######## fetch_receive_flat ########
$ cat config.mk
export PLATFORM = sky130hd
export DESIGN_NAME = fetch_receive_flat
export DESIGN_NICKNAME = d
export VERILOG_FILES = /design/src/rtl/fetch_receive_pkg.sv /design/src/rtl/fetch_receive_if.sv /design/src/rtl/fetch_receive_buffer.sv /design/src/rtl/fetch_receive.sv /design/src/flat_wrapper.sv
export SDC_FILE = /design/constraint.sdc
export NUM_CORES = 1
export LEC_CHECK = 0
export CORE_MARGIN = 4
export CORE_UTILIZATION = 50
export CTS_BUF_LIST = sky130_fd_sc_hd__clkbuf_4
export CTS_CLUSTER_DIAMETER = 30
export DETAILED_ROUTE_END_ITERATION = 10
export PLACE_DENSITY_LB_ADDON = 0.3
export REMOVE_ABC_BUFFERS = 1
export SLEW_MARGIN = 30
export SYNTH_ARGS = -nofsm -noshare
export SYNTH_HDL_FRONTEND = slang
export SYNTH_HIERARCHICAL = 1
export SYNTH_SLANG_ARGS = --single-unit
$ cat constraint.sdc
create_clock -name clock -period 7.26 [get_ports clock]
set_clock_uncertainty 0.05 [all_clocks]
set_input_delay 1.815 -clock clock [delete_from_list [all_inputs] [get_ports clock]]
set_output_delay 1.815 -clock clock [all_outputs]
set_load 0.02 [all_outputs]
$ cat src/rtl/fetch_receive_pkg.sv
// Shared core constants for the fetch receive path: the bubble instruction
// and the occupancy encoding of the two-entry fetch buffer.
package fetch_receive_pkg;

  localparam logic [31:0] NOP_INST = 32'h00000013;

  typedef enum logic [1:0] {
    EMPTY = 2'd0,
    ONE   = 2'd1,
    FULL  = 2'd2
  } occ_e;

endpackage

$ cat src/rtl/fetch_receive_if.sv
// Fetch-side bundle: issue/memory inputs toward the receive stage and the
// head-of-buffer instruction plus stall request coming back out.
interface fetch_receive_if #(
  parameter int DATA_WIDTH   = 32,
  parameter int ADDRESS_BITS = 20
);
  logic [ADDRESS_BITS-1:0] issue_PC;
  logic                    issue_fire;
  logic [DATA_WIDTH-1:0]   i_mem_data;
  logic                    flush;
  logic                    decode_ready;
  logic [DATA_WIDTH-1:0]   instruction;
  logic [ADDRESS_BITS-1:0] inst_PC;
  logic                    inst_valid;
  logic                    fetch_stall;

  modport master (
    output issue_PC, issue_fire, i_mem_data, flush, decode_ready,
    input  instruction, inst_PC, inst_valid, fetch_stall
  );

  modport slave (
    input  issue_PC, issue_fire, i_mem_data, flush, decode_ready,
    output instruction, inst_PC, inst_valid, fetch_stall
  );
endinterface

$ cat src/rtl/fetch_receive_buffer.sv
// Two-entry in-order buffer of {PC, instruction}; clear empties it in one
// cycle and takes priority over push and pop.
module fetch_buffer
  import fetch_receive_pkg::*;
#(
  parameter int WIDTH = 52
) (
  input  logic             clock,
  input  logic             reset,
  input  logic             push_i,
  input  logic             pop_i,
  input  logic             clear_i,
  input  logic [WIDTH-1:0] wdata_i,
  output logic [WIDTH-1:0] rdata_o,
  output occ_e             state_o
);

  logic [WIDTH-1:0] mem_q [2];
  logic             wr_ptr_q;
  logic             rd_ptr_q;
  occ_e             state_q, state_d;
  logic             pop_eff;

  // A pop request while empty is ignored so occupancy never underflows.
  assign pop_eff = pop_i && (state_q != EMPTY);

  always_comb begin
    state_d = state_q;
    unique case ({push_i, pop_eff})
      2'b10: state_d = (state_q == EMPTY) ? ONE : FULL;
      2'b01: state_d = (state_q == FULL) ? ONE : EMPTY;
      default: state_d = state_q;
    endcase
  end

  always_ff @(posedge clock) begin
    if (reset || clear_i) begin
      state_q  <= EMPTY;
      wr_ptr_q <= 1'b0;
      rd_ptr_q <= 1'b0;
    end else begin
      state_q <= state_d;
      if (push_i)  wr_ptr_q <= ~wr_ptr_q;
      if (pop_eff) rd_ptr_q <= ~rd_ptr_q;
    end
  end

  always_ff @(posedge clock) begin
    if (push_i && !clear_i) mem_q[wr_ptr_q] <= wdata_i;
  end

  assign rdata_o = mem_q[rd_ptr_q];
  assign state_o = state_q;

endmodule

$ cat src/rtl/fetch_receive.sv
// Fetch receive stage: pairs each issued PC with the synchronous-read memory
// word one cycle later and buffers the pair until decode accepts it.
module fetch_receive
  import fetch_receive_pkg::*;
#(
  parameter int                    CORE         = 0,
  parameter int                    DATA_WIDTH   = 32,
  parameter int                    ADDRESS_BITS = 20,
  parameter logic [DATA_WIDTH-1:0] NOP          = DATA_WIDTH'(NOP_INST)
) (
  input logic             clock,
  input logic             reset,
  fetch_receive_if.slave  bus
);

  localparam int ENTRY_W = ADDRESS_BITS + DATA_WIDTH;

  logic                    core_unused;
  logic [ADDRESS_BITS-1:0] pending_PC_q, pending_PC_d;
  logic                    pending_valid_q, pending_valid_d;
  logic [ENTRY_W-1:0]      head;
  occ_e                    state;
  logic                    inst_valid;
  logic                    pop;
  logic                    push;
  logic [2:0]              fill;

  assign core_unused = (CORE != 0);

  assign inst_valid = (state != EMPTY);
  assign pop        = inst_valid && bus.decode_ready;
  // A flush discards the word returning for the previous fetch.
  assign push       = pending_valid_q && !bus.flush;

  // Occupancy after this edge, counting the fetch whose data is in flight.
  assign fill = {1'b0, 2'(state)} + {2'b00, pending_valid_q} - {2'b00, pop};
  assign bus.fetch_stall = (fill >= 3'd2);

  always_comb begin
    pending_valid_d = bus.issue_fire && (!bus.fetch_stall || bus.flush);
    pending_PC_d    = pending_valid_d ? bus.issue_PC : pending_PC_q;
  end

  always_ff @(posedge clock) begin
    if (reset) pending_valid_q <= 1'b0;
    else       pending_valid_q <= pending_valid_d;
  end

  always_ff @(posedge clock) begin
    pending_PC_q <= pending_PC_d;
  end

  fetch_buffer #(
    .WIDTH (ENTRY_W)
  ) u_buffer (
    .clock   (clock),
    .reset   (reset),
    .push_i  (push),
    .pop_i   (pop),
    .clear_i (bus.flush),
    .wdata_i ({pending_PC_q, bus.i_mem_data}),
    .rdata_o (head),
    .state_o (state)
  );

  assign bus.inst_valid  = inst_valid;
  assign bus.instruction = inst_valid ? head[DATA_WIDTH-1:0] : NOP;
  assign bus.inst_PC     = inst_valid ? head[ENTRY_W-1:DATA_WIDTH] : '0;

endmodule

$ cat src/flat_wrapper.sv
// flat-port wrapper written by rule: the top's interface ports become plain ports
module fetch_receive_flat import fetch_receive_pkg::*;
#(
  parameter int                    CORE         = 0,
  parameter int                    DATA_WIDTH   = 32,
  parameter int                    ADDRESS_BITS = 20,
  parameter logic [DATA_WIDTH-1:0] NOP          = DATA_WIDTH'(NOP_INST)
)
  (clock, reset, bus_issue_PC, bus_issue_fire, bus_i_mem_data, bus_flush, bus_decode_ready, bus_instruction, bus_inst_PC, bus_inst_valid, bus_fetch_stall);
  fetch_receive_if #(.DATA_WIDTH(DATA_WIDTH), .ADDRESS_BITS(ADDRESS_BITS)) bus_i ();
  input logic clock;
  input logic reset;
  input wire logic [$bits(bus_i.issue_PC)-1:0] bus_issue_PC;
  input wire logic [$bits(bus_i.issue_fire)-1:0] bus_issue_fire;
  input wire logic [$bits(bus_i.i_mem_data)-1:0] bus_i_mem_data;
  input wire logic [$bits(bus_i.flush)-1:0] bus_flush;
  input wire logic [$bits(bus_i.decode_ready)-1:0] bus_decode_ready;
  output wire logic [$bits(bus_i.instruction)-1:0] bus_instruction;
  output wire logic [$bits(bus_i.inst_PC)-1:0] bus_inst_PC;
  output wire logic [$bits(bus_i.inst_valid)-1:0] bus_inst_valid;
  output wire logic [$bits(bus_i.fetch_stall)-1:0] bus_fetch_stall;
  assign bus_i.issue_PC = bus_issue_PC;
  assign bus_i.issue_fire = bus_issue_fire;
  assign bus_i.i_mem_data = bus_i_mem_data;
  assign bus_i.flush = bus_flush;
  assign bus_i.decode_ready = bus_decode_ready;
  assign bus_instruction = bus_i.instruction;
  assign bus_inst_PC = bus_i.inst_PC;
  assign bus_inst_valid = bus_i.inst_valid;
  assign bus_fetch_stall = bus_i.fetch_stall;
  fetch_receive #(.CORE(CORE), .DATA_WIDTH(DATA_WIDTH), .ADDRESS_BITS(ADDRESS_BITS), .NOP(NOP)) u_core (.clock(clock), .reset(reset), .bus(bus_i));
endmodule
######## uart_tx_arbiter ########
`src/rtl/uart_tx_arbiter.sv`:
```
// uart_tx_arbiter: round-robin share of the UART transmit byte path
// between the manual and automatic requesters, with 0x00 idle filler.
module uart_tx_arbiter #(
  parameter int TIMEOUT_CYCLES = 4096,
  parameter int GAP_CYCLES     = 2
) (
  input  logic       clock,
  input  logic       reset,
  input  logic       man_valid,
  input  logic [7:0] man_bits,
  output logic       man_ready,
  input  logic       aut_valid,
  input  logic [7:0] aut_bits,
  output logic       aut_ready,
  output logic [7:0] tx_bits,
  input  logic       tx_ready,
  output logic       busy,
  output logic       last_grant,
  output logic       timeout_err,
  input  logic       clear_err
);

  localparam int TW =
    (TIMEOUT_CYCLES > 2) ? $clog2(TIMEOUT_CYCLES) : 1;
  localparam logic [TW-1:0] TO_LAST =
    TW'(TIMEOUT_CYCLES - 1);
  localparam logic [7:0] GAP_LAST = 8'(GAP_CYCLES - 1);

  typedef enum logic [1:0] {
    IDLE,
    SEND,
    GAP
  } state_t;

  state_t        state;
  logic          man_full;
  logic          aut_full;
  logic [7:0]    man_data;
  logic [7:0]    aut_data;
  logic          grant_aut;
  logic [TW-1:0] to_cnt;
  logic [7:0]    gap_cnt;

  logic man_take;
  logic aut_take;
  logic pick_aut;
  logic timed_out;
  logic done;

  // 0x00 is the idle filler, so it is accepted but never queued
  assign man_take = man_valid && !man_full
                 && (man_bits != 8'h00);
  assign aut_take = aut_valid && !aut_full
                 && (aut_bits != 8'h00);

  assign pick_aut  = aut_full && (!man_full || !last_grant);
  assign timed_out = (to_cnt == TO_LAST);
  assign done      = (state == SEND) && (tx_ready || timed_out);

  assign man_ready = !man_full;
  assign aut_ready = !aut_full;
  assign busy      = (state != IDLE);

  always_ff @(posedge clock or posedge reset) begin
    if (reset) begin
      state       <= IDLE;
      man_full    <= 1'b0;
      aut_full    <= 1'b0;
      man_data    <= 8'h00;
      aut_data    <= 8'h00;
      grant_aut   <= 1'b0;
      last_grant  <= 1'b1;
      tx_bits     <= 8'h00;
      to_cnt      <= '0;
      gap_cnt     <= 8'h00;
      timeout_err <= 1'b0;
    end else begin
      if (man_take) begin
        man_full <= 1'b1;
        man_data <= man_bits;
      end
      if (aut_take) begin
        aut_full <= 1'b1;
        aut_data <= aut_bits;
      end
      if (done) begin
        if (grant_aut) aut_full <= 1'b0;
        else           man_full <= 1'b0;
      end

      // a late tx_ready on the timeout cycle still counts as sent
      if (done && !tx_ready) timeout_err <= 1'b1;
      else if (clear_err)    timeout_err <= 1'b0;

      case (state)
        IDLE: begin
          if (man_full || aut_full) begin
            state      <= SEND;
            grant_aut  <= pick_aut;
            last_grant <= pick_aut;
            tx_bits    <= pick_aut ? aut_data : man_data;
            to_cnt     <= '0;
          end
        end
        SEND: begin
          if (done) begin
            state   <= GAP;
            tx_bits <= 8'h00;
            gap_cnt <= 8'h00;
          end else begin
            to_cnt <= to_cnt + 1'b1;
          end
        end
        GAP: begin
          if (gap_cnt == GAP_LAST) state <= IDLE;
          else gap_cnt <= gap_cnt + 8'd1;
        end
        default: state <= IDLE;
      endcase
    end
  end

endmodule
```
`config.mk`:
```
export PLATFORM = sky130hd
export DESIGN_NAME = uart_tx_arbiter
export DESIGN_NICKNAME = d
export VERILOG_FILES = /design/src/rtl/uart_tx_arbiter.sv
export SDC_FILE = /design/constraint.sdc
export NUM_CORES = 1
export LEC_CHECK = 0
export CORE_MARGIN = 2
export CORE_UTILIZATION = 48
export CTS_CLUSTER_SIZE = 25
export DETAILED_ROUTE_END_ITERATION = 10
export HOLD_SLACK_MARGIN = 0.15
export PLACE_DENSITY = 0.83
export SLEW_MARGIN = 5
export SYNTH_ARGS = -nofsm -noshare
export SYNTH_HDL_FRONTEND = slang
export SYNTH_SLANG_ARGS = --single-unit
```
`constraint.sdc`:
```
create_clock -name clock -period 5.5 [get_ports clock]
set_input_delay 0.825 -clock clock [delete_from_list [all_inputs] [get_ports clock]]
set_output_delay 0.825 -clock clock [all_outputs]
set_load 0.02 [all_outputs]
```
######## warn_fluid_levels_flat ########
**src/rtl/warn_fluid_levels_if.sv**
```systemverilog
// Bundles the sampled level bus, acknowledges and the lamp outputs of warn_fluid_levels.
// The sensor side holds the master modport; the warning block holds the slave modport.
interface warn_fluid_levels_if #(
  parameter int N_CH  = 2,
  parameter int WIDTH = 32
);
  logic                    sample;
  logic [N_CH*WIDTH-1:0]   level;
  logic [N_CH-1:0]         ack;
  logic [N_CH-1:0]         warn;
  logic                    any_warn;

  modport master (
    output sample, level, ack,
    input  warn, any_warn
  );

  modport slave (
    input  sample, level, ack,
    output warn, any_warn
  );
endinterface

```
**src/rtl/warn_fluid_levels.sv**
```systemverilog
// Multi-channel low-fluid warning with hysteresis and debounce per channel.
// Define WARN_STICKY_EN to keep a cleared warning lit (HELD) until it is acknowledged.
module warn_fluid_levels #(
  parameter int N_CH     = 2,
  parameter int WIDTH    = 32,
  parameter int THRESH   = 10,
  parameter int HYST     = 5,
  parameter int DEBOUNCE = 4
) (
  input  logic                 clock,
  input  logic                 reset,
  warn_fluid_levels_if.slave   bus
);

  localparam int CW = $clog2(DEBOUNCE + 1);
  localparam logic [CW-1:0] DB_C = CW'(DEBOUNCE);

  // Thresholds live in WIDTH+1 bits so THRESH+HYST can never wrap.
  localparam logic signed [WIDTH:0] THR_W = (WIDTH+1)'(THRESH);
  localparam logic signed [WIDTH:0] HYS_W = (WIDTH+1)'(HYST);
  localparam logic signed [WIDTH:0] HI_W  = THR_W + HYS_W;

`ifdef WARN_STICKY_EN
  typedef enum logic [2:0] {S_OK, S_ARMING, S_WARN, S_CLEARING, S_HELD} state_t;
  localparam state_t CLEAR_TGT = S_HELD;
`else
  typedef enum logic [2:0] {S_OK, S_ARMING, S_WARN, S_CLEARING} state_t;
  localparam state_t CLEAR_TGT = S_OK;
  logic unused_ack;
  assign unused_ack = ^bus.ack;
`endif

  state_t          state_q [N_CH];
  state_t          state_d [N_CH];
  logic [CW-1:0]   cnt_q   [N_CH];
  logic [CW-1:0]   cnt_d   [N_CH];
  logic [N_CH-1:0] low;
  logic [N_CH-1:0] high;
  logic [N_CH-1:0] warn_d;
  logic [N_CH-1:0] warn_q;
  logic            any_q;

  always_comb begin
    low  = '0;
    high = '0;
    for (int i = 0; i < N_CH; i++) begin
      low[i]  = $signed({bus.level[i*WIDTH+WIDTH-1], bus.level[i*WIDTH +: WIDTH]}) < THR_W;
      high[i] = $signed({bus.level[i*WIDTH+WIDTH-1], bus.level[i*WIDTH +: WIDTH]}) >= HI_W;
    end
  end

  always_ff @(posedge clock or posedge reset) begin
    if (reset) begin
      for (int i = 0; i < N_CH; i++) begin
        state_q[i] <= S_OK;
        cnt_q[i]   <= '0;
      end
    end else begin
      for (int i = 0; i < N_CH; i++) begin
        state_q[i] <= state_d[i];
        cnt_q[i]   <= cnt_d[i];
      end
    end
  end

  always_comb begin
    for (int i = 0; i < N_CH; i++) begin
      state_d[i] = state_q[i];
      cnt_d[i]   = cnt_q[i];
      case (state_q[i])
        S_OK: begin
          if (bus.sample && low[i]) begin
            if (DEBOUNCE == 1) begin
              state_d[i] = S_WARN;
              cnt_d[i]   = '0;
            end else begin
              state_d[i] = S_ARMING;
              cnt_d[i]   = CW'(1);
            end
          end
        end
        S_ARMING: begin
          if (bus.sample) begin
            if (!low[i]) begin
              state_d[i] = S_OK;
              cnt_d[i]   = '0;
            end else if (cnt_q[i] + CW'(1) == DB_C) begin
              state_d[i] = S_WARN;
              cnt_d[i]   = '0;
            end else begin
              cnt_d[i]   = cnt_q[i] + CW'(1);
            end
          end
        end
        S_WARN: begin
          if (bus.sample && high[i]) begin
            if (DEBOUNCE == 1) begin
              state_d[i] = CLEAR_TGT;
              cnt_d[i]   = '0;
            end else begin
              state_d[i] = S_CLEARING;
              cnt_d[i]   = CW'(1);
            end
          end
        end
        S_CLEARING: begin
          if (bus.sample) begin
            if (!high[i]) begin
              state_d[i] = S_WARN;
              cnt_d[i]   = '0;
            end else if (cnt_q[i] + CW'(1) == DB_C) begin
              state_d[i] = CLEAR_TGT;
              cnt_d[i]   = '0;
            end else begin
              cnt_d[i]   = cnt_q[i] + CW'(1);
            end
          end
        end
`ifdef WARN_STICKY_EN
        // A fresh low sample outranks a simultaneous acknowledge.
        S_HELD: begin
          if (bus.sample && low[i]) begin
            state_d[i] = S_WARN;
            cnt_d[i]   = '0;
          end else if (bus.ack[i]) begin
            state_d[i] = S_OK;
            cnt_d[i]   = '0;
          end
        end
`endif
        default: begin
          state_d[i] = S_OK;
          cnt_d[i]   = '0;
        end
      endcase
    end
  end

  // Lamps are decoded from the next state and registered, so they move on the accepting edge.
  always_comb begin
    warn_d = '0;
    for (int i = 0; i < N_CH; i++) begin
      warn_d[i] = (state_d[i] == S_WARN) || (state_d[i] == S_CLEARING)
`ifdef WARN_STICKY_EN
                  || (state_d[i] == S_HELD)
`endif
                  ;
    end
  end

  always_ff @(posedge clock or posedge reset) begin
    if (reset) begin
      warn_q <= '0;
      any_q  <= 1'b0;
    end else begin
      warn_q <= warn_d;
      any_q  <= |warn_d;
    end
  end

  assign bus.warn     = warn_q;
  assign bus.any_warn = any_q;

endmodule
```
**src/flat_wrapper.sv**
```systemverilog
// flat-port wrapper written by rule: the top's interface ports become plain ports
module warn_fluid_levels_flat 
#(
  parameter int N_CH     = 2,
  parameter int WIDTH    = 32,
  parameter int THRESH   = 10,
  parameter int HYST     = 5,
  parameter int DEBOUNCE = 4
)
  (clock, reset, bus_sample, bus_level, bus_ack, bus_warn, bus_any_warn);
  warn_fluid_levels_if #(.N_CH(N_CH), .WIDTH(WIDTH)) bus_i ();
  input  logic clock;
  input  logic reset;
  input wire logic [$bits(bus_i.sample)-1:0] bus_sample;
  input wire logic [$bits(bus_i.level)-1:0] bus_level;
  input wire logic [$bits(bus_i.ack)-1:0] bus_ack;
  output wire logic [$bits(bus_i.warn)-1:0] bus_warn;
  output wire logic [$bits(bus_i.any_warn)-1:0] bus_any_warn;
  assign bus_i.sample = bus_sample;
  assign bus_i.level = bus_level;
  assign bus_i.ack = bus_ack;
  assign bus_warn = bus_i.warn;
  assign bus_any_warn = bus_i.any_warn;
  warn_fluid_levels #(.N_CH(N_CH), .WIDTH(WIDTH), .THRESH(THRESH), .HYST(HYST), .DEBOUNCE(DEBOUNCE)) u_core (.clock(clock), .reset(reset), .bus(bus_i));
endmodule
```
**config.mk**
```make
export PLATFORM = sky130hd
export DESIGN_NAME = warn_fluid_levels_flat
export DESIGN_NICKNAME = d
export VERILOG_FILES = /design/src/rtl/warn_fluid_levels_if.sv /design/src/rtl/warn_fluid_levels.sv /design/src/flat_wrapper.sv
export SDC_FILE = /design/constraint.sdc
export NUM_CORES = 1
export LEC_CHECK = 0
export ABC_AREA = 1
export CAP_MARGIN = 0
export CORE_MARGIN = 2
export CORE_UTILIZATION = 39
export CTS_CLUSTER_DIAMETER = 100
export DETAILED_ROUTE_END_ITERATION = 8
export PLACE_DENSITY = 0.79
export SYNTH_ARGS = -nofsm -noshare
export SYNTH_HDL_FRONTEND = slang
export SYNTH_SLANG_ARGS = --single-unit
```
**constraint.sdc**
```tcl
create_clock -name clock -period 2.3 [get_ports clock]
set_clock_uncertainty 0.1 [all_clocks]
set_input_delay 0.46 -clock clock [delete_from_list [all_inputs] [get_ports clock]]
set_output_delay 0.46 -clock clock [all_outputs]
set_load 0.02 [all_outputs]
```
######## prga_decrypt ########
`src/rtl/rc4_pkg.sv`:
```
// Shared types and constants for the RC4 keystream/decrypt stage.
// Holds the FSM state encoding, the default message length and the accepted character range.
package rc4_pkg;

    localparam int MSG_LEN_DEF = 32;

    localparam logic [7:0] CHAR_LO = 8'h61;
    localparam logic [7:0] CHAR_HI = 8'h7A;
    localparam logic [7:0] CHAR_SP = 8'h20;

    typedef enum logic [3:0] {
        IDLE,
        INC_I,
        WAIT_SI,
        READ_SJ,
        WAIT_SJ,
        SWAP_I,
        SWAP_J,
        READ_F,
        WAIT_F,
        WRITE_D,
        DONE
    } prga_state_t;

    // A one-entry message still needs a 1-bit address bus.
    function automatic int addr_w(input int n);
        return (n > 1) ? $clog2(n) : 1;
    endfunction

endpackage

```
`src/rtl/rc4_char_check.sv`:
```
// Combinational plaintext validator: accepts lowercase ASCII letters and space.
module rc4_char_check
    import rc4_pkg::*;
(
    input  logic [7:0] data_i,
    output logic       valid_o
);

    assign valid_o = ((data_i >= CHAR_LO) && (data_i <= CHAR_HI)) || (data_i == CHAR_SP);

endmodule

```
`src/rtl/prga_decrypt.sv`:
```
// RC4 PRGA decrypt engine: walks the scheduled S array, XORs the keystream with the encrypted ROM
// and writes plaintext to the result RAM. Memory outputs are registered, so each read waits one extra cycle.
module prga_decrypt
    import rc4_pkg::*;
#(
    parameter int MSG_LEN    = MSG_LEN_DEF,
    parameter int CHECK_TEXT = 1,
    localparam int AW        = addr_w(MSG_LEN)
) (
    input  logic          clk,
    input  logic          reset_n,
    input  logic          start,
    output logic [7:0]    s_addr,
    output logic [7:0]    s_wdata,
    output logic          s_wren,
    input  logic [7:0]    s_rdata,
    output logic [AW-1:0] rom_addr,
    input  logic [7:0]    rom_rdata,
    output logic [AW-1:0] d_addr,
    output logic [7:0]    d_wdata,
    output logic          d_wren,
    output logic          done,
    output logic          fail,
    input  logic [7:0]    ksa_s_addr,
    input  logic [7:0]    ksa_s_wdata,
    input  logic          ksa_s_wren
);

    localparam logic [AW-1:0] K_LAST = AW'(MSG_LEN - 1);

    prga_state_t   state_q;
    logic [7:0]    i_q, j_q, si_q, sj_q;
    logic [AW-1:0] k_q;
    logic [7:0]    s_addr_q, s_wdata_q;
    logic          s_wren_q;
    logic [AW-1:0] rom_addr_q, d_addr_q;
    logic [7:0]    d_wdata_q;
    logic          d_wren_q, done_q, fail_q;

    logic [7:0] j_d;
    logic [7:0] dec_byte;
    logic       char_ok, dec_ok;

    assign j_d      = j_q + s_rdata;
    assign dec_byte = s_rdata ^ rom_rdata;
    assign dec_ok   = (CHECK_TEXT != 0) ? char_ok : 1'b1;

    rc4_char_check u_char_check (
        .data_i  (dec_byte),
        .valid_o (char_ok)
    );

    always_ff @(posedge clk or negedge reset_n) begin
        if (!reset_n) begin
            state_q    <= IDLE;
            i_q        <= '0;
            j_q        <= '0;
            k_q        <= '0;
            si_q       <= '0;
            sj_q       <= '0;
            s_addr_q   <= '0;
            s_wdata_q  <= '0;
            s_wren_q   <= 1'b0;
            rom_addr_q <= '0;
            d_addr_q   <= '0;
            d_wdata_q  <= '0;
            d_wren_q   <= 1'b0;
            done_q     <= 1'b0;
            fail_q     <= 1'b0;
        end else begin
            s_wren_q <= 1'b0;
            d_wren_q <= 1'b0;
            case (state_q)
                IDLE: begin
                    if (start) begin
                        i_q     <= '0;
                        j_q     <= '0;
                        k_q     <= '0;
                        state_q <= INC_I;
                    end
                end
                INC_I: begin
                    i_q        <= i_q + 8'd1;
                    s_addr_q   <= i_q + 8'd1;
                    rom_addr_q <= k_q;
                    state_q    <= WAIT_SI;
                end
                WAIT_SI: state_q <= READ_SJ;
                READ_SJ: begin
                    si_q     <= s_rdata;
                    j_q      <= j_d;
                    s_addr_q <= j_d;
                    state_q  <= WAIT_SJ;
                end
                WAIT_SJ: state_q <= SWAP_I;
                // When i==j both writes carry the same byte, so no special case is needed.
                SWAP_I: begin
                    sj_q      <= s_rdata;
                    s_addr_q  <= i_q;
                    s_wdata_q <= s_rdata;
                    s_wren_q  <= 1'b1;
                    state_q   <= SWAP_J;
                end
                SWAP_J: begin
                    s_addr_q  <= j_q;
                    s_wdata_q <= si_q;
                    s_wren_q  <= 1'b1;
                    state_q   <= READ_F;
                end
                READ_F: begin
                    s_addr_q <= si_q + sj_q;
                    state_q  <= WAIT_F;
                end
                WAIT_F: state_q <= WRITE_D;
                WRITE_D: begin
                    d_addr_q  <= k_q;
                    d_wdata_q <= dec_byte;
                    if (!dec_ok) begin
                        fail_q  <= 1'b1;
                        done_q  <= 1'b1;
                        state_q <= DONE;
                    end else begin
                        d_wren_q <= 1'b1;
                        if (k_q == K_LAST) begin
                            done_q  <= 1'b1;
                            state_q <= DONE;
                        end else begin
                            k_q     <= k_q + AW'(1);
                            state_q <= INC_I;
                        end
                    end
                end
                DONE: begin
                    if (!start) begin
                        done_q  <= 1'b0;
                        fail_q  <= 1'b0;
                        state_q <= IDLE;
                    end
                end
                default: state_q <= IDLE;
            endcase
        end
    end

    // The key-scheduling stage owns the S port whenever start is low; reset forces the idle (zero) registers.
    assign s_addr   = (start || !reset_n) ? s_addr_q  : ksa_s_addr;
    assign s_wdata  = (start || !reset_n) ? s_wdata_q : ksa_s_wdata;
    assign s_wren   = (start || !reset_n) ? s_wren_q  : ksa_s_wren;

    assign rom_addr = rom_addr_q;
    assign d_addr   = d_addr_q;
    assign d_wdata  = d_wdata_q;
    assign d_wren   = d_wren_q;
    assign done     = done_q;
    assign fail     = fail_q;

endmodule

```
`config.mk`:
```
export PLATFORM = sky130hd
export DESIGN_NAME = prga_decrypt
export DESIGN_NICKNAME = d
export VERILOG_FILES = /design/src/rtl/rc4_pkg.sv /design/src/rtl/rc4_char_check.sv /design/src/rtl/prga_decrypt.sv
export SDC_FILE = /design/constraint.sdc
export NUM_CORES = 1
export LEC_CHECK = 0
export CAP_MARGIN = 0
export CORE_UTILIZATION = 58
export DETAILED_ROUTE_END_ITERATION = 10
export MAX_ROUTING_LAYER = met4
export PLACE_DENSITY_LB_ADDON = 0.1
export SETUP_SLACK_MARGIN = 0.02
export SLEW_MARGIN = 20
export SYNTH_ARGS = -nofsm -noshare
export SYNTH_HDL_FRONTEND = slang
export SYNTH_SLANG_ARGS = --single-unit
```
`constraint.sdc`:
```
create_clock -name clk -period 3.09 [get_ports clk]
set_input_delay 0.309 -clock clk [delete_from_list [all_inputs] [get_ports clk]]
set_output_delay 0.309 -clock clk [all_outputs]
set_load 0.005 [all_outputs]
```

## Gallery

Cells coloured by class.
The bar under the picture is 20 um long.
(a)
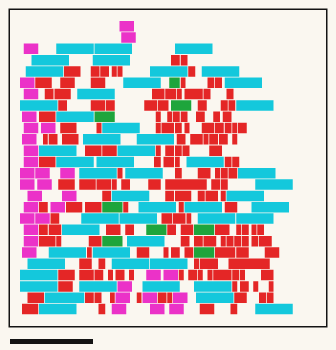
(b)
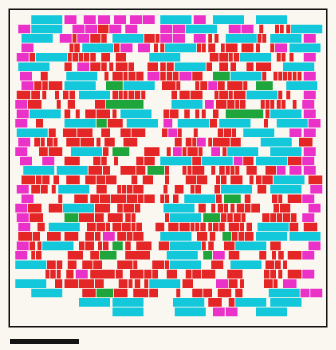
(c)
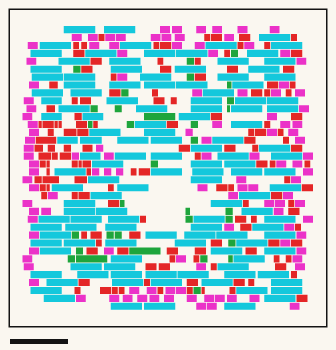
(d)
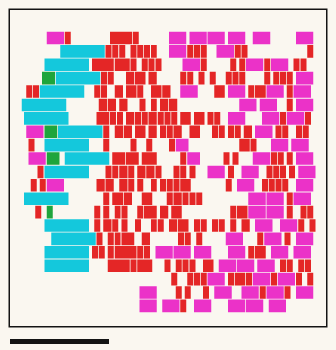
(d) comes from warn_fluid_levels_flat.
(b) comes from prga_decrypt.
(c) comes from fetch_receive_flat.
(a) comes from uart_tx_arbiter.

Key to (a):
| colour | class | cells | share of their area |
|---|---|---|---|
| cyan | flip-flops | 51 | 44% |
| magenta | other buffers and delay cells | 34 | 12% |
| red | all other logic | 171 | 41% |
| green | clock drivers and dummy loads | 8 | 3.6% |

==> fetch_receive_flat/port_nets.png <==
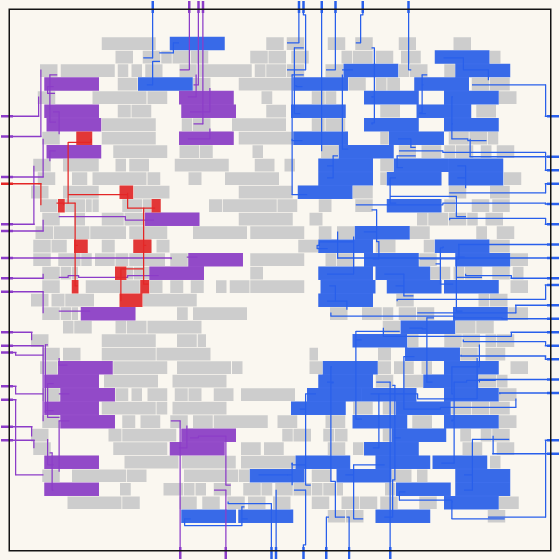
| colour | port | direction | end cells | buffers | wire |
|---|---|---|---|---|---|
| purple | bus_issue_PC | input | 20 | 20 | 463 um |
| blue | bus_i_mem_data | input | 64 | 32 | 1330 um |
| red | bus_flush | input | 10 | 1 | 97.4 um |
total I/O pin count: 111
count of buffers from port buffering: 110

==> results.txt, fetch_receive_flat <==
run metrics: largest net degree at the start of global routing=roughly 54, hold path start=u_core/pending_PC_q[5], status=finished clean, reg2reg end=u_core/pending_PC_q[5], WHS=0.404 ns, Mapped Area=5080 um2, pre-CTS setup slack=~1.0 ns, worst-path cell chain=clkdlybuf4s50_1, nor2b_1, ha_1, nand2b_1, fa_1, xor2_1, nand2b_1, clkdlybuf4s50_1, # H-tree levels=4, simple-gate share of the synthesized area=between 8 and 9%, post-synthesis cell type with the largest instance count=edfxtp_1, Fin Setup TNS=0 ns, switching share of power=between 10% and 20%, yosys aoi share=less than 1%, sequential cell area share=between 50% and 60%, bufs w/o clock=116, # clk buffers=20, Net count, final=roughly 460, fill count=approximately 700, drt wl/cell=~17 um
==> fetch_receive_flat: registers in the layout, summed over array words and instances, names as in the netlist, named ones only <==
| register | count |
|---|---|
| u_core/u_buffer/mem_q | 104 |
| u_core/pending_PC_q | 20 |
| u_core/u_buffer/state_o | 2 |
| u_core/pending_valid_q | 1 |
| u_core/u_buffer/rd_ptr_q | 1 |
| u_core/u_buffer/wr_ptr_q | 1 |
==> fetch_receive_flat: layer usage <==
layer	up-vias	track usage, %	part of all wire (%)
met5	-	0	0
met4	0	5.41	1.3
met3	13	5.92	7.7
met2	93	27.3	50
met1	1346	19.2	41
li1	1295	-	-
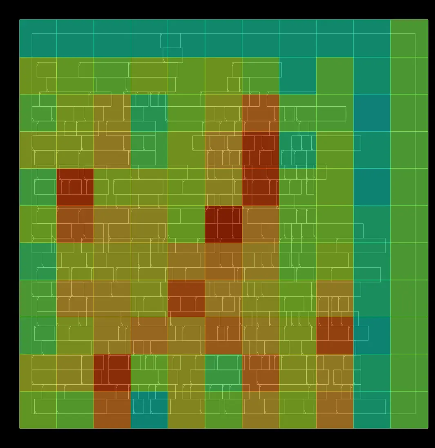
(uart_tx_arbiter/final_congestion.png)
met1 usage: 25.4%
total global-route track usage: 19.2%
global-route met3 utilization: 4.27%
met2 Usage GRT: 31.3%

==> results.txt, uart_tx_arbiter <==
run metrics: Sink Count=51, clock skew=roughly 0.0061 ns, pre-CTS setup slack=between 2 and 3 ns, Yosys top cell by area=dfrtp_1, switching share of power=between 30 and 40%, Chip Area, Yosys=between 2000 and 2500 um2, RePlAce Congestion=0.772, post-route ant nets=0, R2R cell count=5, count of buffers from port buffering=34, Tool Warnings=27, Reg-to-Reg Start=to_cnt[0], DRT Pass-1 Iters=4, Overflow after GRT=0, cell count after synthesis=231, post-CTS resize count=0, drt wl/cell=~15 um, switching pwr=roughly 0.58 mW, Fin Setup TNS=0 ns, DRC=0, fp util=49.3%, Root Buffer=clkbuf_8, Routed WL=just over 5000 um, Worst-Skew Late Latency=~0.30 ns, Int Power=0.916 mW, status=finished clean, largest net degree at the start of global routing=~52, placed insts=326, Post-synth regs=roughly 50, r2r setup slk=3.14 ns, clock buffer depth=2, met2 wire len=~2500 um, cell area power density=501 nW/um2, post-synthesis cell type with the largest instance count=dfrtp_1, CTS tree=built, num rows=26, yosys xor share=0.352%, Warnings, synthesis=0, fin worst setup slack=between 2 and 3 ns
==> uart_tx_arbiter: area by class of cell <==
| type | instances | area, um2 |
|---|---|---|
| multi-input cells | 158 | 1130 |
| well taps | 70 | 87.6 |
| inverters | 13 | 48.8 |
| fillers | 418 | 2060 |
| clock buffers | 7 | 96.3 |
| clock inverters | 1 | 7.51 |
| flip-flops and latches | 51 | 1280 |
| repair buffers | 34 | 340 |
==> uart_tx_arbiter: worst max-delay path: stages (launching register included) <==
cell and delay (ns):
dfrtp_1 0.43, nor2_1 0.34, inv_1 0.07, clkdlybuf4s50_1 0.54
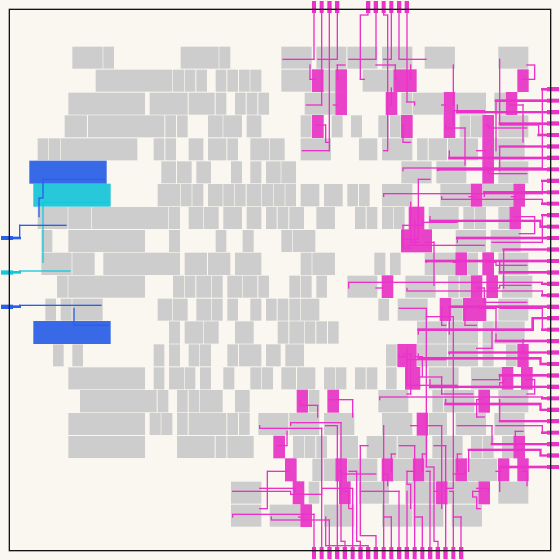
(warn_fluid_levels_flat/port_nets.png)
| colour | port | direction | end cells | buffers | wire |
|---|---|---|---|---|---|
| blue | bus_warn | output | 2 | 2 | 36.7 um |
| magenta | bus_level | input | 52 | 64 | 1110 um |
| cyan | bus_any_warn | output | 1 | 1 | 21.8 um |
total I/O pin count: 72
count of buffers from port buffering: 69

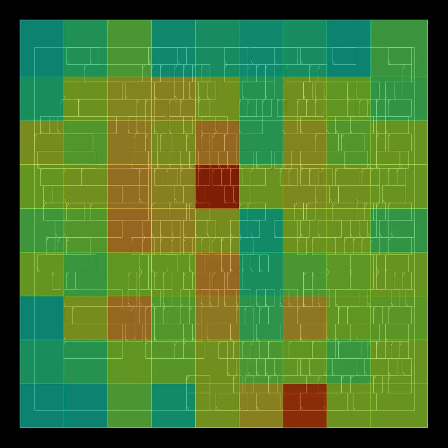
(warn_fluid_levels_flat/final_congestion.png)
GRT Max-Usage Layer: met2
drt wl/cell: 8.89 um
met2 Usage GRT: 28.0%
met1 usage: 21.6%
total global-route track usage: 16.8%

==> results.txt, warn_fluid_levels_flat <==
run metrics: status=finished clean, share of post-route cells with drive strength above 1=5.54%, logic share of the area=~36%, Net count, final=399, placed insts=approximately 370, post-layout power=0.864 mW, # H-tree levels=1, Mapped Area=1410 um2, Clock-cell share=1.19%, Top Metal Used=met4, Tool Warnings=30, switching pwr=0.284 mW, # clk buffers=4, TritonCTS buffer count=3, fin worst setup slack=roughly 0.46 ns, bufs w/o clock=71, Met3 Routed Length=296 um, switching share of power=between 30% and 40%, unrepaired setup endpoints after global routing=false, first-pass GRT wire length=~5700 um
[warn_fluid_levels_flat: cells in the mapped netlist (2+ instances only)]
master,number,area (um2)
nor2_2,3,18.8
nor2_1,30,113
ha_1,4,50.1
nor3_1,5,25.0
dfrtp_1,15,375
nand4_1,7,43.8
nand2_2,6,37.5
a21oi_1,5,25.0
a21o_1,2,15.0
and2_0,2,12.5
o21ai_0,6,30.0
inv_2,3,11.3
nand2_1,77,289
nand3_1,13,65.1
inv_1,63,236
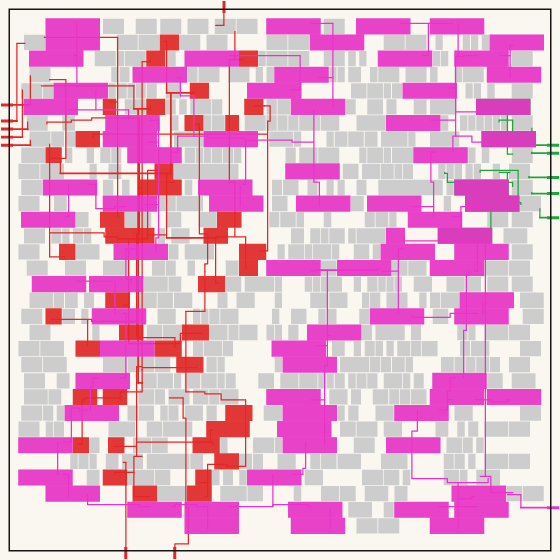
(prga_decrypt/port_nets.png)
| colour | port | direction | end cells | buffers | wire |
|---|---|---|---|---|---|
| red | s_rdata | input | 42 | 8 | 802 um |
| magenta | reset_n | input | 80 | 2 | 628 um |
| green | rom_addr | output | 5 | 5 | 76.0 um |
count of buffers from port buffering: 73
total I/O pin count: 74

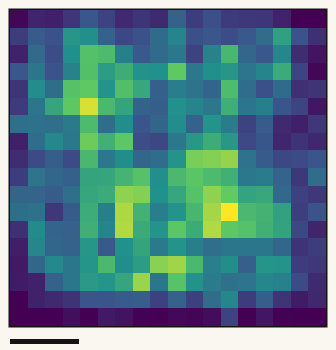
(prga_decrypt/wire_density.png)
The bar under the picture is 20 um long. 18 x 18 tiles, from dark purple (low) to yellow (high), scaled to the fullest tile. Values are wire area over tile area, all layers added.
densest ninth of the die: centre
mean over tiles: 0.23
fullest tile: 0.62
nearly empty tiles: 4.9%
total global-route track usage: 31.6%
via count: 4168
drt wl/cell: 18.0 um
Routed WL: 12000 um

==> results.txt, prga_decrypt <==
run metrics: clock buffer depth=2, sequential cell area share=between 30% and 40%, switching share of power=42.2%, crit path DAT=a little over 2 ns, DRT Pass-1 Iters=5, Worst setup endpoint=s_wdata[7], post-synthesis cell type count=~51, commonest cells in the netlist=dfrtp_1 (79), nand2_1 (66), nor2_1 (46), non-clk buf share=14.2%, first-pass GRT wire length=about 20000 um, Layout Cells excl Fill=671, vias in the first global route=around 4100, post-route ant nets=0, Met3 Routed Length=~750 um, Post-synth regs=about 80, Worst Path Required=roughly 2.8 ns, Die Ht=between 90 and 100 um, wl on met1=around 5200 um, Tool Warnings=26, slowest cell on the critical path=clkdlybuf4s50_1, Mapped Area=4610 um2, Gate power share=between 50 and 60%, Max Clk Rate=between 400 and 500 MHz, Top cells by area=dfrtp_1 (43%), mux2_2 (8.5%), nand2_1 (5.4%), Area leader share=a little over two fifths, status=finished clean, Reg-to-Reg Start=state_q[2], placed insts=between 600 and 700, TritonCTS buffer count=9, largest class=combinational gates, Post-synth ARST share=100%
[prga_decrypt: registers in the layout, summed over array words and instances, names as in the netlist]
register   flops
sj_q           8
s_wren_q       1
d_wdata        8
s_addr_q       8
si_q           8
i_q            8
k_q            5
done           1
s_wdata_q      8
fail           1
rom_addr       5
j_q            8
d_addr         5
d_wren         1
state_q        4
[prga_decrypt: logic make-up after synthesis]
kind of cell,count (synthesis),share of synthesized area [%]
buffers and inverters,29,2.44
DFF,79,42.9
and+or+nand+nor,166,16.5
adders and majority gates,19,5.48
xor gates and xnor gates,23,4.37
muxes,40,9.63
AOI/OAI and AO/OA,135,18.7

######## spi_adc_scanner ########
==> spi_adc_scanner/drive_strength.png <==
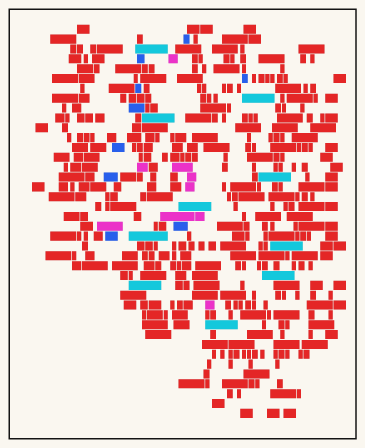

$ cat src/rtl/spi_adc_scanner.sv
// SPI ADC front end: runs cs/sck frames of NUM_CH words and presents all results with a one-cycle strobe.
// Define ADC_AVG_EN to report a per-channel moving average of the last 4 frames instead of raw words.
module spi_adc_scanner #(
    parameter int ADC_WIDTH = 12,
    parameter int NUM_CH    = 2,
    parameter int LEAD_BITS = 5,
    parameter int CLK_DIV   = 4,
    parameter int CS_IDLE   = 4
) (
    input  logic                        clk,
    input  logic                        rst,
    input  logic                        en,
    input  logic                        din,
    output logic                        sck,
    output logic                        cs,
    output logic [NUM_CH*ADC_WIDTH-1:0] sample,
    output logic                        sample_valid,
    output logic                        busy
);
    localparam int WORD_BITS  = LEAD_BITS + ADC_WIDTH;
    localparam int TOTAL_BITS = NUM_CH * WORD_BITS;
    localparam int MAX_BITS   = 8 * (LEAD_BITS + 16);
    localparam int DATA_W     = NUM_CH * ADC_WIDTH;
    localparam int BIT_W      = $clog2(MAX_BITS + 1);
    localparam int POS_W      = $clog2(WORD_BITS + 1);
    localparam int DIV_W      = $clog2(CLK_DIV + 1);
    localparam int GAP_W      = $clog2(CS_IDLE + 1);

    typedef enum logic [1:0] {IDLE, SETUP, SHIFT, GAP} state_t;

    state_t               state_reg;
    logic [DIV_W-1:0]     div_reg;
    logic [GAP_W-1:0]     gap_reg;
    logic [BIT_W-1:0]     bit_reg;
    logic [POS_W-1:0]     pos_reg;
    logic [DATA_W-1:0]    shift_reg;
    logic [DATA_W-1:0]    sample_next;
    logic [ADC_WIDTH-1:0] raw_word [NUM_CH];
    logic [ADC_WIDTH-1:0] out_word [NUM_CH];
    logic                 div_hit;
    logic                 gap_hit;
    logic                 last_bit;
    logic                 data_bit;
    logic                 frame_end;

    assign div_hit   = (div_reg == DIV_W'(CLK_DIV - 1));
    assign gap_hit   = (gap_reg == GAP_W'(CS_IDLE - 1));
    assign last_bit  = (bit_reg == BIT_W'(TOTAL_BITS - 1));
    assign data_bit  = (int'(pos_reg) >= LEAD_BITS);
    assign frame_end = (state_reg == SHIFT) && sck && div_hit && last_bit;

    // Data bits of all words share one shift register, so word 0 ends up in the top slice.
    genvar gi;
    generate
        for (gi = 0; gi < NUM_CH; gi++) begin : g_ch
            assign raw_word[gi] = shift_reg[(NUM_CH-gi)*ADC_WIDTH-1 -: ADC_WIDTH];
`ifdef ADC_AVG_EN
            logic [ADC_WIDTH-1:0] hist_reg [4];
            logic [ADC_WIDTH+1:0] sum_reg;
            logic [ADC_WIDTH+1:0] sum_next;

            assign sum_next = sum_reg - {2'b00, hist_reg[3]} + {2'b00, raw_word[gi]};

            always_ff @(posedge clk) begin
                if (rst) begin
                    sum_reg <= '0;
                    for (int i = 0; i < 4; i++) begin
                        hist_reg[i] <= '0;
                    end
                end else if (frame_end) begin
                    sum_reg     <= sum_next;
                    hist_reg[0] <= raw_word[gi];
                    for (int i = 1; i < 4; i++) begin
                        hist_reg[i] <= hist_reg[i-1];
                    end
                end
            end

            assign out_word[gi] = sum_next[ADC_WIDTH+1:2];
`else
            assign out_word[gi] = raw_word[gi];
`endif
            assign sample_next[gi*ADC_WIDTH +: ADC_WIDTH] = out_word[gi];
        end
    endgenerate

    always_ff @(posedge clk) begin
        if (rst) begin
            state_reg    <= IDLE;
            cs           <= 1'b1;
            sck          <= 1'b0;
            busy         <= 1'b0;
            sample_valid <= 1'b0;
            sample       <= '0;
            shift_reg    <= '0;
            div_reg      <= '0;
            gap_reg      <= '0;
            bit_reg      <= '0;
            pos_reg      <= '0;
        end else begin
            sample_valid <= 1'b0;
            case (state_reg)
                IDLE: begin
                    if (en) begin
                        cs        <= 1'b0;
                        busy      <= 1'b1;
                        div_reg   <= '0;
                        bit_reg   <= '0;
                        pos_reg   <= '0;
                        state_reg <= SETUP;
                    end
                end
                SETUP: begin
                    if (div_hit) begin
                        div_reg   <= '0;
                        sck       <= 1'b1;
                        state_reg <= SHIFT;
                        if (data_bit) begin
                            shift_reg <= {shift_reg[DATA_W-2:0], din};
                        end
                    end else begin
                        div_reg <= div_reg + 1'b1;
                    end
                end
                SHIFT: begin
                    if (div_hit) begin
                        div_reg <= '0;
                        if (sck) begin
                            sck <= 1'b0;
                            if (last_bit) begin
                                cs           <= 1'b1;
                                sample       <= sample_next;
                                sample_valid <= 1'b1;
                                gap_reg      <= '0;
                                state_reg    <= GAP;
                            end else begin
                                bit_reg <= bit_reg + 1'b1;
                                pos_reg <= (pos_reg == POS_W'(WORD_BITS - 1)) ? '0 : pos_reg + 1'b1;
                            end
                        end else begin
                            sck <= 1'b1;
                            if (data_bit) begin
                                shift_reg <= {shift_reg[DATA_W-2:0], din};
                            end
                        end
                    end else begin
                        div_reg <= div_reg + 1'b1;
                    end
                end
                GAP: begin
                    if (gap_hit) begin
                        // Back-to-back frames skip IDLE so cs falls exactly CS_IDLE cycles after rising.
                        if (en) begin
                            cs        <= 1'b0;
                            div_reg   <= '0;
                            bit_reg   <= '0;
                            pos_reg   <= '0;
                            state_reg <= SETUP;
                        end else begin
                            busy      <= 1'b0;
                            state_reg <= IDLE;
                        end
                    end else begin
                        gap_reg <= gap_reg + 1'b1;
                    end
                end
                default: state_reg <= IDLE;
            endcase
        end
    end
endmodule

$ cat config.mk
export PLATFORM = sky130hd
export DESIGN_NAME = spi_adc_scanner
export DESIGN_NICKNAME = d
export VERILOG_FILES = /design/src/rtl/spi_adc_scanner.sv
export SDC_FILE = /design/constraint.sdc
export NUM_CORES = 1
export LEC_CHECK = 0
export CAP_MARGIN = 20
export CORE_ASPECT_RATIO = 1.25
export CORE_MARGIN = 2
export CORE_UTILIZATION = 30
export DETAILED_ROUTE_END_ITERATION = 10
export MAX_ROUTING_LAYER = met4
export PLACE_DENSITY = 0.53
export SLEW_MARGIN = 40
export SYNTH_ARGS = -nofsm -noshare
export SYNTH_HDL_FRONTEND = slang
export SYNTH_SLANG_ARGS = --single-unit
$ cat constraint.sdc
create_clock -name clk -period 3.5 [get_ports clk]
set_clock_uncertainty 0.15 [all_clocks]
set_input_delay 0.7 -clock clk [delete_from_list [all_inputs] [get_ports clk]]
set_output_delay 0.7 -clock clk [all_outputs]
set_load 0.01 [all_outputs]
######## pwm_gen ########
--- src/rtl/pwm_gen.sv ---
// ----------------------------------------------------------------------------
// pwm_gen : multi-channel PWM waveform generator
//
// Receives per-channel configuration writes (enable, period, high-level length)
// from the PWM parameter parser and drives one registered PWM output per
// channel. Each channel keeps a shadow set (written by the config port), an
// active set (driving the waveform) and a free-running 28-bit period counter.
//
// Optional feature macro: PWM_GLITCHLESS_UPDATE_EN
//   defined   : a running channel moves shadow -> active only at its period
//               boundary, so the current period always completes.
//   undefined : shadow -> active happens one cycle after every write and the
//               counter restarts (current period truncated).
//
// Parameters
//   CHANNEL_NUM         number of channels (1..256)
//
// Ports
//   clk                 in   module clock
//   rst                 in   synchronous reset, active-high
//   pwm_config_vld      in   1-cycle config write strobe
//   pwm_config_channel  in   [7:0]  target channel index
//   pwm_en              in   channel output enable
//   pwm_period          in   [27:0] period length in clk cycles
//   pwm_hlevel          in   [27:0] high-level length in clk cycles
//   pwm_out             out  [CHANNEL_NUM-1:0] PWM waveforms, registered
//   pwm_pending         out  [CHANNEL_NUM-1:0] shadow written, not yet applied
// ----------------------------------------------------------------------------
module pwm_gen #(
    parameter int CHANNEL_NUM = 8
) (
    input  logic                   clk,
    input  logic                   rst,
    input  logic                   pwm_config_vld,
    input  logic [7:0]             pwm_config_channel,
    input  logic                   pwm_en,
    input  logic [27:0]            pwm_period,
    input  logic [27:0]            pwm_hlevel,
    output logic [CHANNEL_NUM-1:0] pwm_out,
    output logic [CHANNEL_NUM-1:0] pwm_pending
);

    for (genvar ch = 0; ch < CHANNEL_NUM; ch++) begin : g_ch
        logic        sh_en_q, sh_en_d;
        logic [27:0] sh_period_q, sh_period_d;
        logic [27:0] sh_hlevel_q, sh_hlevel_d;
        logic        act_en_q, act_en_d;
        logic [27:0] act_period_q, act_period_d;
        logic [27:0] act_hlevel_q, act_hlevel_d;
        logic [27:0] cnt_q, cnt_d;
        logic        pend_q, pend_d;
        logic        out_q, out_d;
        logic        wr, running, boundary, load;

        // Indices >= CHANNEL_NUM never match any instance, so such writes
        // are dropped without touching state.
        assign wr       = pwm_config_vld && (pwm_config_channel == 8'(ch));
        assign running  = act_en_q && (act_period_q != 28'd0);
        assign boundary = (cnt_q == act_period_q - 28'd1);

`ifdef PWM_GLITCHLESS_UPDATE_EN
        // Idle channels load at once; running ones wait for the last count
        // of the period so no runt pulse is produced.
        assign load = pend_q && (!running || boundary);
`else
        assign load = pend_q;
`endif

        always_comb begin
            sh_en_d      = sh_en_q;
            sh_period_d  = sh_period_q;
            sh_hlevel_d  = sh_hlevel_q;
            act_en_d     = act_en_q;
            act_period_d = act_period_q;
            act_hlevel_d = act_hlevel_q;
            pend_d       = pend_q;

            // Load uses the shadow as it was before any write on this edge.
            if (load) begin
                act_en_d     = sh_en_q;
                act_period_d = sh_period_q;
                act_hlevel_d = sh_hlevel_q;
                cnt_d        = '0;
                pend_d       = 1'b0;
            end else if (running) begin
                cnt_d = boundary ? '0 : cnt_q + 28'd1;
            end else begin
                cnt_d = '0;
            end

            // A write coinciding with a load keeps pending set for the new data.
            if (wr) begin
                sh_en_d     = pwm_en;
                sh_period_d = pwm_period;
                sh_hlevel_d = pwm_hlevel;
                pend_d      = 1'b1;
            end

            // hlevel >= period gives constant high because cnt < period.
            out_d = running && (cnt_q < act_hlevel_q);
        end

        always_ff @(posedge clk) begin
            if (rst) begin
                sh_en_q      <= 1'b0;
                sh_period_q  <= '0;
                sh_hlevel_q  <= '0;
                act_en_q     <= 1'b0;
                act_period_q <= '0;
                act_hlevel_q <= '0;
                cnt_q        <= '0;
                pend_q       <= 1'b0;
                out_q        <= 1'b0;
            end else begin
                sh_en_q      <= sh_en_d;
                sh_period_q  <= sh_period_d;
                sh_hlevel_q  <= sh_hlevel_d;
                act_en_q     <= act_en_d;
                act_period_q <= act_period_d;
                act_hlevel_q <= act_hlevel_d;
                cnt_q        <= cnt_d;
                pend_q       <= pend_d;
                out_q        <= out_d;
            end
        end

        assign pwm_out[ch]     = out_q;
        assign pwm_pending[ch] = pend_q;
    end

endmodule

--- config.mk ---
export PLATFORM = sky130hd
export DESIGN_NAME = pwm_gen
export DESIGN_NICKNAME = d
export VERILOG_FILES = /design/src/rtl/pwm_gen.sv
export SDC_FILE = /design/constraint.sdc
export NUM_CORES = 2
export LEC_CHECK = 0
export CAP_MARGIN = 10
export CORE_ASPECT_RATIO = 0.7
export CORE_MARGIN = 5
export CORE_UTILIZATION = 35
export CTS_CLUSTER_SIZE = 28
export DETAILED_ROUTE_END_ITERATION = 12
export PLACE_DENSITY_LB_ADDON = 0.1
export SLEW_MARGIN = 20
export SYNTH_ARGS = -nofsm -noshare
export SYNTH_HDL_FRONTEND = slang
export SYNTH_SLANG_ARGS = --single-unit
--- constraint.sdc ---
create_clock -name clk -period 10.6 [get_ports clk]
set_clock_uncertainty 0.15 [all_clocks]
set_input_delay 2.12 -clock clk [delete_from_list [all_inputs] [get_ports clk]]
set_output_delay 2.12 -clock clk [all_outputs]
set_load 0.01 [all_outputs]
######## pdp8_ram_arb_flat ########
<file path="src/rtl/pdp8_ram_arb_if.sv">
// Bus bundle between the pdp8 CPU, the pdp8_io DMA port and pdp8_ram around pdp8_ram_arb.
// slave = arbiter view, master = surrounding top-level view. PDP8_RAM_ARB_STATS_EN adds grant statistics.
interface pdp8_ram_arb_if #(
  parameter int unsigned ADDR_W = 15,
  parameter int unsigned DATA_W = 12
);
  logic [ADDR_W-1:0] cpu_addr;
  logic [DATA_W-1:0] cpu_wdata;
  logic              cpu_rd;
  logic              cpu_wr;
  logic [DATA_W-1:0] cpu_rdata;
  logic              cpu_ack;
  logic [ADDR_W-1:0] dma_ma;
  logic [DATA_W-1:0] dma_wdata;
  logic              dma_read_req;
  logic              dma_write_req;
  logic [DATA_W-1:0] dma_rdata;
  logic              dma_done;
  logic [ADDR_W-1:0] ram_addr;
  logic [DATA_W-1:0] ram_wdata;
  logic [DATA_W-1:0] ram_rdata;
  logic              ram_rd;
  logic              ram_wr;
`ifdef PDP8_RAM_ARB_STATS_EN
  logic              stats_clr;
  logic [15:0]       cpu_grants;
  logic [15:0]       dma_grants;
`endif

  modport slave (
    input  cpu_addr, cpu_wdata, cpu_rd, cpu_wr,
    input  dma_ma, dma_wdata, dma_read_req, dma_write_req,
    input  ram_rdata,
`ifdef PDP8_RAM_ARB_STATS_EN
    input  stats_clr,
    output cpu_grants, dma_grants,
`endif
    output cpu_rdata, cpu_ack, dma_rdata, dma_done,
    output ram_addr, ram_wdata, ram_rd, ram_wr
  );

  modport master (
    output cpu_addr, cpu_wdata, cpu_rd, cpu_wr,
    output dma_ma, dma_wdata, dma_read_req, dma_write_req,
    output ram_rdata,
`ifdef PDP8_RAM_ARB_STATS_EN
    output stats_clr,
    input  cpu_grants, dma_grants,
`endif
    input  cpu_rdata, cpu_ack, dma_rdata, dma_done,
    input  ram_addr, ram_wdata, ram_rd, ram_wr
  );
endinterface

</file>
<file path="src/rtl/pdp8_ram_arb.sv">
// Shares the single pdp8_ram port between the CPU and the DMA port with fixed-length RAM cycles.
// Optional PDP8_RAM_ARB_STATS_EN adds saturating per-port grant counters with a clear input.
module pdp8_ram_arb #(
  parameter int unsigned ADDR_W     = 15,
  parameter int unsigned DATA_W     = 12,
  parameter int unsigned RAM_LAT    = 2,
  parameter int unsigned STARVE_MAX = 4
) (
  input  logic           clk,
  input  logic           reset,
  pdp8_ram_arb_if.slave  bus
);
  localparam int unsigned BEAT_W = 4;
  localparam int unsigned STV_W  = $clog2(STARVE_MAX + 2);

  typedef enum logic [1:0] {IDLE, ACC, ACK} state_t;

  state_t            state;
  logic [BEAT_W-1:0] beat;
  logic [STV_W-1:0]  starve;
  logic              own_dma;
  logic              cpu_req;
  logic              dma_req;
  logic              dma_win;

  assign cpu_req = bus.cpu_rd | bus.cpu_wr;
  assign dma_req = bus.dma_read_req | bus.dma_write_req;
  // DMA wins alone, or when the CPU has used up its consecutive-grant allowance.
  assign dma_win = dma_req & (~cpu_req | (starve == STV_W'(STARVE_MAX)));

  always_ff @(posedge clk or posedge reset) begin
    if (reset) begin
      state         <= IDLE;
      beat          <= '0;
      starve        <= '0;
      own_dma       <= 1'b0;
      bus.ram_addr  <= '0;
      bus.ram_wdata <= '0;
      bus.ram_rd    <= 1'b0;
      bus.ram_wr    <= 1'b0;
      bus.cpu_rdata <= '0;
      bus.dma_rdata <= '0;
      bus.cpu_ack   <= 1'b0;
      bus.dma_done  <= 1'b0;
    end else begin
      bus.cpu_ack  <= 1'b0;
      bus.dma_done <= 1'b0;
      case (state)
        IDLE: begin
          if (!dma_req) begin
            starve <= '0;
          end
          if (cpu_req || dma_req) begin
            state   <= ACC;
            beat    <= '0;
            own_dma <= dma_win;
            if (dma_win) begin
              bus.ram_addr  <= bus.dma_ma;
              bus.ram_wdata <= bus.dma_wdata;
              bus.ram_wr    <= bus.dma_write_req;
              bus.ram_rd    <= ~bus.dma_write_req;
              starve        <= '0;
            end else begin
              bus.ram_addr  <= bus.cpu_addr;
              bus.ram_wdata <= bus.cpu_wdata;
              bus.ram_wr    <= bus.cpu_wr;
              bus.ram_rd    <= ~bus.cpu_wr;
              if (dma_req && (starve != STV_W'(STARVE_MAX))) begin
                starve <= starve + STV_W'(1);
              end
            end
          end
        end
        ACC: begin
          if (beat == BEAT_W'(RAM_LAT - 1)) begin
            // Last beat: capture read data for the owner only and raise its acknowledge.
            if (bus.ram_rd) begin
              if (own_dma) bus.dma_rdata <= bus.ram_rdata;
              else         bus.cpu_rdata <= bus.ram_rdata;
            end
            bus.ram_rd <= 1'b0;
            bus.ram_wr <= 1'b0;
            if (own_dma) bus.dma_done <= 1'b1;
            else         bus.cpu_ack  <= 1'b1;
            state <= ACK;
          end else begin
            beat <= beat + BEAT_W'(1);
          end
        end
        ACK:     state <= IDLE;
        default: state <= IDLE;
      endcase
    end
  end

`ifdef PDP8_RAM_ARB_STATS_EN
  logic grant;
  assign grant = (state == IDLE) & (cpu_req | dma_req);

  // Clear has priority over an increment in the same cycle.
  always_ff @(posedge clk or posedge reset) begin
    if (reset) begin
      bus.cpu_grants <= '0;
      bus.dma_grants <= '0;
    end else if (bus.stats_clr) begin
      bus.cpu_grants <= '0;
      bus.dma_grants <= '0;
    end else if (grant) begin
      if (dma_win && (bus.dma_grants != 16'hffff)) begin
        bus.dma_grants <= bus.dma_grants + 16'd1;
      end
      if (!dma_win && (bus.cpu_grants != 16'hffff)) begin
        bus.cpu_grants <= bus.cpu_grants + 16'd1;
      end
    end
  end
`endif
endmodule

</file>
<file path="src/flat_wrapper.sv">
// flat-port wrapper written by rule: the top's interface ports become plain ports
module pdp8_ram_arb_flat 
#(
  parameter int unsigned ADDR_W     = 15,
  parameter int unsigned DATA_W     = 12,
  parameter int unsigned RAM_LAT    = 2,
  parameter int unsigned STARVE_MAX = 4
)
  (clk, reset, bus_cpu_addr, bus_cpu_wdata, bus_cpu_rd, bus_cpu_wr, bus_dma_ma, bus_dma_wdata, bus_dma_read_req, bus_dma_write_req, bus_ram_rdata, bus_cpu_rdata, bus_cpu_ack, bus_dma_rdata, bus_dma_done, bus_ram_addr, bus_ram_wdata, bus_ram_rd, bus_ram_wr);
  pdp8_ram_arb_if #(.ADDR_W(ADDR_W), .DATA_W(DATA_W)) bus_i ();
  input  logic clk;
  input  logic reset;
  input wire logic [$bits(bus_i.cpu_addr)-1:0] bus_cpu_addr;
  input wire logic [$bits(bus_i.cpu_wdata)-1:0] bus_cpu_wdata;
  input wire logic [$bits(bus_i.cpu_rd)-1:0] bus_cpu_rd;
  input wire logic [$bits(bus_i.cpu_wr)-1:0] bus_cpu_wr;
  input wire logic [$bits(bus_i.dma_ma)-1:0] bus_dma_ma;
  input wire logic [$bits(bus_i.dma_wdata)-1:0] bus_dma_wdata;
  input wire logic [$bits(bus_i.dma_read_req)-1:0] bus_dma_read_req;
  input wire logic [$bits(bus_i.dma_write_req)-1:0] bus_dma_write_req;
  input wire logic [$bits(bus_i.ram_rdata)-1:0] bus_ram_rdata;
  output wire logic [$bits(bus_i.cpu_rdata)-1:0] bus_cpu_rdata;
  output wire logic [$bits(bus_i.cpu_ack)-1:0] bus_cpu_ack;
  output wire logic [$bits(bus_i.dma_rdata)-1:0] bus_dma_rdata;
  output wire logic [$bits(bus_i.dma_done)-1:0] bus_dma_done;
  output wire logic [$bits(bus_i.ram_addr)-1:0] bus_ram_addr;
  output wire logic [$bits(bus_i.ram_wdata)-1:0] bus_ram_wdata;
  output wire logic [$bits(bus_i.ram_rd)-1:0] bus_ram_rd;
  output wire logic [$bits(bus_i.ram_wr)-1:0] bus_ram_wr;
  assign bus_i.cpu_addr = bus_cpu_addr;
  assign bus_i.cpu_wdata = bus_cpu_wdata;
  assign bus_i.cpu_rd = bus_cpu_rd;
  assign bus_i.cpu_wr = bus_cpu_wr;
  assign bus_i.dma_ma = bus_dma_ma;
  assign bus_i.dma_wdata = bus_dma_wdata;
  assign bus_i.dma_read_req = bus_dma_read_req;
  assign bus_i.dma_write_req = bus_dma_write_req;
  assign bus_i.ram_rdata = bus_ram_rdata;
  assign bus_cpu_rdata = bus_i.cpu_rdata;
  assign bus_cpu_ack = bus_i.cpu_ack;
  assign bus_dma_rdata = bus_i.dma_rdata;
  assign bus_dma_done = bus_i.dma_done;
  assign bus_ram_addr = bus_i.ram_addr;
  assign bus_ram_wdata = bus_i.ram_wdata;
  assign bus_ram_rd = bus_i.ram_rd;
  assign bus_ram_wr = bus_i.ram_wr;
  pdp8_ram_arb #(.ADDR_W(ADDR_W), .DATA_W(DATA_W), .RAM_LAT(RAM_LAT), .STARVE_MAX(STARVE_MAX)) u_core (.clk(clk), .reset(reset), .bus(bus_i));
endmodule
</file>
<file path="config.mk">
export PLATFORM = sky130hd
export DESIGN_NAME = pdp8_ram_arb_flat
export DESIGN_NICKNAME = d
export VERILOG_FILES = /design/src/rtl/pdp8_ram_arb_if.sv /design/src/rtl/pdp8_ram_arb.sv /design/src/flat_wrapper.sv
export SDC_FILE = /design/constraint.sdc
export NUM_CORES = 1
export LEC_CHECK = 0
export CORE_MARGIN = 2
export CORE_UTILIZATION = 62
export CTS_CLUSTER_DIAMETER = 40
export DETAILED_ROUTE_END_ITERATION = 8
export DONT_BUFFER_PORTS = 1
export GPL_ROUTABILITY_DRIVEN = 0
export PLACE_DENSITY = 0.87
export SYNTH_ARGS = -nofsm -noshare
export SYNTH_HDL_FRONTEND = slang
export SYNTH_SLANG_ARGS = --single-unit
</file>
<file path="constraint.sdc">
create_clock -name clk -period 2.8 [get_ports clk]
set_input_delay 0.56 -clock clk [delete_from_list [all_inputs] [get_ports clk]]
set_output_delay 0.56 -clock clk [all_outputs]
set_load 0.01 [all_outputs]
</file>
==> pdp8_ram_arb_flat/cell_classes.png <==
The bar under the picture is 20 um long.
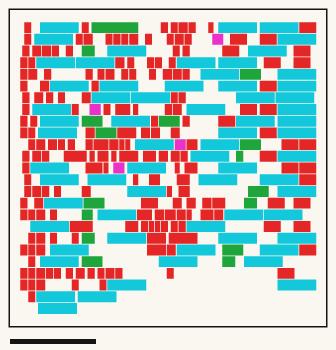
| colour | class | cells | share of their area |
|---|---|---|---|
| magenta | other buffers and delay cells | 4 | 0.96% |
| cyan | flip-flops | 65 | 52% |
| red | all other logic | 191 | 41% |
| green | clock drivers and dummy loads | 16 | 6.4% |
num rows: 25
core area: 4690 um2
Final Cell Area: 3190 um2
sequential cell area share: 50.9%

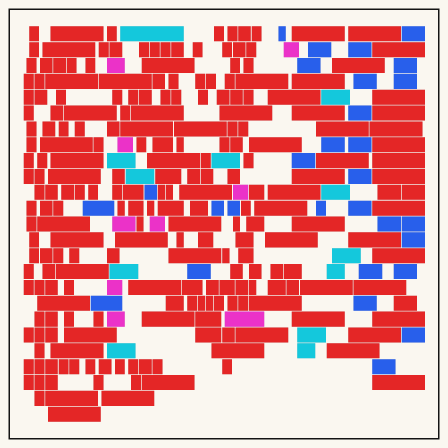
(pdp8_ram_arb_flat/drive_strength.png)
| colour | size | cells |
|---|---|---|
| red | drive 1 or less | 226 |
| blue | drive 2 | 29 |
| magenta | drive 3 to 4 | 9 |
| cyan | drive 6 and up | 12 |
bufs w/o clock: 4
area grow syn2layout: 6.82%
fin worst setup slack: 0.547 ns

==> results.txt, pdp8_ram_arb_flat <==
run metrics: commonest cells in the netlist=dfrtp_1 (65), o21ai_0 (30), a21oi_1 (29), unrepaired setup endpoints after global routing=false, wl on met1=approximately 2500 um, Clock Pin Slew Worst Setup and Hold Paths=around 0.08 ns, WHS=approximately 0.33 ns, Top Metal Used=met4, Reg-to-Reg Start=u_core.beat[1], share of post-route cells with drive strength above 1=a little under a fifth, non-clk buf share=less than 1%, cell count after synthesis=between 200 and 300, clock buffer depth=2, post-synthesis cell type count=40, # H-tree levels=3, Worst setup endpoint=u_core.bus.cpu_rdata[7], Fin. Hold Viols=0, via count=2203, DRT Pass-1 Iters=4, seq pwr=roughly 1.9 mW, Logic family by area=AND-OR/OR-AND gates, Max Clk Rate=approximately 440 MHz, top_reg_cell synth=dfrtp_1, status=finished clean, placed insts=approximately 310, combinational group power=~1.2 mW, count of buffers from port buffering=0, met2 Usage GRT=approximately 36%, total I/O pin count=around 130, Int Power=2.35 mW, Die Ht=between 70 and 80 um, max reg flops=15, Mean Syn Cell Area=~11 um2, Die Span X=between 70 and 80 um, reg2reg end=u_core.bus.cpu_rdata[7], adder share=between 1.5 and 2%, Die ar.=5390 um2, 1st-iter DRT viols=between 100 and 150, slowest cell on the critical path=nand4b_1, switching pwr=roughly 1.5 mW, delay-heaviest family, CP=simple AND/OR/NAND/NOR gates, slowest stage delay, CP=0.62 ns, CP Capture Type=register, Slew Limit Headroom=roughly 24%, total global-route track usage=a little under a quarter, mi-comb count=~190
==> pdp8_ram_arb_flat: layout by cell type, fill, tap and decap left out, drive strengths merged, types with 2 or more instances in the layout <==
| cell | count |
|---|---|
| clkbuf | 9 |
| nand2b | 3 |
| a22o | 3 |
| dfrtp | 65 |
| mux2 | 25 |
| a31oi | 27 |
| buf | 4 |
| inv | 6 |
| nand3 | 28 |
| and2 | 2 |
| ha | 4 |
| nor2 | 7 |
| o2bb2ai | 2 |
| or2 | 2 |
| o21ai | 30 |
| nor3 | 2 |
| nand2 | 3 |
| clkinv | 3 |
| nor2b | 3 |
| a21oi | 29 |
| or3 | 2 |
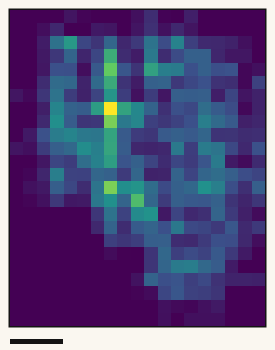
(spi_adc_scanner/wire_density.png)
The bar under the picture is 20 um long. 19 x 24 tiles, from dark purple (low) to yellow (high), scaled to the fullest tile. Values are wire area over tile area, all layers added.
nearly empty tiles: 31%
tiles over half the peak: 3.7%
densest ninth of the die: centre
Routed WL: 6870 um
via count: 2607
drt wl/cell: 12.8 um

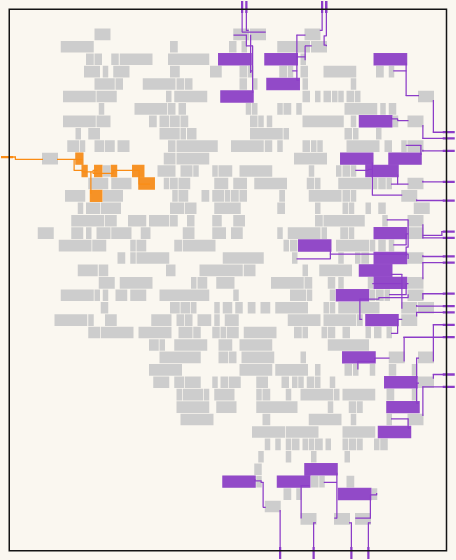
(spi_adc_scanner/port_nets.png)
| colour | port | direction | end cells | buffers | wire |
|---|---|---|---|---|---|
| orange | en | input | 7 | 1 | 42.1 um |
| purple | sample | output | 24 | 24 | 416 um |
total I/O pin count: 32
count of buffers from port buffering: 31

Notes on spi_adc_scanner/drive_strength.png above:
| colour | size | cells |
|---|---|---|
| cyan | drive 6 and up | 10 |
| magenta | drive 3 to 4 | 9 |
| red | drive 1 or less | 379 |
| blue | drive 2 | 9 |
bufs w/o clock: 35
area grow syn2layout: 22.5%
Final Cell Area: 3830 um2

==> results.txt, spi_adc_scanner <==
run metrics: vias per cell=4.86, Area leader share=a little under half, worst-path cell chain=inv_1, ha_1, o21bai_1, a2111o_1, or3_1, a21oi_1, P_leak=between 1 and 1.5 nW, status=finished clean, non-clk buf share=under 10%, Warnings, synthesis=0, met2 wire len=roughly 3300 um, met1 usage=16.8%, Mean Syn Cell Area=8.37 um2, CP Depth=6, yosys stat cell total=between 300 and 400, Root Buffer=clkbuf_16, global-route met3 utilization=a little over 3%, WHS=0.297 ns, total global-route track usage=13.7%, commonest cells in the netlist=nand2_1 (103), dfxtp_1 (73), a21oi_1 (61), initial antenna violation count=0, cell count after synthesis=374, final period utilization=between 70% and 80%, adder share=under 10%, Worst IR Drop VDD=between 200 and 250 uV, r2r setup slk=slightly below 1 ns, post-synthesis cell type with the largest instance count=nand2_1, CP Capture Type=register, core area=between 10000 and 15000 um2, fill count=about 1000, max-cap violation count=0, pre-CTS setup slack=around 0.85 ns, CP startpoint=state_reg[0], R2R cell count=6, mi-comb count=271
[spi_adc_scanner: power breakdown]
group	internal (mW)	total [mW]	leakage (nW)	switching, mW
clock network	0.550	0.890	0.139	0.339
logic	0.129	0.359	0.579	0.230
registers	0.855	0.876	0.589	0.0204
[spi_adc_scanner: worst reg2reg max path: stages, from the launching register on]
cell and delay (ns):
dfxtp_1 0.34, inv_1 0.15, ha_1 0.55, o21bai_1 0.22, a2111o_1 0.49, or3_1 0.38
a21oi_1 0.17
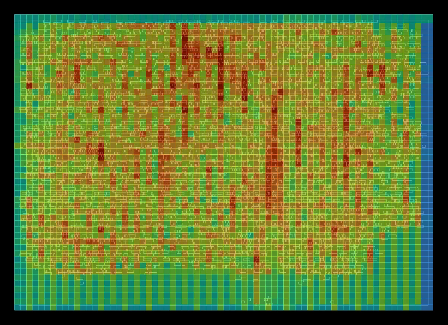
(pwm_gen/final_congestion.png)
total global-route track usage: 21.9%
met1 usage: 34.4%
utilization after layout: 39.2%

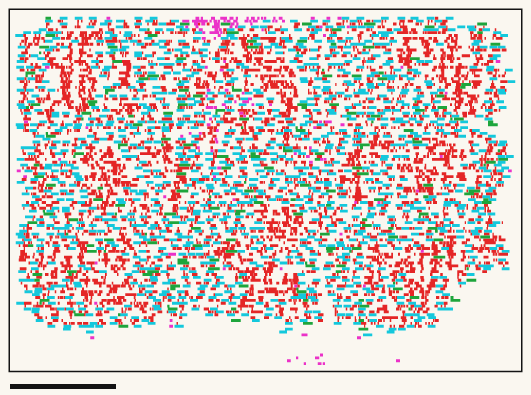
(pwm_gen/cell_classes.png)
The bar under the picture is 100 um long.
| colour | class | cells | share of their area |
|---|---|---|---|
| cyan | flip-flops | 1152 | 40% |
| green | clock drivers and dummy loads | 219 | 7.0% |
| red | all other logic | 4978 | 51% |
| magenta | other buffers and delay cells | 149 | 2.1% |
num rows: 121
sequential cell area share: 37.9%
core area: 155000 um2
Final Cell Area: 61000 um2

==> results.txt, pwm_gen <==
run metrics: status=finished clean, yosys xor share=7.78%, non-clk buf share=1.96%, Fin. Hold Viols=0, hold-critical path depth=2, Tool Warnings=38, post-synthesis cell type count=about 80, via count=around 44000, total I/O pin count=84, Top Metal Used=met5, met2 Usage GRT=30.8%, WHS=slightly above 0.3 ns, Final HPWL DP=~120000 um, pre-CTS setup slack=slightly above 5 ns, crit path max fanout=96, max-cap violation count=0, Slew Viols, Final=0, Worst setup endpoint=g_ch[2].act_period_q[2], Clock-cell share=under 10%, reg2reg end=g_ch[0].cnt_q[27], wl on met1=approximately 96000 um, Die ar.=approximately 160000 um2, # H-tree levels=3, R2R cell count=11, commonest cells in the netlist=dfxtp_1 (1152), nand2_1 (1071), nor2_1 (841), adder share=between 5 and 6%, largest net degree at the start of global routing=roughly 180, n_taps=about 2100, unrepaired setup endpoints after global routing=false, Top cells by area=dfxtp_1 (42%), mux2i_1 (8.7%), nand2_1 (7.3%), Die Span X=between 400 and 500 um, Seq. cell area=about 23000 um2, count of buffers from port buffering=83, Worst-Skew Late Latency=about 0.77 ns, Clock Pin Slew Worst Setup and Hold Paths=around 0.060 ns, Mean Syn Cell Area=around 8.4 um2, hold path endpoint=g_ch[1].sh_hlevel_q[16], Warnings, synthesis=0, clock buffer depth=3, Flops=roughly 1200, CP startpoint=rst, post-layout power=9.00 mW, # setup viols final=0, sequential share of power=about half
-- pwm_gen: sequential cells by signal, summed over array words and instances (netlist names) --
| signal | cells |
|---|---|
| g_ch.act_en_q | 8 |
| g_ch.act_hlevel_q | 224 |
| g_ch.act_period_q | 224 |
| g_ch.cnt_q | 224 |
| g_ch.load | 8 |
| g_ch.out_q | 8 |
| g_ch.sh_en_q | 8 |
| g_ch.sh_hlevel_q | 224 |
| g_ch.sh_period_q | 224 |
-- pwm_gen: worst max-delay path, stage by stage --
cell and delay (ns):
buf_8 0.47, buf_4 0.84, buf_4 0.81, buf_4 0.68, nor2_1 0.12

######## if_fetch ########
==> config.mk <==
export PLATFORM = sky130hd
export DESIGN_NAME = if_fetch
export DESIGN_NICKNAME = d
export VERILOG_FILES = /design/src/rtl/if_fetch.sv
export SDC_FILE = /design/constraint.sdc
export NUM_CORES = 1
export LEC_CHECK = 0
export ABC_CLOCK_PERIOD_IN_PS = 5500
export CAP_MARGIN = 20
export CORE_MARGIN = 2
export CORE_UTILIZATION = 50
export CTS_CLUSTER_DIAMETER = 30
export DETAILED_ROUTE_END_ITERATION = 12
export MAX_ROUTING_LAYER = met4
export PLACE_DENSITY = 0.76
export SLEW_MARGIN = 20
export SYNTH_ARGS = -nofsm -noshare
export SYNTH_HDL_FRONTEND = slang
export SYNTH_HIERARCHICAL = 1
export SYNTH_SLANG_ARGS = --single-unit
export TNS_END_PERCENT = 1
==> constraint.sdc <==
create_clock -name i_clk -period 5.5 [get_ports i_clk]
set_clock_uncertainty 0.1 [all_clocks]
set_input_delay 0.825 -clock i_clk [delete_from_list [all_inputs] [get_ports i_clk]]
set_output_delay 0.825 -clock i_clk [all_outputs]
set_load 0.02 [all_outputs]
==> src/rtl/if_fetch.sv <==
// Instruction fetch: owns the fetch PC, credit-limited requests, in-order response queue to decode.
// Latency: request n -> response n+1 -> o_valid n+2 (1-cycle memory). Decode stall holds the head; credits stop requests.
module if_fetch #(
  parameter logic [15:0] RESET_PC = 16'h0000,
  parameter int          QDEPTH   = 2
) (
  input  logic        i_clk,
  input  logic        i_nRst,
  input  logic        i_stall,
  input  logic        i_redirect,
  input  logic [15:0] i_target,
  input  logic        i_hlt,
  output logic        o_imReq,
  output logic [15:0] o_imAddr,
  input  logic        i_imRdy,
  input  logic        i_imValid,
  input  logic [15:0] i_imData,
  output logic [15:0] o_instr,
  output logic [15:0] o_pc,
  output logic [15:0] o_pcNext,
  output logic        o_valid,
  output logic        o_halted
);
  localparam int CW = $clog2(QDEPTH + 1);

  typedef struct packed {
    logic [15:0] instr;
    logic [15:0] pc;
  } entry_t;

  logic [15:0]   fpc;
  logic [15:0]   tagPc;
  logic [CW-1:0] dropCnt, qCount, inflight;
  logic          halted;
  logic          issue, consume, haltNow, discard, qPush, qClr;
  entry_t        head, qIn;

  assign o_valid  = (qCount != '0);
  // Queued plus in-flight words share one credit pool, so the queue cannot overflow.
  assign o_imReq  = i_nRst & ~halted & ~i_redirect &
                    (({1'b0, qCount} + {1'b0, inflight}) < (CW + 1)'(QDEPTH));
  assign o_imAddr = fpc;
  assign o_halted = halted;

  assign issue   = o_imReq & i_imRdy;
  assign consume = o_valid & ~i_stall;
  assign haltNow = i_hlt & consume & ~i_redirect;
  assign discard = (dropCnt != '0) | halted | haltNow | i_redirect;
  assign qPush   = i_imValid & ~discard;
  assign qClr    = i_redirect | haltNow;
  assign qIn     = '{instr: i_imData, pc: tagPc};

  assign o_instr  = o_valid ? head.instr : 16'h0000;
  assign o_pc     = o_valid ? head.pc : fpc;
  assign o_pcNext = o_pc + 16'd1;

  fifo #(.W(16), .DEPTH(QDEPTH)) tagFifo (
    .clk   (i_clk),
    .nRst  (i_nRst),
    .clr   (1'b0),
    .wrVld (issue),
    .wrDat (fpc),
    .rdRdy (i_imValid),
    .rdDat (tagPc),
    .count (inflight)
  );

  fifo #(.W($bits(entry_t)), .DEPTH(QDEPTH)) instrQueue (
    .clk   (i_clk),
    .nRst  (i_nRst),
    .clr   (qClr),
    .wrVld (qPush),
    .wrDat (qIn),
    .rdRdy (consume),
    .rdDat (head),
    .count (qCount)
  );

  always_ff @(posedge i_clk or negedge i_nRst) begin
    if (!i_nRst) begin
      fpc     <= RESET_PC;
      dropCnt <= '0;
      halted  <= 1'b0;
    end else if (i_redirect) begin
      fpc     <= i_target;
      // Everything still outstanding after this cycle is wrong-path.
      dropCnt <= inflight - CW'(i_imValid);
      halted  <= 1'b0;
    end else begin
      if (issue)
        fpc <= fpc + 16'd1;
      if (i_imValid && dropCnt != '0)
        dropCnt <= dropCnt - 1'b1;
      if (haltNow)
        halted <= 1'b1;
    end
  end
endmodule

// Generic in-order FIFO with synchronous clear; the user guarantees no push when full or pop when empty.
// Zero-latency head on rdDat; clear has priority over push and pop.
module fifo #(
  parameter int W     = 8,
  parameter int DEPTH = 2
) (
  input  logic                       clk,
  input  logic                       nRst,
  input  logic                       clr,
  input  logic                       wrVld,
  input  logic [W-1:0]               wrDat,
  input  logic                       rdRdy,
  output logic [W-1:0]               rdDat,
  output logic [$clog2(DEPTH+1)-1:0] count
);
  localparam int AW = (DEPTH > 1) ? $clog2(DEPTH) : 1;
  localparam int CW = $clog2(DEPTH + 1);

  logic [W-1:0]  mem [DEPTH];
  logic [AW-1:0] wrPtr, rdPtr;

  function automatic logic [AW-1:0] nxt(input logic [AW-1:0] p);
    return (p == AW'(DEPTH - 1)) ? '0 : p + 1'b1;
  endfunction

  assign rdDat = mem[rdPtr];

  always_ff @(posedge clk) begin
    if (wrVld && !clr)
      mem[wrPtr] <= wrDat;
  end

  always_ff @(posedge clk or negedge nRst) begin
    if (!nRst) begin
      wrPtr <= '0;
      rdPtr <= '0;
      count <= '0;
    end else if (clr) begin
      wrPtr <= '0;
      rdPtr <= '0;
      count <= '0;
    end else begin
      if (wrVld)
        wrPtr <= nxt(wrPtr);
      if (rdRdy)
        rdPtr <= nxt(rdPtr);
      count <= count + CW'(wrVld) - CW'(rdRdy);
    end
  end
endmodule

######## delivery_game_uc_flat ########
$ cat src/rtl/delivery_game_uc_pkg.sv
// Shared definitions for the delivery game control unit: state codes also used by
// the top-level debug display decoder.
package delivery_game_uc_pkg;

  typedef enum logic [3:0] {
    S_IDLE          = 4'd0,
    S_PREPARA       = 4'd1,
    S_MEDE          = 4'd2,
    S_ESPERA_MEDIDA = 4'd3,
    S_JOGANDO       = 4'd4,
    S_PAUSA         = 4'd5,
    S_FIM_PERDEU    = 4'd6,
    S_FIM_GANHOU    = 4'd7
  } state_t;

  localparam int unsigned DEFAULT_TIMEOUT_CYCLES = 100;
  localparam int unsigned DEFAULT_WIN_SCORE      = 7;

endpackage

$ cat src/rtl/delivery_game_uc_if.sv
// Control-unit <-> datapath/buttons bundle. master = control unit, slave = its environment.
interface delivery_game_uc_if;

  logic       iniciar;
  logic       pausar;
  logic       game_over;
  logic [2:0] pontuacao;
  logic       velocity_ready;
  logic       end_delay;

  logic       zera;
  logic       count_map;
  logic       get_velocity;
  logic       reset_delay;
  logic       conta_delay;
  logic       jogando;
  logic       ganhou;
  logic       perdeu;
  logic       timeout_medida;
  logic [3:0] db_estado;

  modport master (
    input  iniciar, pausar, game_over, pontuacao, velocity_ready, end_delay,
    output zera, count_map, get_velocity, reset_delay, conta_delay,
           jogando, ganhou, perdeu, timeout_medida, db_estado
  );

  modport slave (
    output iniciar, pausar, game_over, pontuacao, velocity_ready, end_delay,
    input  zera, count_map, get_velocity, reset_delay, conta_delay,
           jogando, ganhou, perdeu, timeout_medida, db_estado
  );

endinterface

$ cat src/rtl/delivery_game_uc_edge.sv
// Rising-edge detector: one-cycle pulse per low-to-high transition of a raw button level.
module delivery_game_uc_edge (
  input  logic clk,
  input  logic reset_i,
  input  logic sinal_i,
  output logic pulso_o
);

  logic prev_q;

  always_ff @(posedge clk or posedge reset_i) begin
    if (reset_i) prev_q <= 1'b0;
    else         prev_q <= sinal_i;
  end

  assign pulso_o = sinal_i & ~prev_q;

endmodule

$ cat src/rtl/delivery_game_uc.sv
// Moore control unit for the delivery game: sequences the datapath through measure,
// play, pause and end-of-game states. All outputs are registered from the next state.
module delivery_game_uc
  import delivery_game_uc_pkg::*;
#(
  parameter int unsigned TIMEOUT_CYCLES = DEFAULT_TIMEOUT_CYCLES,
  parameter int unsigned WIN_SCORE      = DEFAULT_WIN_SCORE
) (
  input  logic               clock,
  input  logic               reset,
  delivery_game_uc_if.master bus
);

  localparam int unsigned CW = $clog2(TIMEOUT_CYCLES) + 1;

  logic iniciar_p;
  logic pausar_p;

  delivery_game_uc_edge u_edge_iniciar (
    .clk     (clock),
    .reset_i (~reset),
    .sinal_i (bus.iniciar),
    .pulso_o (iniciar_p)
  );

  delivery_game_uc_edge u_edge_pausar (
    .clk     (clock),
    .reset_i (~reset),
    .sinal_i (bus.pausar),
    .pulso_o (pausar_p)
  );

  state_t        state_q, state_d;
  logic [CW-1:0] tmo_cnt_q, tmo_cnt_d;
  logic          tmo_hit;
  logic          win;
  logic          set_timeout;

  logic zera_q, count_map_q, get_velocity_q, reset_delay_q, conta_delay_q;
  logic jogando_q, ganhou_q, perdeu_q, timeout_q;
  logic [3:0] db_estado_q;

  assign tmo_hit = (tmo_cnt_q == CW'(TIMEOUT_CYCLES - 1));
  assign win     = (32'(bus.pontuacao) >= WIN_SCORE);

  // A ready arriving in the timeout cycle wins, so the flag is only set without it.
  assign set_timeout = (state_q == S_ESPERA_MEDIDA) && !bus.game_over &&
                       !bus.velocity_ready && tmo_hit;

  always_comb begin
    state_d = state_q;
    case (state_q)
      S_IDLE:          if (iniciar_p) state_d = S_PREPARA;
      S_PREPARA:       state_d = S_MEDE;
      S_MEDE:          state_d = bus.game_over ? S_FIM_PERDEU : S_ESPERA_MEDIDA;
      S_ESPERA_MEDIDA: begin
        if (bus.game_over)                     state_d = S_FIM_PERDEU;
        else if (bus.velocity_ready || tmo_hit) state_d = S_JOGANDO;
      end
      S_JOGANDO: begin
        if (bus.game_over)      state_d = S_FIM_PERDEU;
        else if (win)           state_d = S_FIM_GANHOU;
        else if (pausar_p)      state_d = S_PAUSA;
        else if (bus.end_delay) state_d = S_MEDE;
      end
      S_PAUSA: begin
        if (iniciar_p)     state_d = S_PREPARA;
        else if (pausar_p) state_d = S_JOGANDO;
      end
      S_FIM_PERDEU,
      S_FIM_GANHOU:    if (iniciar_p) state_d = S_PREPARA;
      default:         state_d = S_IDLE;
    endcase
  end

  always_comb begin
    tmo_cnt_d = '0;
    if (state_q == S_ESPERA_MEDIDA) tmo_cnt_d = tmo_cnt_q + 1'b1;
  end

  always_ff @(posedge clock or negedge reset) begin
    if (!reset) begin
      state_q        <= S_IDLE;
      tmo_cnt_q      <= '0;
      zera_q         <= 1'b0;
      count_map_q    <= 1'b0;
      get_velocity_q <= 1'b0;
      reset_delay_q  <= 1'b0;
      conta_delay_q  <= 1'b0;
      jogando_q      <= 1'b0;
      ganhou_q       <= 1'b0;
      perdeu_q       <= 1'b0;
      timeout_q      <= 1'b0;
      db_estado_q    <= '0;
    end else begin
      state_q        <= state_d;
      tmo_cnt_q      <= tmo_cnt_d;
      zera_q         <= (state_d == S_PREPARA);
      count_map_q    <= (state_d == S_MEDE) || (state_d == S_ESPERA_MEDIDA) ||
                        (state_d == S_JOGANDO);
      get_velocity_q <= (state_d == S_MEDE);
      reset_delay_q  <= (state_d == S_PREPARA) || (state_d == S_MEDE);
      conta_delay_q  <= (state_d == S_JOGANDO);
      jogando_q      <= (state_d == S_JOGANDO);
      ganhou_q       <= (state_d == S_FIM_GANHOU);
      perdeu_q       <= (state_d == S_FIM_PERDEU);
      timeout_q      <= (state_d == S_PREPARA) ? 1'b0 : (timeout_q | set_timeout);
      db_estado_q    <= state_d;
    end
  end

  assign bus.zera           = zera_q;
  assign bus.count_map      = count_map_q;
  assign bus.get_velocity   = get_velocity_q;
  assign bus.reset_delay    = reset_delay_q;
  assign bus.conta_delay    = conta_delay_q;
  assign bus.jogando        = jogando_q;
  assign bus.ganhou         = ganhou_q;
  assign bus.perdeu         = perdeu_q;
  assign bus.timeout_medida = timeout_q;
  assign bus.db_estado      = db_estado_q;

endmodule
$ cat src/flat_wrapper.sv
// flat-port wrapper written by rule: the top's interface ports become plain ports
module delivery_game_uc_flat import delivery_game_uc_pkg::*;
#(
  parameter int unsigned TIMEOUT_CYCLES = DEFAULT_TIMEOUT_CYCLES,
  parameter int unsigned WIN_SCORE      = DEFAULT_WIN_SCORE
)
  (clock, reset, bus_iniciar, bus_pausar, bus_game_over, bus_pontuacao, bus_velocity_ready, bus_end_delay, bus_zera, bus_count_map, bus_get_velocity, bus_reset_delay, bus_conta_delay, bus_jogando, bus_ganhou, bus_perdeu, bus_timeout_medida, bus_db_estado);
  delivery_game_uc_if bus_i ();
  input  logic clock;
  input  logic reset;
  input wire logic [$bits(bus_i.iniciar)-1:0] bus_iniciar;
  input wire logic [$bits(bus_i.pausar)-1:0] bus_pausar;
  input wire logic [$bits(bus_i.game_over)-1:0] bus_game_over;
  input wire logic [$bits(bus_i.pontuacao)-1:0] bus_pontuacao;
  input wire logic [$bits(bus_i.velocity_ready)-1:0] bus_velocity_ready;
  input wire logic [$bits(bus_i.end_delay)-1:0] bus_end_delay;
  output wire logic [$bits(bus_i.zera)-1:0] bus_zera;
  output wire logic [$bits(bus_i.count_map)-1:0] bus_count_map;
  output wire logic [$bits(bus_i.get_velocity)-1:0] bus_get_velocity;
  output wire logic [$bits(bus_i.reset_delay)-1:0] bus_reset_delay;
  output wire logic [$bits(bus_i.conta_delay)-1:0] bus_conta_delay;
  output wire logic [$bits(bus_i.jogando)-1:0] bus_jogando;
  output wire logic [$bits(bus_i.ganhou)-1:0] bus_ganhou;
  output wire logic [$bits(bus_i.perdeu)-1:0] bus_perdeu;
  output wire logic [$bits(bus_i.timeout_medida)-1:0] bus_timeout_medida;
  output wire logic [$bits(bus_i.db_estado)-1:0] bus_db_estado;
  assign bus_i.iniciar = bus_iniciar;
  assign bus_i.pausar = bus_pausar;
  assign bus_i.game_over = bus_game_over;
  assign bus_i.pontuacao = bus_pontuacao;
  assign bus_i.velocity_ready = bus_velocity_ready;
  assign bus_i.end_delay = bus_end_delay;
  assign bus_zera = bus_i.zera;
  assign bus_count_map = bus_i.count_map;
  assign bus_get_velocity = bus_i.get_velocity;
  assign bus_reset_delay = bus_i.reset_delay;
  assign bus_conta_delay = bus_i.conta_delay;
  assign bus_jogando = bus_i.jogando;
  assign bus_ganhou = bus_i.ganhou;
  assign bus_perdeu = bus_i.perdeu;
  assign bus_timeout_medida = bus_i.timeout_medida;
  assign bus_db_estado = bus_i.db_estado;
  delivery_game_uc #(.TIMEOUT_CYCLES(TIMEOUT_CYCLES), .WIN_SCORE(WIN_SCORE)) u_core (.clock(clock), .reset(reset), .bus(bus_i));
endmodule
$ cat config.mk
export PLATFORM = sky130hd
export DESIGN_NAME = delivery_game_uc_flat
export DESIGN_NICKNAME = d
export VERILOG_FILES = /design/src/rtl/delivery_game_uc_pkg.sv /design/src/rtl/delivery_game_uc_if.sv /design/src/rtl/delivery_game_uc_edge.sv /design/src/rtl/delivery_game_uc.sv /design/src/flat_wrapper.sv
export SDC_FILE = /design/constraint.sdc
export NUM_CORES = 1
export LEC_CHECK = 0
export CORE_MARGIN = 2
export CORE_UTILIZATION = 40
export CTS_BUF_LIST = sky130_fd_sc_hd__clkbuf_8 sky130_fd_sc_hd__clkbuf_16
export DETAILED_ROUTE_END_ITERATION = 12
export GPL_TIMING_DRIVEN = 0
export PLACE_DENSITY = 0.74
export SYNTH_ARGS = -nofsm -noshare
export SYNTH_HDL_FRONTEND = slang
export SYNTH_SLANG_ARGS = --single-unit
export TNS_END_PERCENT = 50
$ cat constraint.sdc
create_clock -name clock -period 1.7 [get_ports clock]
set_input_delay 0.51 -clock clock [delete_from_list [all_inputs] [get_ports clock]]
set_output_delay 0.51 -clock clock [all_outputs]
set_load 0.03 [all_outputs]
######## mem_test_sequencer ########
## src/rtl/rtl_settings_pkg.sv

```systemverilog
// Shared enums and state helpers for the memory test sequencer.
// Optional watchdog build switch: MEM_TEST_WDOG_EN.
package rtl_settings_pkg;

  typedef enum logic [1:0] {
    READ_ONLY       = 2'd0,
    WRITE_ONLY      = 2'd1,
    WRITE_AND_CHECK = 2'd2,
    BURST_CHECK     = 2'd3
  } test_mode_t;

  typedef enum logic [3:0] {
    IDLE_S        = 4'd0,
    LOAD_S        = 4'd1,
    WRITE_ONLY_S  = 4'd2,
    READ_ONLY_S   = 4'd3,
    WRITE_WORD_S  = 4'd4,
    READ_WORD_S   = 4'd5,
    BURST_WR_S    = 4'd6,
    BURST_RD_S    = 4'd7,
    END_TEST_S    = 4'd8,
    ERROR_CHECK_S = 4'd9
  } state_t;

  localparam logic TYPE_WR = 1'b0;
  localparam logic TYPE_RD = 1'b1;

  // States that present a command to the transmitter.
  function automatic logic is_cmd(state_t s);
    return s inside {WRITE_ONLY_S, READ_ONLY_S,
                     WRITE_WORD_S, READ_WORD_S,
                     BURST_WR_S, BURST_RD_S};
  endfunction

  // States that wait for downstream to drain.
  function automatic logic is_wait(state_t s);
    return s inside {END_TEST_S, ERROR_CHECK_S};
  endfunction

  // Command states that issue reads.
  function automatic logic is_read(state_t s);
    return s inside {READ_ONLY_S, READ_WORD_S, BURST_RD_S};
  endfunction

  // Entry command state for a test mode.
  function automatic state_t first_state(test_mode_t m);
    state_t s;
    case (m)
      READ_ONLY:       s = READ_ONLY_S;
      WRITE_ONLY:      s = WRITE_ONLY_S;
      WRITE_AND_CHECK: s = WRITE_WORD_S;
      default:         s = BURST_WR_S;
    endcase
    return s;
  endfunction

endpackage

```

## src/rtl/addr_replay_buf.sv

```systemverilog
// Address replay FIFO: burst write addresses are stored and
// read back in the same order for the burst read phase.
module addr_replay_buf #(
  parameter int ADDR_W  = 28,
  parameter int DEPTH_W = 4
) (
  input  logic              clk,
  input  logic              rst,
  input  logic              flush,
  input  logic              wr_en,
  input  logic [ADDR_W-1:0] wr_data,
  input  logic              rd_en,
  output logic [ADDR_W-1:0] rd_data,
  output logic [DEPTH_W:0]  count
);

  localparam int DEPTH = 2 ** DEPTH_W;

  logic [ADDR_W-1:0]  mem_q [DEPTH];
  logic [DEPTH_W-1:0] wr_ptr_q;
  logic [DEPTH_W-1:0] rd_ptr_q;
  logic [DEPTH_W:0]   cnt_q;

  // Storage array, no reset so it can map to RAM.
  always_ff @(posedge clk) begin
    if (wr_en) mem_q[wr_ptr_q] <= wr_data;
  end

  // Pointers and occupancy; flush empties the buffer.
  always_ff @(posedge clk or posedge rst) begin
    if (rst) begin
      wr_ptr_q <= '0;
      rd_ptr_q <= '0;
      cnt_q    <= '0;
    end else if (flush) begin
      wr_ptr_q <= '0;
      rd_ptr_q <= '0;
      cnt_q    <= '0;
    end else begin
      if (wr_en) wr_ptr_q <= wr_ptr_q + DEPTH_W'(1);
      if (rd_en) rd_ptr_q <= rd_ptr_q + DEPTH_W'(1);
      case ({wr_en, rd_en})
        2'b10:   cnt_q <= cnt_q + (DEPTH_W+1)'(1);
        2'b01:   cnt_q <= cnt_q - (DEPTH_W+1)'(1);
        default: cnt_q <= cnt_q;
      endcase
    end
  end

  assign rd_data = mem_q[rd_ptr_q];
  assign count   = cnt_q;

endmodule

```

## src/rtl/mem_test_sequencer.sv

```systemverilog
// Memory test sequencer: issues write/read command streams.
// Define MEM_TEST_WDOG_EN to bound the finish wait.
module mem_test_sequencer
  import rtl_settings_pkg::*;
#(
  parameter int ADDR_W      = 28,
  parameter int CNT_W       = 16,
  parameter int BURST_W     = 4,
  parameter int WDOG_CYCLES = 4096
) (
  input  logic               rst_i,
  input  logic               clk_i,
  input  logic               test_start_i,
  input  logic               test_abort_i,
  input  logic [1:0]         test_mode_i,
  input  logic [CNT_W-1:0]   test_count_i,
  input  logic [BURST_W-1:0] burst_len_i,
  input  logic               stop_on_error_i,
  input  logic               cmp_error_i,
  input  logic               cmp_busy_i,
  input  logic               meas_busy_i,
  input  logic               trans_busy_i,
  input  logic               trans_ready_i,
  input  logic [ADDR_W-1:0]  next_addr_i,
  output logic               next_addr_en_o,
  output logic               trans_valid_o,
  output logic               trans_type_o,
  output logic [ADDR_W-1:0]  trans_addr_o,
  output logic               test_finished_o,
  output logic               test_result_o,
  output logic [CNT_W-1:0]   err_cnt_o
);

  state_t             state_q;
  state_t             state_n;
  test_mode_t         mode_q;
  logic               stop_q;
  logic [BURST_W:0]   burst_q;
  logic [BURST_W:0]   wr_cnt_q;
  logic [BURST_W:0]   wr_n;
  logic [CNT_W:0]     rem_q;
  logic               accept;
  logic               counted;
  logic               last;
  logic               burst_end;
  logic               set_fin;
  logic               set_res;
  logic               err_inc;
  logic               wr_clr;
  logic               wdog_hit;
  logic               fin_q;
  logic               res_q;
  logic [CNT_W-1:0]   err_q;
  logic [ADDR_W-1:0]  buf_rd;
  logic [BURST_W:0]   buf_cnt;

  assign trans_valid_o = is_cmd(state_q);
  assign trans_type_o  = is_read(state_q) ? TYPE_RD : TYPE_WR;
  assign trans_addr_o  = (state_q == BURST_RD_S) ? buf_rd
                                                  : next_addr_i;
  assign accept  = trans_valid_o && trans_ready_i;
  // Only-modes count everything, check modes count reads.
  assign counted = accept &&
                   ((mode_q inside {READ_ONLY, WRITE_ONLY}) ||
                    trans_type_o);
  assign last    = (rem_q == (CNT_W+1)'(1));
  assign wr_n    = wr_cnt_q + (BURST_W+1)'(1);
  assign burst_end = (wr_n == burst_q) ||
                     ((CNT_W+1)'(wr_n) == rem_q);

  assign next_addr_en_o =
    (state_q == LOAD_S) ||
    (accept && (state_q inside {WRITE_ONLY_S, READ_ONLY_S,
                                READ_WORD_S, BURST_WR_S}));

  addr_replay_buf #(
    .ADDR_W  (ADDR_W),
    .DEPTH_W (BURST_W)
  ) u_buf (
    .clk     (clk_i),
    .rst     (rst_i),
    .flush   (state_q == LOAD_S),
    .wr_en   (accept && (state_q == BURST_WR_S)),
    .wr_data (next_addr_i),
    .rd_en   (accept && (state_q == BURST_RD_S)),
    .rd_data (buf_rd),
    .count   (buf_cnt)
  );

`ifdef MEM_TEST_WDOG_EN
  localparam int WD_W = $clog2(WDOG_CYCLES + 1);
  logic [WD_W-1:0] wdog_q;

  // Cycles spent waiting for downstream to go idle.
  always_ff @(posedge clk_i or posedge rst_i) begin
    if (rst_i)                 wdog_q <= '0;
    else if (is_wait(state_q)) wdog_q <= wdog_q + WD_W'(1);
    else                       wdog_q <= '0;
  end

  assign wdog_hit = (wdog_q == WD_W'(WDOG_CYCLES - 1));
`else
  assign wdog_hit = 1'b0;
`endif

  // State register.
  always_ff @(posedge clk_i or posedge rst_i) begin
    if (rst_i) state_q <= IDLE_S;
    else       state_q <= state_n;
  end

  // Next state plus finish/result/error decisions.
  always_comb begin
    state_n = state_q;
    set_fin = 1'b0;
    set_res = 1'b0;
    err_inc = 1'b0;
    wr_clr  = 1'b0;
    case (state_q)
      IDLE_S:
        if (test_start_i) state_n = LOAD_S;
      LOAD_S:
        state_n = first_state(test_mode_t'(test_mode_i));
      WRITE_ONLY_S, READ_ONLY_S:
        if (counted && last) state_n = END_TEST_S;
      WRITE_WORD_S:
        if (accept) state_n = READ_WORD_S;
      READ_WORD_S:
        if (accept) state_n = last ? END_TEST_S : WRITE_WORD_S;
      BURST_WR_S:
        if (accept && burst_end) state_n = BURST_RD_S;
      BURST_RD_S:
        if (accept) begin
          if (last) begin
            state_n = END_TEST_S;
          end else if (buf_cnt == (BURST_W+1)'(1)) begin
            state_n = BURST_WR_S;
            wr_clr  = 1'b1;
          end
        end
      END_TEST_S, ERROR_CHECK_S:
        if (!(cmp_busy_i || meas_busy_i || trans_busy_i)) begin
          set_fin = 1'b1;
          state_n = IDLE_S;
        end else if (wdog_hit) begin
          set_fin = 1'b1;
          set_res = 1'b1;
          state_n = IDLE_S;
        end
      default:
        state_n = IDLE_S;
    endcase
    if (cmp_error_i && (is_cmd(state_q) || is_wait(state_q))) begin
      set_res = 1'b1;
      if (!stop_q)               err_inc = 1'b1;
      else if (is_cmd(state_q))  state_n = ERROR_CHECK_S;
    end
    // Abort is applied last so it wins over a same-cycle error.
    if (test_abort_i) begin
      if (is_cmd(state_q) || state_q == LOAD_S) begin
        set_res = 1'b1;
        state_n = END_TEST_S;
      end else if (is_wait(state_q)) begin
        set_res = 1'b1;
      end
    end
  end

  // Test configuration latch and progress counters.
  always_ff @(posedge clk_i or posedge rst_i) begin
    if (rst_i) begin
      mode_q   <= READ_ONLY;
      stop_q   <= 1'b0;
      burst_q  <= '0;
      rem_q    <= '0;
      wr_cnt_q <= '0;
    end else if (state_q == LOAD_S) begin
      mode_q   <= test_mode_t'(test_mode_i);
      stop_q   <= stop_on_error_i;
      burst_q  <= {1'b0, burst_len_i} + (BURST_W+1)'(1);
      rem_q    <= {1'b0, test_count_i} + (CNT_W+1)'(1);
      wr_cnt_q <= '0;
    end else begin
      if (counted) rem_q <= rem_q - (CNT_W+1)'(1);
      if (wr_clr)
        wr_cnt_q <= '0;
      else if (accept && state_q == BURST_WR_S)
        wr_cnt_q <= wr_n;
    end
  end

  // Sticky status, cleared when a new test is accepted.
  always_ff @(posedge clk_i or posedge rst_i) begin
    if (rst_i) begin
      fin_q <= 1'b0;
      res_q <= 1'b0;
      err_q <= '0;
    end else if (state_q == IDLE_S && test_start_i) begin
      fin_q <= 1'b0;
      res_q <= 1'b0;
      err_q <= '0;
    end else begin
      if (set_fin) fin_q <= 1'b1;
      if (set_res) res_q <= 1'b1;
      if (err_inc && err_q != '1) err_q <= err_q + CNT_W'(1);
    end
  end

  assign test_finished_o = fin_q;
  assign test_result_o   = res_q;
  assign err_cnt_o       = err_q;

endmodule

```

## config.mk

```make
export PLATFORM = sky130hd
export DESIGN_NAME = mem_test_sequencer
export DESIGN_NICKNAME = d
export VERILOG_FILES = /design/src/rtl/rtl_settings_pkg.sv /design/src/rtl/addr_replay_buf.sv /design/src/rtl/mem_test_sequencer.sv
export SDC_FILE = /design/constraint.sdc
export NUM_CORES = 1
export LEC_CHECK = 0
export ABC_AREA = 1
export CAP_MARGIN = 20
export CORE_MARGIN = 1.5
export CORE_UTILIZATION = 60
export DETAILED_ROUTE_END_ITERATION = 8
export PLACE_DENSITY = 0.75
export SLEW_MARGIN = 30
export SYNTH_ARGS = -nofsm -noshare
export SYNTH_HDL_FRONTEND = slang
export SYNTH_HIERARCHICAL = 1
export SYNTH_SLANG_ARGS = --single-unit
```

## constraint.sdc

```tcl
create_clock -name clk_i -period 3.28 [get_ports clk_i]
set_input_delay 0.82 -clock clk_i [delete_from_list [all_inputs] [get_ports clk_i]]
set_output_delay 0.82 -clock clk_i [all_outputs]
set_load 0.02 [all_outputs]
```

==> if_fetch/port_nets.png <==
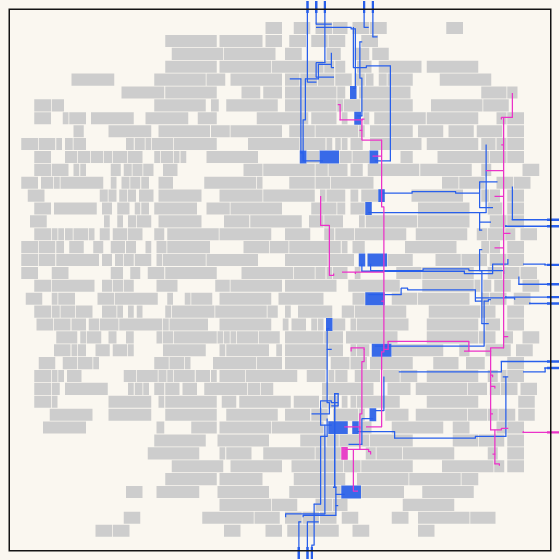
| colour | port | direction | end cells | buffers | wire |
|---|---|---|---|---|---|
| blue | o_pc | output | 16 | 16 | 722 um |
| magenta | o_valid | output | 1 | 2 | 294 um |
total I/O pin count: 106
count of buffers from port buffering: 105

==> results.txt, if_fetch <==
run metrics: Top reg by flops=instrQueue/mem, Clock-cell share=about 8%, Die ar.=~13000 um2, reg2reg end=tagFifo/mem[1][2], num rows=40, switching share of power=between 30% and 40%, slowest cell on the critical path=dfrtp_1, fp util=about half, status=finished clean, Reg-to-Reg Start=instrQueue/count[0], CP Capture Type=output port, global-route met3 utilization=5.47%, max reg flops=64, Worst IR Drop VDD=between 200 and 250 uV, Seq. cell area=~3600 um2, met1 usage=a little under 30%, Chip Area, Yosys=6050 um2, vias per cell=5.82, initial antenna violation count=0
[if_fetch: worst min path at each step]
stage,start,endpoint,slack (ns),cells after the start
2_1_floorplan,dropCnt[1],dropCnt[1],0.42,2
3_5_place_dp,tagFifo/mem[0][3],instrQueue/mem[1][3],0.45,1
4_1_cts,tagFifo/mem[0][3],instrQueue/mem[0][3],0.46,1
3_3_place_gp,tagFifo/mem[1][0],instrQueue/mem[0][0],0.44,1
5_1_grt,tagFifo/mem[1][4],instrQueue/mem[0][4],0.48,1
6_report,tagFifo/mem[0][3],instrQueue/mem[0][3],0.46,1
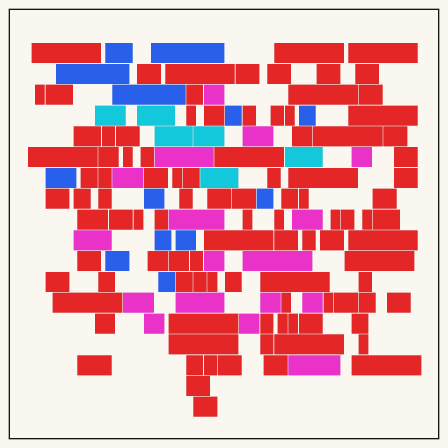
(delivery_game_uc_flat/drive_strength.png)
| colour | size | cells |
|---|---|---|
| cyan | drive 6 and up | 6 |
| magenta | drive 3 to 4 | 17 |
| red | drive 1 or less | 102 |
| blue | drive 2 | 13 |
fin worst setup slack: -0.0523 ns
area grow syn2layout: 40.1%
Final Cell Area: 1510 um2
bufs w/o clock: 31

==> results.txt, delivery_game_uc_flat <==
run metrics: Top cell excl fill/tap=dfrtp_1, status=finished with violations, failing checks=negative setup slack, vias in the first global route=around 900, core area=roughly 2500 um2, RePlAce Congestion=between 0.8 and 0.9, Post-synth ARST share=100%, fin worst setup slack=-0.0523 ns, Hold Buf Count CTS=0, Area leader share=between 50% and 60%, total global-route track usage=roughly 17%, crit path max fanout=4, Worst IR Drop VDD=approximately 1300 uV, Tool Warnings=29, # setup viols final=5
delivery_game_uc_flat: per-layer routing:
metal | share of wire [%] | up-vias
li1 | - | 434
met1 | 42 | 427
met2 | 53 | 24
met3 | 4.2 | 2
met4 | 0.43 | 0
met5 | 0 | -
delivery_game_uc_flat: layout make-up:
type / instances / area [um2]
fill: 225 / 1010
tap: 30 / 37.5
timing repair buffer: 28 / 248
inverter: 2 / 7.51
clock buffer: 4 / 55.1
buffer: 3 / 30.0
sequential: 22 / 554
multi-input combinational: 79 / 581
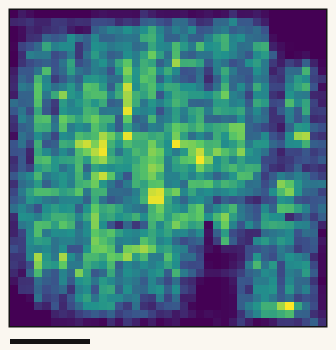
(mem_test_sequencer/wire_density.png)
The bar under the picture is 50 um long. 39 x 39 tiles, from dark purple (low) to yellow (high), scaled to the fullest tile. Values are wire area over tile area, all layers added.
tiles over half the peak: 31%
densest ninth of the die: centre
nearly empty tiles: 6.7%
Routed WL: 61500 um
via count: 17100
total global-route track usage: 30.4%

==> results.txt, mem_test_sequencer <==
run metrics: count of buffers from port buffering=108, P_leak=9.81 nW, 1st-iter DRT viols=2178, utilization after layout=73.8%, hold-critical path depth=2, core area=around 37000 um2, delay-heaviest family, CP=buffers and inverters, crit path DAT=2.48 ns, # setup viols final=3, top_reg_cell synth=edfxtp_1, Worst IR Drop VDD=roughly 420 uV, DRT Pass-1 Iters=5, Hold Buf Count CTS=0, status=finished with violations, worst-path cell chain=buf_4, bufbuf_16, o21ai_0, o211ai_1, nand3_1, nand2_2, nand2_1, nand2_1, buf_4, CTS tree=built, Clock Pin Slew Worst Setup and Hold Paths=roughly 0.06 ns, mux frac, synth=less than 1%, RePlAce Congestion=~0.95, sequential share of power=49.9%, adder share=less than 1%, switching share of power=about a quarter, yosys xor share=0.815%, failing checks=negative setup slack, Tool Warnings=32, Gate power share=approximately 14%, switching pwr=4.02 mW, vias in the first global route=between 15000 and 20000, first-pass GRT wire length=roughly 90000 um, unrepaired setup endpoints after global routing=true, Met3 Routed Length=6420 um, CP startpoint kind=register, fin worst setup slack=-0.0219 ns, post-route ant nets=0, post-CTS resize count=119, clock power share=a little over a third, vias per cell=~6.2, cell count after synthesis=2065, non-clk buf share=10.5%, Warnings, synthesis=6, Int Power=around 11 mW, post-synthesis cell type count=approximately 48
[mem_test_sequencer: registers in the layout (all words and copies together) (netlist names)]
name             cells
u_buf/mem_q        448
rem_q               17
err_cnt_o           16
burst_q              5
u_buf/count          5
wr_cnt_q             5
state_q              4
u_buf/rd_ptr_q       4
u_buf/wr_ptr_q       4
mode_q               1
stop_q               1
test_finished_o      1
test_result_o        1
[mem_test_sequencer: tightest hold or removal path: stages (launching register included)]
cell	delay [ns]
dfrtp_1	0.34
a31oi_1	0.04
nor2_1	0.08

######## adder_bist_ctrl ########
==> adder_bist_ctrl/port_nets.png <==
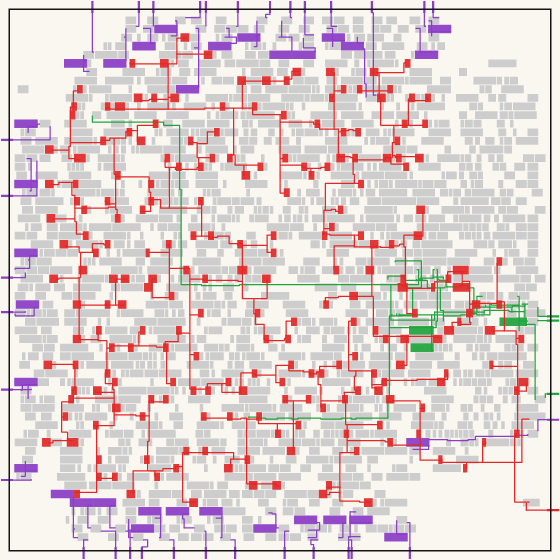

`config.mk`:
```
export PLATFORM = sky130hd
export DESIGN_NAME = adder_bist_ctrl
export DESIGN_NICKNAME = d
export VERILOG_FILES = /design/src/rtl/adder_bist_ctrl.sv
export SDC_FILE = /design/constraint.sdc
export NUM_CORES = 1
export LEC_CHECK = 0
export CORE_UTILIZATION = 47
export DETAILED_ROUTE_END_ITERATION = 10
export GPL_TIMING_DRIVEN = 0
export PLACE_DENSITY = 0.66
export REMOVE_ABC_BUFFERS = 1
export SYNTH_ARGS = -nofsm -noshare
export SYNTH_HDL_FRONTEND = slang
export SYNTH_SLANG_ARGS = --single-unit
```
`constraint.sdc`:
```
create_clock -name clk -period 2.7 [get_ports clk]
set_input_delay 0.54 -clock clk [delete_from_list [all_inputs] [get_ports clk]]
set_output_delay 0.54 -clock clk [all_outputs]
set_load 0.01 [all_outputs]
```
`src/rtl/adder_bist_ctrl.sv`:
```
// BIST sequencer for an add/subtract datapath: LFSR operand pairs, add then
// subtract of the same b, round-trip and carry checks, first-failure capture.
module adder_bist_ctrl #(
   parameter int unsigned WIDTH       = 32,
   parameter int unsigned NUM_VECTORS = 256,
   parameter logic [31:0] SEED        = 32'hACE12468
) (
   input  logic             clk,
   input  logic             rst,
   input  logic             start,
   output logic             busy,
   output logic             done,
   output logic             pass,
   output logic [15:0]      fail_count,
   output logic [WIDTH-1:0] fail_a,
   output logic [WIDTH-1:0] fail_b,
   output logic [WIDTH-1:0] add_a,
   output logic [WIDTH-1:0] add_b,
   output logic             add_sel,
   input  logic [WIDTH-1:0] add_sum,
   input  logic             add_cout,
   output logic [2:0]       dbg_state
);

   typedef enum logic [2:0] {
      S_IDLE, S_GEN_A, S_GEN_B, S_ADD, S_SUB, S_CHECK, S_DONE
   } state_t;

   localparam logic [31:0] LFSR_MASK = 32'h80200003;
   localparam logic [31:0] SEED_EFF  = (SEED == 32'd0) ? 32'd1 : SEED;
   localparam logic [15:0] NUM_VEC_L = 16'(NUM_VECTORS);

   state_t             state_q;
   logic [31:0]        lfsr_q;
   logic [31:0]        lfsr_d;
   logic [15:0]        cnt_q;
   logic [15:0]        cnt_d;
   logic [WIDTH-1:0]   a_q, b_q, s_q, d_q;
   logic               err_add_q, err_sub_q;
   logic               vec_fail;
   logic               busy_q, done_q, pass_q, add_sel_q;
   logic [15:0]        fail_count_q;
   logic [WIDTH-1:0]   fail_a_q, fail_b_q, add_a_q, add_b_q;

   // Galois step: shift right, fold the mask back in when a 1 falls out.
   assign lfsr_d   = {1'b0, lfsr_q[31:1]} ^ (lfsr_q[0] ? LFSR_MASK : 32'd0);
   assign cnt_d    = cnt_q + 16'd1;
   assign vec_fail = (d_q != a_q) | err_add_q | err_sub_q;

   always_ff @(posedge clk) begin
      if (rst) begin
         state_q      <= S_IDLE;
         lfsr_q       <= SEED_EFF;
         cnt_q        <= '0;
         a_q          <= '0;
         b_q          <= '0;
         s_q          <= '0;
         d_q          <= '0;
         err_add_q    <= 1'b0;
         err_sub_q    <= 1'b0;
         busy_q       <= 1'b0;
         done_q       <= 1'b0;
         pass_q       <= 1'b0;
         fail_count_q <= '0;
         fail_a_q     <= '0;
         fail_b_q     <= '0;
         add_a_q      <= '0;
         add_b_q      <= '0;
         add_sel_q    <= 1'b0;
      end else begin
         done_q <= 1'b0;
         case (state_q)
            S_IDLE: begin
               if (start) begin
                  fail_count_q <= '0;
                  fail_a_q     <= '0;
                  fail_b_q     <= '0;
                  pass_q       <= 1'b0;
                  busy_q       <= 1'b1;
                  cnt_q        <= '0;
                  state_q      <= S_GEN_A;
               end
            end
            S_GEN_A: begin
               lfsr_q  <= lfsr_d;
               a_q     <= lfsr_d[WIDTH-1:0];
               state_q <= S_GEN_B;
            end
            // Adder inputs are registered, so the add operands go out here
            // to be stable for the whole ADD cycle.
            S_GEN_B: begin
               lfsr_q    <= lfsr_d;
               b_q       <= lfsr_d[WIDTH-1:0];
               add_a_q   <= a_q;
               add_b_q   <= lfsr_d[WIDTH-1:0];
               add_sel_q <= 1'b0;
               state_q   <= S_ADD;
            end
            S_ADD: begin
               s_q       <= add_sum;
               err_add_q <= add_cout != (add_sum < a_q);
               add_a_q   <= add_sum;
               add_sel_q <= 1'b1;
               state_q   <= S_SUB;
            end
            S_SUB: begin
               d_q       <= add_sum;
               err_sub_q <= add_cout != (s_q >= b_q);
               state_q   <= S_CHECK;
            end
            S_CHECK: begin
               if (vec_fail) begin
                  if (fail_count_q != 16'hFFFF) fail_count_q <= fail_count_q + 16'd1;
                  if (fail_count_q == 16'd0) begin
                     fail_a_q <= a_q;
                     fail_b_q <= b_q;
                  end
               end
               cnt_q   <= cnt_d;
               state_q <= (cnt_d == NUM_VEC_L) ? S_DONE : S_GEN_A;
            end
            S_DONE: begin
               done_q  <= 1'b1;
               pass_q  <= (fail_count_q == 16'd0);
               busy_q  <= 1'b0;
               state_q <= S_IDLE;
            end
            default: state_q <= S_IDLE;
         endcase
      end
   end

   assign busy       = busy_q;
   assign done       = done_q;
   assign pass       = pass_q;
   assign fail_count = fail_count_q;
   assign fail_a     = fail_a_q;
   assign fail_b     = fail_b_q;
   assign add_a      = add_a_q;
   assign add_b      = add_b_q;
   assign add_sel    = add_sel_q;
   assign dbg_state  = state_q;

endmodule
```
######## game_level_sequencer ########
[src/rtl/game_level_sequencer.sv]
// Game flow controller: idle, per-level pre-game/play, randomize, pause, win and lose phases.
// One level counter stands in for per-level states. Background, freeze and HUD outputs decode from the state.
module game_level_sequencer #(
  parameter int NUM_LEVELS  = 3,
  parameter int RAND_LEVEL  = 3,
  parameter int START_LIVES = 3,
  parameter int MAX_LIVES   = 5,
  parameter int LVL_W       = $clog2(NUM_LEVELS + 1),
  parameter int LIFE_W      = $clog2(MAX_LIVES + 1)
) (
  input  logic              clk,
  input  logic              resetN,
  input  logic              start,
  input  logic              risingSpace,
  input  logic              brakeSpace,
  input  logic              pauseKey,
  input  logic              noBrick,
  input  logic              hitbottom,
  input  logic              bonusLife,
  input  logic [3:0]        numKey,
  output logic              preState,
  output logic              random,
  output logic              paused,
  output logic [2:0]        bgState,
  output logic [LIFE_W-1:0] life,
  output logic [LVL_W-1:0]  lvl,
  output logic              levelStart
);

  typedef enum logic [2:0] {
    S_IDLE  = 3'd0,
    S_PRE   = 3'd1,
    S_RAND  = 3'd2,
    S_PLAY  = 3'd3,
    S_PAUSE = 3'd4,
    S_WIN   = 3'd5,
    S_LOSE  = 3'd6
  } state_t;

  localparam logic [LIFE_W-1:0] START_L = LIFE_W'(START_LIVES);
  localparam logic [LIFE_W-1:0] MAX_L   = LIFE_W'(MAX_LIVES);
  localparam logic [LVL_W-1:0]  LAST_L  = LVL_W'(NUM_LEVELS);
  localparam logic [LVL_W-1:0]  FIRST_L = LVL_W'(1);

  state_t              state_r;
  logic [LVL_W-1:0]    cnt_r;
  logic [LIFE_W-1:0]   life_r;
  logic                levelStart_r;
  logic                jump_s;
  logic                bonus_inc_s;
  logic [LVL_W-1:0]    key_lvl_s;
  logic [LIFE_W-1:0]   hit_life_s;
  logic [LIFE_W-1:0]   bonus_life_s;

  // The randomize phase is the entry point only for the configured level
  function automatic state_t entry_state(input logic [LVL_W-1:0] l);
    if ((RAND_LEVEL != 0) && (int'(l) == RAND_LEVEL)) begin
      return S_RAND;
    end else begin
      return S_PRE;
    end
  endfunction

  assign key_lvl_s    = LVL_W'(numKey);
  assign jump_s       = (state_r != S_PAUSE) && (numKey != 4'd0) &&
                        ({1'b0, numKey} <= 5'(NUM_LEVELS)) &&
                        ({1'b0, numKey} != 5'(lvl));
  assign bonus_inc_s  = bonusLife && (life_r < MAX_L);
  assign hit_life_s   = life_r - LIFE_W'(1) + (bonus_inc_s ? LIFE_W'(1) : LIFE_W'(0));
  assign bonus_life_s = bonus_inc_s ? (life_r + LIFE_W'(1)) : life_r;

  // Game state, level counter, lives and the first-PLAY-cycle pulse
  always_ff @(posedge clk or negedge resetN) begin
    if (!resetN) begin
      state_r      <= S_IDLE;
      cnt_r        <= '0;
      life_r       <= START_L;
      levelStart_r <= 1'b0;
    end else begin
      levelStart_r <= 1'b0;
      if (jump_s) begin
        cnt_r   <= key_lvl_s;
        state_r <= entry_state(key_lvl_s);
        if ((state_r == S_IDLE) || (state_r == S_WIN) || (state_r == S_LOSE)) begin
          life_r <= START_L;
        end
      end else begin
        case (state_r)
          S_IDLE: if (start) begin
            cnt_r   <= FIRST_L;
            state_r <= entry_state(FIRST_L);
          end
          S_PRE: if (risingSpace) begin
            state_r      <= S_PLAY;
            levelStart_r <= 1'b1;
          end
          S_RAND: if (brakeSpace) begin
            state_r <= S_PRE;
          end
          S_PLAY: begin
            if (pauseKey) begin
              state_r <= S_PAUSE;
            end else if (hitbottom) begin
              life_r  <= hit_life_s;
              state_r <= (hit_life_s == '0) ? S_LOSE : S_PRE;
            end else if (noBrick) begin
              if (cnt_r == LAST_L) begin
                state_r <= S_WIN;
              end else begin
                cnt_r   <= cnt_r + LVL_W'(1);
                state_r <= entry_state(cnt_r + LVL_W'(1));
              end
            end else begin
              life_r <= bonus_life_s;
            end
          end
          S_PAUSE: if (pauseKey) begin
            state_r <= S_PLAY;
          end
          S_WIN, S_LOSE: if (start) begin
            life_r  <= START_L;
            cnt_r   <= FIRST_L;
            state_r <= entry_state(FIRST_L);
          end
          default: state_r <= S_IDLE;
        endcase
      end
    end
  end

  // Moore decode of the display and freeze outputs
  always_comb begin
    bgState  = 3'd1;
    preState = 1'b1;
    random   = 1'b0;
    paused   = 1'b0;
    lvl      = '0;
    case (state_r)
      S_IDLE:  bgState = 3'd1;
      S_PRE:   begin bgState = 3'd0; lvl = cnt_r; end
      S_RAND:  begin bgState = 3'd2; random = 1'b1; lvl = cnt_r; end
      S_PLAY:  begin bgState = 3'd0; preState = 1'b0; lvl = cnt_r; end
      S_PAUSE: begin bgState = 3'd5; paused = 1'b1; lvl = cnt_r; end
      S_WIN:   bgState = 3'd3;
      S_LOSE:  bgState = 3'd4;
      default: bgState = 3'd1;
    endcase
  end

  assign life       = life_r;
  assign levelStart = levelStart_r;

endmodule

[config.mk]
export PLATFORM = sky130hd
export DESIGN_NAME = game_level_sequencer
export DESIGN_NICKNAME = d
export VERILOG_FILES = /design/src/rtl/game_level_sequencer.sv
export SDC_FILE = /design/constraint.sdc
export NUM_CORES = 1
export LEC_CHECK = 0
export CAP_MARGIN = 25
export CORE_MARGIN = 2
export CORE_UTILIZATION = 54
export CTS_BUF_LIST = sky130_fd_sc_hd__clkbuf_8
export DETAILED_ROUTE_END_ITERATION = 10
export GPL_ROUTABILITY_DRIVEN = 1
export GPL_TIMING_DRIVEN = 0
export PLACE_DENSITY = 0.87
export SETUP_SLACK_MARGIN = 0.02
export SLEW_MARGIN = 30
export SYNTH_ARGS = -nofsm -noshare
export SYNTH_HDL_FRONTEND = slang
export SYNTH_SLANG_ARGS = --single-unit
export TNS_END_PERCENT = 1
[constraint.sdc]
create_clock -name clk -period 5.9 [get_ports clk]
set_clock_uncertainty 0.2 [all_clocks]
set_input_delay 0.59 -clock clk [delete_from_list [all_inputs] [get_ports clk]]
set_output_delay 0.59 -clock clk [all_outputs]
set_load 0.01 [all_outputs]
######## debounce_filter_mc ########
### config.mk
export PLATFORM = sky130hd
export DESIGN_NAME = debounce_filter_mc
export DESIGN_NICKNAME = d
export VERILOG_FILES = /design/src/rtl/debounce_filter_mc.sv
export SDC_FILE = /design/constraint.sdc
export NUM_CORES = 1
export LEC_CHECK = 0
export ABC_AREA = 1
export CORE_MARGIN = 2
export CORE_UTILIZATION = 40
export CTS_BUF_LIST = sky130_fd_sc_hd__clkbuf_4 sky130_fd_sc_hd__clkbuf_8
export DETAILED_ROUTE_END_ITERATION = 16
export SLEW_MARGIN = 0
export SYNTH_ARGS = -nofsm -noshare
export SYNTH_HDL_FRONTEND = slang
export SYNTH_SLANG_ARGS = --single-unit
### constraint.sdc
create_clock -name clock -period 2.1 [get_ports clock]
set_input_delay 0.42 -clock clock [delete_from_list [all_inputs] [get_ports clock]]
set_output_delay 0.42 -clock clock [all_outputs]
set_load 0.03 [all_outputs]
### src/rtl/debounce_filter_mc.sv
// Multi-channel debounce filter: per-channel 2-flop synchroniser and stability
// counter, shared sample-tick prescaler, registered rise/fall event pulses.
module debounce_filter_mc #(
  parameter int CHANNELS = 4,
  parameter int CNT_W    = 4,
  parameter int PRESCALE = 1,
  parameter int PS_W     = 8
) (
  input  logic                clock,
  input  logic                reset,
  input  logic                enable,
  input  logic [CNT_W-1:0]    thresh,
  input  logic [CHANNELS-1:0] sig_in,
  output logic [CHANNELS-1:0] sig_out,
  output logic [CHANNELS-1:0] rise,
  output logic [CHANNELS-1:0] fall
);

  localparam logic [PS_W-1:0]  PS_LAST = PS_W'(PRESCALE - 1);
  localparam logic [CNT_W:0]   ONE_W   = (CNT_W+1)'(1);

  logic [CHANNELS-1:0] s1;
  logic [CHANNELS-1:0] s2;
  logic [PS_W-1:0]     ps;
  logic                tick;
  logic [CNT_W:0]      teff;
  logic [CNT_W-1:0]    cnt [CHANNELS];

  always_ff @(posedge clock or posedge reset) begin
    if (reset) begin
      s1 <= '0;
      s2 <= '0;
    end else begin
      s1 <= sig_in;
      s2 <= s1;
    end
  end

  always_ff @(posedge clock or posedge reset) begin
    if (reset) begin
      ps <= '0;
    end else if (enable) begin
      if (ps == PS_LAST) ps <= '0;
      else               ps <= ps + PS_W'(1);
    end
  end

  assign tick = enable && (ps == PS_LAST);
  assign teff = (thresh == '0) ? ONE_W : {1'b0, thresh};

  // Count is widened by one bit before the compare so it can never wrap.
  always_ff @(posedge clock or posedge reset) begin
    if (reset) begin
      sig_out <= '0;
      rise    <= '0;
      fall    <= '0;
      for (int i = 0; i < CHANNELS; i++) cnt[i] <= '0;
    end else begin
      rise <= '0;
      fall <= '0;
      if (tick) begin
        for (int i = 0; i < CHANNELS; i++) begin
          if (s2[i] == sig_out[i]) begin
            cnt[i] <= '0;
          end else if (({1'b0, cnt[i]} + ONE_W) >= teff) begin
            sig_out[i] <= s2[i];
            cnt[i]     <= '0;
            rise[i]    <= s2[i];
            fall[i]    <= ~s2[i];
          end else begin
            cnt[i] <= cnt[i] + CNT_W'(1);
          end
        end
      end
    end
  end

endmodule

==> game_level_sequencer/wire_density.png <==
The bar under the picture is 10 um long. 9 x 9 tiles, from dark purple (low) to yellow (high), scaled to the fullest tile. Values are wire area over tile area, all layers added.
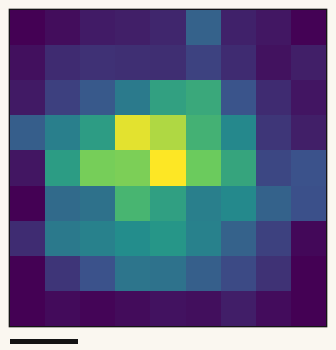
densest ninth of the die: centre
fullest tile: 0.76
mean over tiles: 0.21
tiles over half the peak: 19%
via count: 1092
total global-route track usage: 28.4%
Routed WL: 2700 um
drt wl/cell: 15.5 um

==> results.txt, game_level_sequencer <==
run metrics: status=finished clean, area grow syn2layout=30.6%, Slew Limit Headroom=61.8%, Worst-Margin Slew=0.567 ns, post-layout power=around 0.65 mW, Int Power=between 0.3 and 0.4 mW, CP startpoint=numKey[0], initial antenna violation count=0, yosys stat cell total=123, Worst Path Required=~5.8 ns, Net count, final=about 170, share of post-route cells with drive strength above 1=under 10%, GRT Max-Usage Layer=met2, unrepaired setup endpoints after global routing=false, min cycle time layout=approximately 2.7 ns, post-CTS setup buffer count=0, EDFF count, synth=0, switching share of power=a little under half, Chip Area, Yosys=973 um2, post-synthesis cell type count=about 44, ant diodes=0, met2 Usage GRT=between 50% and 60%, fp util=57.0%, count of buffers from port buffering=22, placed insts=170, switching pwr=just under 0.3 mW, DRT Pass-1 Iters=4, CP Depth=7, r2r setup slk=about 3.5 ns, Overflow after GRT=0, Final HPWL DP=~2100 um
game_level_sequencer: area by class of cell:
| cell class | count | share of cell area (%) |
|---|---|---|
| Buffer | 7 | 2.76 |
| Clock buffer | 3 | 3.25 |
| Clock inverter | 1 | 0.394 |
| Inverter | 9 | 2.66 |
| Multi-Input combinational cell | 98 | 53.2 |
| Sequential cell | 9 | 17.9 |
| Tap cell | 25 | 2.46 |
| Timing Repair Buffer | 22 | 17.3 |
game_level_sequencer: routing by layer:
layer	vias to the layer above	share of wire [%]
met5	-	0
li1	505	-
met2	72	50
met4	0	2.7
met3	16	8.5
met1	499	38
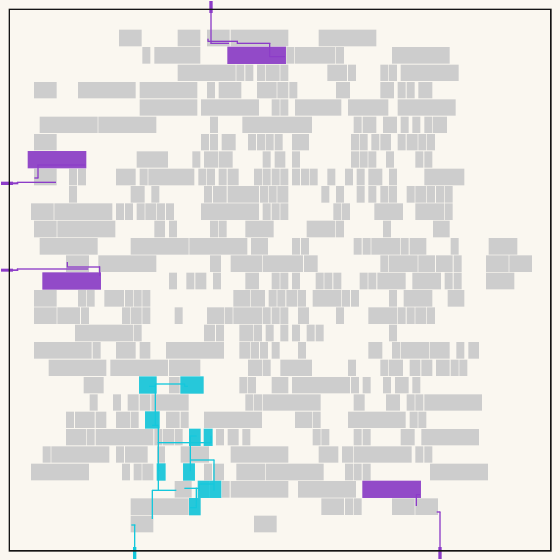
(debounce_filter_mc/port_nets.png)
| colour | port | direction | end cells | buffers | wire |
|---|---|---|---|---|---|
| purple | rise | output | 4 | 4 | 66.4 um |
| cyan | enable | input | 10 | 2 | 69.9 um |
count of buffers from port buffering: 22
total I/O pin count: 23

==> results.txt, debounce_filter_mc <==
run metrics: most frequent logic cells in the routed design=nand2_1 (107), inv_1 (54), dfrtp_1 (44), nor2_1 (35), clkdlybuf4s50_1 (20), DRT Pass-1 Iters=4, met2 wire len=roughly 2300 um, Sink Count=44, status=finished clean, post-synthesis cell type with the largest instance count=nand2_1, Slew Limit Headroom=between 60% and 70%, hold path endpoint=s2[3], min cycle time layout=a little under 2 ns, num rows=29, mux frac, synth=0%, yosys aoi share=around 3.4%, Top cell excl fill/tap=nand2_1, post-route ant nets=0, Clock Pin Slew Worst Setup and Hold Paths=approximately 0.08 ns, Worst IR Drop VDD=between 500 and 600 uV, unrepaired setup endpoints after global routing=false, CP startpoint kind=input pin
## debounce_filter_mc: report_power, final
part           switching [mW]  total (mW)  internal [mW]
registers               0.172        1.14          0.969
logic                   0.448       0.776          0.329
clock network           0.274       0.640          0.366
## debounce_filter_mc: flip-flops by register name, indices dropped and copies added, names as in the netlist
signal and count:
fall 4, rise 4, cnt 16, sig_out 4, s2 4, s1 4
ps 8
## debounce_filter_mc: final cells by class
class,instances,share of cell area [%]
inverters,56,6.67
flip-flops and latches,44,34.9
multi-input cells,239,41.4
clock buffers,6,2.42
repair buffers,34,10.4
well taps,77,3.06
clock inverters,2,1.11
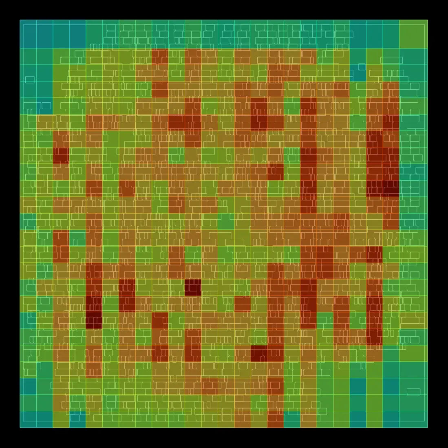
(adder_bist_ctrl/final_congestion.png)
GRT Max-Usage Layer: met2
global-route met3 utilization: 3.96%
total global-route track usage: 26.6%
drt wl/cell: 17.8 um

## Picture notes: adder_bist_ctrl/port_nets.png
| colour | port | direction | end cells | buffers | wire |
|---|---|---|---|---|---|
| red | rst | input | 223 | 2 | 2100 um |
| green | dbg_state | output | 3 | 3 | 586 um |
| purple | fail_b | output | 32 | 32 | 636 um |
count of buffers from port buffering: 186
total I/O pin count: 187

==> results.txt, adder_bist_ctrl <==
run metrics: simple-gate share of the synthesized area=between 20% and 30%, Sink Count=a little under 300, post-CTS setup buffer count=5, sequential share of power=~43%, Clock Pin Slew Worst Setup and Hold Paths=roughly 0.060 ns, share of post-route cells with drive strength above 1=a little over 6%, Crit path top cell by count=buf_12, DRC=0, CTS tree=built, crit path kind=register to register, Max Clk Rate=between 300 and 400 MHz, first-pass GRT wire length=slightly above 60000 um, Worst IR Drop VDD=463 uV, slowest stage delay, CP=0.66 ns, EDFF count, synth=0, status=finished clean
## adder_bist_ctrl: final cells by class
cell class / count / area, um2 / area share, %
clock buffers: 48 / 1030 / 6.07
flip-flops and latches: 297 / 5960 / 35.2
repair buffers: 212 / 2280 / 13.5
inverters: 68 / 255 / 1.51
well taps: 378 / 473 / 2.79
clock inverters: 12 / 138 / 0.813
multi-input cells: 1142 / 6800 / 40.1
## adder_bist_ctrl: registers in the layout, indices dropped and copies added, names as in the netlist, 3 cells and up
name and cells:
s_q 32, d_q 32, fail_a 32, add_b 32, dbg_state 3, add_a 32, fail_count 16, lfsr_q 32
a_q 32, fail_b 32, cnt_q 16

==> layout pictures side by side <==
Cells coloured by class.
shot_01.png
The bar under the picture is 50 um long.
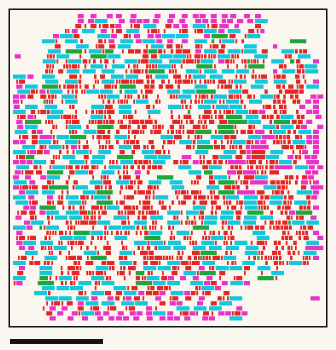
shot_02.png
The bar under the picture is 10 um long.
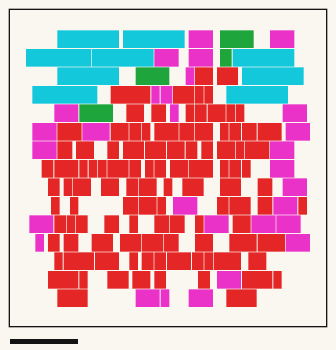
shot_03.png
The bar under the picture is 20 um long.
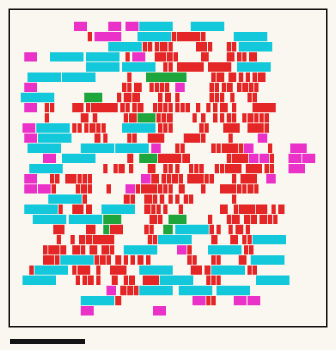
- highest utilization: shot_02.png
- fewest sequential cells: shot_02.png
adder_bist_ctrl: shot_01.png
game_level_sequencer: shot_02.png
debounce_filter_mc: shot_03.png


######## alu_pc_decode_unit ########
==> alu_pc_decode_unit/wire_density.png <==
The bar under the picture is 20 um long. 19 x 19 tiles, from dark purple (low) to yellow (high), scaled to the fullest tile. Values are wire area over tile area, all layers added.
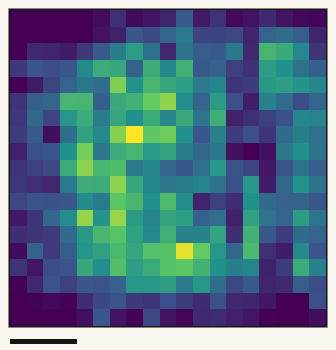

--- src/rtl/alu_pc_decode_unit_pkg.sv ---
// Shared definitions for the ALU / program-counter / instruction-decode unit.
// Holds the ALU operation codes, the default datapath widths and the bit
// positions of the instruction-register fields.
// Optional feature macro used by this slice: ALU_SHIFT_EN (enables the shifter).
package alu_pc_decode_unit_pkg;

  localparam int DATA_W_DEF = 16;
  localparam int PC_W_DEF   = 6;

  // Instruction register layout: [9:7] Y reg, [6:4] X reg, [3:0] opcode
  localparam int IR_W      = 10;
  localparam int IR_Y_MSB  = 9;
  localparam int IR_Y_LSB  = 7;
  localparam int IR_X_MSB  = 6;
  localparam int IR_X_LSB  = 4;
  localparam int IR_OP_MSB = 3;
  localparam int IR_OP_LSB = 0;

  typedef enum logic [2:0] {
    ALU_ADD = 3'b000,
    ALU_SUB = 3'b001,
    ALU_OR  = 3'b010,
    ALU_SLT = 3'b011,
    ALU_SLL = 3'b100,
    ALU_SRL = 3'b101
  } alu_op_e;

endpackage

--- src/rtl/alu_pc_decode_unit_dec3to8.sv ---
// 3-to-8 one-hot decoder with enable.
//   sel : 3-bit field value
//   en  : when low all outputs are low
//   out : one-hot select; value i drives bit 7-i (value 0 -> leftmost bit)
module dec3to8 (
  input  logic [2:0] sel,
  input  logic       en,
  output logic [7:0] out
);

  genvar gi;
  generate
    for (gi = 0; gi < 8; gi++) begin : g_dec
      // Reversed bit order: register 0 sits in the MSB position
      assign out[7-gi] = en & (sel == 3'(gi));
    end
  endgenerate

endmodule

--- src/rtl/alu_pc_decode_unit.sv ---
// ALU, program counter and instruction-field decoder.
// Ports:
//   Clock            : single clock, rising edge
//   Resetn           : synchronous reset, active HIGH despite the name
//   alu_op/a/b       : ALU op select and operands (b is the bus value)
//   alu_out          : combinational ALU result
//   pc_en/incr/load  : counter enable, increment and load requests
//   pc_data          : counter load value
//   pc               : registered program counter
//   ir               : instruction word {Y[2:0], X[2:0], opcode[3:0]}
//   xsel/ysel        : one-hot register selects, opcode : ir[3:0]
// Macro ALU_SHIFT_EN: when defined, ops 100/101 perform logical shifts by
// alu_b[3:0]; otherwise they return 0 and no shifter is built.
module alu_pc_decode_unit
  import alu_pc_decode_unit_pkg::*;
#(
  parameter int DATA_W = DATA_W_DEF,
  parameter int PC_W   = PC_W_DEF
) (
  input  logic              Clock,
  input  logic              Resetn,
  input  logic [2:0]        alu_op,
  input  logic [DATA_W-1:0] alu_a,
  input  logic [DATA_W-1:0] alu_b,
  output logic [DATA_W-1:0] alu_out,
  input  logic              pc_en,
  input  logic              pc_incr,
  input  logic              pc_load,
  input  logic [PC_W-1:0]   pc_data,
  output logic [PC_W-1:0]   pc,
  input  logic [IR_W-1:0]   ir,
  output logic [7:0]        xsel,
  output logic [7:0]        ysel,
  output logic [3:0]        opcode
);

  // ---------------- ALU (combinational) ----------------
  logic slt_c;
  assign slt_c = $signed(alu_a) < $signed(alu_b);

  always_comb begin
    alu_out = '0;
    case (alu_op)
      ALU_ADD: alu_out = alu_a + alu_b;
      ALU_SUB: alu_out = alu_a - alu_b;
      ALU_OR:  alu_out = alu_a | alu_b;
      ALU_SLT: alu_out = {{(DATA_W-1){1'b0}}, slt_c};
`ifdef ALU_SHIFT_EN
      ALU_SLL: alu_out = alu_a << alu_b[3:0];
      ALU_SRL: alu_out = alu_a >> alu_b[3:0];
`endif
      default: alu_out = '0;
    endcase
  end

  // ---------------- Program counter ----------------
  logic [PC_W-1:0] pc_q;
  logic [PC_W-1:0] pc_d;

  // Load beats increment; disabled counter ignores both.
  always_comb begin
    pc_d = pc_q;
    if (pc_en) begin
      if (pc_load)      pc_d = pc_data;
      else if (pc_incr) pc_d = pc_q + PC_W'(1);
    end
  end

  always_ff @(posedge Clock) begin
    if (Resetn) pc_q <= '0;
    else        pc_q <= pc_d;
  end

  assign pc = pc_q;

  // ---------------- Instruction decode ----------------
  dec3to8 u_dec_x (
    .sel (ir[IR_X_MSB:IR_X_LSB]),
    .en  (1'b1),
    .out (xsel)
  );

  dec3to8 u_dec_y (
    .sel (ir[IR_Y_MSB:IR_Y_LSB]),
    .en  (1'b1),
    .out (ysel)
  );

  assign opcode = ir[IR_OP_MSB:IR_OP_LSB];

endmodule

--- config.mk ---
export PLATFORM = sky130hd
export DESIGN_NAME = alu_pc_decode_unit
export DESIGN_NICKNAME = d
export VERILOG_FILES = /design/src/rtl/alu_pc_decode_unit_pkg.sv /design/src/rtl/alu_pc_decode_unit_dec3to8.sv /design/src/rtl/alu_pc_decode_unit.sv
export SDC_FILE = /design/constraint.sdc
export NUM_CORES = 1
export LEC_CHECK = 0
export ABC_AREA = 1
export ABC_CLOCK_PERIOD_IN_PS = 2400
export CAP_MARGIN = 30
export CORE_UTILIZATION = 37
export CTS_CLUSTER_DIAMETER = 40
export DETAILED_ROUTE_END_ITERATION = 10
export PLACE_DENSITY_LB_ADDON = 0.2
export SLEW_MARGIN = 10
export SYNTH_ARGS = -nofsm -noshare
export SYNTH_HDL_FRONTEND = slang
export SYNTH_SLANG_ARGS = --single-unit
--- constraint.sdc ---
create_clock -name Clock -period 2.4 [get_ports Clock]
set_input_delay 0.24 -clock Clock [delete_from_list [all_inputs] [get_ports Clock]]
set_output_delay 0.24 -clock Clock [all_outputs]
set_load 0.005 [all_outputs]
######## rocket_pool_controller ########
<file path="src/rtl/rocket_pool_controller.sv">
// Rocket slot allocator: player/alien slot pools, alien scan FSM and the shared launch bus.
// Player launches win the bus; an alien launch waits in LAUNCH until the bus is free.
module rocket_pool_controller #(
  parameter int P_SLOTS      = 2,
  parameter int A_SLOTS      = 4,
  parameter int COLS         = 14,
  parameter int ROWS         = 6,
  parameter int CELL         = 32,
  parameter int PLAYER_SPEED = -128,
  parameter int PLAYER_XOFF  = 32,
  parameter int COOLDOWN     = 8,
  localparam int CW          = $clog2(COLS),
  localparam int RW          = $clog2(ROWS)
) (
  input  logic                clk,
  input  logic                resetN,
  input  logic                startOfFrame,
  input  logic                playerFire,
  input  logic                shootPulse,
  input  logic [CW-1:0]       randCol,
  input  logic [1:0]          randSpeed,
  input  logic                alienAlive,
  input  logic signed [10:0]  playerTLX,
  input  logic signed [10:0]  playerTLY,
  input  logic signed [10:0]  aliensTLX,
  input  logic signed [10:0]  aliensTLY,
  input  logic [P_SLOTS-1:0]  pRelease,
  input  logic [A_SLOTS-1:0]  aRelease,
  output logic [P_SLOTS-1:0]  isActivePlayers,
  output logic [A_SLOTS-1:0]  isActiveAliens,
  output logic                launchValid,
  output logic                launchIsAlien,
  output logic [2:0]          launchSlot,
  output logic signed [10:0]  initialX,
  output logic signed [10:0]  initialY,
  output logic signed [10:0]  initialSpeed,
  output logic [CW-1:0]       colIdx,
  output logic [RW-1:0]       rowIdx,
  output logic                scanBusy
);

  localparam int NCELLS = COLS * ROWS;
  localparam int VW     = $clog2(NCELLS);
  localparam int CDW    = (COOLDOWN > 0) ? $clog2(COOLDOWN + 1) : 1;
  localparam int CSH    = $clog2(CELL);
  localparam logic [CW-1:0] COL_MAX = CW'(COLS - 1);
  localparam logic [RW-1:0] ROW_MAX = RW'(ROWS - 1);

  typedef enum logic [1:0] {S_IDLE, S_SCAN, S_LAUNCH} state_t;

  state_t               r_state, w_state_next;
  logic [P_SLOTS-1:0]   r_p_active, w_p_set;
  logic [A_SLOTS-1:0]   r_a_active, w_a_set;
  logic [CDW-1:0]       r_cool;
  logic [CW-1:0]        r_col, w_col_next;
  logic [RW-1:0]        r_row, w_row_next;
  logic [VW-1:0]        r_vis, w_vis_next;
  logic                 r_valid, r_is_alien;
  logic [2:0]           r_slot;
  logic signed [10:0]   r_x, r_y, r_speed;
  logic                 w_p_free, w_a_free, w_player_go, w_alien_go;
  logic [2:0]           w_p_slot, w_a_slot;
  logic signed [10:0]   w_ax, w_ay, w_aspeed;

  // Descending loop so the last hit is the lowest free index.
  always_comb begin
    w_p_free = 1'b0;
    w_p_slot = '0;
    for (int i = P_SLOTS - 1; i >= 0; i--) begin
      if (!r_p_active[i]) begin
        w_p_free = 1'b1;
        w_p_slot = 3'(i);
      end
    end
    w_a_free = 1'b0;
    w_a_slot = '0;
    for (int i = A_SLOTS - 1; i >= 0; i--) begin
      if (!r_a_active[i]) begin
        w_a_free = 1'b1;
        w_a_slot = 3'(i);
      end
    end
  end

  assign w_player_go = playerFire && w_p_free && (r_cool == '0);
  assign w_p_set     = w_player_go ? (P_SLOTS'(1) << w_p_slot) : '0;
  assign w_a_set     = w_alien_go  ? (A_SLOTS'(1) << w_a_slot) : '0;

  assign w_ax     = aliensTLX + (11'(r_col) << CSH) + 11'(CELL / 2);
  assign w_ay     = aliensTLY + (11'(r_row) << CSH) + 11'(CELL);
  assign w_aspeed = 11'd32 << randSpeed;

  always_ff @(posedge clk or negedge resetN) begin
    if (!resetN) r_state <= S_IDLE;
    else         r_state <= w_state_next;
  end

  always_comb begin
    w_state_next = r_state;
    w_col_next   = r_col;
    w_row_next   = r_row;
    w_vis_next   = r_vis;
    w_alien_go   = 1'b0;
    case (r_state)
      S_IDLE: begin
        if (shootPulse) begin
          w_col_next   = (randCol > COL_MAX) ? COL_MAX : randCol;
          w_row_next   = ROW_MAX;
          w_vis_next   = '0;
          w_state_next = S_SCAN;
        end
      end
      S_SCAN: begin
        if (alienAlive) begin
          w_state_next = S_LAUNCH;
        end else if (r_vis == VW'(NCELLS - 1)) begin
          w_state_next = S_IDLE;
        end else begin
          w_vis_next = r_vis + 1'b1;
          if (r_row != '0) begin
            w_row_next = r_row - 1'b1;
          end else begin
            w_row_next = ROW_MAX;
            w_col_next = (r_col == COL_MAX) ? '0 : r_col + 1'b1;
          end
        end
      end
      S_LAUNCH: begin
        if (!w_a_free) begin
          w_state_next = S_IDLE;
        end else if (!w_player_go) begin
          w_alien_go   = 1'b1;
          w_state_next = S_IDLE;
        end
      end
      default: w_state_next = S_IDLE;
    endcase
  end

  always_ff @(posedge clk or negedge resetN) begin
    if (!resetN) begin
      r_p_active <= '0;
      r_a_active <= '0;
      r_cool     <= '0;
      r_col      <= '0;
      r_row      <= '0;
      r_vis      <= '0;
      r_valid    <= 1'b0;
      r_is_alien <= 1'b0;
      r_slot     <= '0;
      r_x        <= '0;
      r_y        <= '0;
      r_speed    <= '0;
    end else begin
      r_p_active <= (r_p_active & ~pRelease) | w_p_set;
      r_a_active <= (r_a_active & ~aRelease) | w_a_set;
      r_col      <= w_col_next;
      r_row      <= w_row_next;
      r_vis      <= w_vis_next;
      if (w_player_go)
        r_cool <= CDW'(COOLDOWN);
      else if (startOfFrame && r_cool != '0)
        r_cool <= r_cool - 1'b1;
      r_valid <= w_player_go | w_alien_go;
      if (w_player_go) begin
        r_is_alien <= 1'b0;
        r_slot     <= w_p_slot;
        r_x        <= playerTLX + 11'(PLAYER_XOFF);
        r_y        <= playerTLY;
        r_speed    <= 11'(PLAYER_SPEED);
      end else if (w_alien_go) begin
        r_is_alien <= 1'b1;
        r_slot     <= w_a_slot;
        r_x        <= w_ax;
        r_y        <= w_ay;
        r_speed    <= w_aspeed;
      end
    end
  end

  assign isActivePlayers = r_p_active;
  assign isActiveAliens  = r_a_active;
  assign launchValid     = r_valid;
  assign launchIsAlien   = r_is_alien;
  assign launchSlot      = r_slot;
  assign initialX        = r_x;
  assign initialY        = r_y;
  assign initialSpeed    = r_speed;
  assign colIdx          = r_col;
  assign rowIdx          = r_row;
  assign scanBusy        = (r_state != S_IDLE);

endmodule

</file>
<file path="config.mk">
export PLATFORM = sky130hd
export DESIGN_NAME = rocket_pool_controller
export DESIGN_NICKNAME = d
export VERILOG_FILES = /design/src/rtl/rocket_pool_controller.sv
export SDC_FILE = /design/constraint.sdc
export NUM_CORES = 1
export LEC_CHECK = 0
export ABC_AREA = 1
export CORE_MARGIN = 4
export CORE_UTILIZATION = 40
export DETAILED_ROUTE_END_ITERATION = 16
export GPL_TIMING_DRIVEN = 0
export PLACE_DENSITY = 0.75
export SLEW_MARGIN = 10
export SYNTH_ARGS = -nofsm -noshare
export SYNTH_HDL_FRONTEND = slang
export SYNTH_SLANG_ARGS = --single-unit
</file>
<file path="constraint.sdc">
create_clock -name clk -period 1.65 [get_ports clk]
set_input_delay 0.4125 -clock clk [delete_from_list [all_inputs] [get_ports clk]]
set_output_delay 0.4125 -clock clk [all_outputs]
set_load 0.02 [all_outputs]
</file>
######## spi_dev_master ########
## config.mk

```make
export PLATFORM = sky130hd
export DESIGN_NAME = spi_dev_master
export DESIGN_NICKNAME = d
export VERILOG_FILES = /design/src/rtl/spi_dev_master.sv
export SDC_FILE = /design/constraint.sdc
export NUM_CORES = 1
export LEC_CHECK = 0
export ABC_AREA = 1
export CAP_MARGIN = 20
export CORE_ASPECT_RATIO = 1.2
export CORE_MARGIN = 5
export CORE_UTILIZATION = 54
export CTS_CLUSTER_DIAMETER = 120
export DETAILED_ROUTE_END_ITERATION = 10
export GPL_ROUTABILITY_DRIVEN = 0
export GPL_TIMING_DRIVEN = 0
export PLACE_DENSITY_LB_ADDON = 0.08
export SYNTH_ARGS = -nofsm -noshare
export SYNTH_HDL_FRONTEND = slang
export SYNTH_SLANG_ARGS = --single-unit
export TNS_END_PERCENT = 1
```

## constraint.sdc

```tcl
create_clock -name clk -period 2.3 [get_ports clk]
set_input_delay 0.345 -clock clk [delete_from_list [all_inputs] [get_ports clk]]
set_output_delay 0.345 -clock clk [all_outputs]
set_load 0.05 [all_outputs]
```

## src/rtl/spi_dev_master.sv

```systemverilog
// spi_dev_master: SPI mode-0 master for the shared device-handler bus.
// Three device slots are encoded onto {ncs2,ncs1}. Words arrive on a
// valid/ready stream, are shifted out MSB first, and each received word is
// returned with a one-cycle rx_valid strobe.
module spi_dev_master #(
  parameter int unsigned DW      = 8,
  parameter int unsigned CLK_DIV = 4
) (
  input  logic          clk,
  input  logic          reset,
  input  logic [1:0]    dev_sel,
  input  logic [DW-1:0] tx_data,
  input  logic          tx_last,
  input  logic          tx_valid,
  output logic          tx_ready,
  output logic [DW-1:0] rx_data,
  output logic          rx_valid,
  output logic          err,
  output logic          busy,
  output logic          sclk,
  output logic          mosi,
  input  logic          miso,
  output logic          ncs1,
  output logic          ncs2
);

  localparam int unsigned CW = (CLK_DIV > 1) ? $clog2(CLK_DIV) : 1;
  localparam int unsigned BW = $clog2(DW);
  localparam logic [CW-1:0] CNT_MAX = CW'(CLK_DIV - 1);
  localparam logic [BW-1:0] BIT_MAX = BW'(DW - 1);

  typedef enum logic [2:0] {
    S_IDLE, S_SETUP, S_HIGH, S_LOW, S_WAIT, S_HOLD, S_GAP
  } state_t;

  state_t        state_q, state_d;
  logic [CW-1:0] cnt_q, cnt_d;
  logic [BW-1:0] bit_q, bit_d;
  logic          sclk_q, sclk_d;
  logic [1:0]    cs_q, cs_d;          // {ncs2, ncs1}
  logic          mosi_q, mosi_d;
  logic [DW-2:0] data_q, data_d;      // bits still to send below the current one
  logic          last_q, last_d;
  logic [DW-1:0] rx_shift_q, rx_shift_d;
  logic [DW-1:0] rx_data_q, rx_data_d;
  logic          rx_valid_q, rx_valid_d;
  logic          err_q, err_d;
  logic          cnt_end;
  logic          accept;

  // State register: every flop of the block, asynchronous active-high reset
  always_ff @(posedge clk or posedge reset) begin
    if (reset) begin
      state_q    <= S_IDLE;
      cnt_q      <= '0;
      bit_q      <= '0;
      sclk_q     <= 1'b0;
      cs_q       <= '1;
      mosi_q     <= 1'b1;
      data_q     <= '0;
      last_q     <= 1'b0;
      rx_shift_q <= '0;
      rx_data_q  <= '0;
      rx_valid_q <= 1'b0;
      err_q      <= 1'b0;
    end else begin
      state_q    <= state_d;
      cnt_q      <= cnt_d;
      bit_q      <= bit_d;
      sclk_q     <= sclk_d;
      cs_q       <= cs_d;
      mosi_q     <= mosi_d;
      data_q     <= data_d;
      last_q     <= last_d;
      rx_shift_q <= rx_shift_d;
      rx_data_q  <= rx_data_d;
      rx_valid_q <= rx_valid_d;
      err_q      <= err_d;
    end
  end

  // Next-state logic: phase sequencing, shifting and word hand-off
  always_comb begin
    state_d    = state_q;
    cnt_d      = cnt_q;
    bit_d      = bit_q;
    sclk_d     = sclk_q;
    cs_d       = cs_q;
    mosi_d     = mosi_q;
    data_d     = data_q;
    last_d     = last_q;
    rx_shift_d = rx_shift_q;
    rx_data_d  = rx_data_q;
    rx_valid_d = 1'b0;
    err_d      = 1'b0;
    unique case (state_q)
      S_IDLE: begin
        if (accept) begin
          if (dev_sel == 2'd0) begin
            err_d = 1'b1;
          end else begin
            cs_d    = dev_sel - 2'd1;
            data_d  = tx_data[DW-2:0];
            mosi_d  = tx_data[DW-1];
            last_d  = tx_last;
            cnt_d   = '0;
            bit_d   = '0;
            state_d = S_SETUP;
          end
        end
      end
      S_SETUP: begin
        if (cnt_end) begin
          cnt_d   = '0;
          sclk_d  = 1'b1;
          state_d = S_HIGH;
        end else begin
          cnt_d = cnt_q + CW'(1);
        end
      end
      S_HIGH: begin
        if (cnt_q == '0) begin
          rx_shift_d = (rx_shift_q << 1) | {{(DW-1){1'b0}}, miso};
        end
        if (cnt_end) begin
          cnt_d   = '0;
          sclk_d  = 1'b0;
          state_d = S_LOW;
          // mosi changes on the falling edge; the final bit hands the word up instead
          if (bit_q == BIT_MAX) begin
            rx_data_d  = rx_shift_d;
            rx_valid_d = 1'b1;
          end else begin
            mosi_d = data_q[DW-2];
            data_d = data_q << 1;
          end
        end else begin
          cnt_d = cnt_q + CW'(1);
        end
      end
      S_LOW: begin
        if (cnt_end) begin
          cnt_d = '0;
          if (bit_q != BIT_MAX) begin
            bit_d   = bit_q + BW'(1);
            sclk_d  = 1'b1;
            state_d = S_HIGH;
          end else if (last_q) begin
            state_d = S_HOLD;
          end else if (accept) begin
            // Streaming word: skip SETUP so the inter-word gap is one LOW phase
            data_d  = tx_data[DW-2:0];
            mosi_d  = tx_data[DW-1];
            last_d  = tx_last;
            bit_d   = '0;
            sclk_d  = 1'b1;
            state_d = S_HIGH;
          end else begin
            state_d = S_WAIT;
          end
        end else begin
          cnt_d = cnt_q + CW'(1);
        end
      end
      S_WAIT: begin
        if (accept) begin
          data_d  = tx_data[DW-2:0];
          mosi_d  = tx_data[DW-1];
          last_d  = tx_last;
          bit_d   = '0;
          cnt_d   = '0;
          state_d = S_SETUP;
        end
      end
      S_HOLD: begin
        if (cnt_end) begin
          cnt_d   = '0;
          cs_d    = '1;
          mosi_d  = 1'b1;
          state_d = S_GAP;
        end else begin
          cnt_d = cnt_q + CW'(1);
        end
      end
      S_GAP: begin
        if (cnt_end) begin
          cnt_d   = '0;
          state_d = S_IDLE;
        end else begin
          cnt_d = cnt_q + CW'(1);
        end
      end
      default: state_d = S_IDLE;
    endcase
  end

  // Output logic: handshake and status decoded from registered state
  always_comb begin
    cnt_end  = (cnt_q == CNT_MAX);
    tx_ready = (state_q == S_IDLE) || (state_q == S_WAIT) ||
               ((state_q == S_LOW) && cnt_end && (bit_q == BIT_MAX) && !last_q);
    accept   = tx_valid && tx_ready;
    busy     = !(cs_q[0] && cs_q[1]);
  end

  assign sclk     = sclk_q;
  assign mosi     = mosi_q;
  assign ncs1     = cs_q[0];
  assign ncs2     = cs_q[1];
  assign rx_data  = rx_data_q;
  assign rx_valid = rx_valid_q;
  assign err      = err_q;

endmodule

```

######## dram_vport_arbiter_flat ########
--- src/rtl/dram_vport_if.sv ---
// dram_vport_if: video/CPU/DRAM handshake bundle; slave = arbiter side, master = requesters + DRAM side
interface dram_vport_if #(parameter int AW = 21, parameter int DW = 16) ();
  logic          video_go;
  logic [1:0]    video_bw;
  logic [AW-1:0] video_addr;
  logic          video_next;
  logic          video_strobe;
  logic [DW-1:0] video_data;
  logic          cpu_req;
  logic          cpu_rnw;
  logic [AW-1:0] cpu_addr;
  logic [DW-1:0] cpu_wrdata;
  logic          cpu_next;
  logic          cpu_strobe;
  logic [DW-1:0] cpu_rddata;
  logic          dram_req;
  logic          dram_rnw;
  logic [AW-1:0] dram_addr;
  logic [DW-1:0] dram_wrdata;
  logic          dram_rdy;
  logic [DW-1:0] dram_rddata;
  modport slave (
    input  video_go, video_bw, video_addr, cpu_req, cpu_rnw, cpu_addr, cpu_wrdata, dram_rdy, dram_rddata,
    output video_next, video_strobe, video_data, cpu_next, cpu_strobe, cpu_rddata,
           dram_req, dram_rnw, dram_addr, dram_wrdata
  );
  modport master (
    output video_go, video_bw, video_addr, cpu_req, cpu_rnw, cpu_addr, cpu_wrdata, dram_rdy, dram_rddata,
    input  video_next, video_strobe, video_data, cpu_next, cpu_strobe, cpu_rddata,
           dram_req, dram_rnw, dram_addr, dram_wrdata
  );
endinterface

--- src/rtl/dram_vport_arbiter.sv ---
// dram_vport_arbiter: splits 8-slot DRAM window between video and CPU; ports clk, rst, cend, bus (dram_vport_if.slave)
module dram_vport_arbiter #(
  parameter int AW = 21,
  parameter int DW = 16
) (
  input logic          clk,
  input logic          rst,
  input logic          cend,
  dram_vport_if.slave  bus
);
  typedef enum logic {IDLE, BUSY} state_t;
  typedef enum logic [1:0] {NONE, VIDEO, CPU} owner_t;
  state_t        state_q, state_d;
  owner_t        owner_q, owner_d;
  logic [2:0]    slot_q, slot_d;
  logic          dram_req_q, dram_req_d, dram_rnw_q, dram_rnw_d;
  logic [AW-1:0] dram_addr_q, dram_addr_d;
  logic [DW-1:0] dram_wrdata_q, dram_wrdata_d, video_data_q, video_data_d, cpu_rddata_q, cpu_rddata_d;
  logic          video_strobe_q, video_strobe_d, cpu_strobe_q, cpu_strobe_d;
  logic          vslot, done, free, grant_v, grant_c;
  always_comb begin
    vslot = (bus.video_bw == 2'd3) | (bus.video_bw == 2'd2 & ~slot_q[0]) |
            (bus.video_bw == 2'd1 & slot_q[1:0] == 2'd0) | (bus.video_bw == 2'd0 & slot_q == 3'd0);
    done = state_q == BUSY & bus.dram_rdy;
    // completion frees the port in the same clock so a coincident cend can still grant
    free = state_q == IDLE | done;
    grant_v = ~rst & cend & free & vslot & bus.video_go;
    grant_c = ~rst & cend & free & ~grant_v & bus.cpu_req;
    slot_d = cend ? slot_q + 3'd1 : slot_q;
    state_d = (grant_v | grant_c) ? BUSY : done ? IDLE : state_q;
    owner_d = grant_v ? VIDEO : grant_c ? CPU : done ? NONE : owner_q;
    dram_req_d = grant_v | grant_c;
    dram_rnw_d = grant_v ? 1'b1 : grant_c ? bus.cpu_rnw : dram_rnw_q;
    dram_addr_d = grant_v ? bus.video_addr : grant_c ? bus.cpu_addr : dram_addr_q;
    dram_wrdata_d = grant_c ? bus.cpu_wrdata : dram_wrdata_q;
    video_strobe_d = done & owner_q == VIDEO;
    cpu_strobe_d = done & owner_q == CPU;
    video_data_d = video_strobe_d ? bus.dram_rddata : video_data_q;
    // dram_rnw_q still describes the completing access; writes leave cpu_rddata alone
    cpu_rddata_d = (cpu_strobe_d & dram_rnw_q) ? bus.dram_rddata : cpu_rddata_q;
  end
  always_ff @(posedge clk) begin
    if (rst) begin
      state_q        <= IDLE;
      owner_q        <= NONE;
      slot_q         <= '0;
      dram_req_q     <= 1'b0;
      dram_rnw_q     <= 1'b1;
      dram_addr_q    <= '0;
      dram_wrdata_q  <= '0;
      video_strobe_q <= 1'b0;
      cpu_strobe_q   <= 1'b0;
      video_data_q   <= '0;
      cpu_rddata_q   <= '0;
    end else begin
      state_q        <= state_d;
      owner_q        <= owner_d;
      slot_q         <= slot_d;
      dram_req_q     <= dram_req_d;
      dram_rnw_q     <= dram_rnw_d;
      dram_addr_q    <= dram_addr_d;
      dram_wrdata_q  <= dram_wrdata_d;
      video_strobe_q <= video_strobe_d;
      cpu_strobe_q   <= cpu_strobe_d;
      video_data_q   <= video_data_d;
      cpu_rddata_q   <= cpu_rddata_d;
    end
  end
  assign bus.video_next   = grant_v;
  assign bus.cpu_next     = grant_c;
  assign bus.dram_req     = dram_req_q;
  assign bus.dram_rnw     = dram_rnw_q;
  assign bus.dram_addr    = dram_addr_q;
  assign bus.dram_wrdata  = dram_wrdata_q;
  assign bus.video_strobe = video_strobe_q;
  assign bus.cpu_strobe   = cpu_strobe_q;
  assign bus.video_data   = video_data_q;
  assign bus.cpu_rddata   = cpu_rddata_q;
endmodule

--- src/flat_wrapper.sv ---
// flat-port wrapper written by rule: the top's interface ports become plain ports
module dram_vport_arbiter_flat 
#(
  parameter int AW = 21,
  parameter int DW = 16
)
  (clk, rst, cend, bus_video_go, bus_video_bw, bus_video_addr, bus_cpu_req, bus_cpu_rnw, bus_cpu_addr, bus_cpu_wrdata, bus_dram_rdy, bus_dram_rddata, bus_video_next, bus_video_strobe, bus_video_data, bus_cpu_next, bus_cpu_strobe, bus_cpu_rddata, bus_dram_req, bus_dram_rnw, bus_dram_addr, bus_dram_wrdata);
  dram_vport_if #(.AW(AW), .DW(DW)) bus_i ();
  input logic clk;
  input logic rst;
  input logic cend;
  input wire logic [$bits(bus_i.video_go)-1:0] bus_video_go;
  input wire logic [$bits(bus_i.video_bw)-1:0] bus_video_bw;
  input wire logic [$bits(bus_i.video_addr)-1:0] bus_video_addr;
  input wire logic [$bits(bus_i.cpu_req)-1:0] bus_cpu_req;
  input wire logic [$bits(bus_i.cpu_rnw)-1:0] bus_cpu_rnw;
  input wire logic [$bits(bus_i.cpu_addr)-1:0] bus_cpu_addr;
  input wire logic [$bits(bus_i.cpu_wrdata)-1:0] bus_cpu_wrdata;
  input wire logic [$bits(bus_i.dram_rdy)-1:0] bus_dram_rdy;
  input wire logic [$bits(bus_i.dram_rddata)-1:0] bus_dram_rddata;
  output wire logic [$bits(bus_i.video_next)-1:0] bus_video_next;
  output wire logic [$bits(bus_i.video_strobe)-1:0] bus_video_strobe;
  output wire logic [$bits(bus_i.video_data)-1:0] bus_video_data;
  output wire logic [$bits(bus_i.cpu_next)-1:0] bus_cpu_next;
  output wire logic [$bits(bus_i.cpu_strobe)-1:0] bus_cpu_strobe;
  output wire logic [$bits(bus_i.cpu_rddata)-1:0] bus_cpu_rddata;
  output wire logic [$bits(bus_i.dram_req)-1:0] bus_dram_req;
  output wire logic [$bits(bus_i.dram_rnw)-1:0] bus_dram_rnw;
  output wire logic [$bits(bus_i.dram_addr)-1:0] bus_dram_addr;
  output wire logic [$bits(bus_i.dram_wrdata)-1:0] bus_dram_wrdata;
  assign bus_i.video_go = bus_video_go;
  assign bus_i.video_bw = bus_video_bw;
  assign bus_i.video_addr = bus_video_addr;
  assign bus_i.cpu_req = bus_cpu_req;
  assign bus_i.cpu_rnw = bus_cpu_rnw;
  assign bus_i.cpu_addr = bus_cpu_addr;
  assign bus_i.cpu_wrdata = bus_cpu_wrdata;
  assign bus_i.dram_rdy = bus_dram_rdy;
  assign bus_i.dram_rddata = bus_dram_rddata;
  assign bus_video_next = bus_i.video_next;
  assign bus_video_strobe = bus_i.video_strobe;
  assign bus_video_data = bus_i.video_data;
  assign bus_cpu_next = bus_i.cpu_next;
  assign bus_cpu_strobe = bus_i.cpu_strobe;
  assign bus_cpu_rddata = bus_i.cpu_rddata;
  assign bus_dram_req = bus_i.dram_req;
  assign bus_dram_rnw = bus_i.dram_rnw;
  assign bus_dram_addr = bus_i.dram_addr;
  assign bus_dram_wrdata = bus_i.dram_wrdata;
  dram_vport_arbiter #(.AW(AW), .DW(DW)) u_core (.clk(clk), .rst(rst), .cend(cend), .bus(bus_i));
endmodule
--- config.mk ---
export PLATFORM = sky130hd
export DESIGN_NAME = dram_vport_arbiter_flat
export DESIGN_NICKNAME = d
export VERILOG_FILES = /design/src/rtl/dram_vport_if.sv /design/src/rtl/dram_vport_arbiter.sv /design/src/flat_wrapper.sv
export SDC_FILE = /design/constraint.sdc
export NUM_CORES = 1
export LEC_CHECK = 0
export ABC_AREA = 1
export CORE_AREA = 2 2 91 93
export CTS_CLUSTER_SIZE = 14
export DETAILED_ROUTE_END_ITERATION = 6
export DIE_AREA = 0 0 93 95
export GPL_ROUTABILITY_DRIVEN = 0
export GPL_TIMING_DRIVEN = 0
export PLACE_DENSITY = 0.95
export SLEW_MARGIN = 20
export SYNTH_ARGS = -nofsm -noshare
export SYNTH_HDL_FRONTEND = slang
export SYNTH_SLANG_ARGS = --single-unit
--- constraint.sdc ---
create_clock -name clk -period 3.5 [get_ports clk]
set_input_delay 0.35 -clock clk [delete_from_list [all_inputs] [get_ports clk]]
set_output_delay 0.35 -clock clk [all_outputs]
set_load 0.02 [all_outputs]

## Gallery

Cells coloured by class.
The bar under the picture is 20 um long.
picture 1
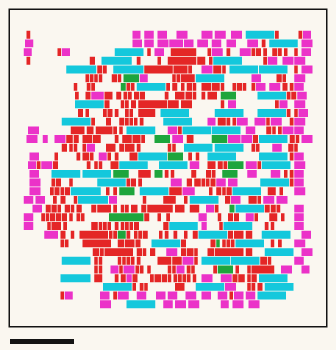
picture 2
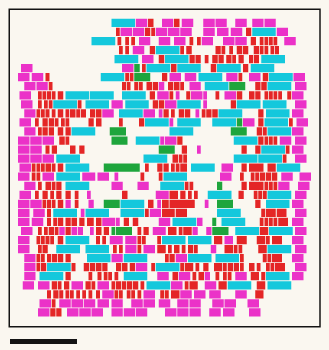
picture 3
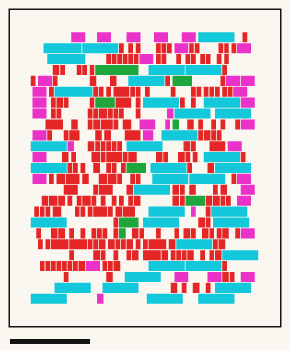
picture 4
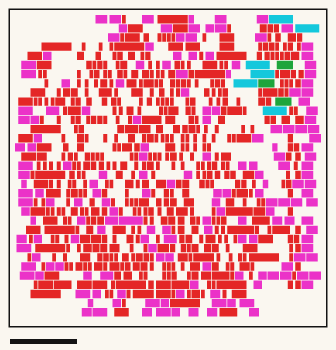
For rocket_pool_controller, see picture 1.
For spi_dev_master, see picture 3.
For alu_pc_decode_unit, see picture 4.
For dram_vport_arbiter_flat, see picture 2.

Key to picture 2:
| colour | class | cells | share of their area |
|---|---|---|---|
| red | all other logic | 357 | 32% |
| green | clock drivers and dummy loads | 16 | 3.7% |
| magenta | other buffers and delay cells | 188 | 34% |
| cyan | flip-flops | 79 | 31% |

==> dram_vport_arbiter_flat/final_congestion.png <==
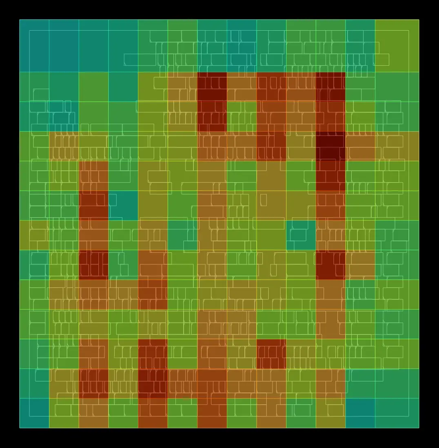
global-route met3 utilization: 4.23%
GRT Max-Usage Layer: met2
met2 Usage GRT: 41.4%
drt wl/cell: 13.9 um
met1 usage: 27.4%

==> results.txt, dram_vport_arbiter_flat <==
run metrics: # setup viols final=0, WHS=just over 0.2 ns, Final HPWL DP=roughly 8100 um, ant diodes=0, Worst Path Required=3.15 ns, cell area power density=between 300 and 400 nW/um2, commonest cells in the netlist=nand2_1 (88), dfxtp_1 (79), nor2_1 (54), CP startpoint=u_core.slot_q[0], utilization after layout=66.9%, Post-synth ARST share=0%, reg2reg end=u_core.bus.dram_rnw, Die ar.=about 9000 um2, CP startpoint kind=register, Clock Pin Slew Worst Setup and Hold Paths=0.08 ns, Met3 Routed Length=527 um, post-CTS resize count=0, initial antenna violation count=0, status=finished clean, Die Ht=95 um, # H-tree levels=3, Logic area=approximately 1500 um2, sequential share of power=48.4%, Crit path top cell by count=inv_1, hold path endpoint=u_core.bus.dram_addr[20], min cycle time layout=2.95 ns, worst-path cell chain=inv_1, ha_1, inv_1, nor2_1, nand2_1, nand3_1, nand2_2, buf_6, inv_1, nor2_1, clkdlybuf4s50_1, Top cell excl fill/tap=clkdlybuf4s50_1, 1st-iter DRT viols=about 130, share of post-route cells with drive strength above 1=between 6 and 7%, vias in the first global route=~3400, Root Buffer=clkbuf_8, Max Clk Rate=between 300 and 400 MHz
[dram_vport_arbiter_flat: sequential cells by signal (all words and copies together), names as in the netlist]
register                 cells
u_core.owner_q               2
u_core.bus.dram_wrdata      16
u_core.slot_q                3
u_core.bus.cpu_strobe        1
u_core.bus.dram_rnw          1
u_core.bus.video_strobe      1
u_core.bus.dram_req          1
u_core.bus.cpu_rddata       16
u_core.bus.dram_addr        21
u_core.state_q               1
u_core.bus.video_data       16
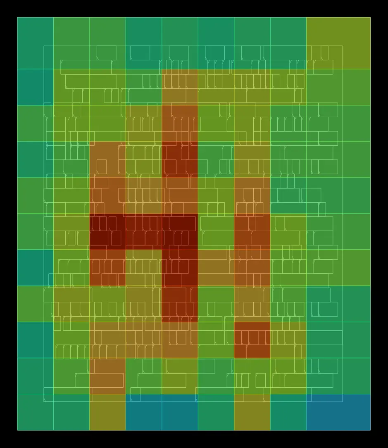
(spi_dev_master/final_congestion.png)
utilization after layout: 67.2%
met2 Usage GRT: 31.6%

==> results.txt, spi_dev_master <==
run metrics: status=finished clean, Die Span X=approximately 67 um, Die ar.=~5300 um2, placed insts=377, Tool Warnings=27, # H-tree levels=2, GRT Max-Usage Layer=met2, Fin Setup TNS=0 ns, Worst IR Drop VDD=about 910 uV, Seq. cell area=~950 um2, Sink Count=38, global-route met3 utilization=~4.1%, Worst-Margin Slew=just under 0.8 ns, clock skew=0.00412 ns, Max Clk Rate=between 400 and 500 MHz, Warnings, synthesis=0
## spi_dev_master: worst max-delay path: cells and delay by family (launching register included)
kind,cells,cell delay [ns]
and+or+nand+nor,1,0.11
AOI/OAI and AO/OA,1,0.18
adders and majority gates,2,0.39
buffers and inverters,1,0.31
DFF,1,0.42
## spi_dev_master: synth_stat cells (all sizes together)
cell type / number
a21oi: 2
o31ai: 1
o22ai: 1
ha: 5
clkbuf: 2
dfstp: 3
nand4: 5
nor3: 1
buf: 4
o21ai: 35
inv: 35
nand3: 20
dfrtp: 35
nor2: 15
nand2: 129
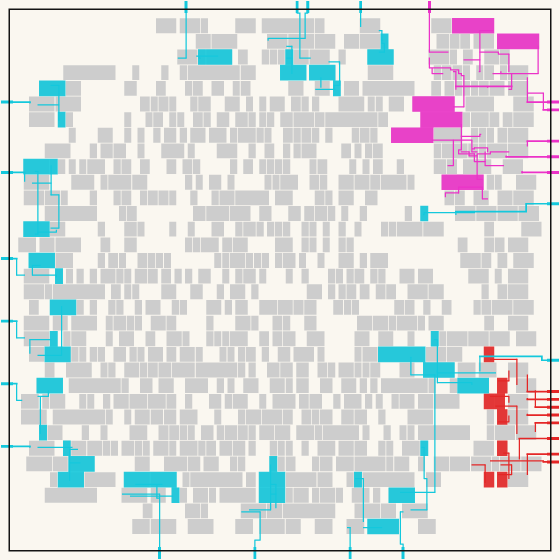
(alu_pc_decode_unit/port_nets.png)
| colour | port | direction | end cells | buffers | wire |
|---|---|---|---|---|---|
| red | xsel | output | 8 | 8 | 92.3 um |
| magenta | pc | output | 6 | 6 | 175 um |
| cyan | alu_b | input | 38 | 23 | 378 um |
total I/O pin count: 98
count of buffers from port buffering: 89

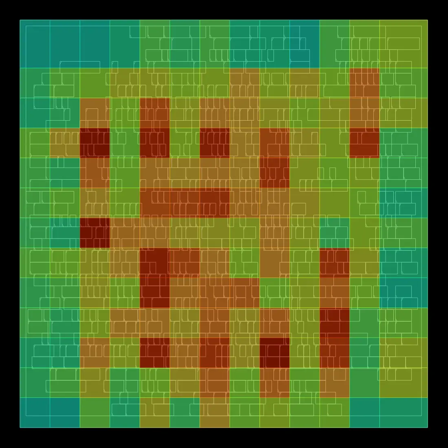
(alu_pc_decode_unit/final_congestion.png)
met1 usage: 29.6%
global-route met3 utilization: 2.35%
GRT Max-Usage Layer: met2

## Picture notes: alu_pc_decode_unit/wire_density.png
nearly empty tiles: 8.0%
mean over tiles: 0.19
fullest tile: 0.56
emptiest ninth of the die: north-west
tiles over half the peak: 26%
densest ninth of the die: centre
total global-route track usage: 23.3%
via count: 4028
drt wl/cell: 12.1 um

==> results.txt, alu_pc_decode_unit <==
run metrics: Yosys top cell by area=ha_1, CP startpoint kind=input pin, Worst setup endpoint=alu_out[10], Warnings, synthesis=0, combinational group power=roughly 1.0 mW, slowest cell on the critical path=clkdlybuf4s50_1, Met3 Routed Length=about 650 um, wl on met1=between 4000 and 5000 um, 1st-iter DRT viols=approximately 220, placed insts=between 800 and 900, Die Span X=~94 um, reg2reg end=pc[4], status=finished clean, post-route ant nets=0, # setup viols final=0, Routed WL=10200 um, Die ar.=slightly below 9000 um2, Top Metal Used=met4, utilization after layout=62.8%, post-synthesis cell type with the largest instance count=nand2_1, sequential share of power=8.8%, TritonCTS buffer count=3, commonest cells in the netlist=nand2_1 (169), inv_1 (131), nand3_1 (60), max-cap violation count=0, Area leader share=21.2%, share of post-route cells with drive strength above 1=between 30% and 40%, final period utilization=approximately 97%, area grow syn2layout=64.4%
-- alu_pc_decode_unit: cell type report --
cell class / count / area share, %
Multi-Input combinational cell: 416 / 54.2
Timing Repair Buffer: 173 / 29.9
Inverter: 138 / 10.2
Tap cell: 105 / 2.56
Sequential cell: 6 / 2.34
Clock buffer: 3 / 0.804
-- alu_pc_decode_unit: timing repair --
action	CTS	global route
buffers inserted	7	5
pin swaps	15	29
hold endpoints to repair	0	0
setup endpoints to repair	16	13
gates cloned	0	0
gates resized	107	79
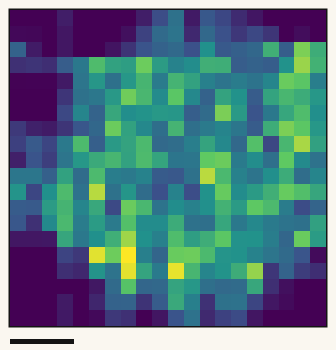
(rocket_pool_controller/wire_density.png)
The bar under the picture is 20 um long. 20 x 20 tiles, from dark purple (low) to yellow (high), scaled to the fullest tile. Values are wire area over tile area, all layers added.
fullest tile: 0.41
mean over tiles: 0.15
nearly empty tiles: 14%
densest ninth of the die: east
emptiest ninth of the die: north-west
tiles over half the peak: 32%
drt wl/cell: 14.1 um
total global-route track usage: 18.6%

==> results.txt, rocket_pool_controller <==
run metrics: top_reg_cell synth=dfrtp_1, wl on met1=just over 4000 um, Flops=57, TritonCTS buffer count=9, met1 usage=a little under a quarter, max-cap violation count=0, fin worst setup slack=-0.135 ns, Inverters=~45, Worst Path Required=1.91 ns, met2 wire len=around 4600 um, via count=between 3000 and 4000, # setup viols final=1, fp util=41.9%, Clock Pin Slew Worst Setup and Hold Paths=around 0.07 ns, # clk buffers=11, DRC=0, met2 Usage GRT=32.4%, crit path max fanout=3, RePlAce Congestion=around 0.82, P_leak=around 2.4 nW, Tool Warnings=29, Slew Viols, Final=0, # H-tree levels=3, cell area power density=between 1500 and 2000 nW/um2, status=finished with violations, initial antenna violation count=0, Int Power=between 4 and 5 mW, yosys aoi share=under 10%, failing checks=negative setup slack, worst-path cell chain=ha_4, ha_4, inv_2, fa_2, inv_2, nand2_2, nand2_1, nand2_1, xor2_1, o211ai_1
-- rocket_pool_controller: timing repair --
action	CTS	global route
setup endpoints to repair	58	29
gates resized	65	17
cloned	0	0
endpoints found under the hold margin	0	0
setup buffers	2	7
pin swaps	9	5
-- rocket_pool_controller: sequential cells by signal, indices dropped and copies added (netlist names) --
| name | cells |
|---|---|
| colIdx | 4 |
| initialSpeed | 5 |
| initialX | 11 |
| initialY | 11 |
| isActiveAliens | 4 |
| isActivePlayers | 2 |
| launchIsAlien | 1 |
| launchSlot | 2 |
| launchValid | 1 |
| r_cool | 4 |
| r_state | 2 |
| r_vis | 7 |
| rowIdx | 3 |


==> layout pictures side by side <==
Congestion heat map.
Plate I
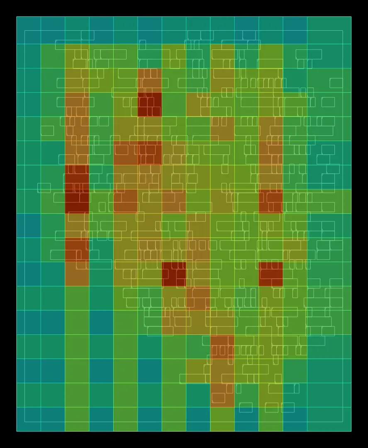
Plate II
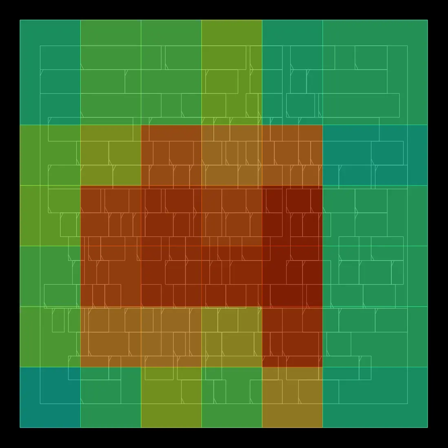
Plate III
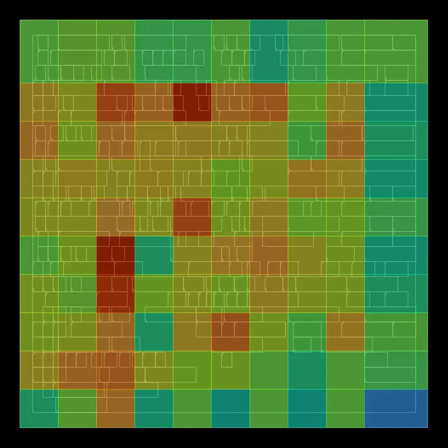
Plate IV
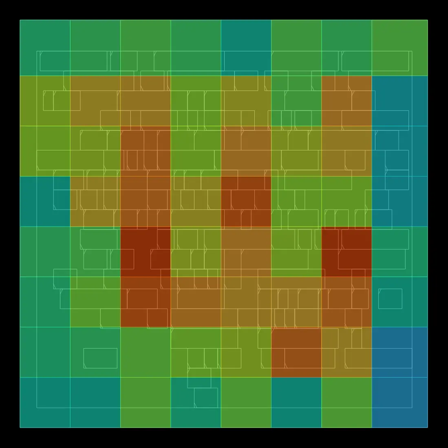
Plate V
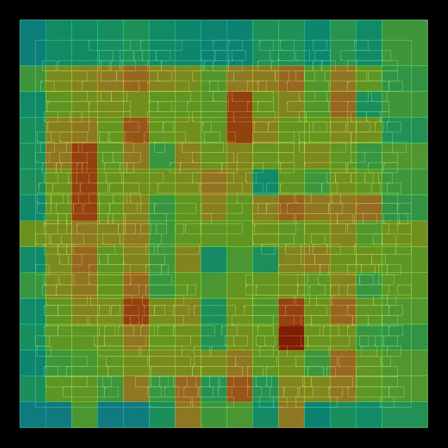
Plate VI
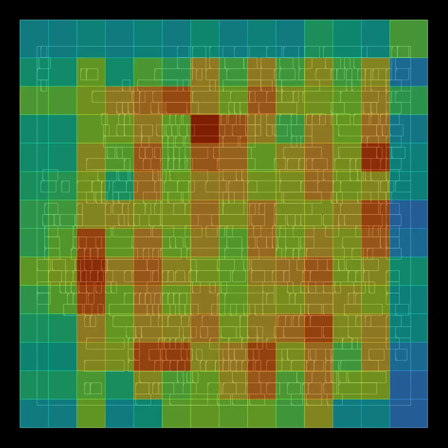
| from | picture |
|---|---|
| rocket_pool_controller | Plate VI |
| spi_adc_scanner | Plate I |
| delivery_game_uc_flat | Plate IV |
| fetch_receive_flat | Plate V |
| game_level_sequencer | Plate II |
| pdp8_ram_arb_flat | Plate III |


==> notes/layouts.md <==
Pictures saved along the way, in no particular order.

Cells coloured by class.
panel A
The bar under the picture is 50 um long.
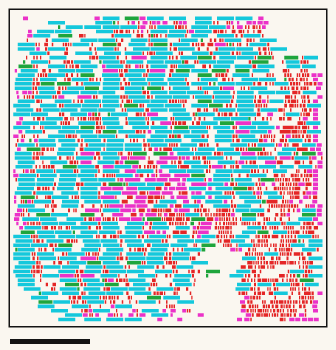
panel B
The bar under the picture is 20 um long.
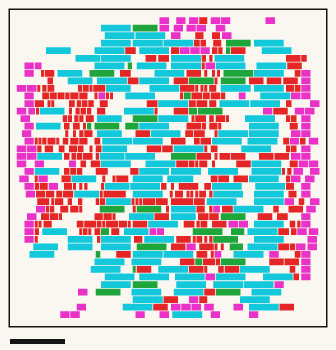
panel C
The bar under the picture is 20 um long.
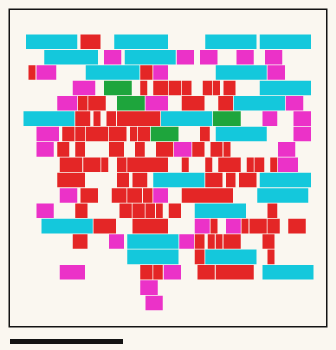
panel D
The bar under the picture is 20 um long.
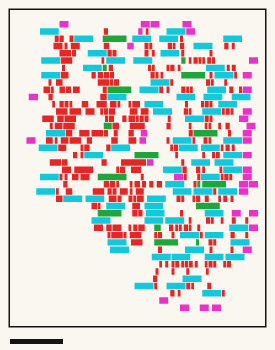
| from | picture |
|---|---|
| mem_test_sequencer | panel A |
| if_fetch | panel B |
| spi_adc_scanner | panel D |
| delivery_game_uc_flat | panel C |
- largest die: panel A
- most cells: panel A

Key to panel B:
| colour | class | cells | share of their area |
|---|---|---|---|
| green | clock drivers and dummy loads | 32 | 8.0% |
| cyan | flip-flops | 123 | 47% |
| red | all other logic | 299 | 31% |
| magenta | other buffers and delay cells | 114 | 15% |

No activity file was given, so power comes from the tool's default toggle rates.
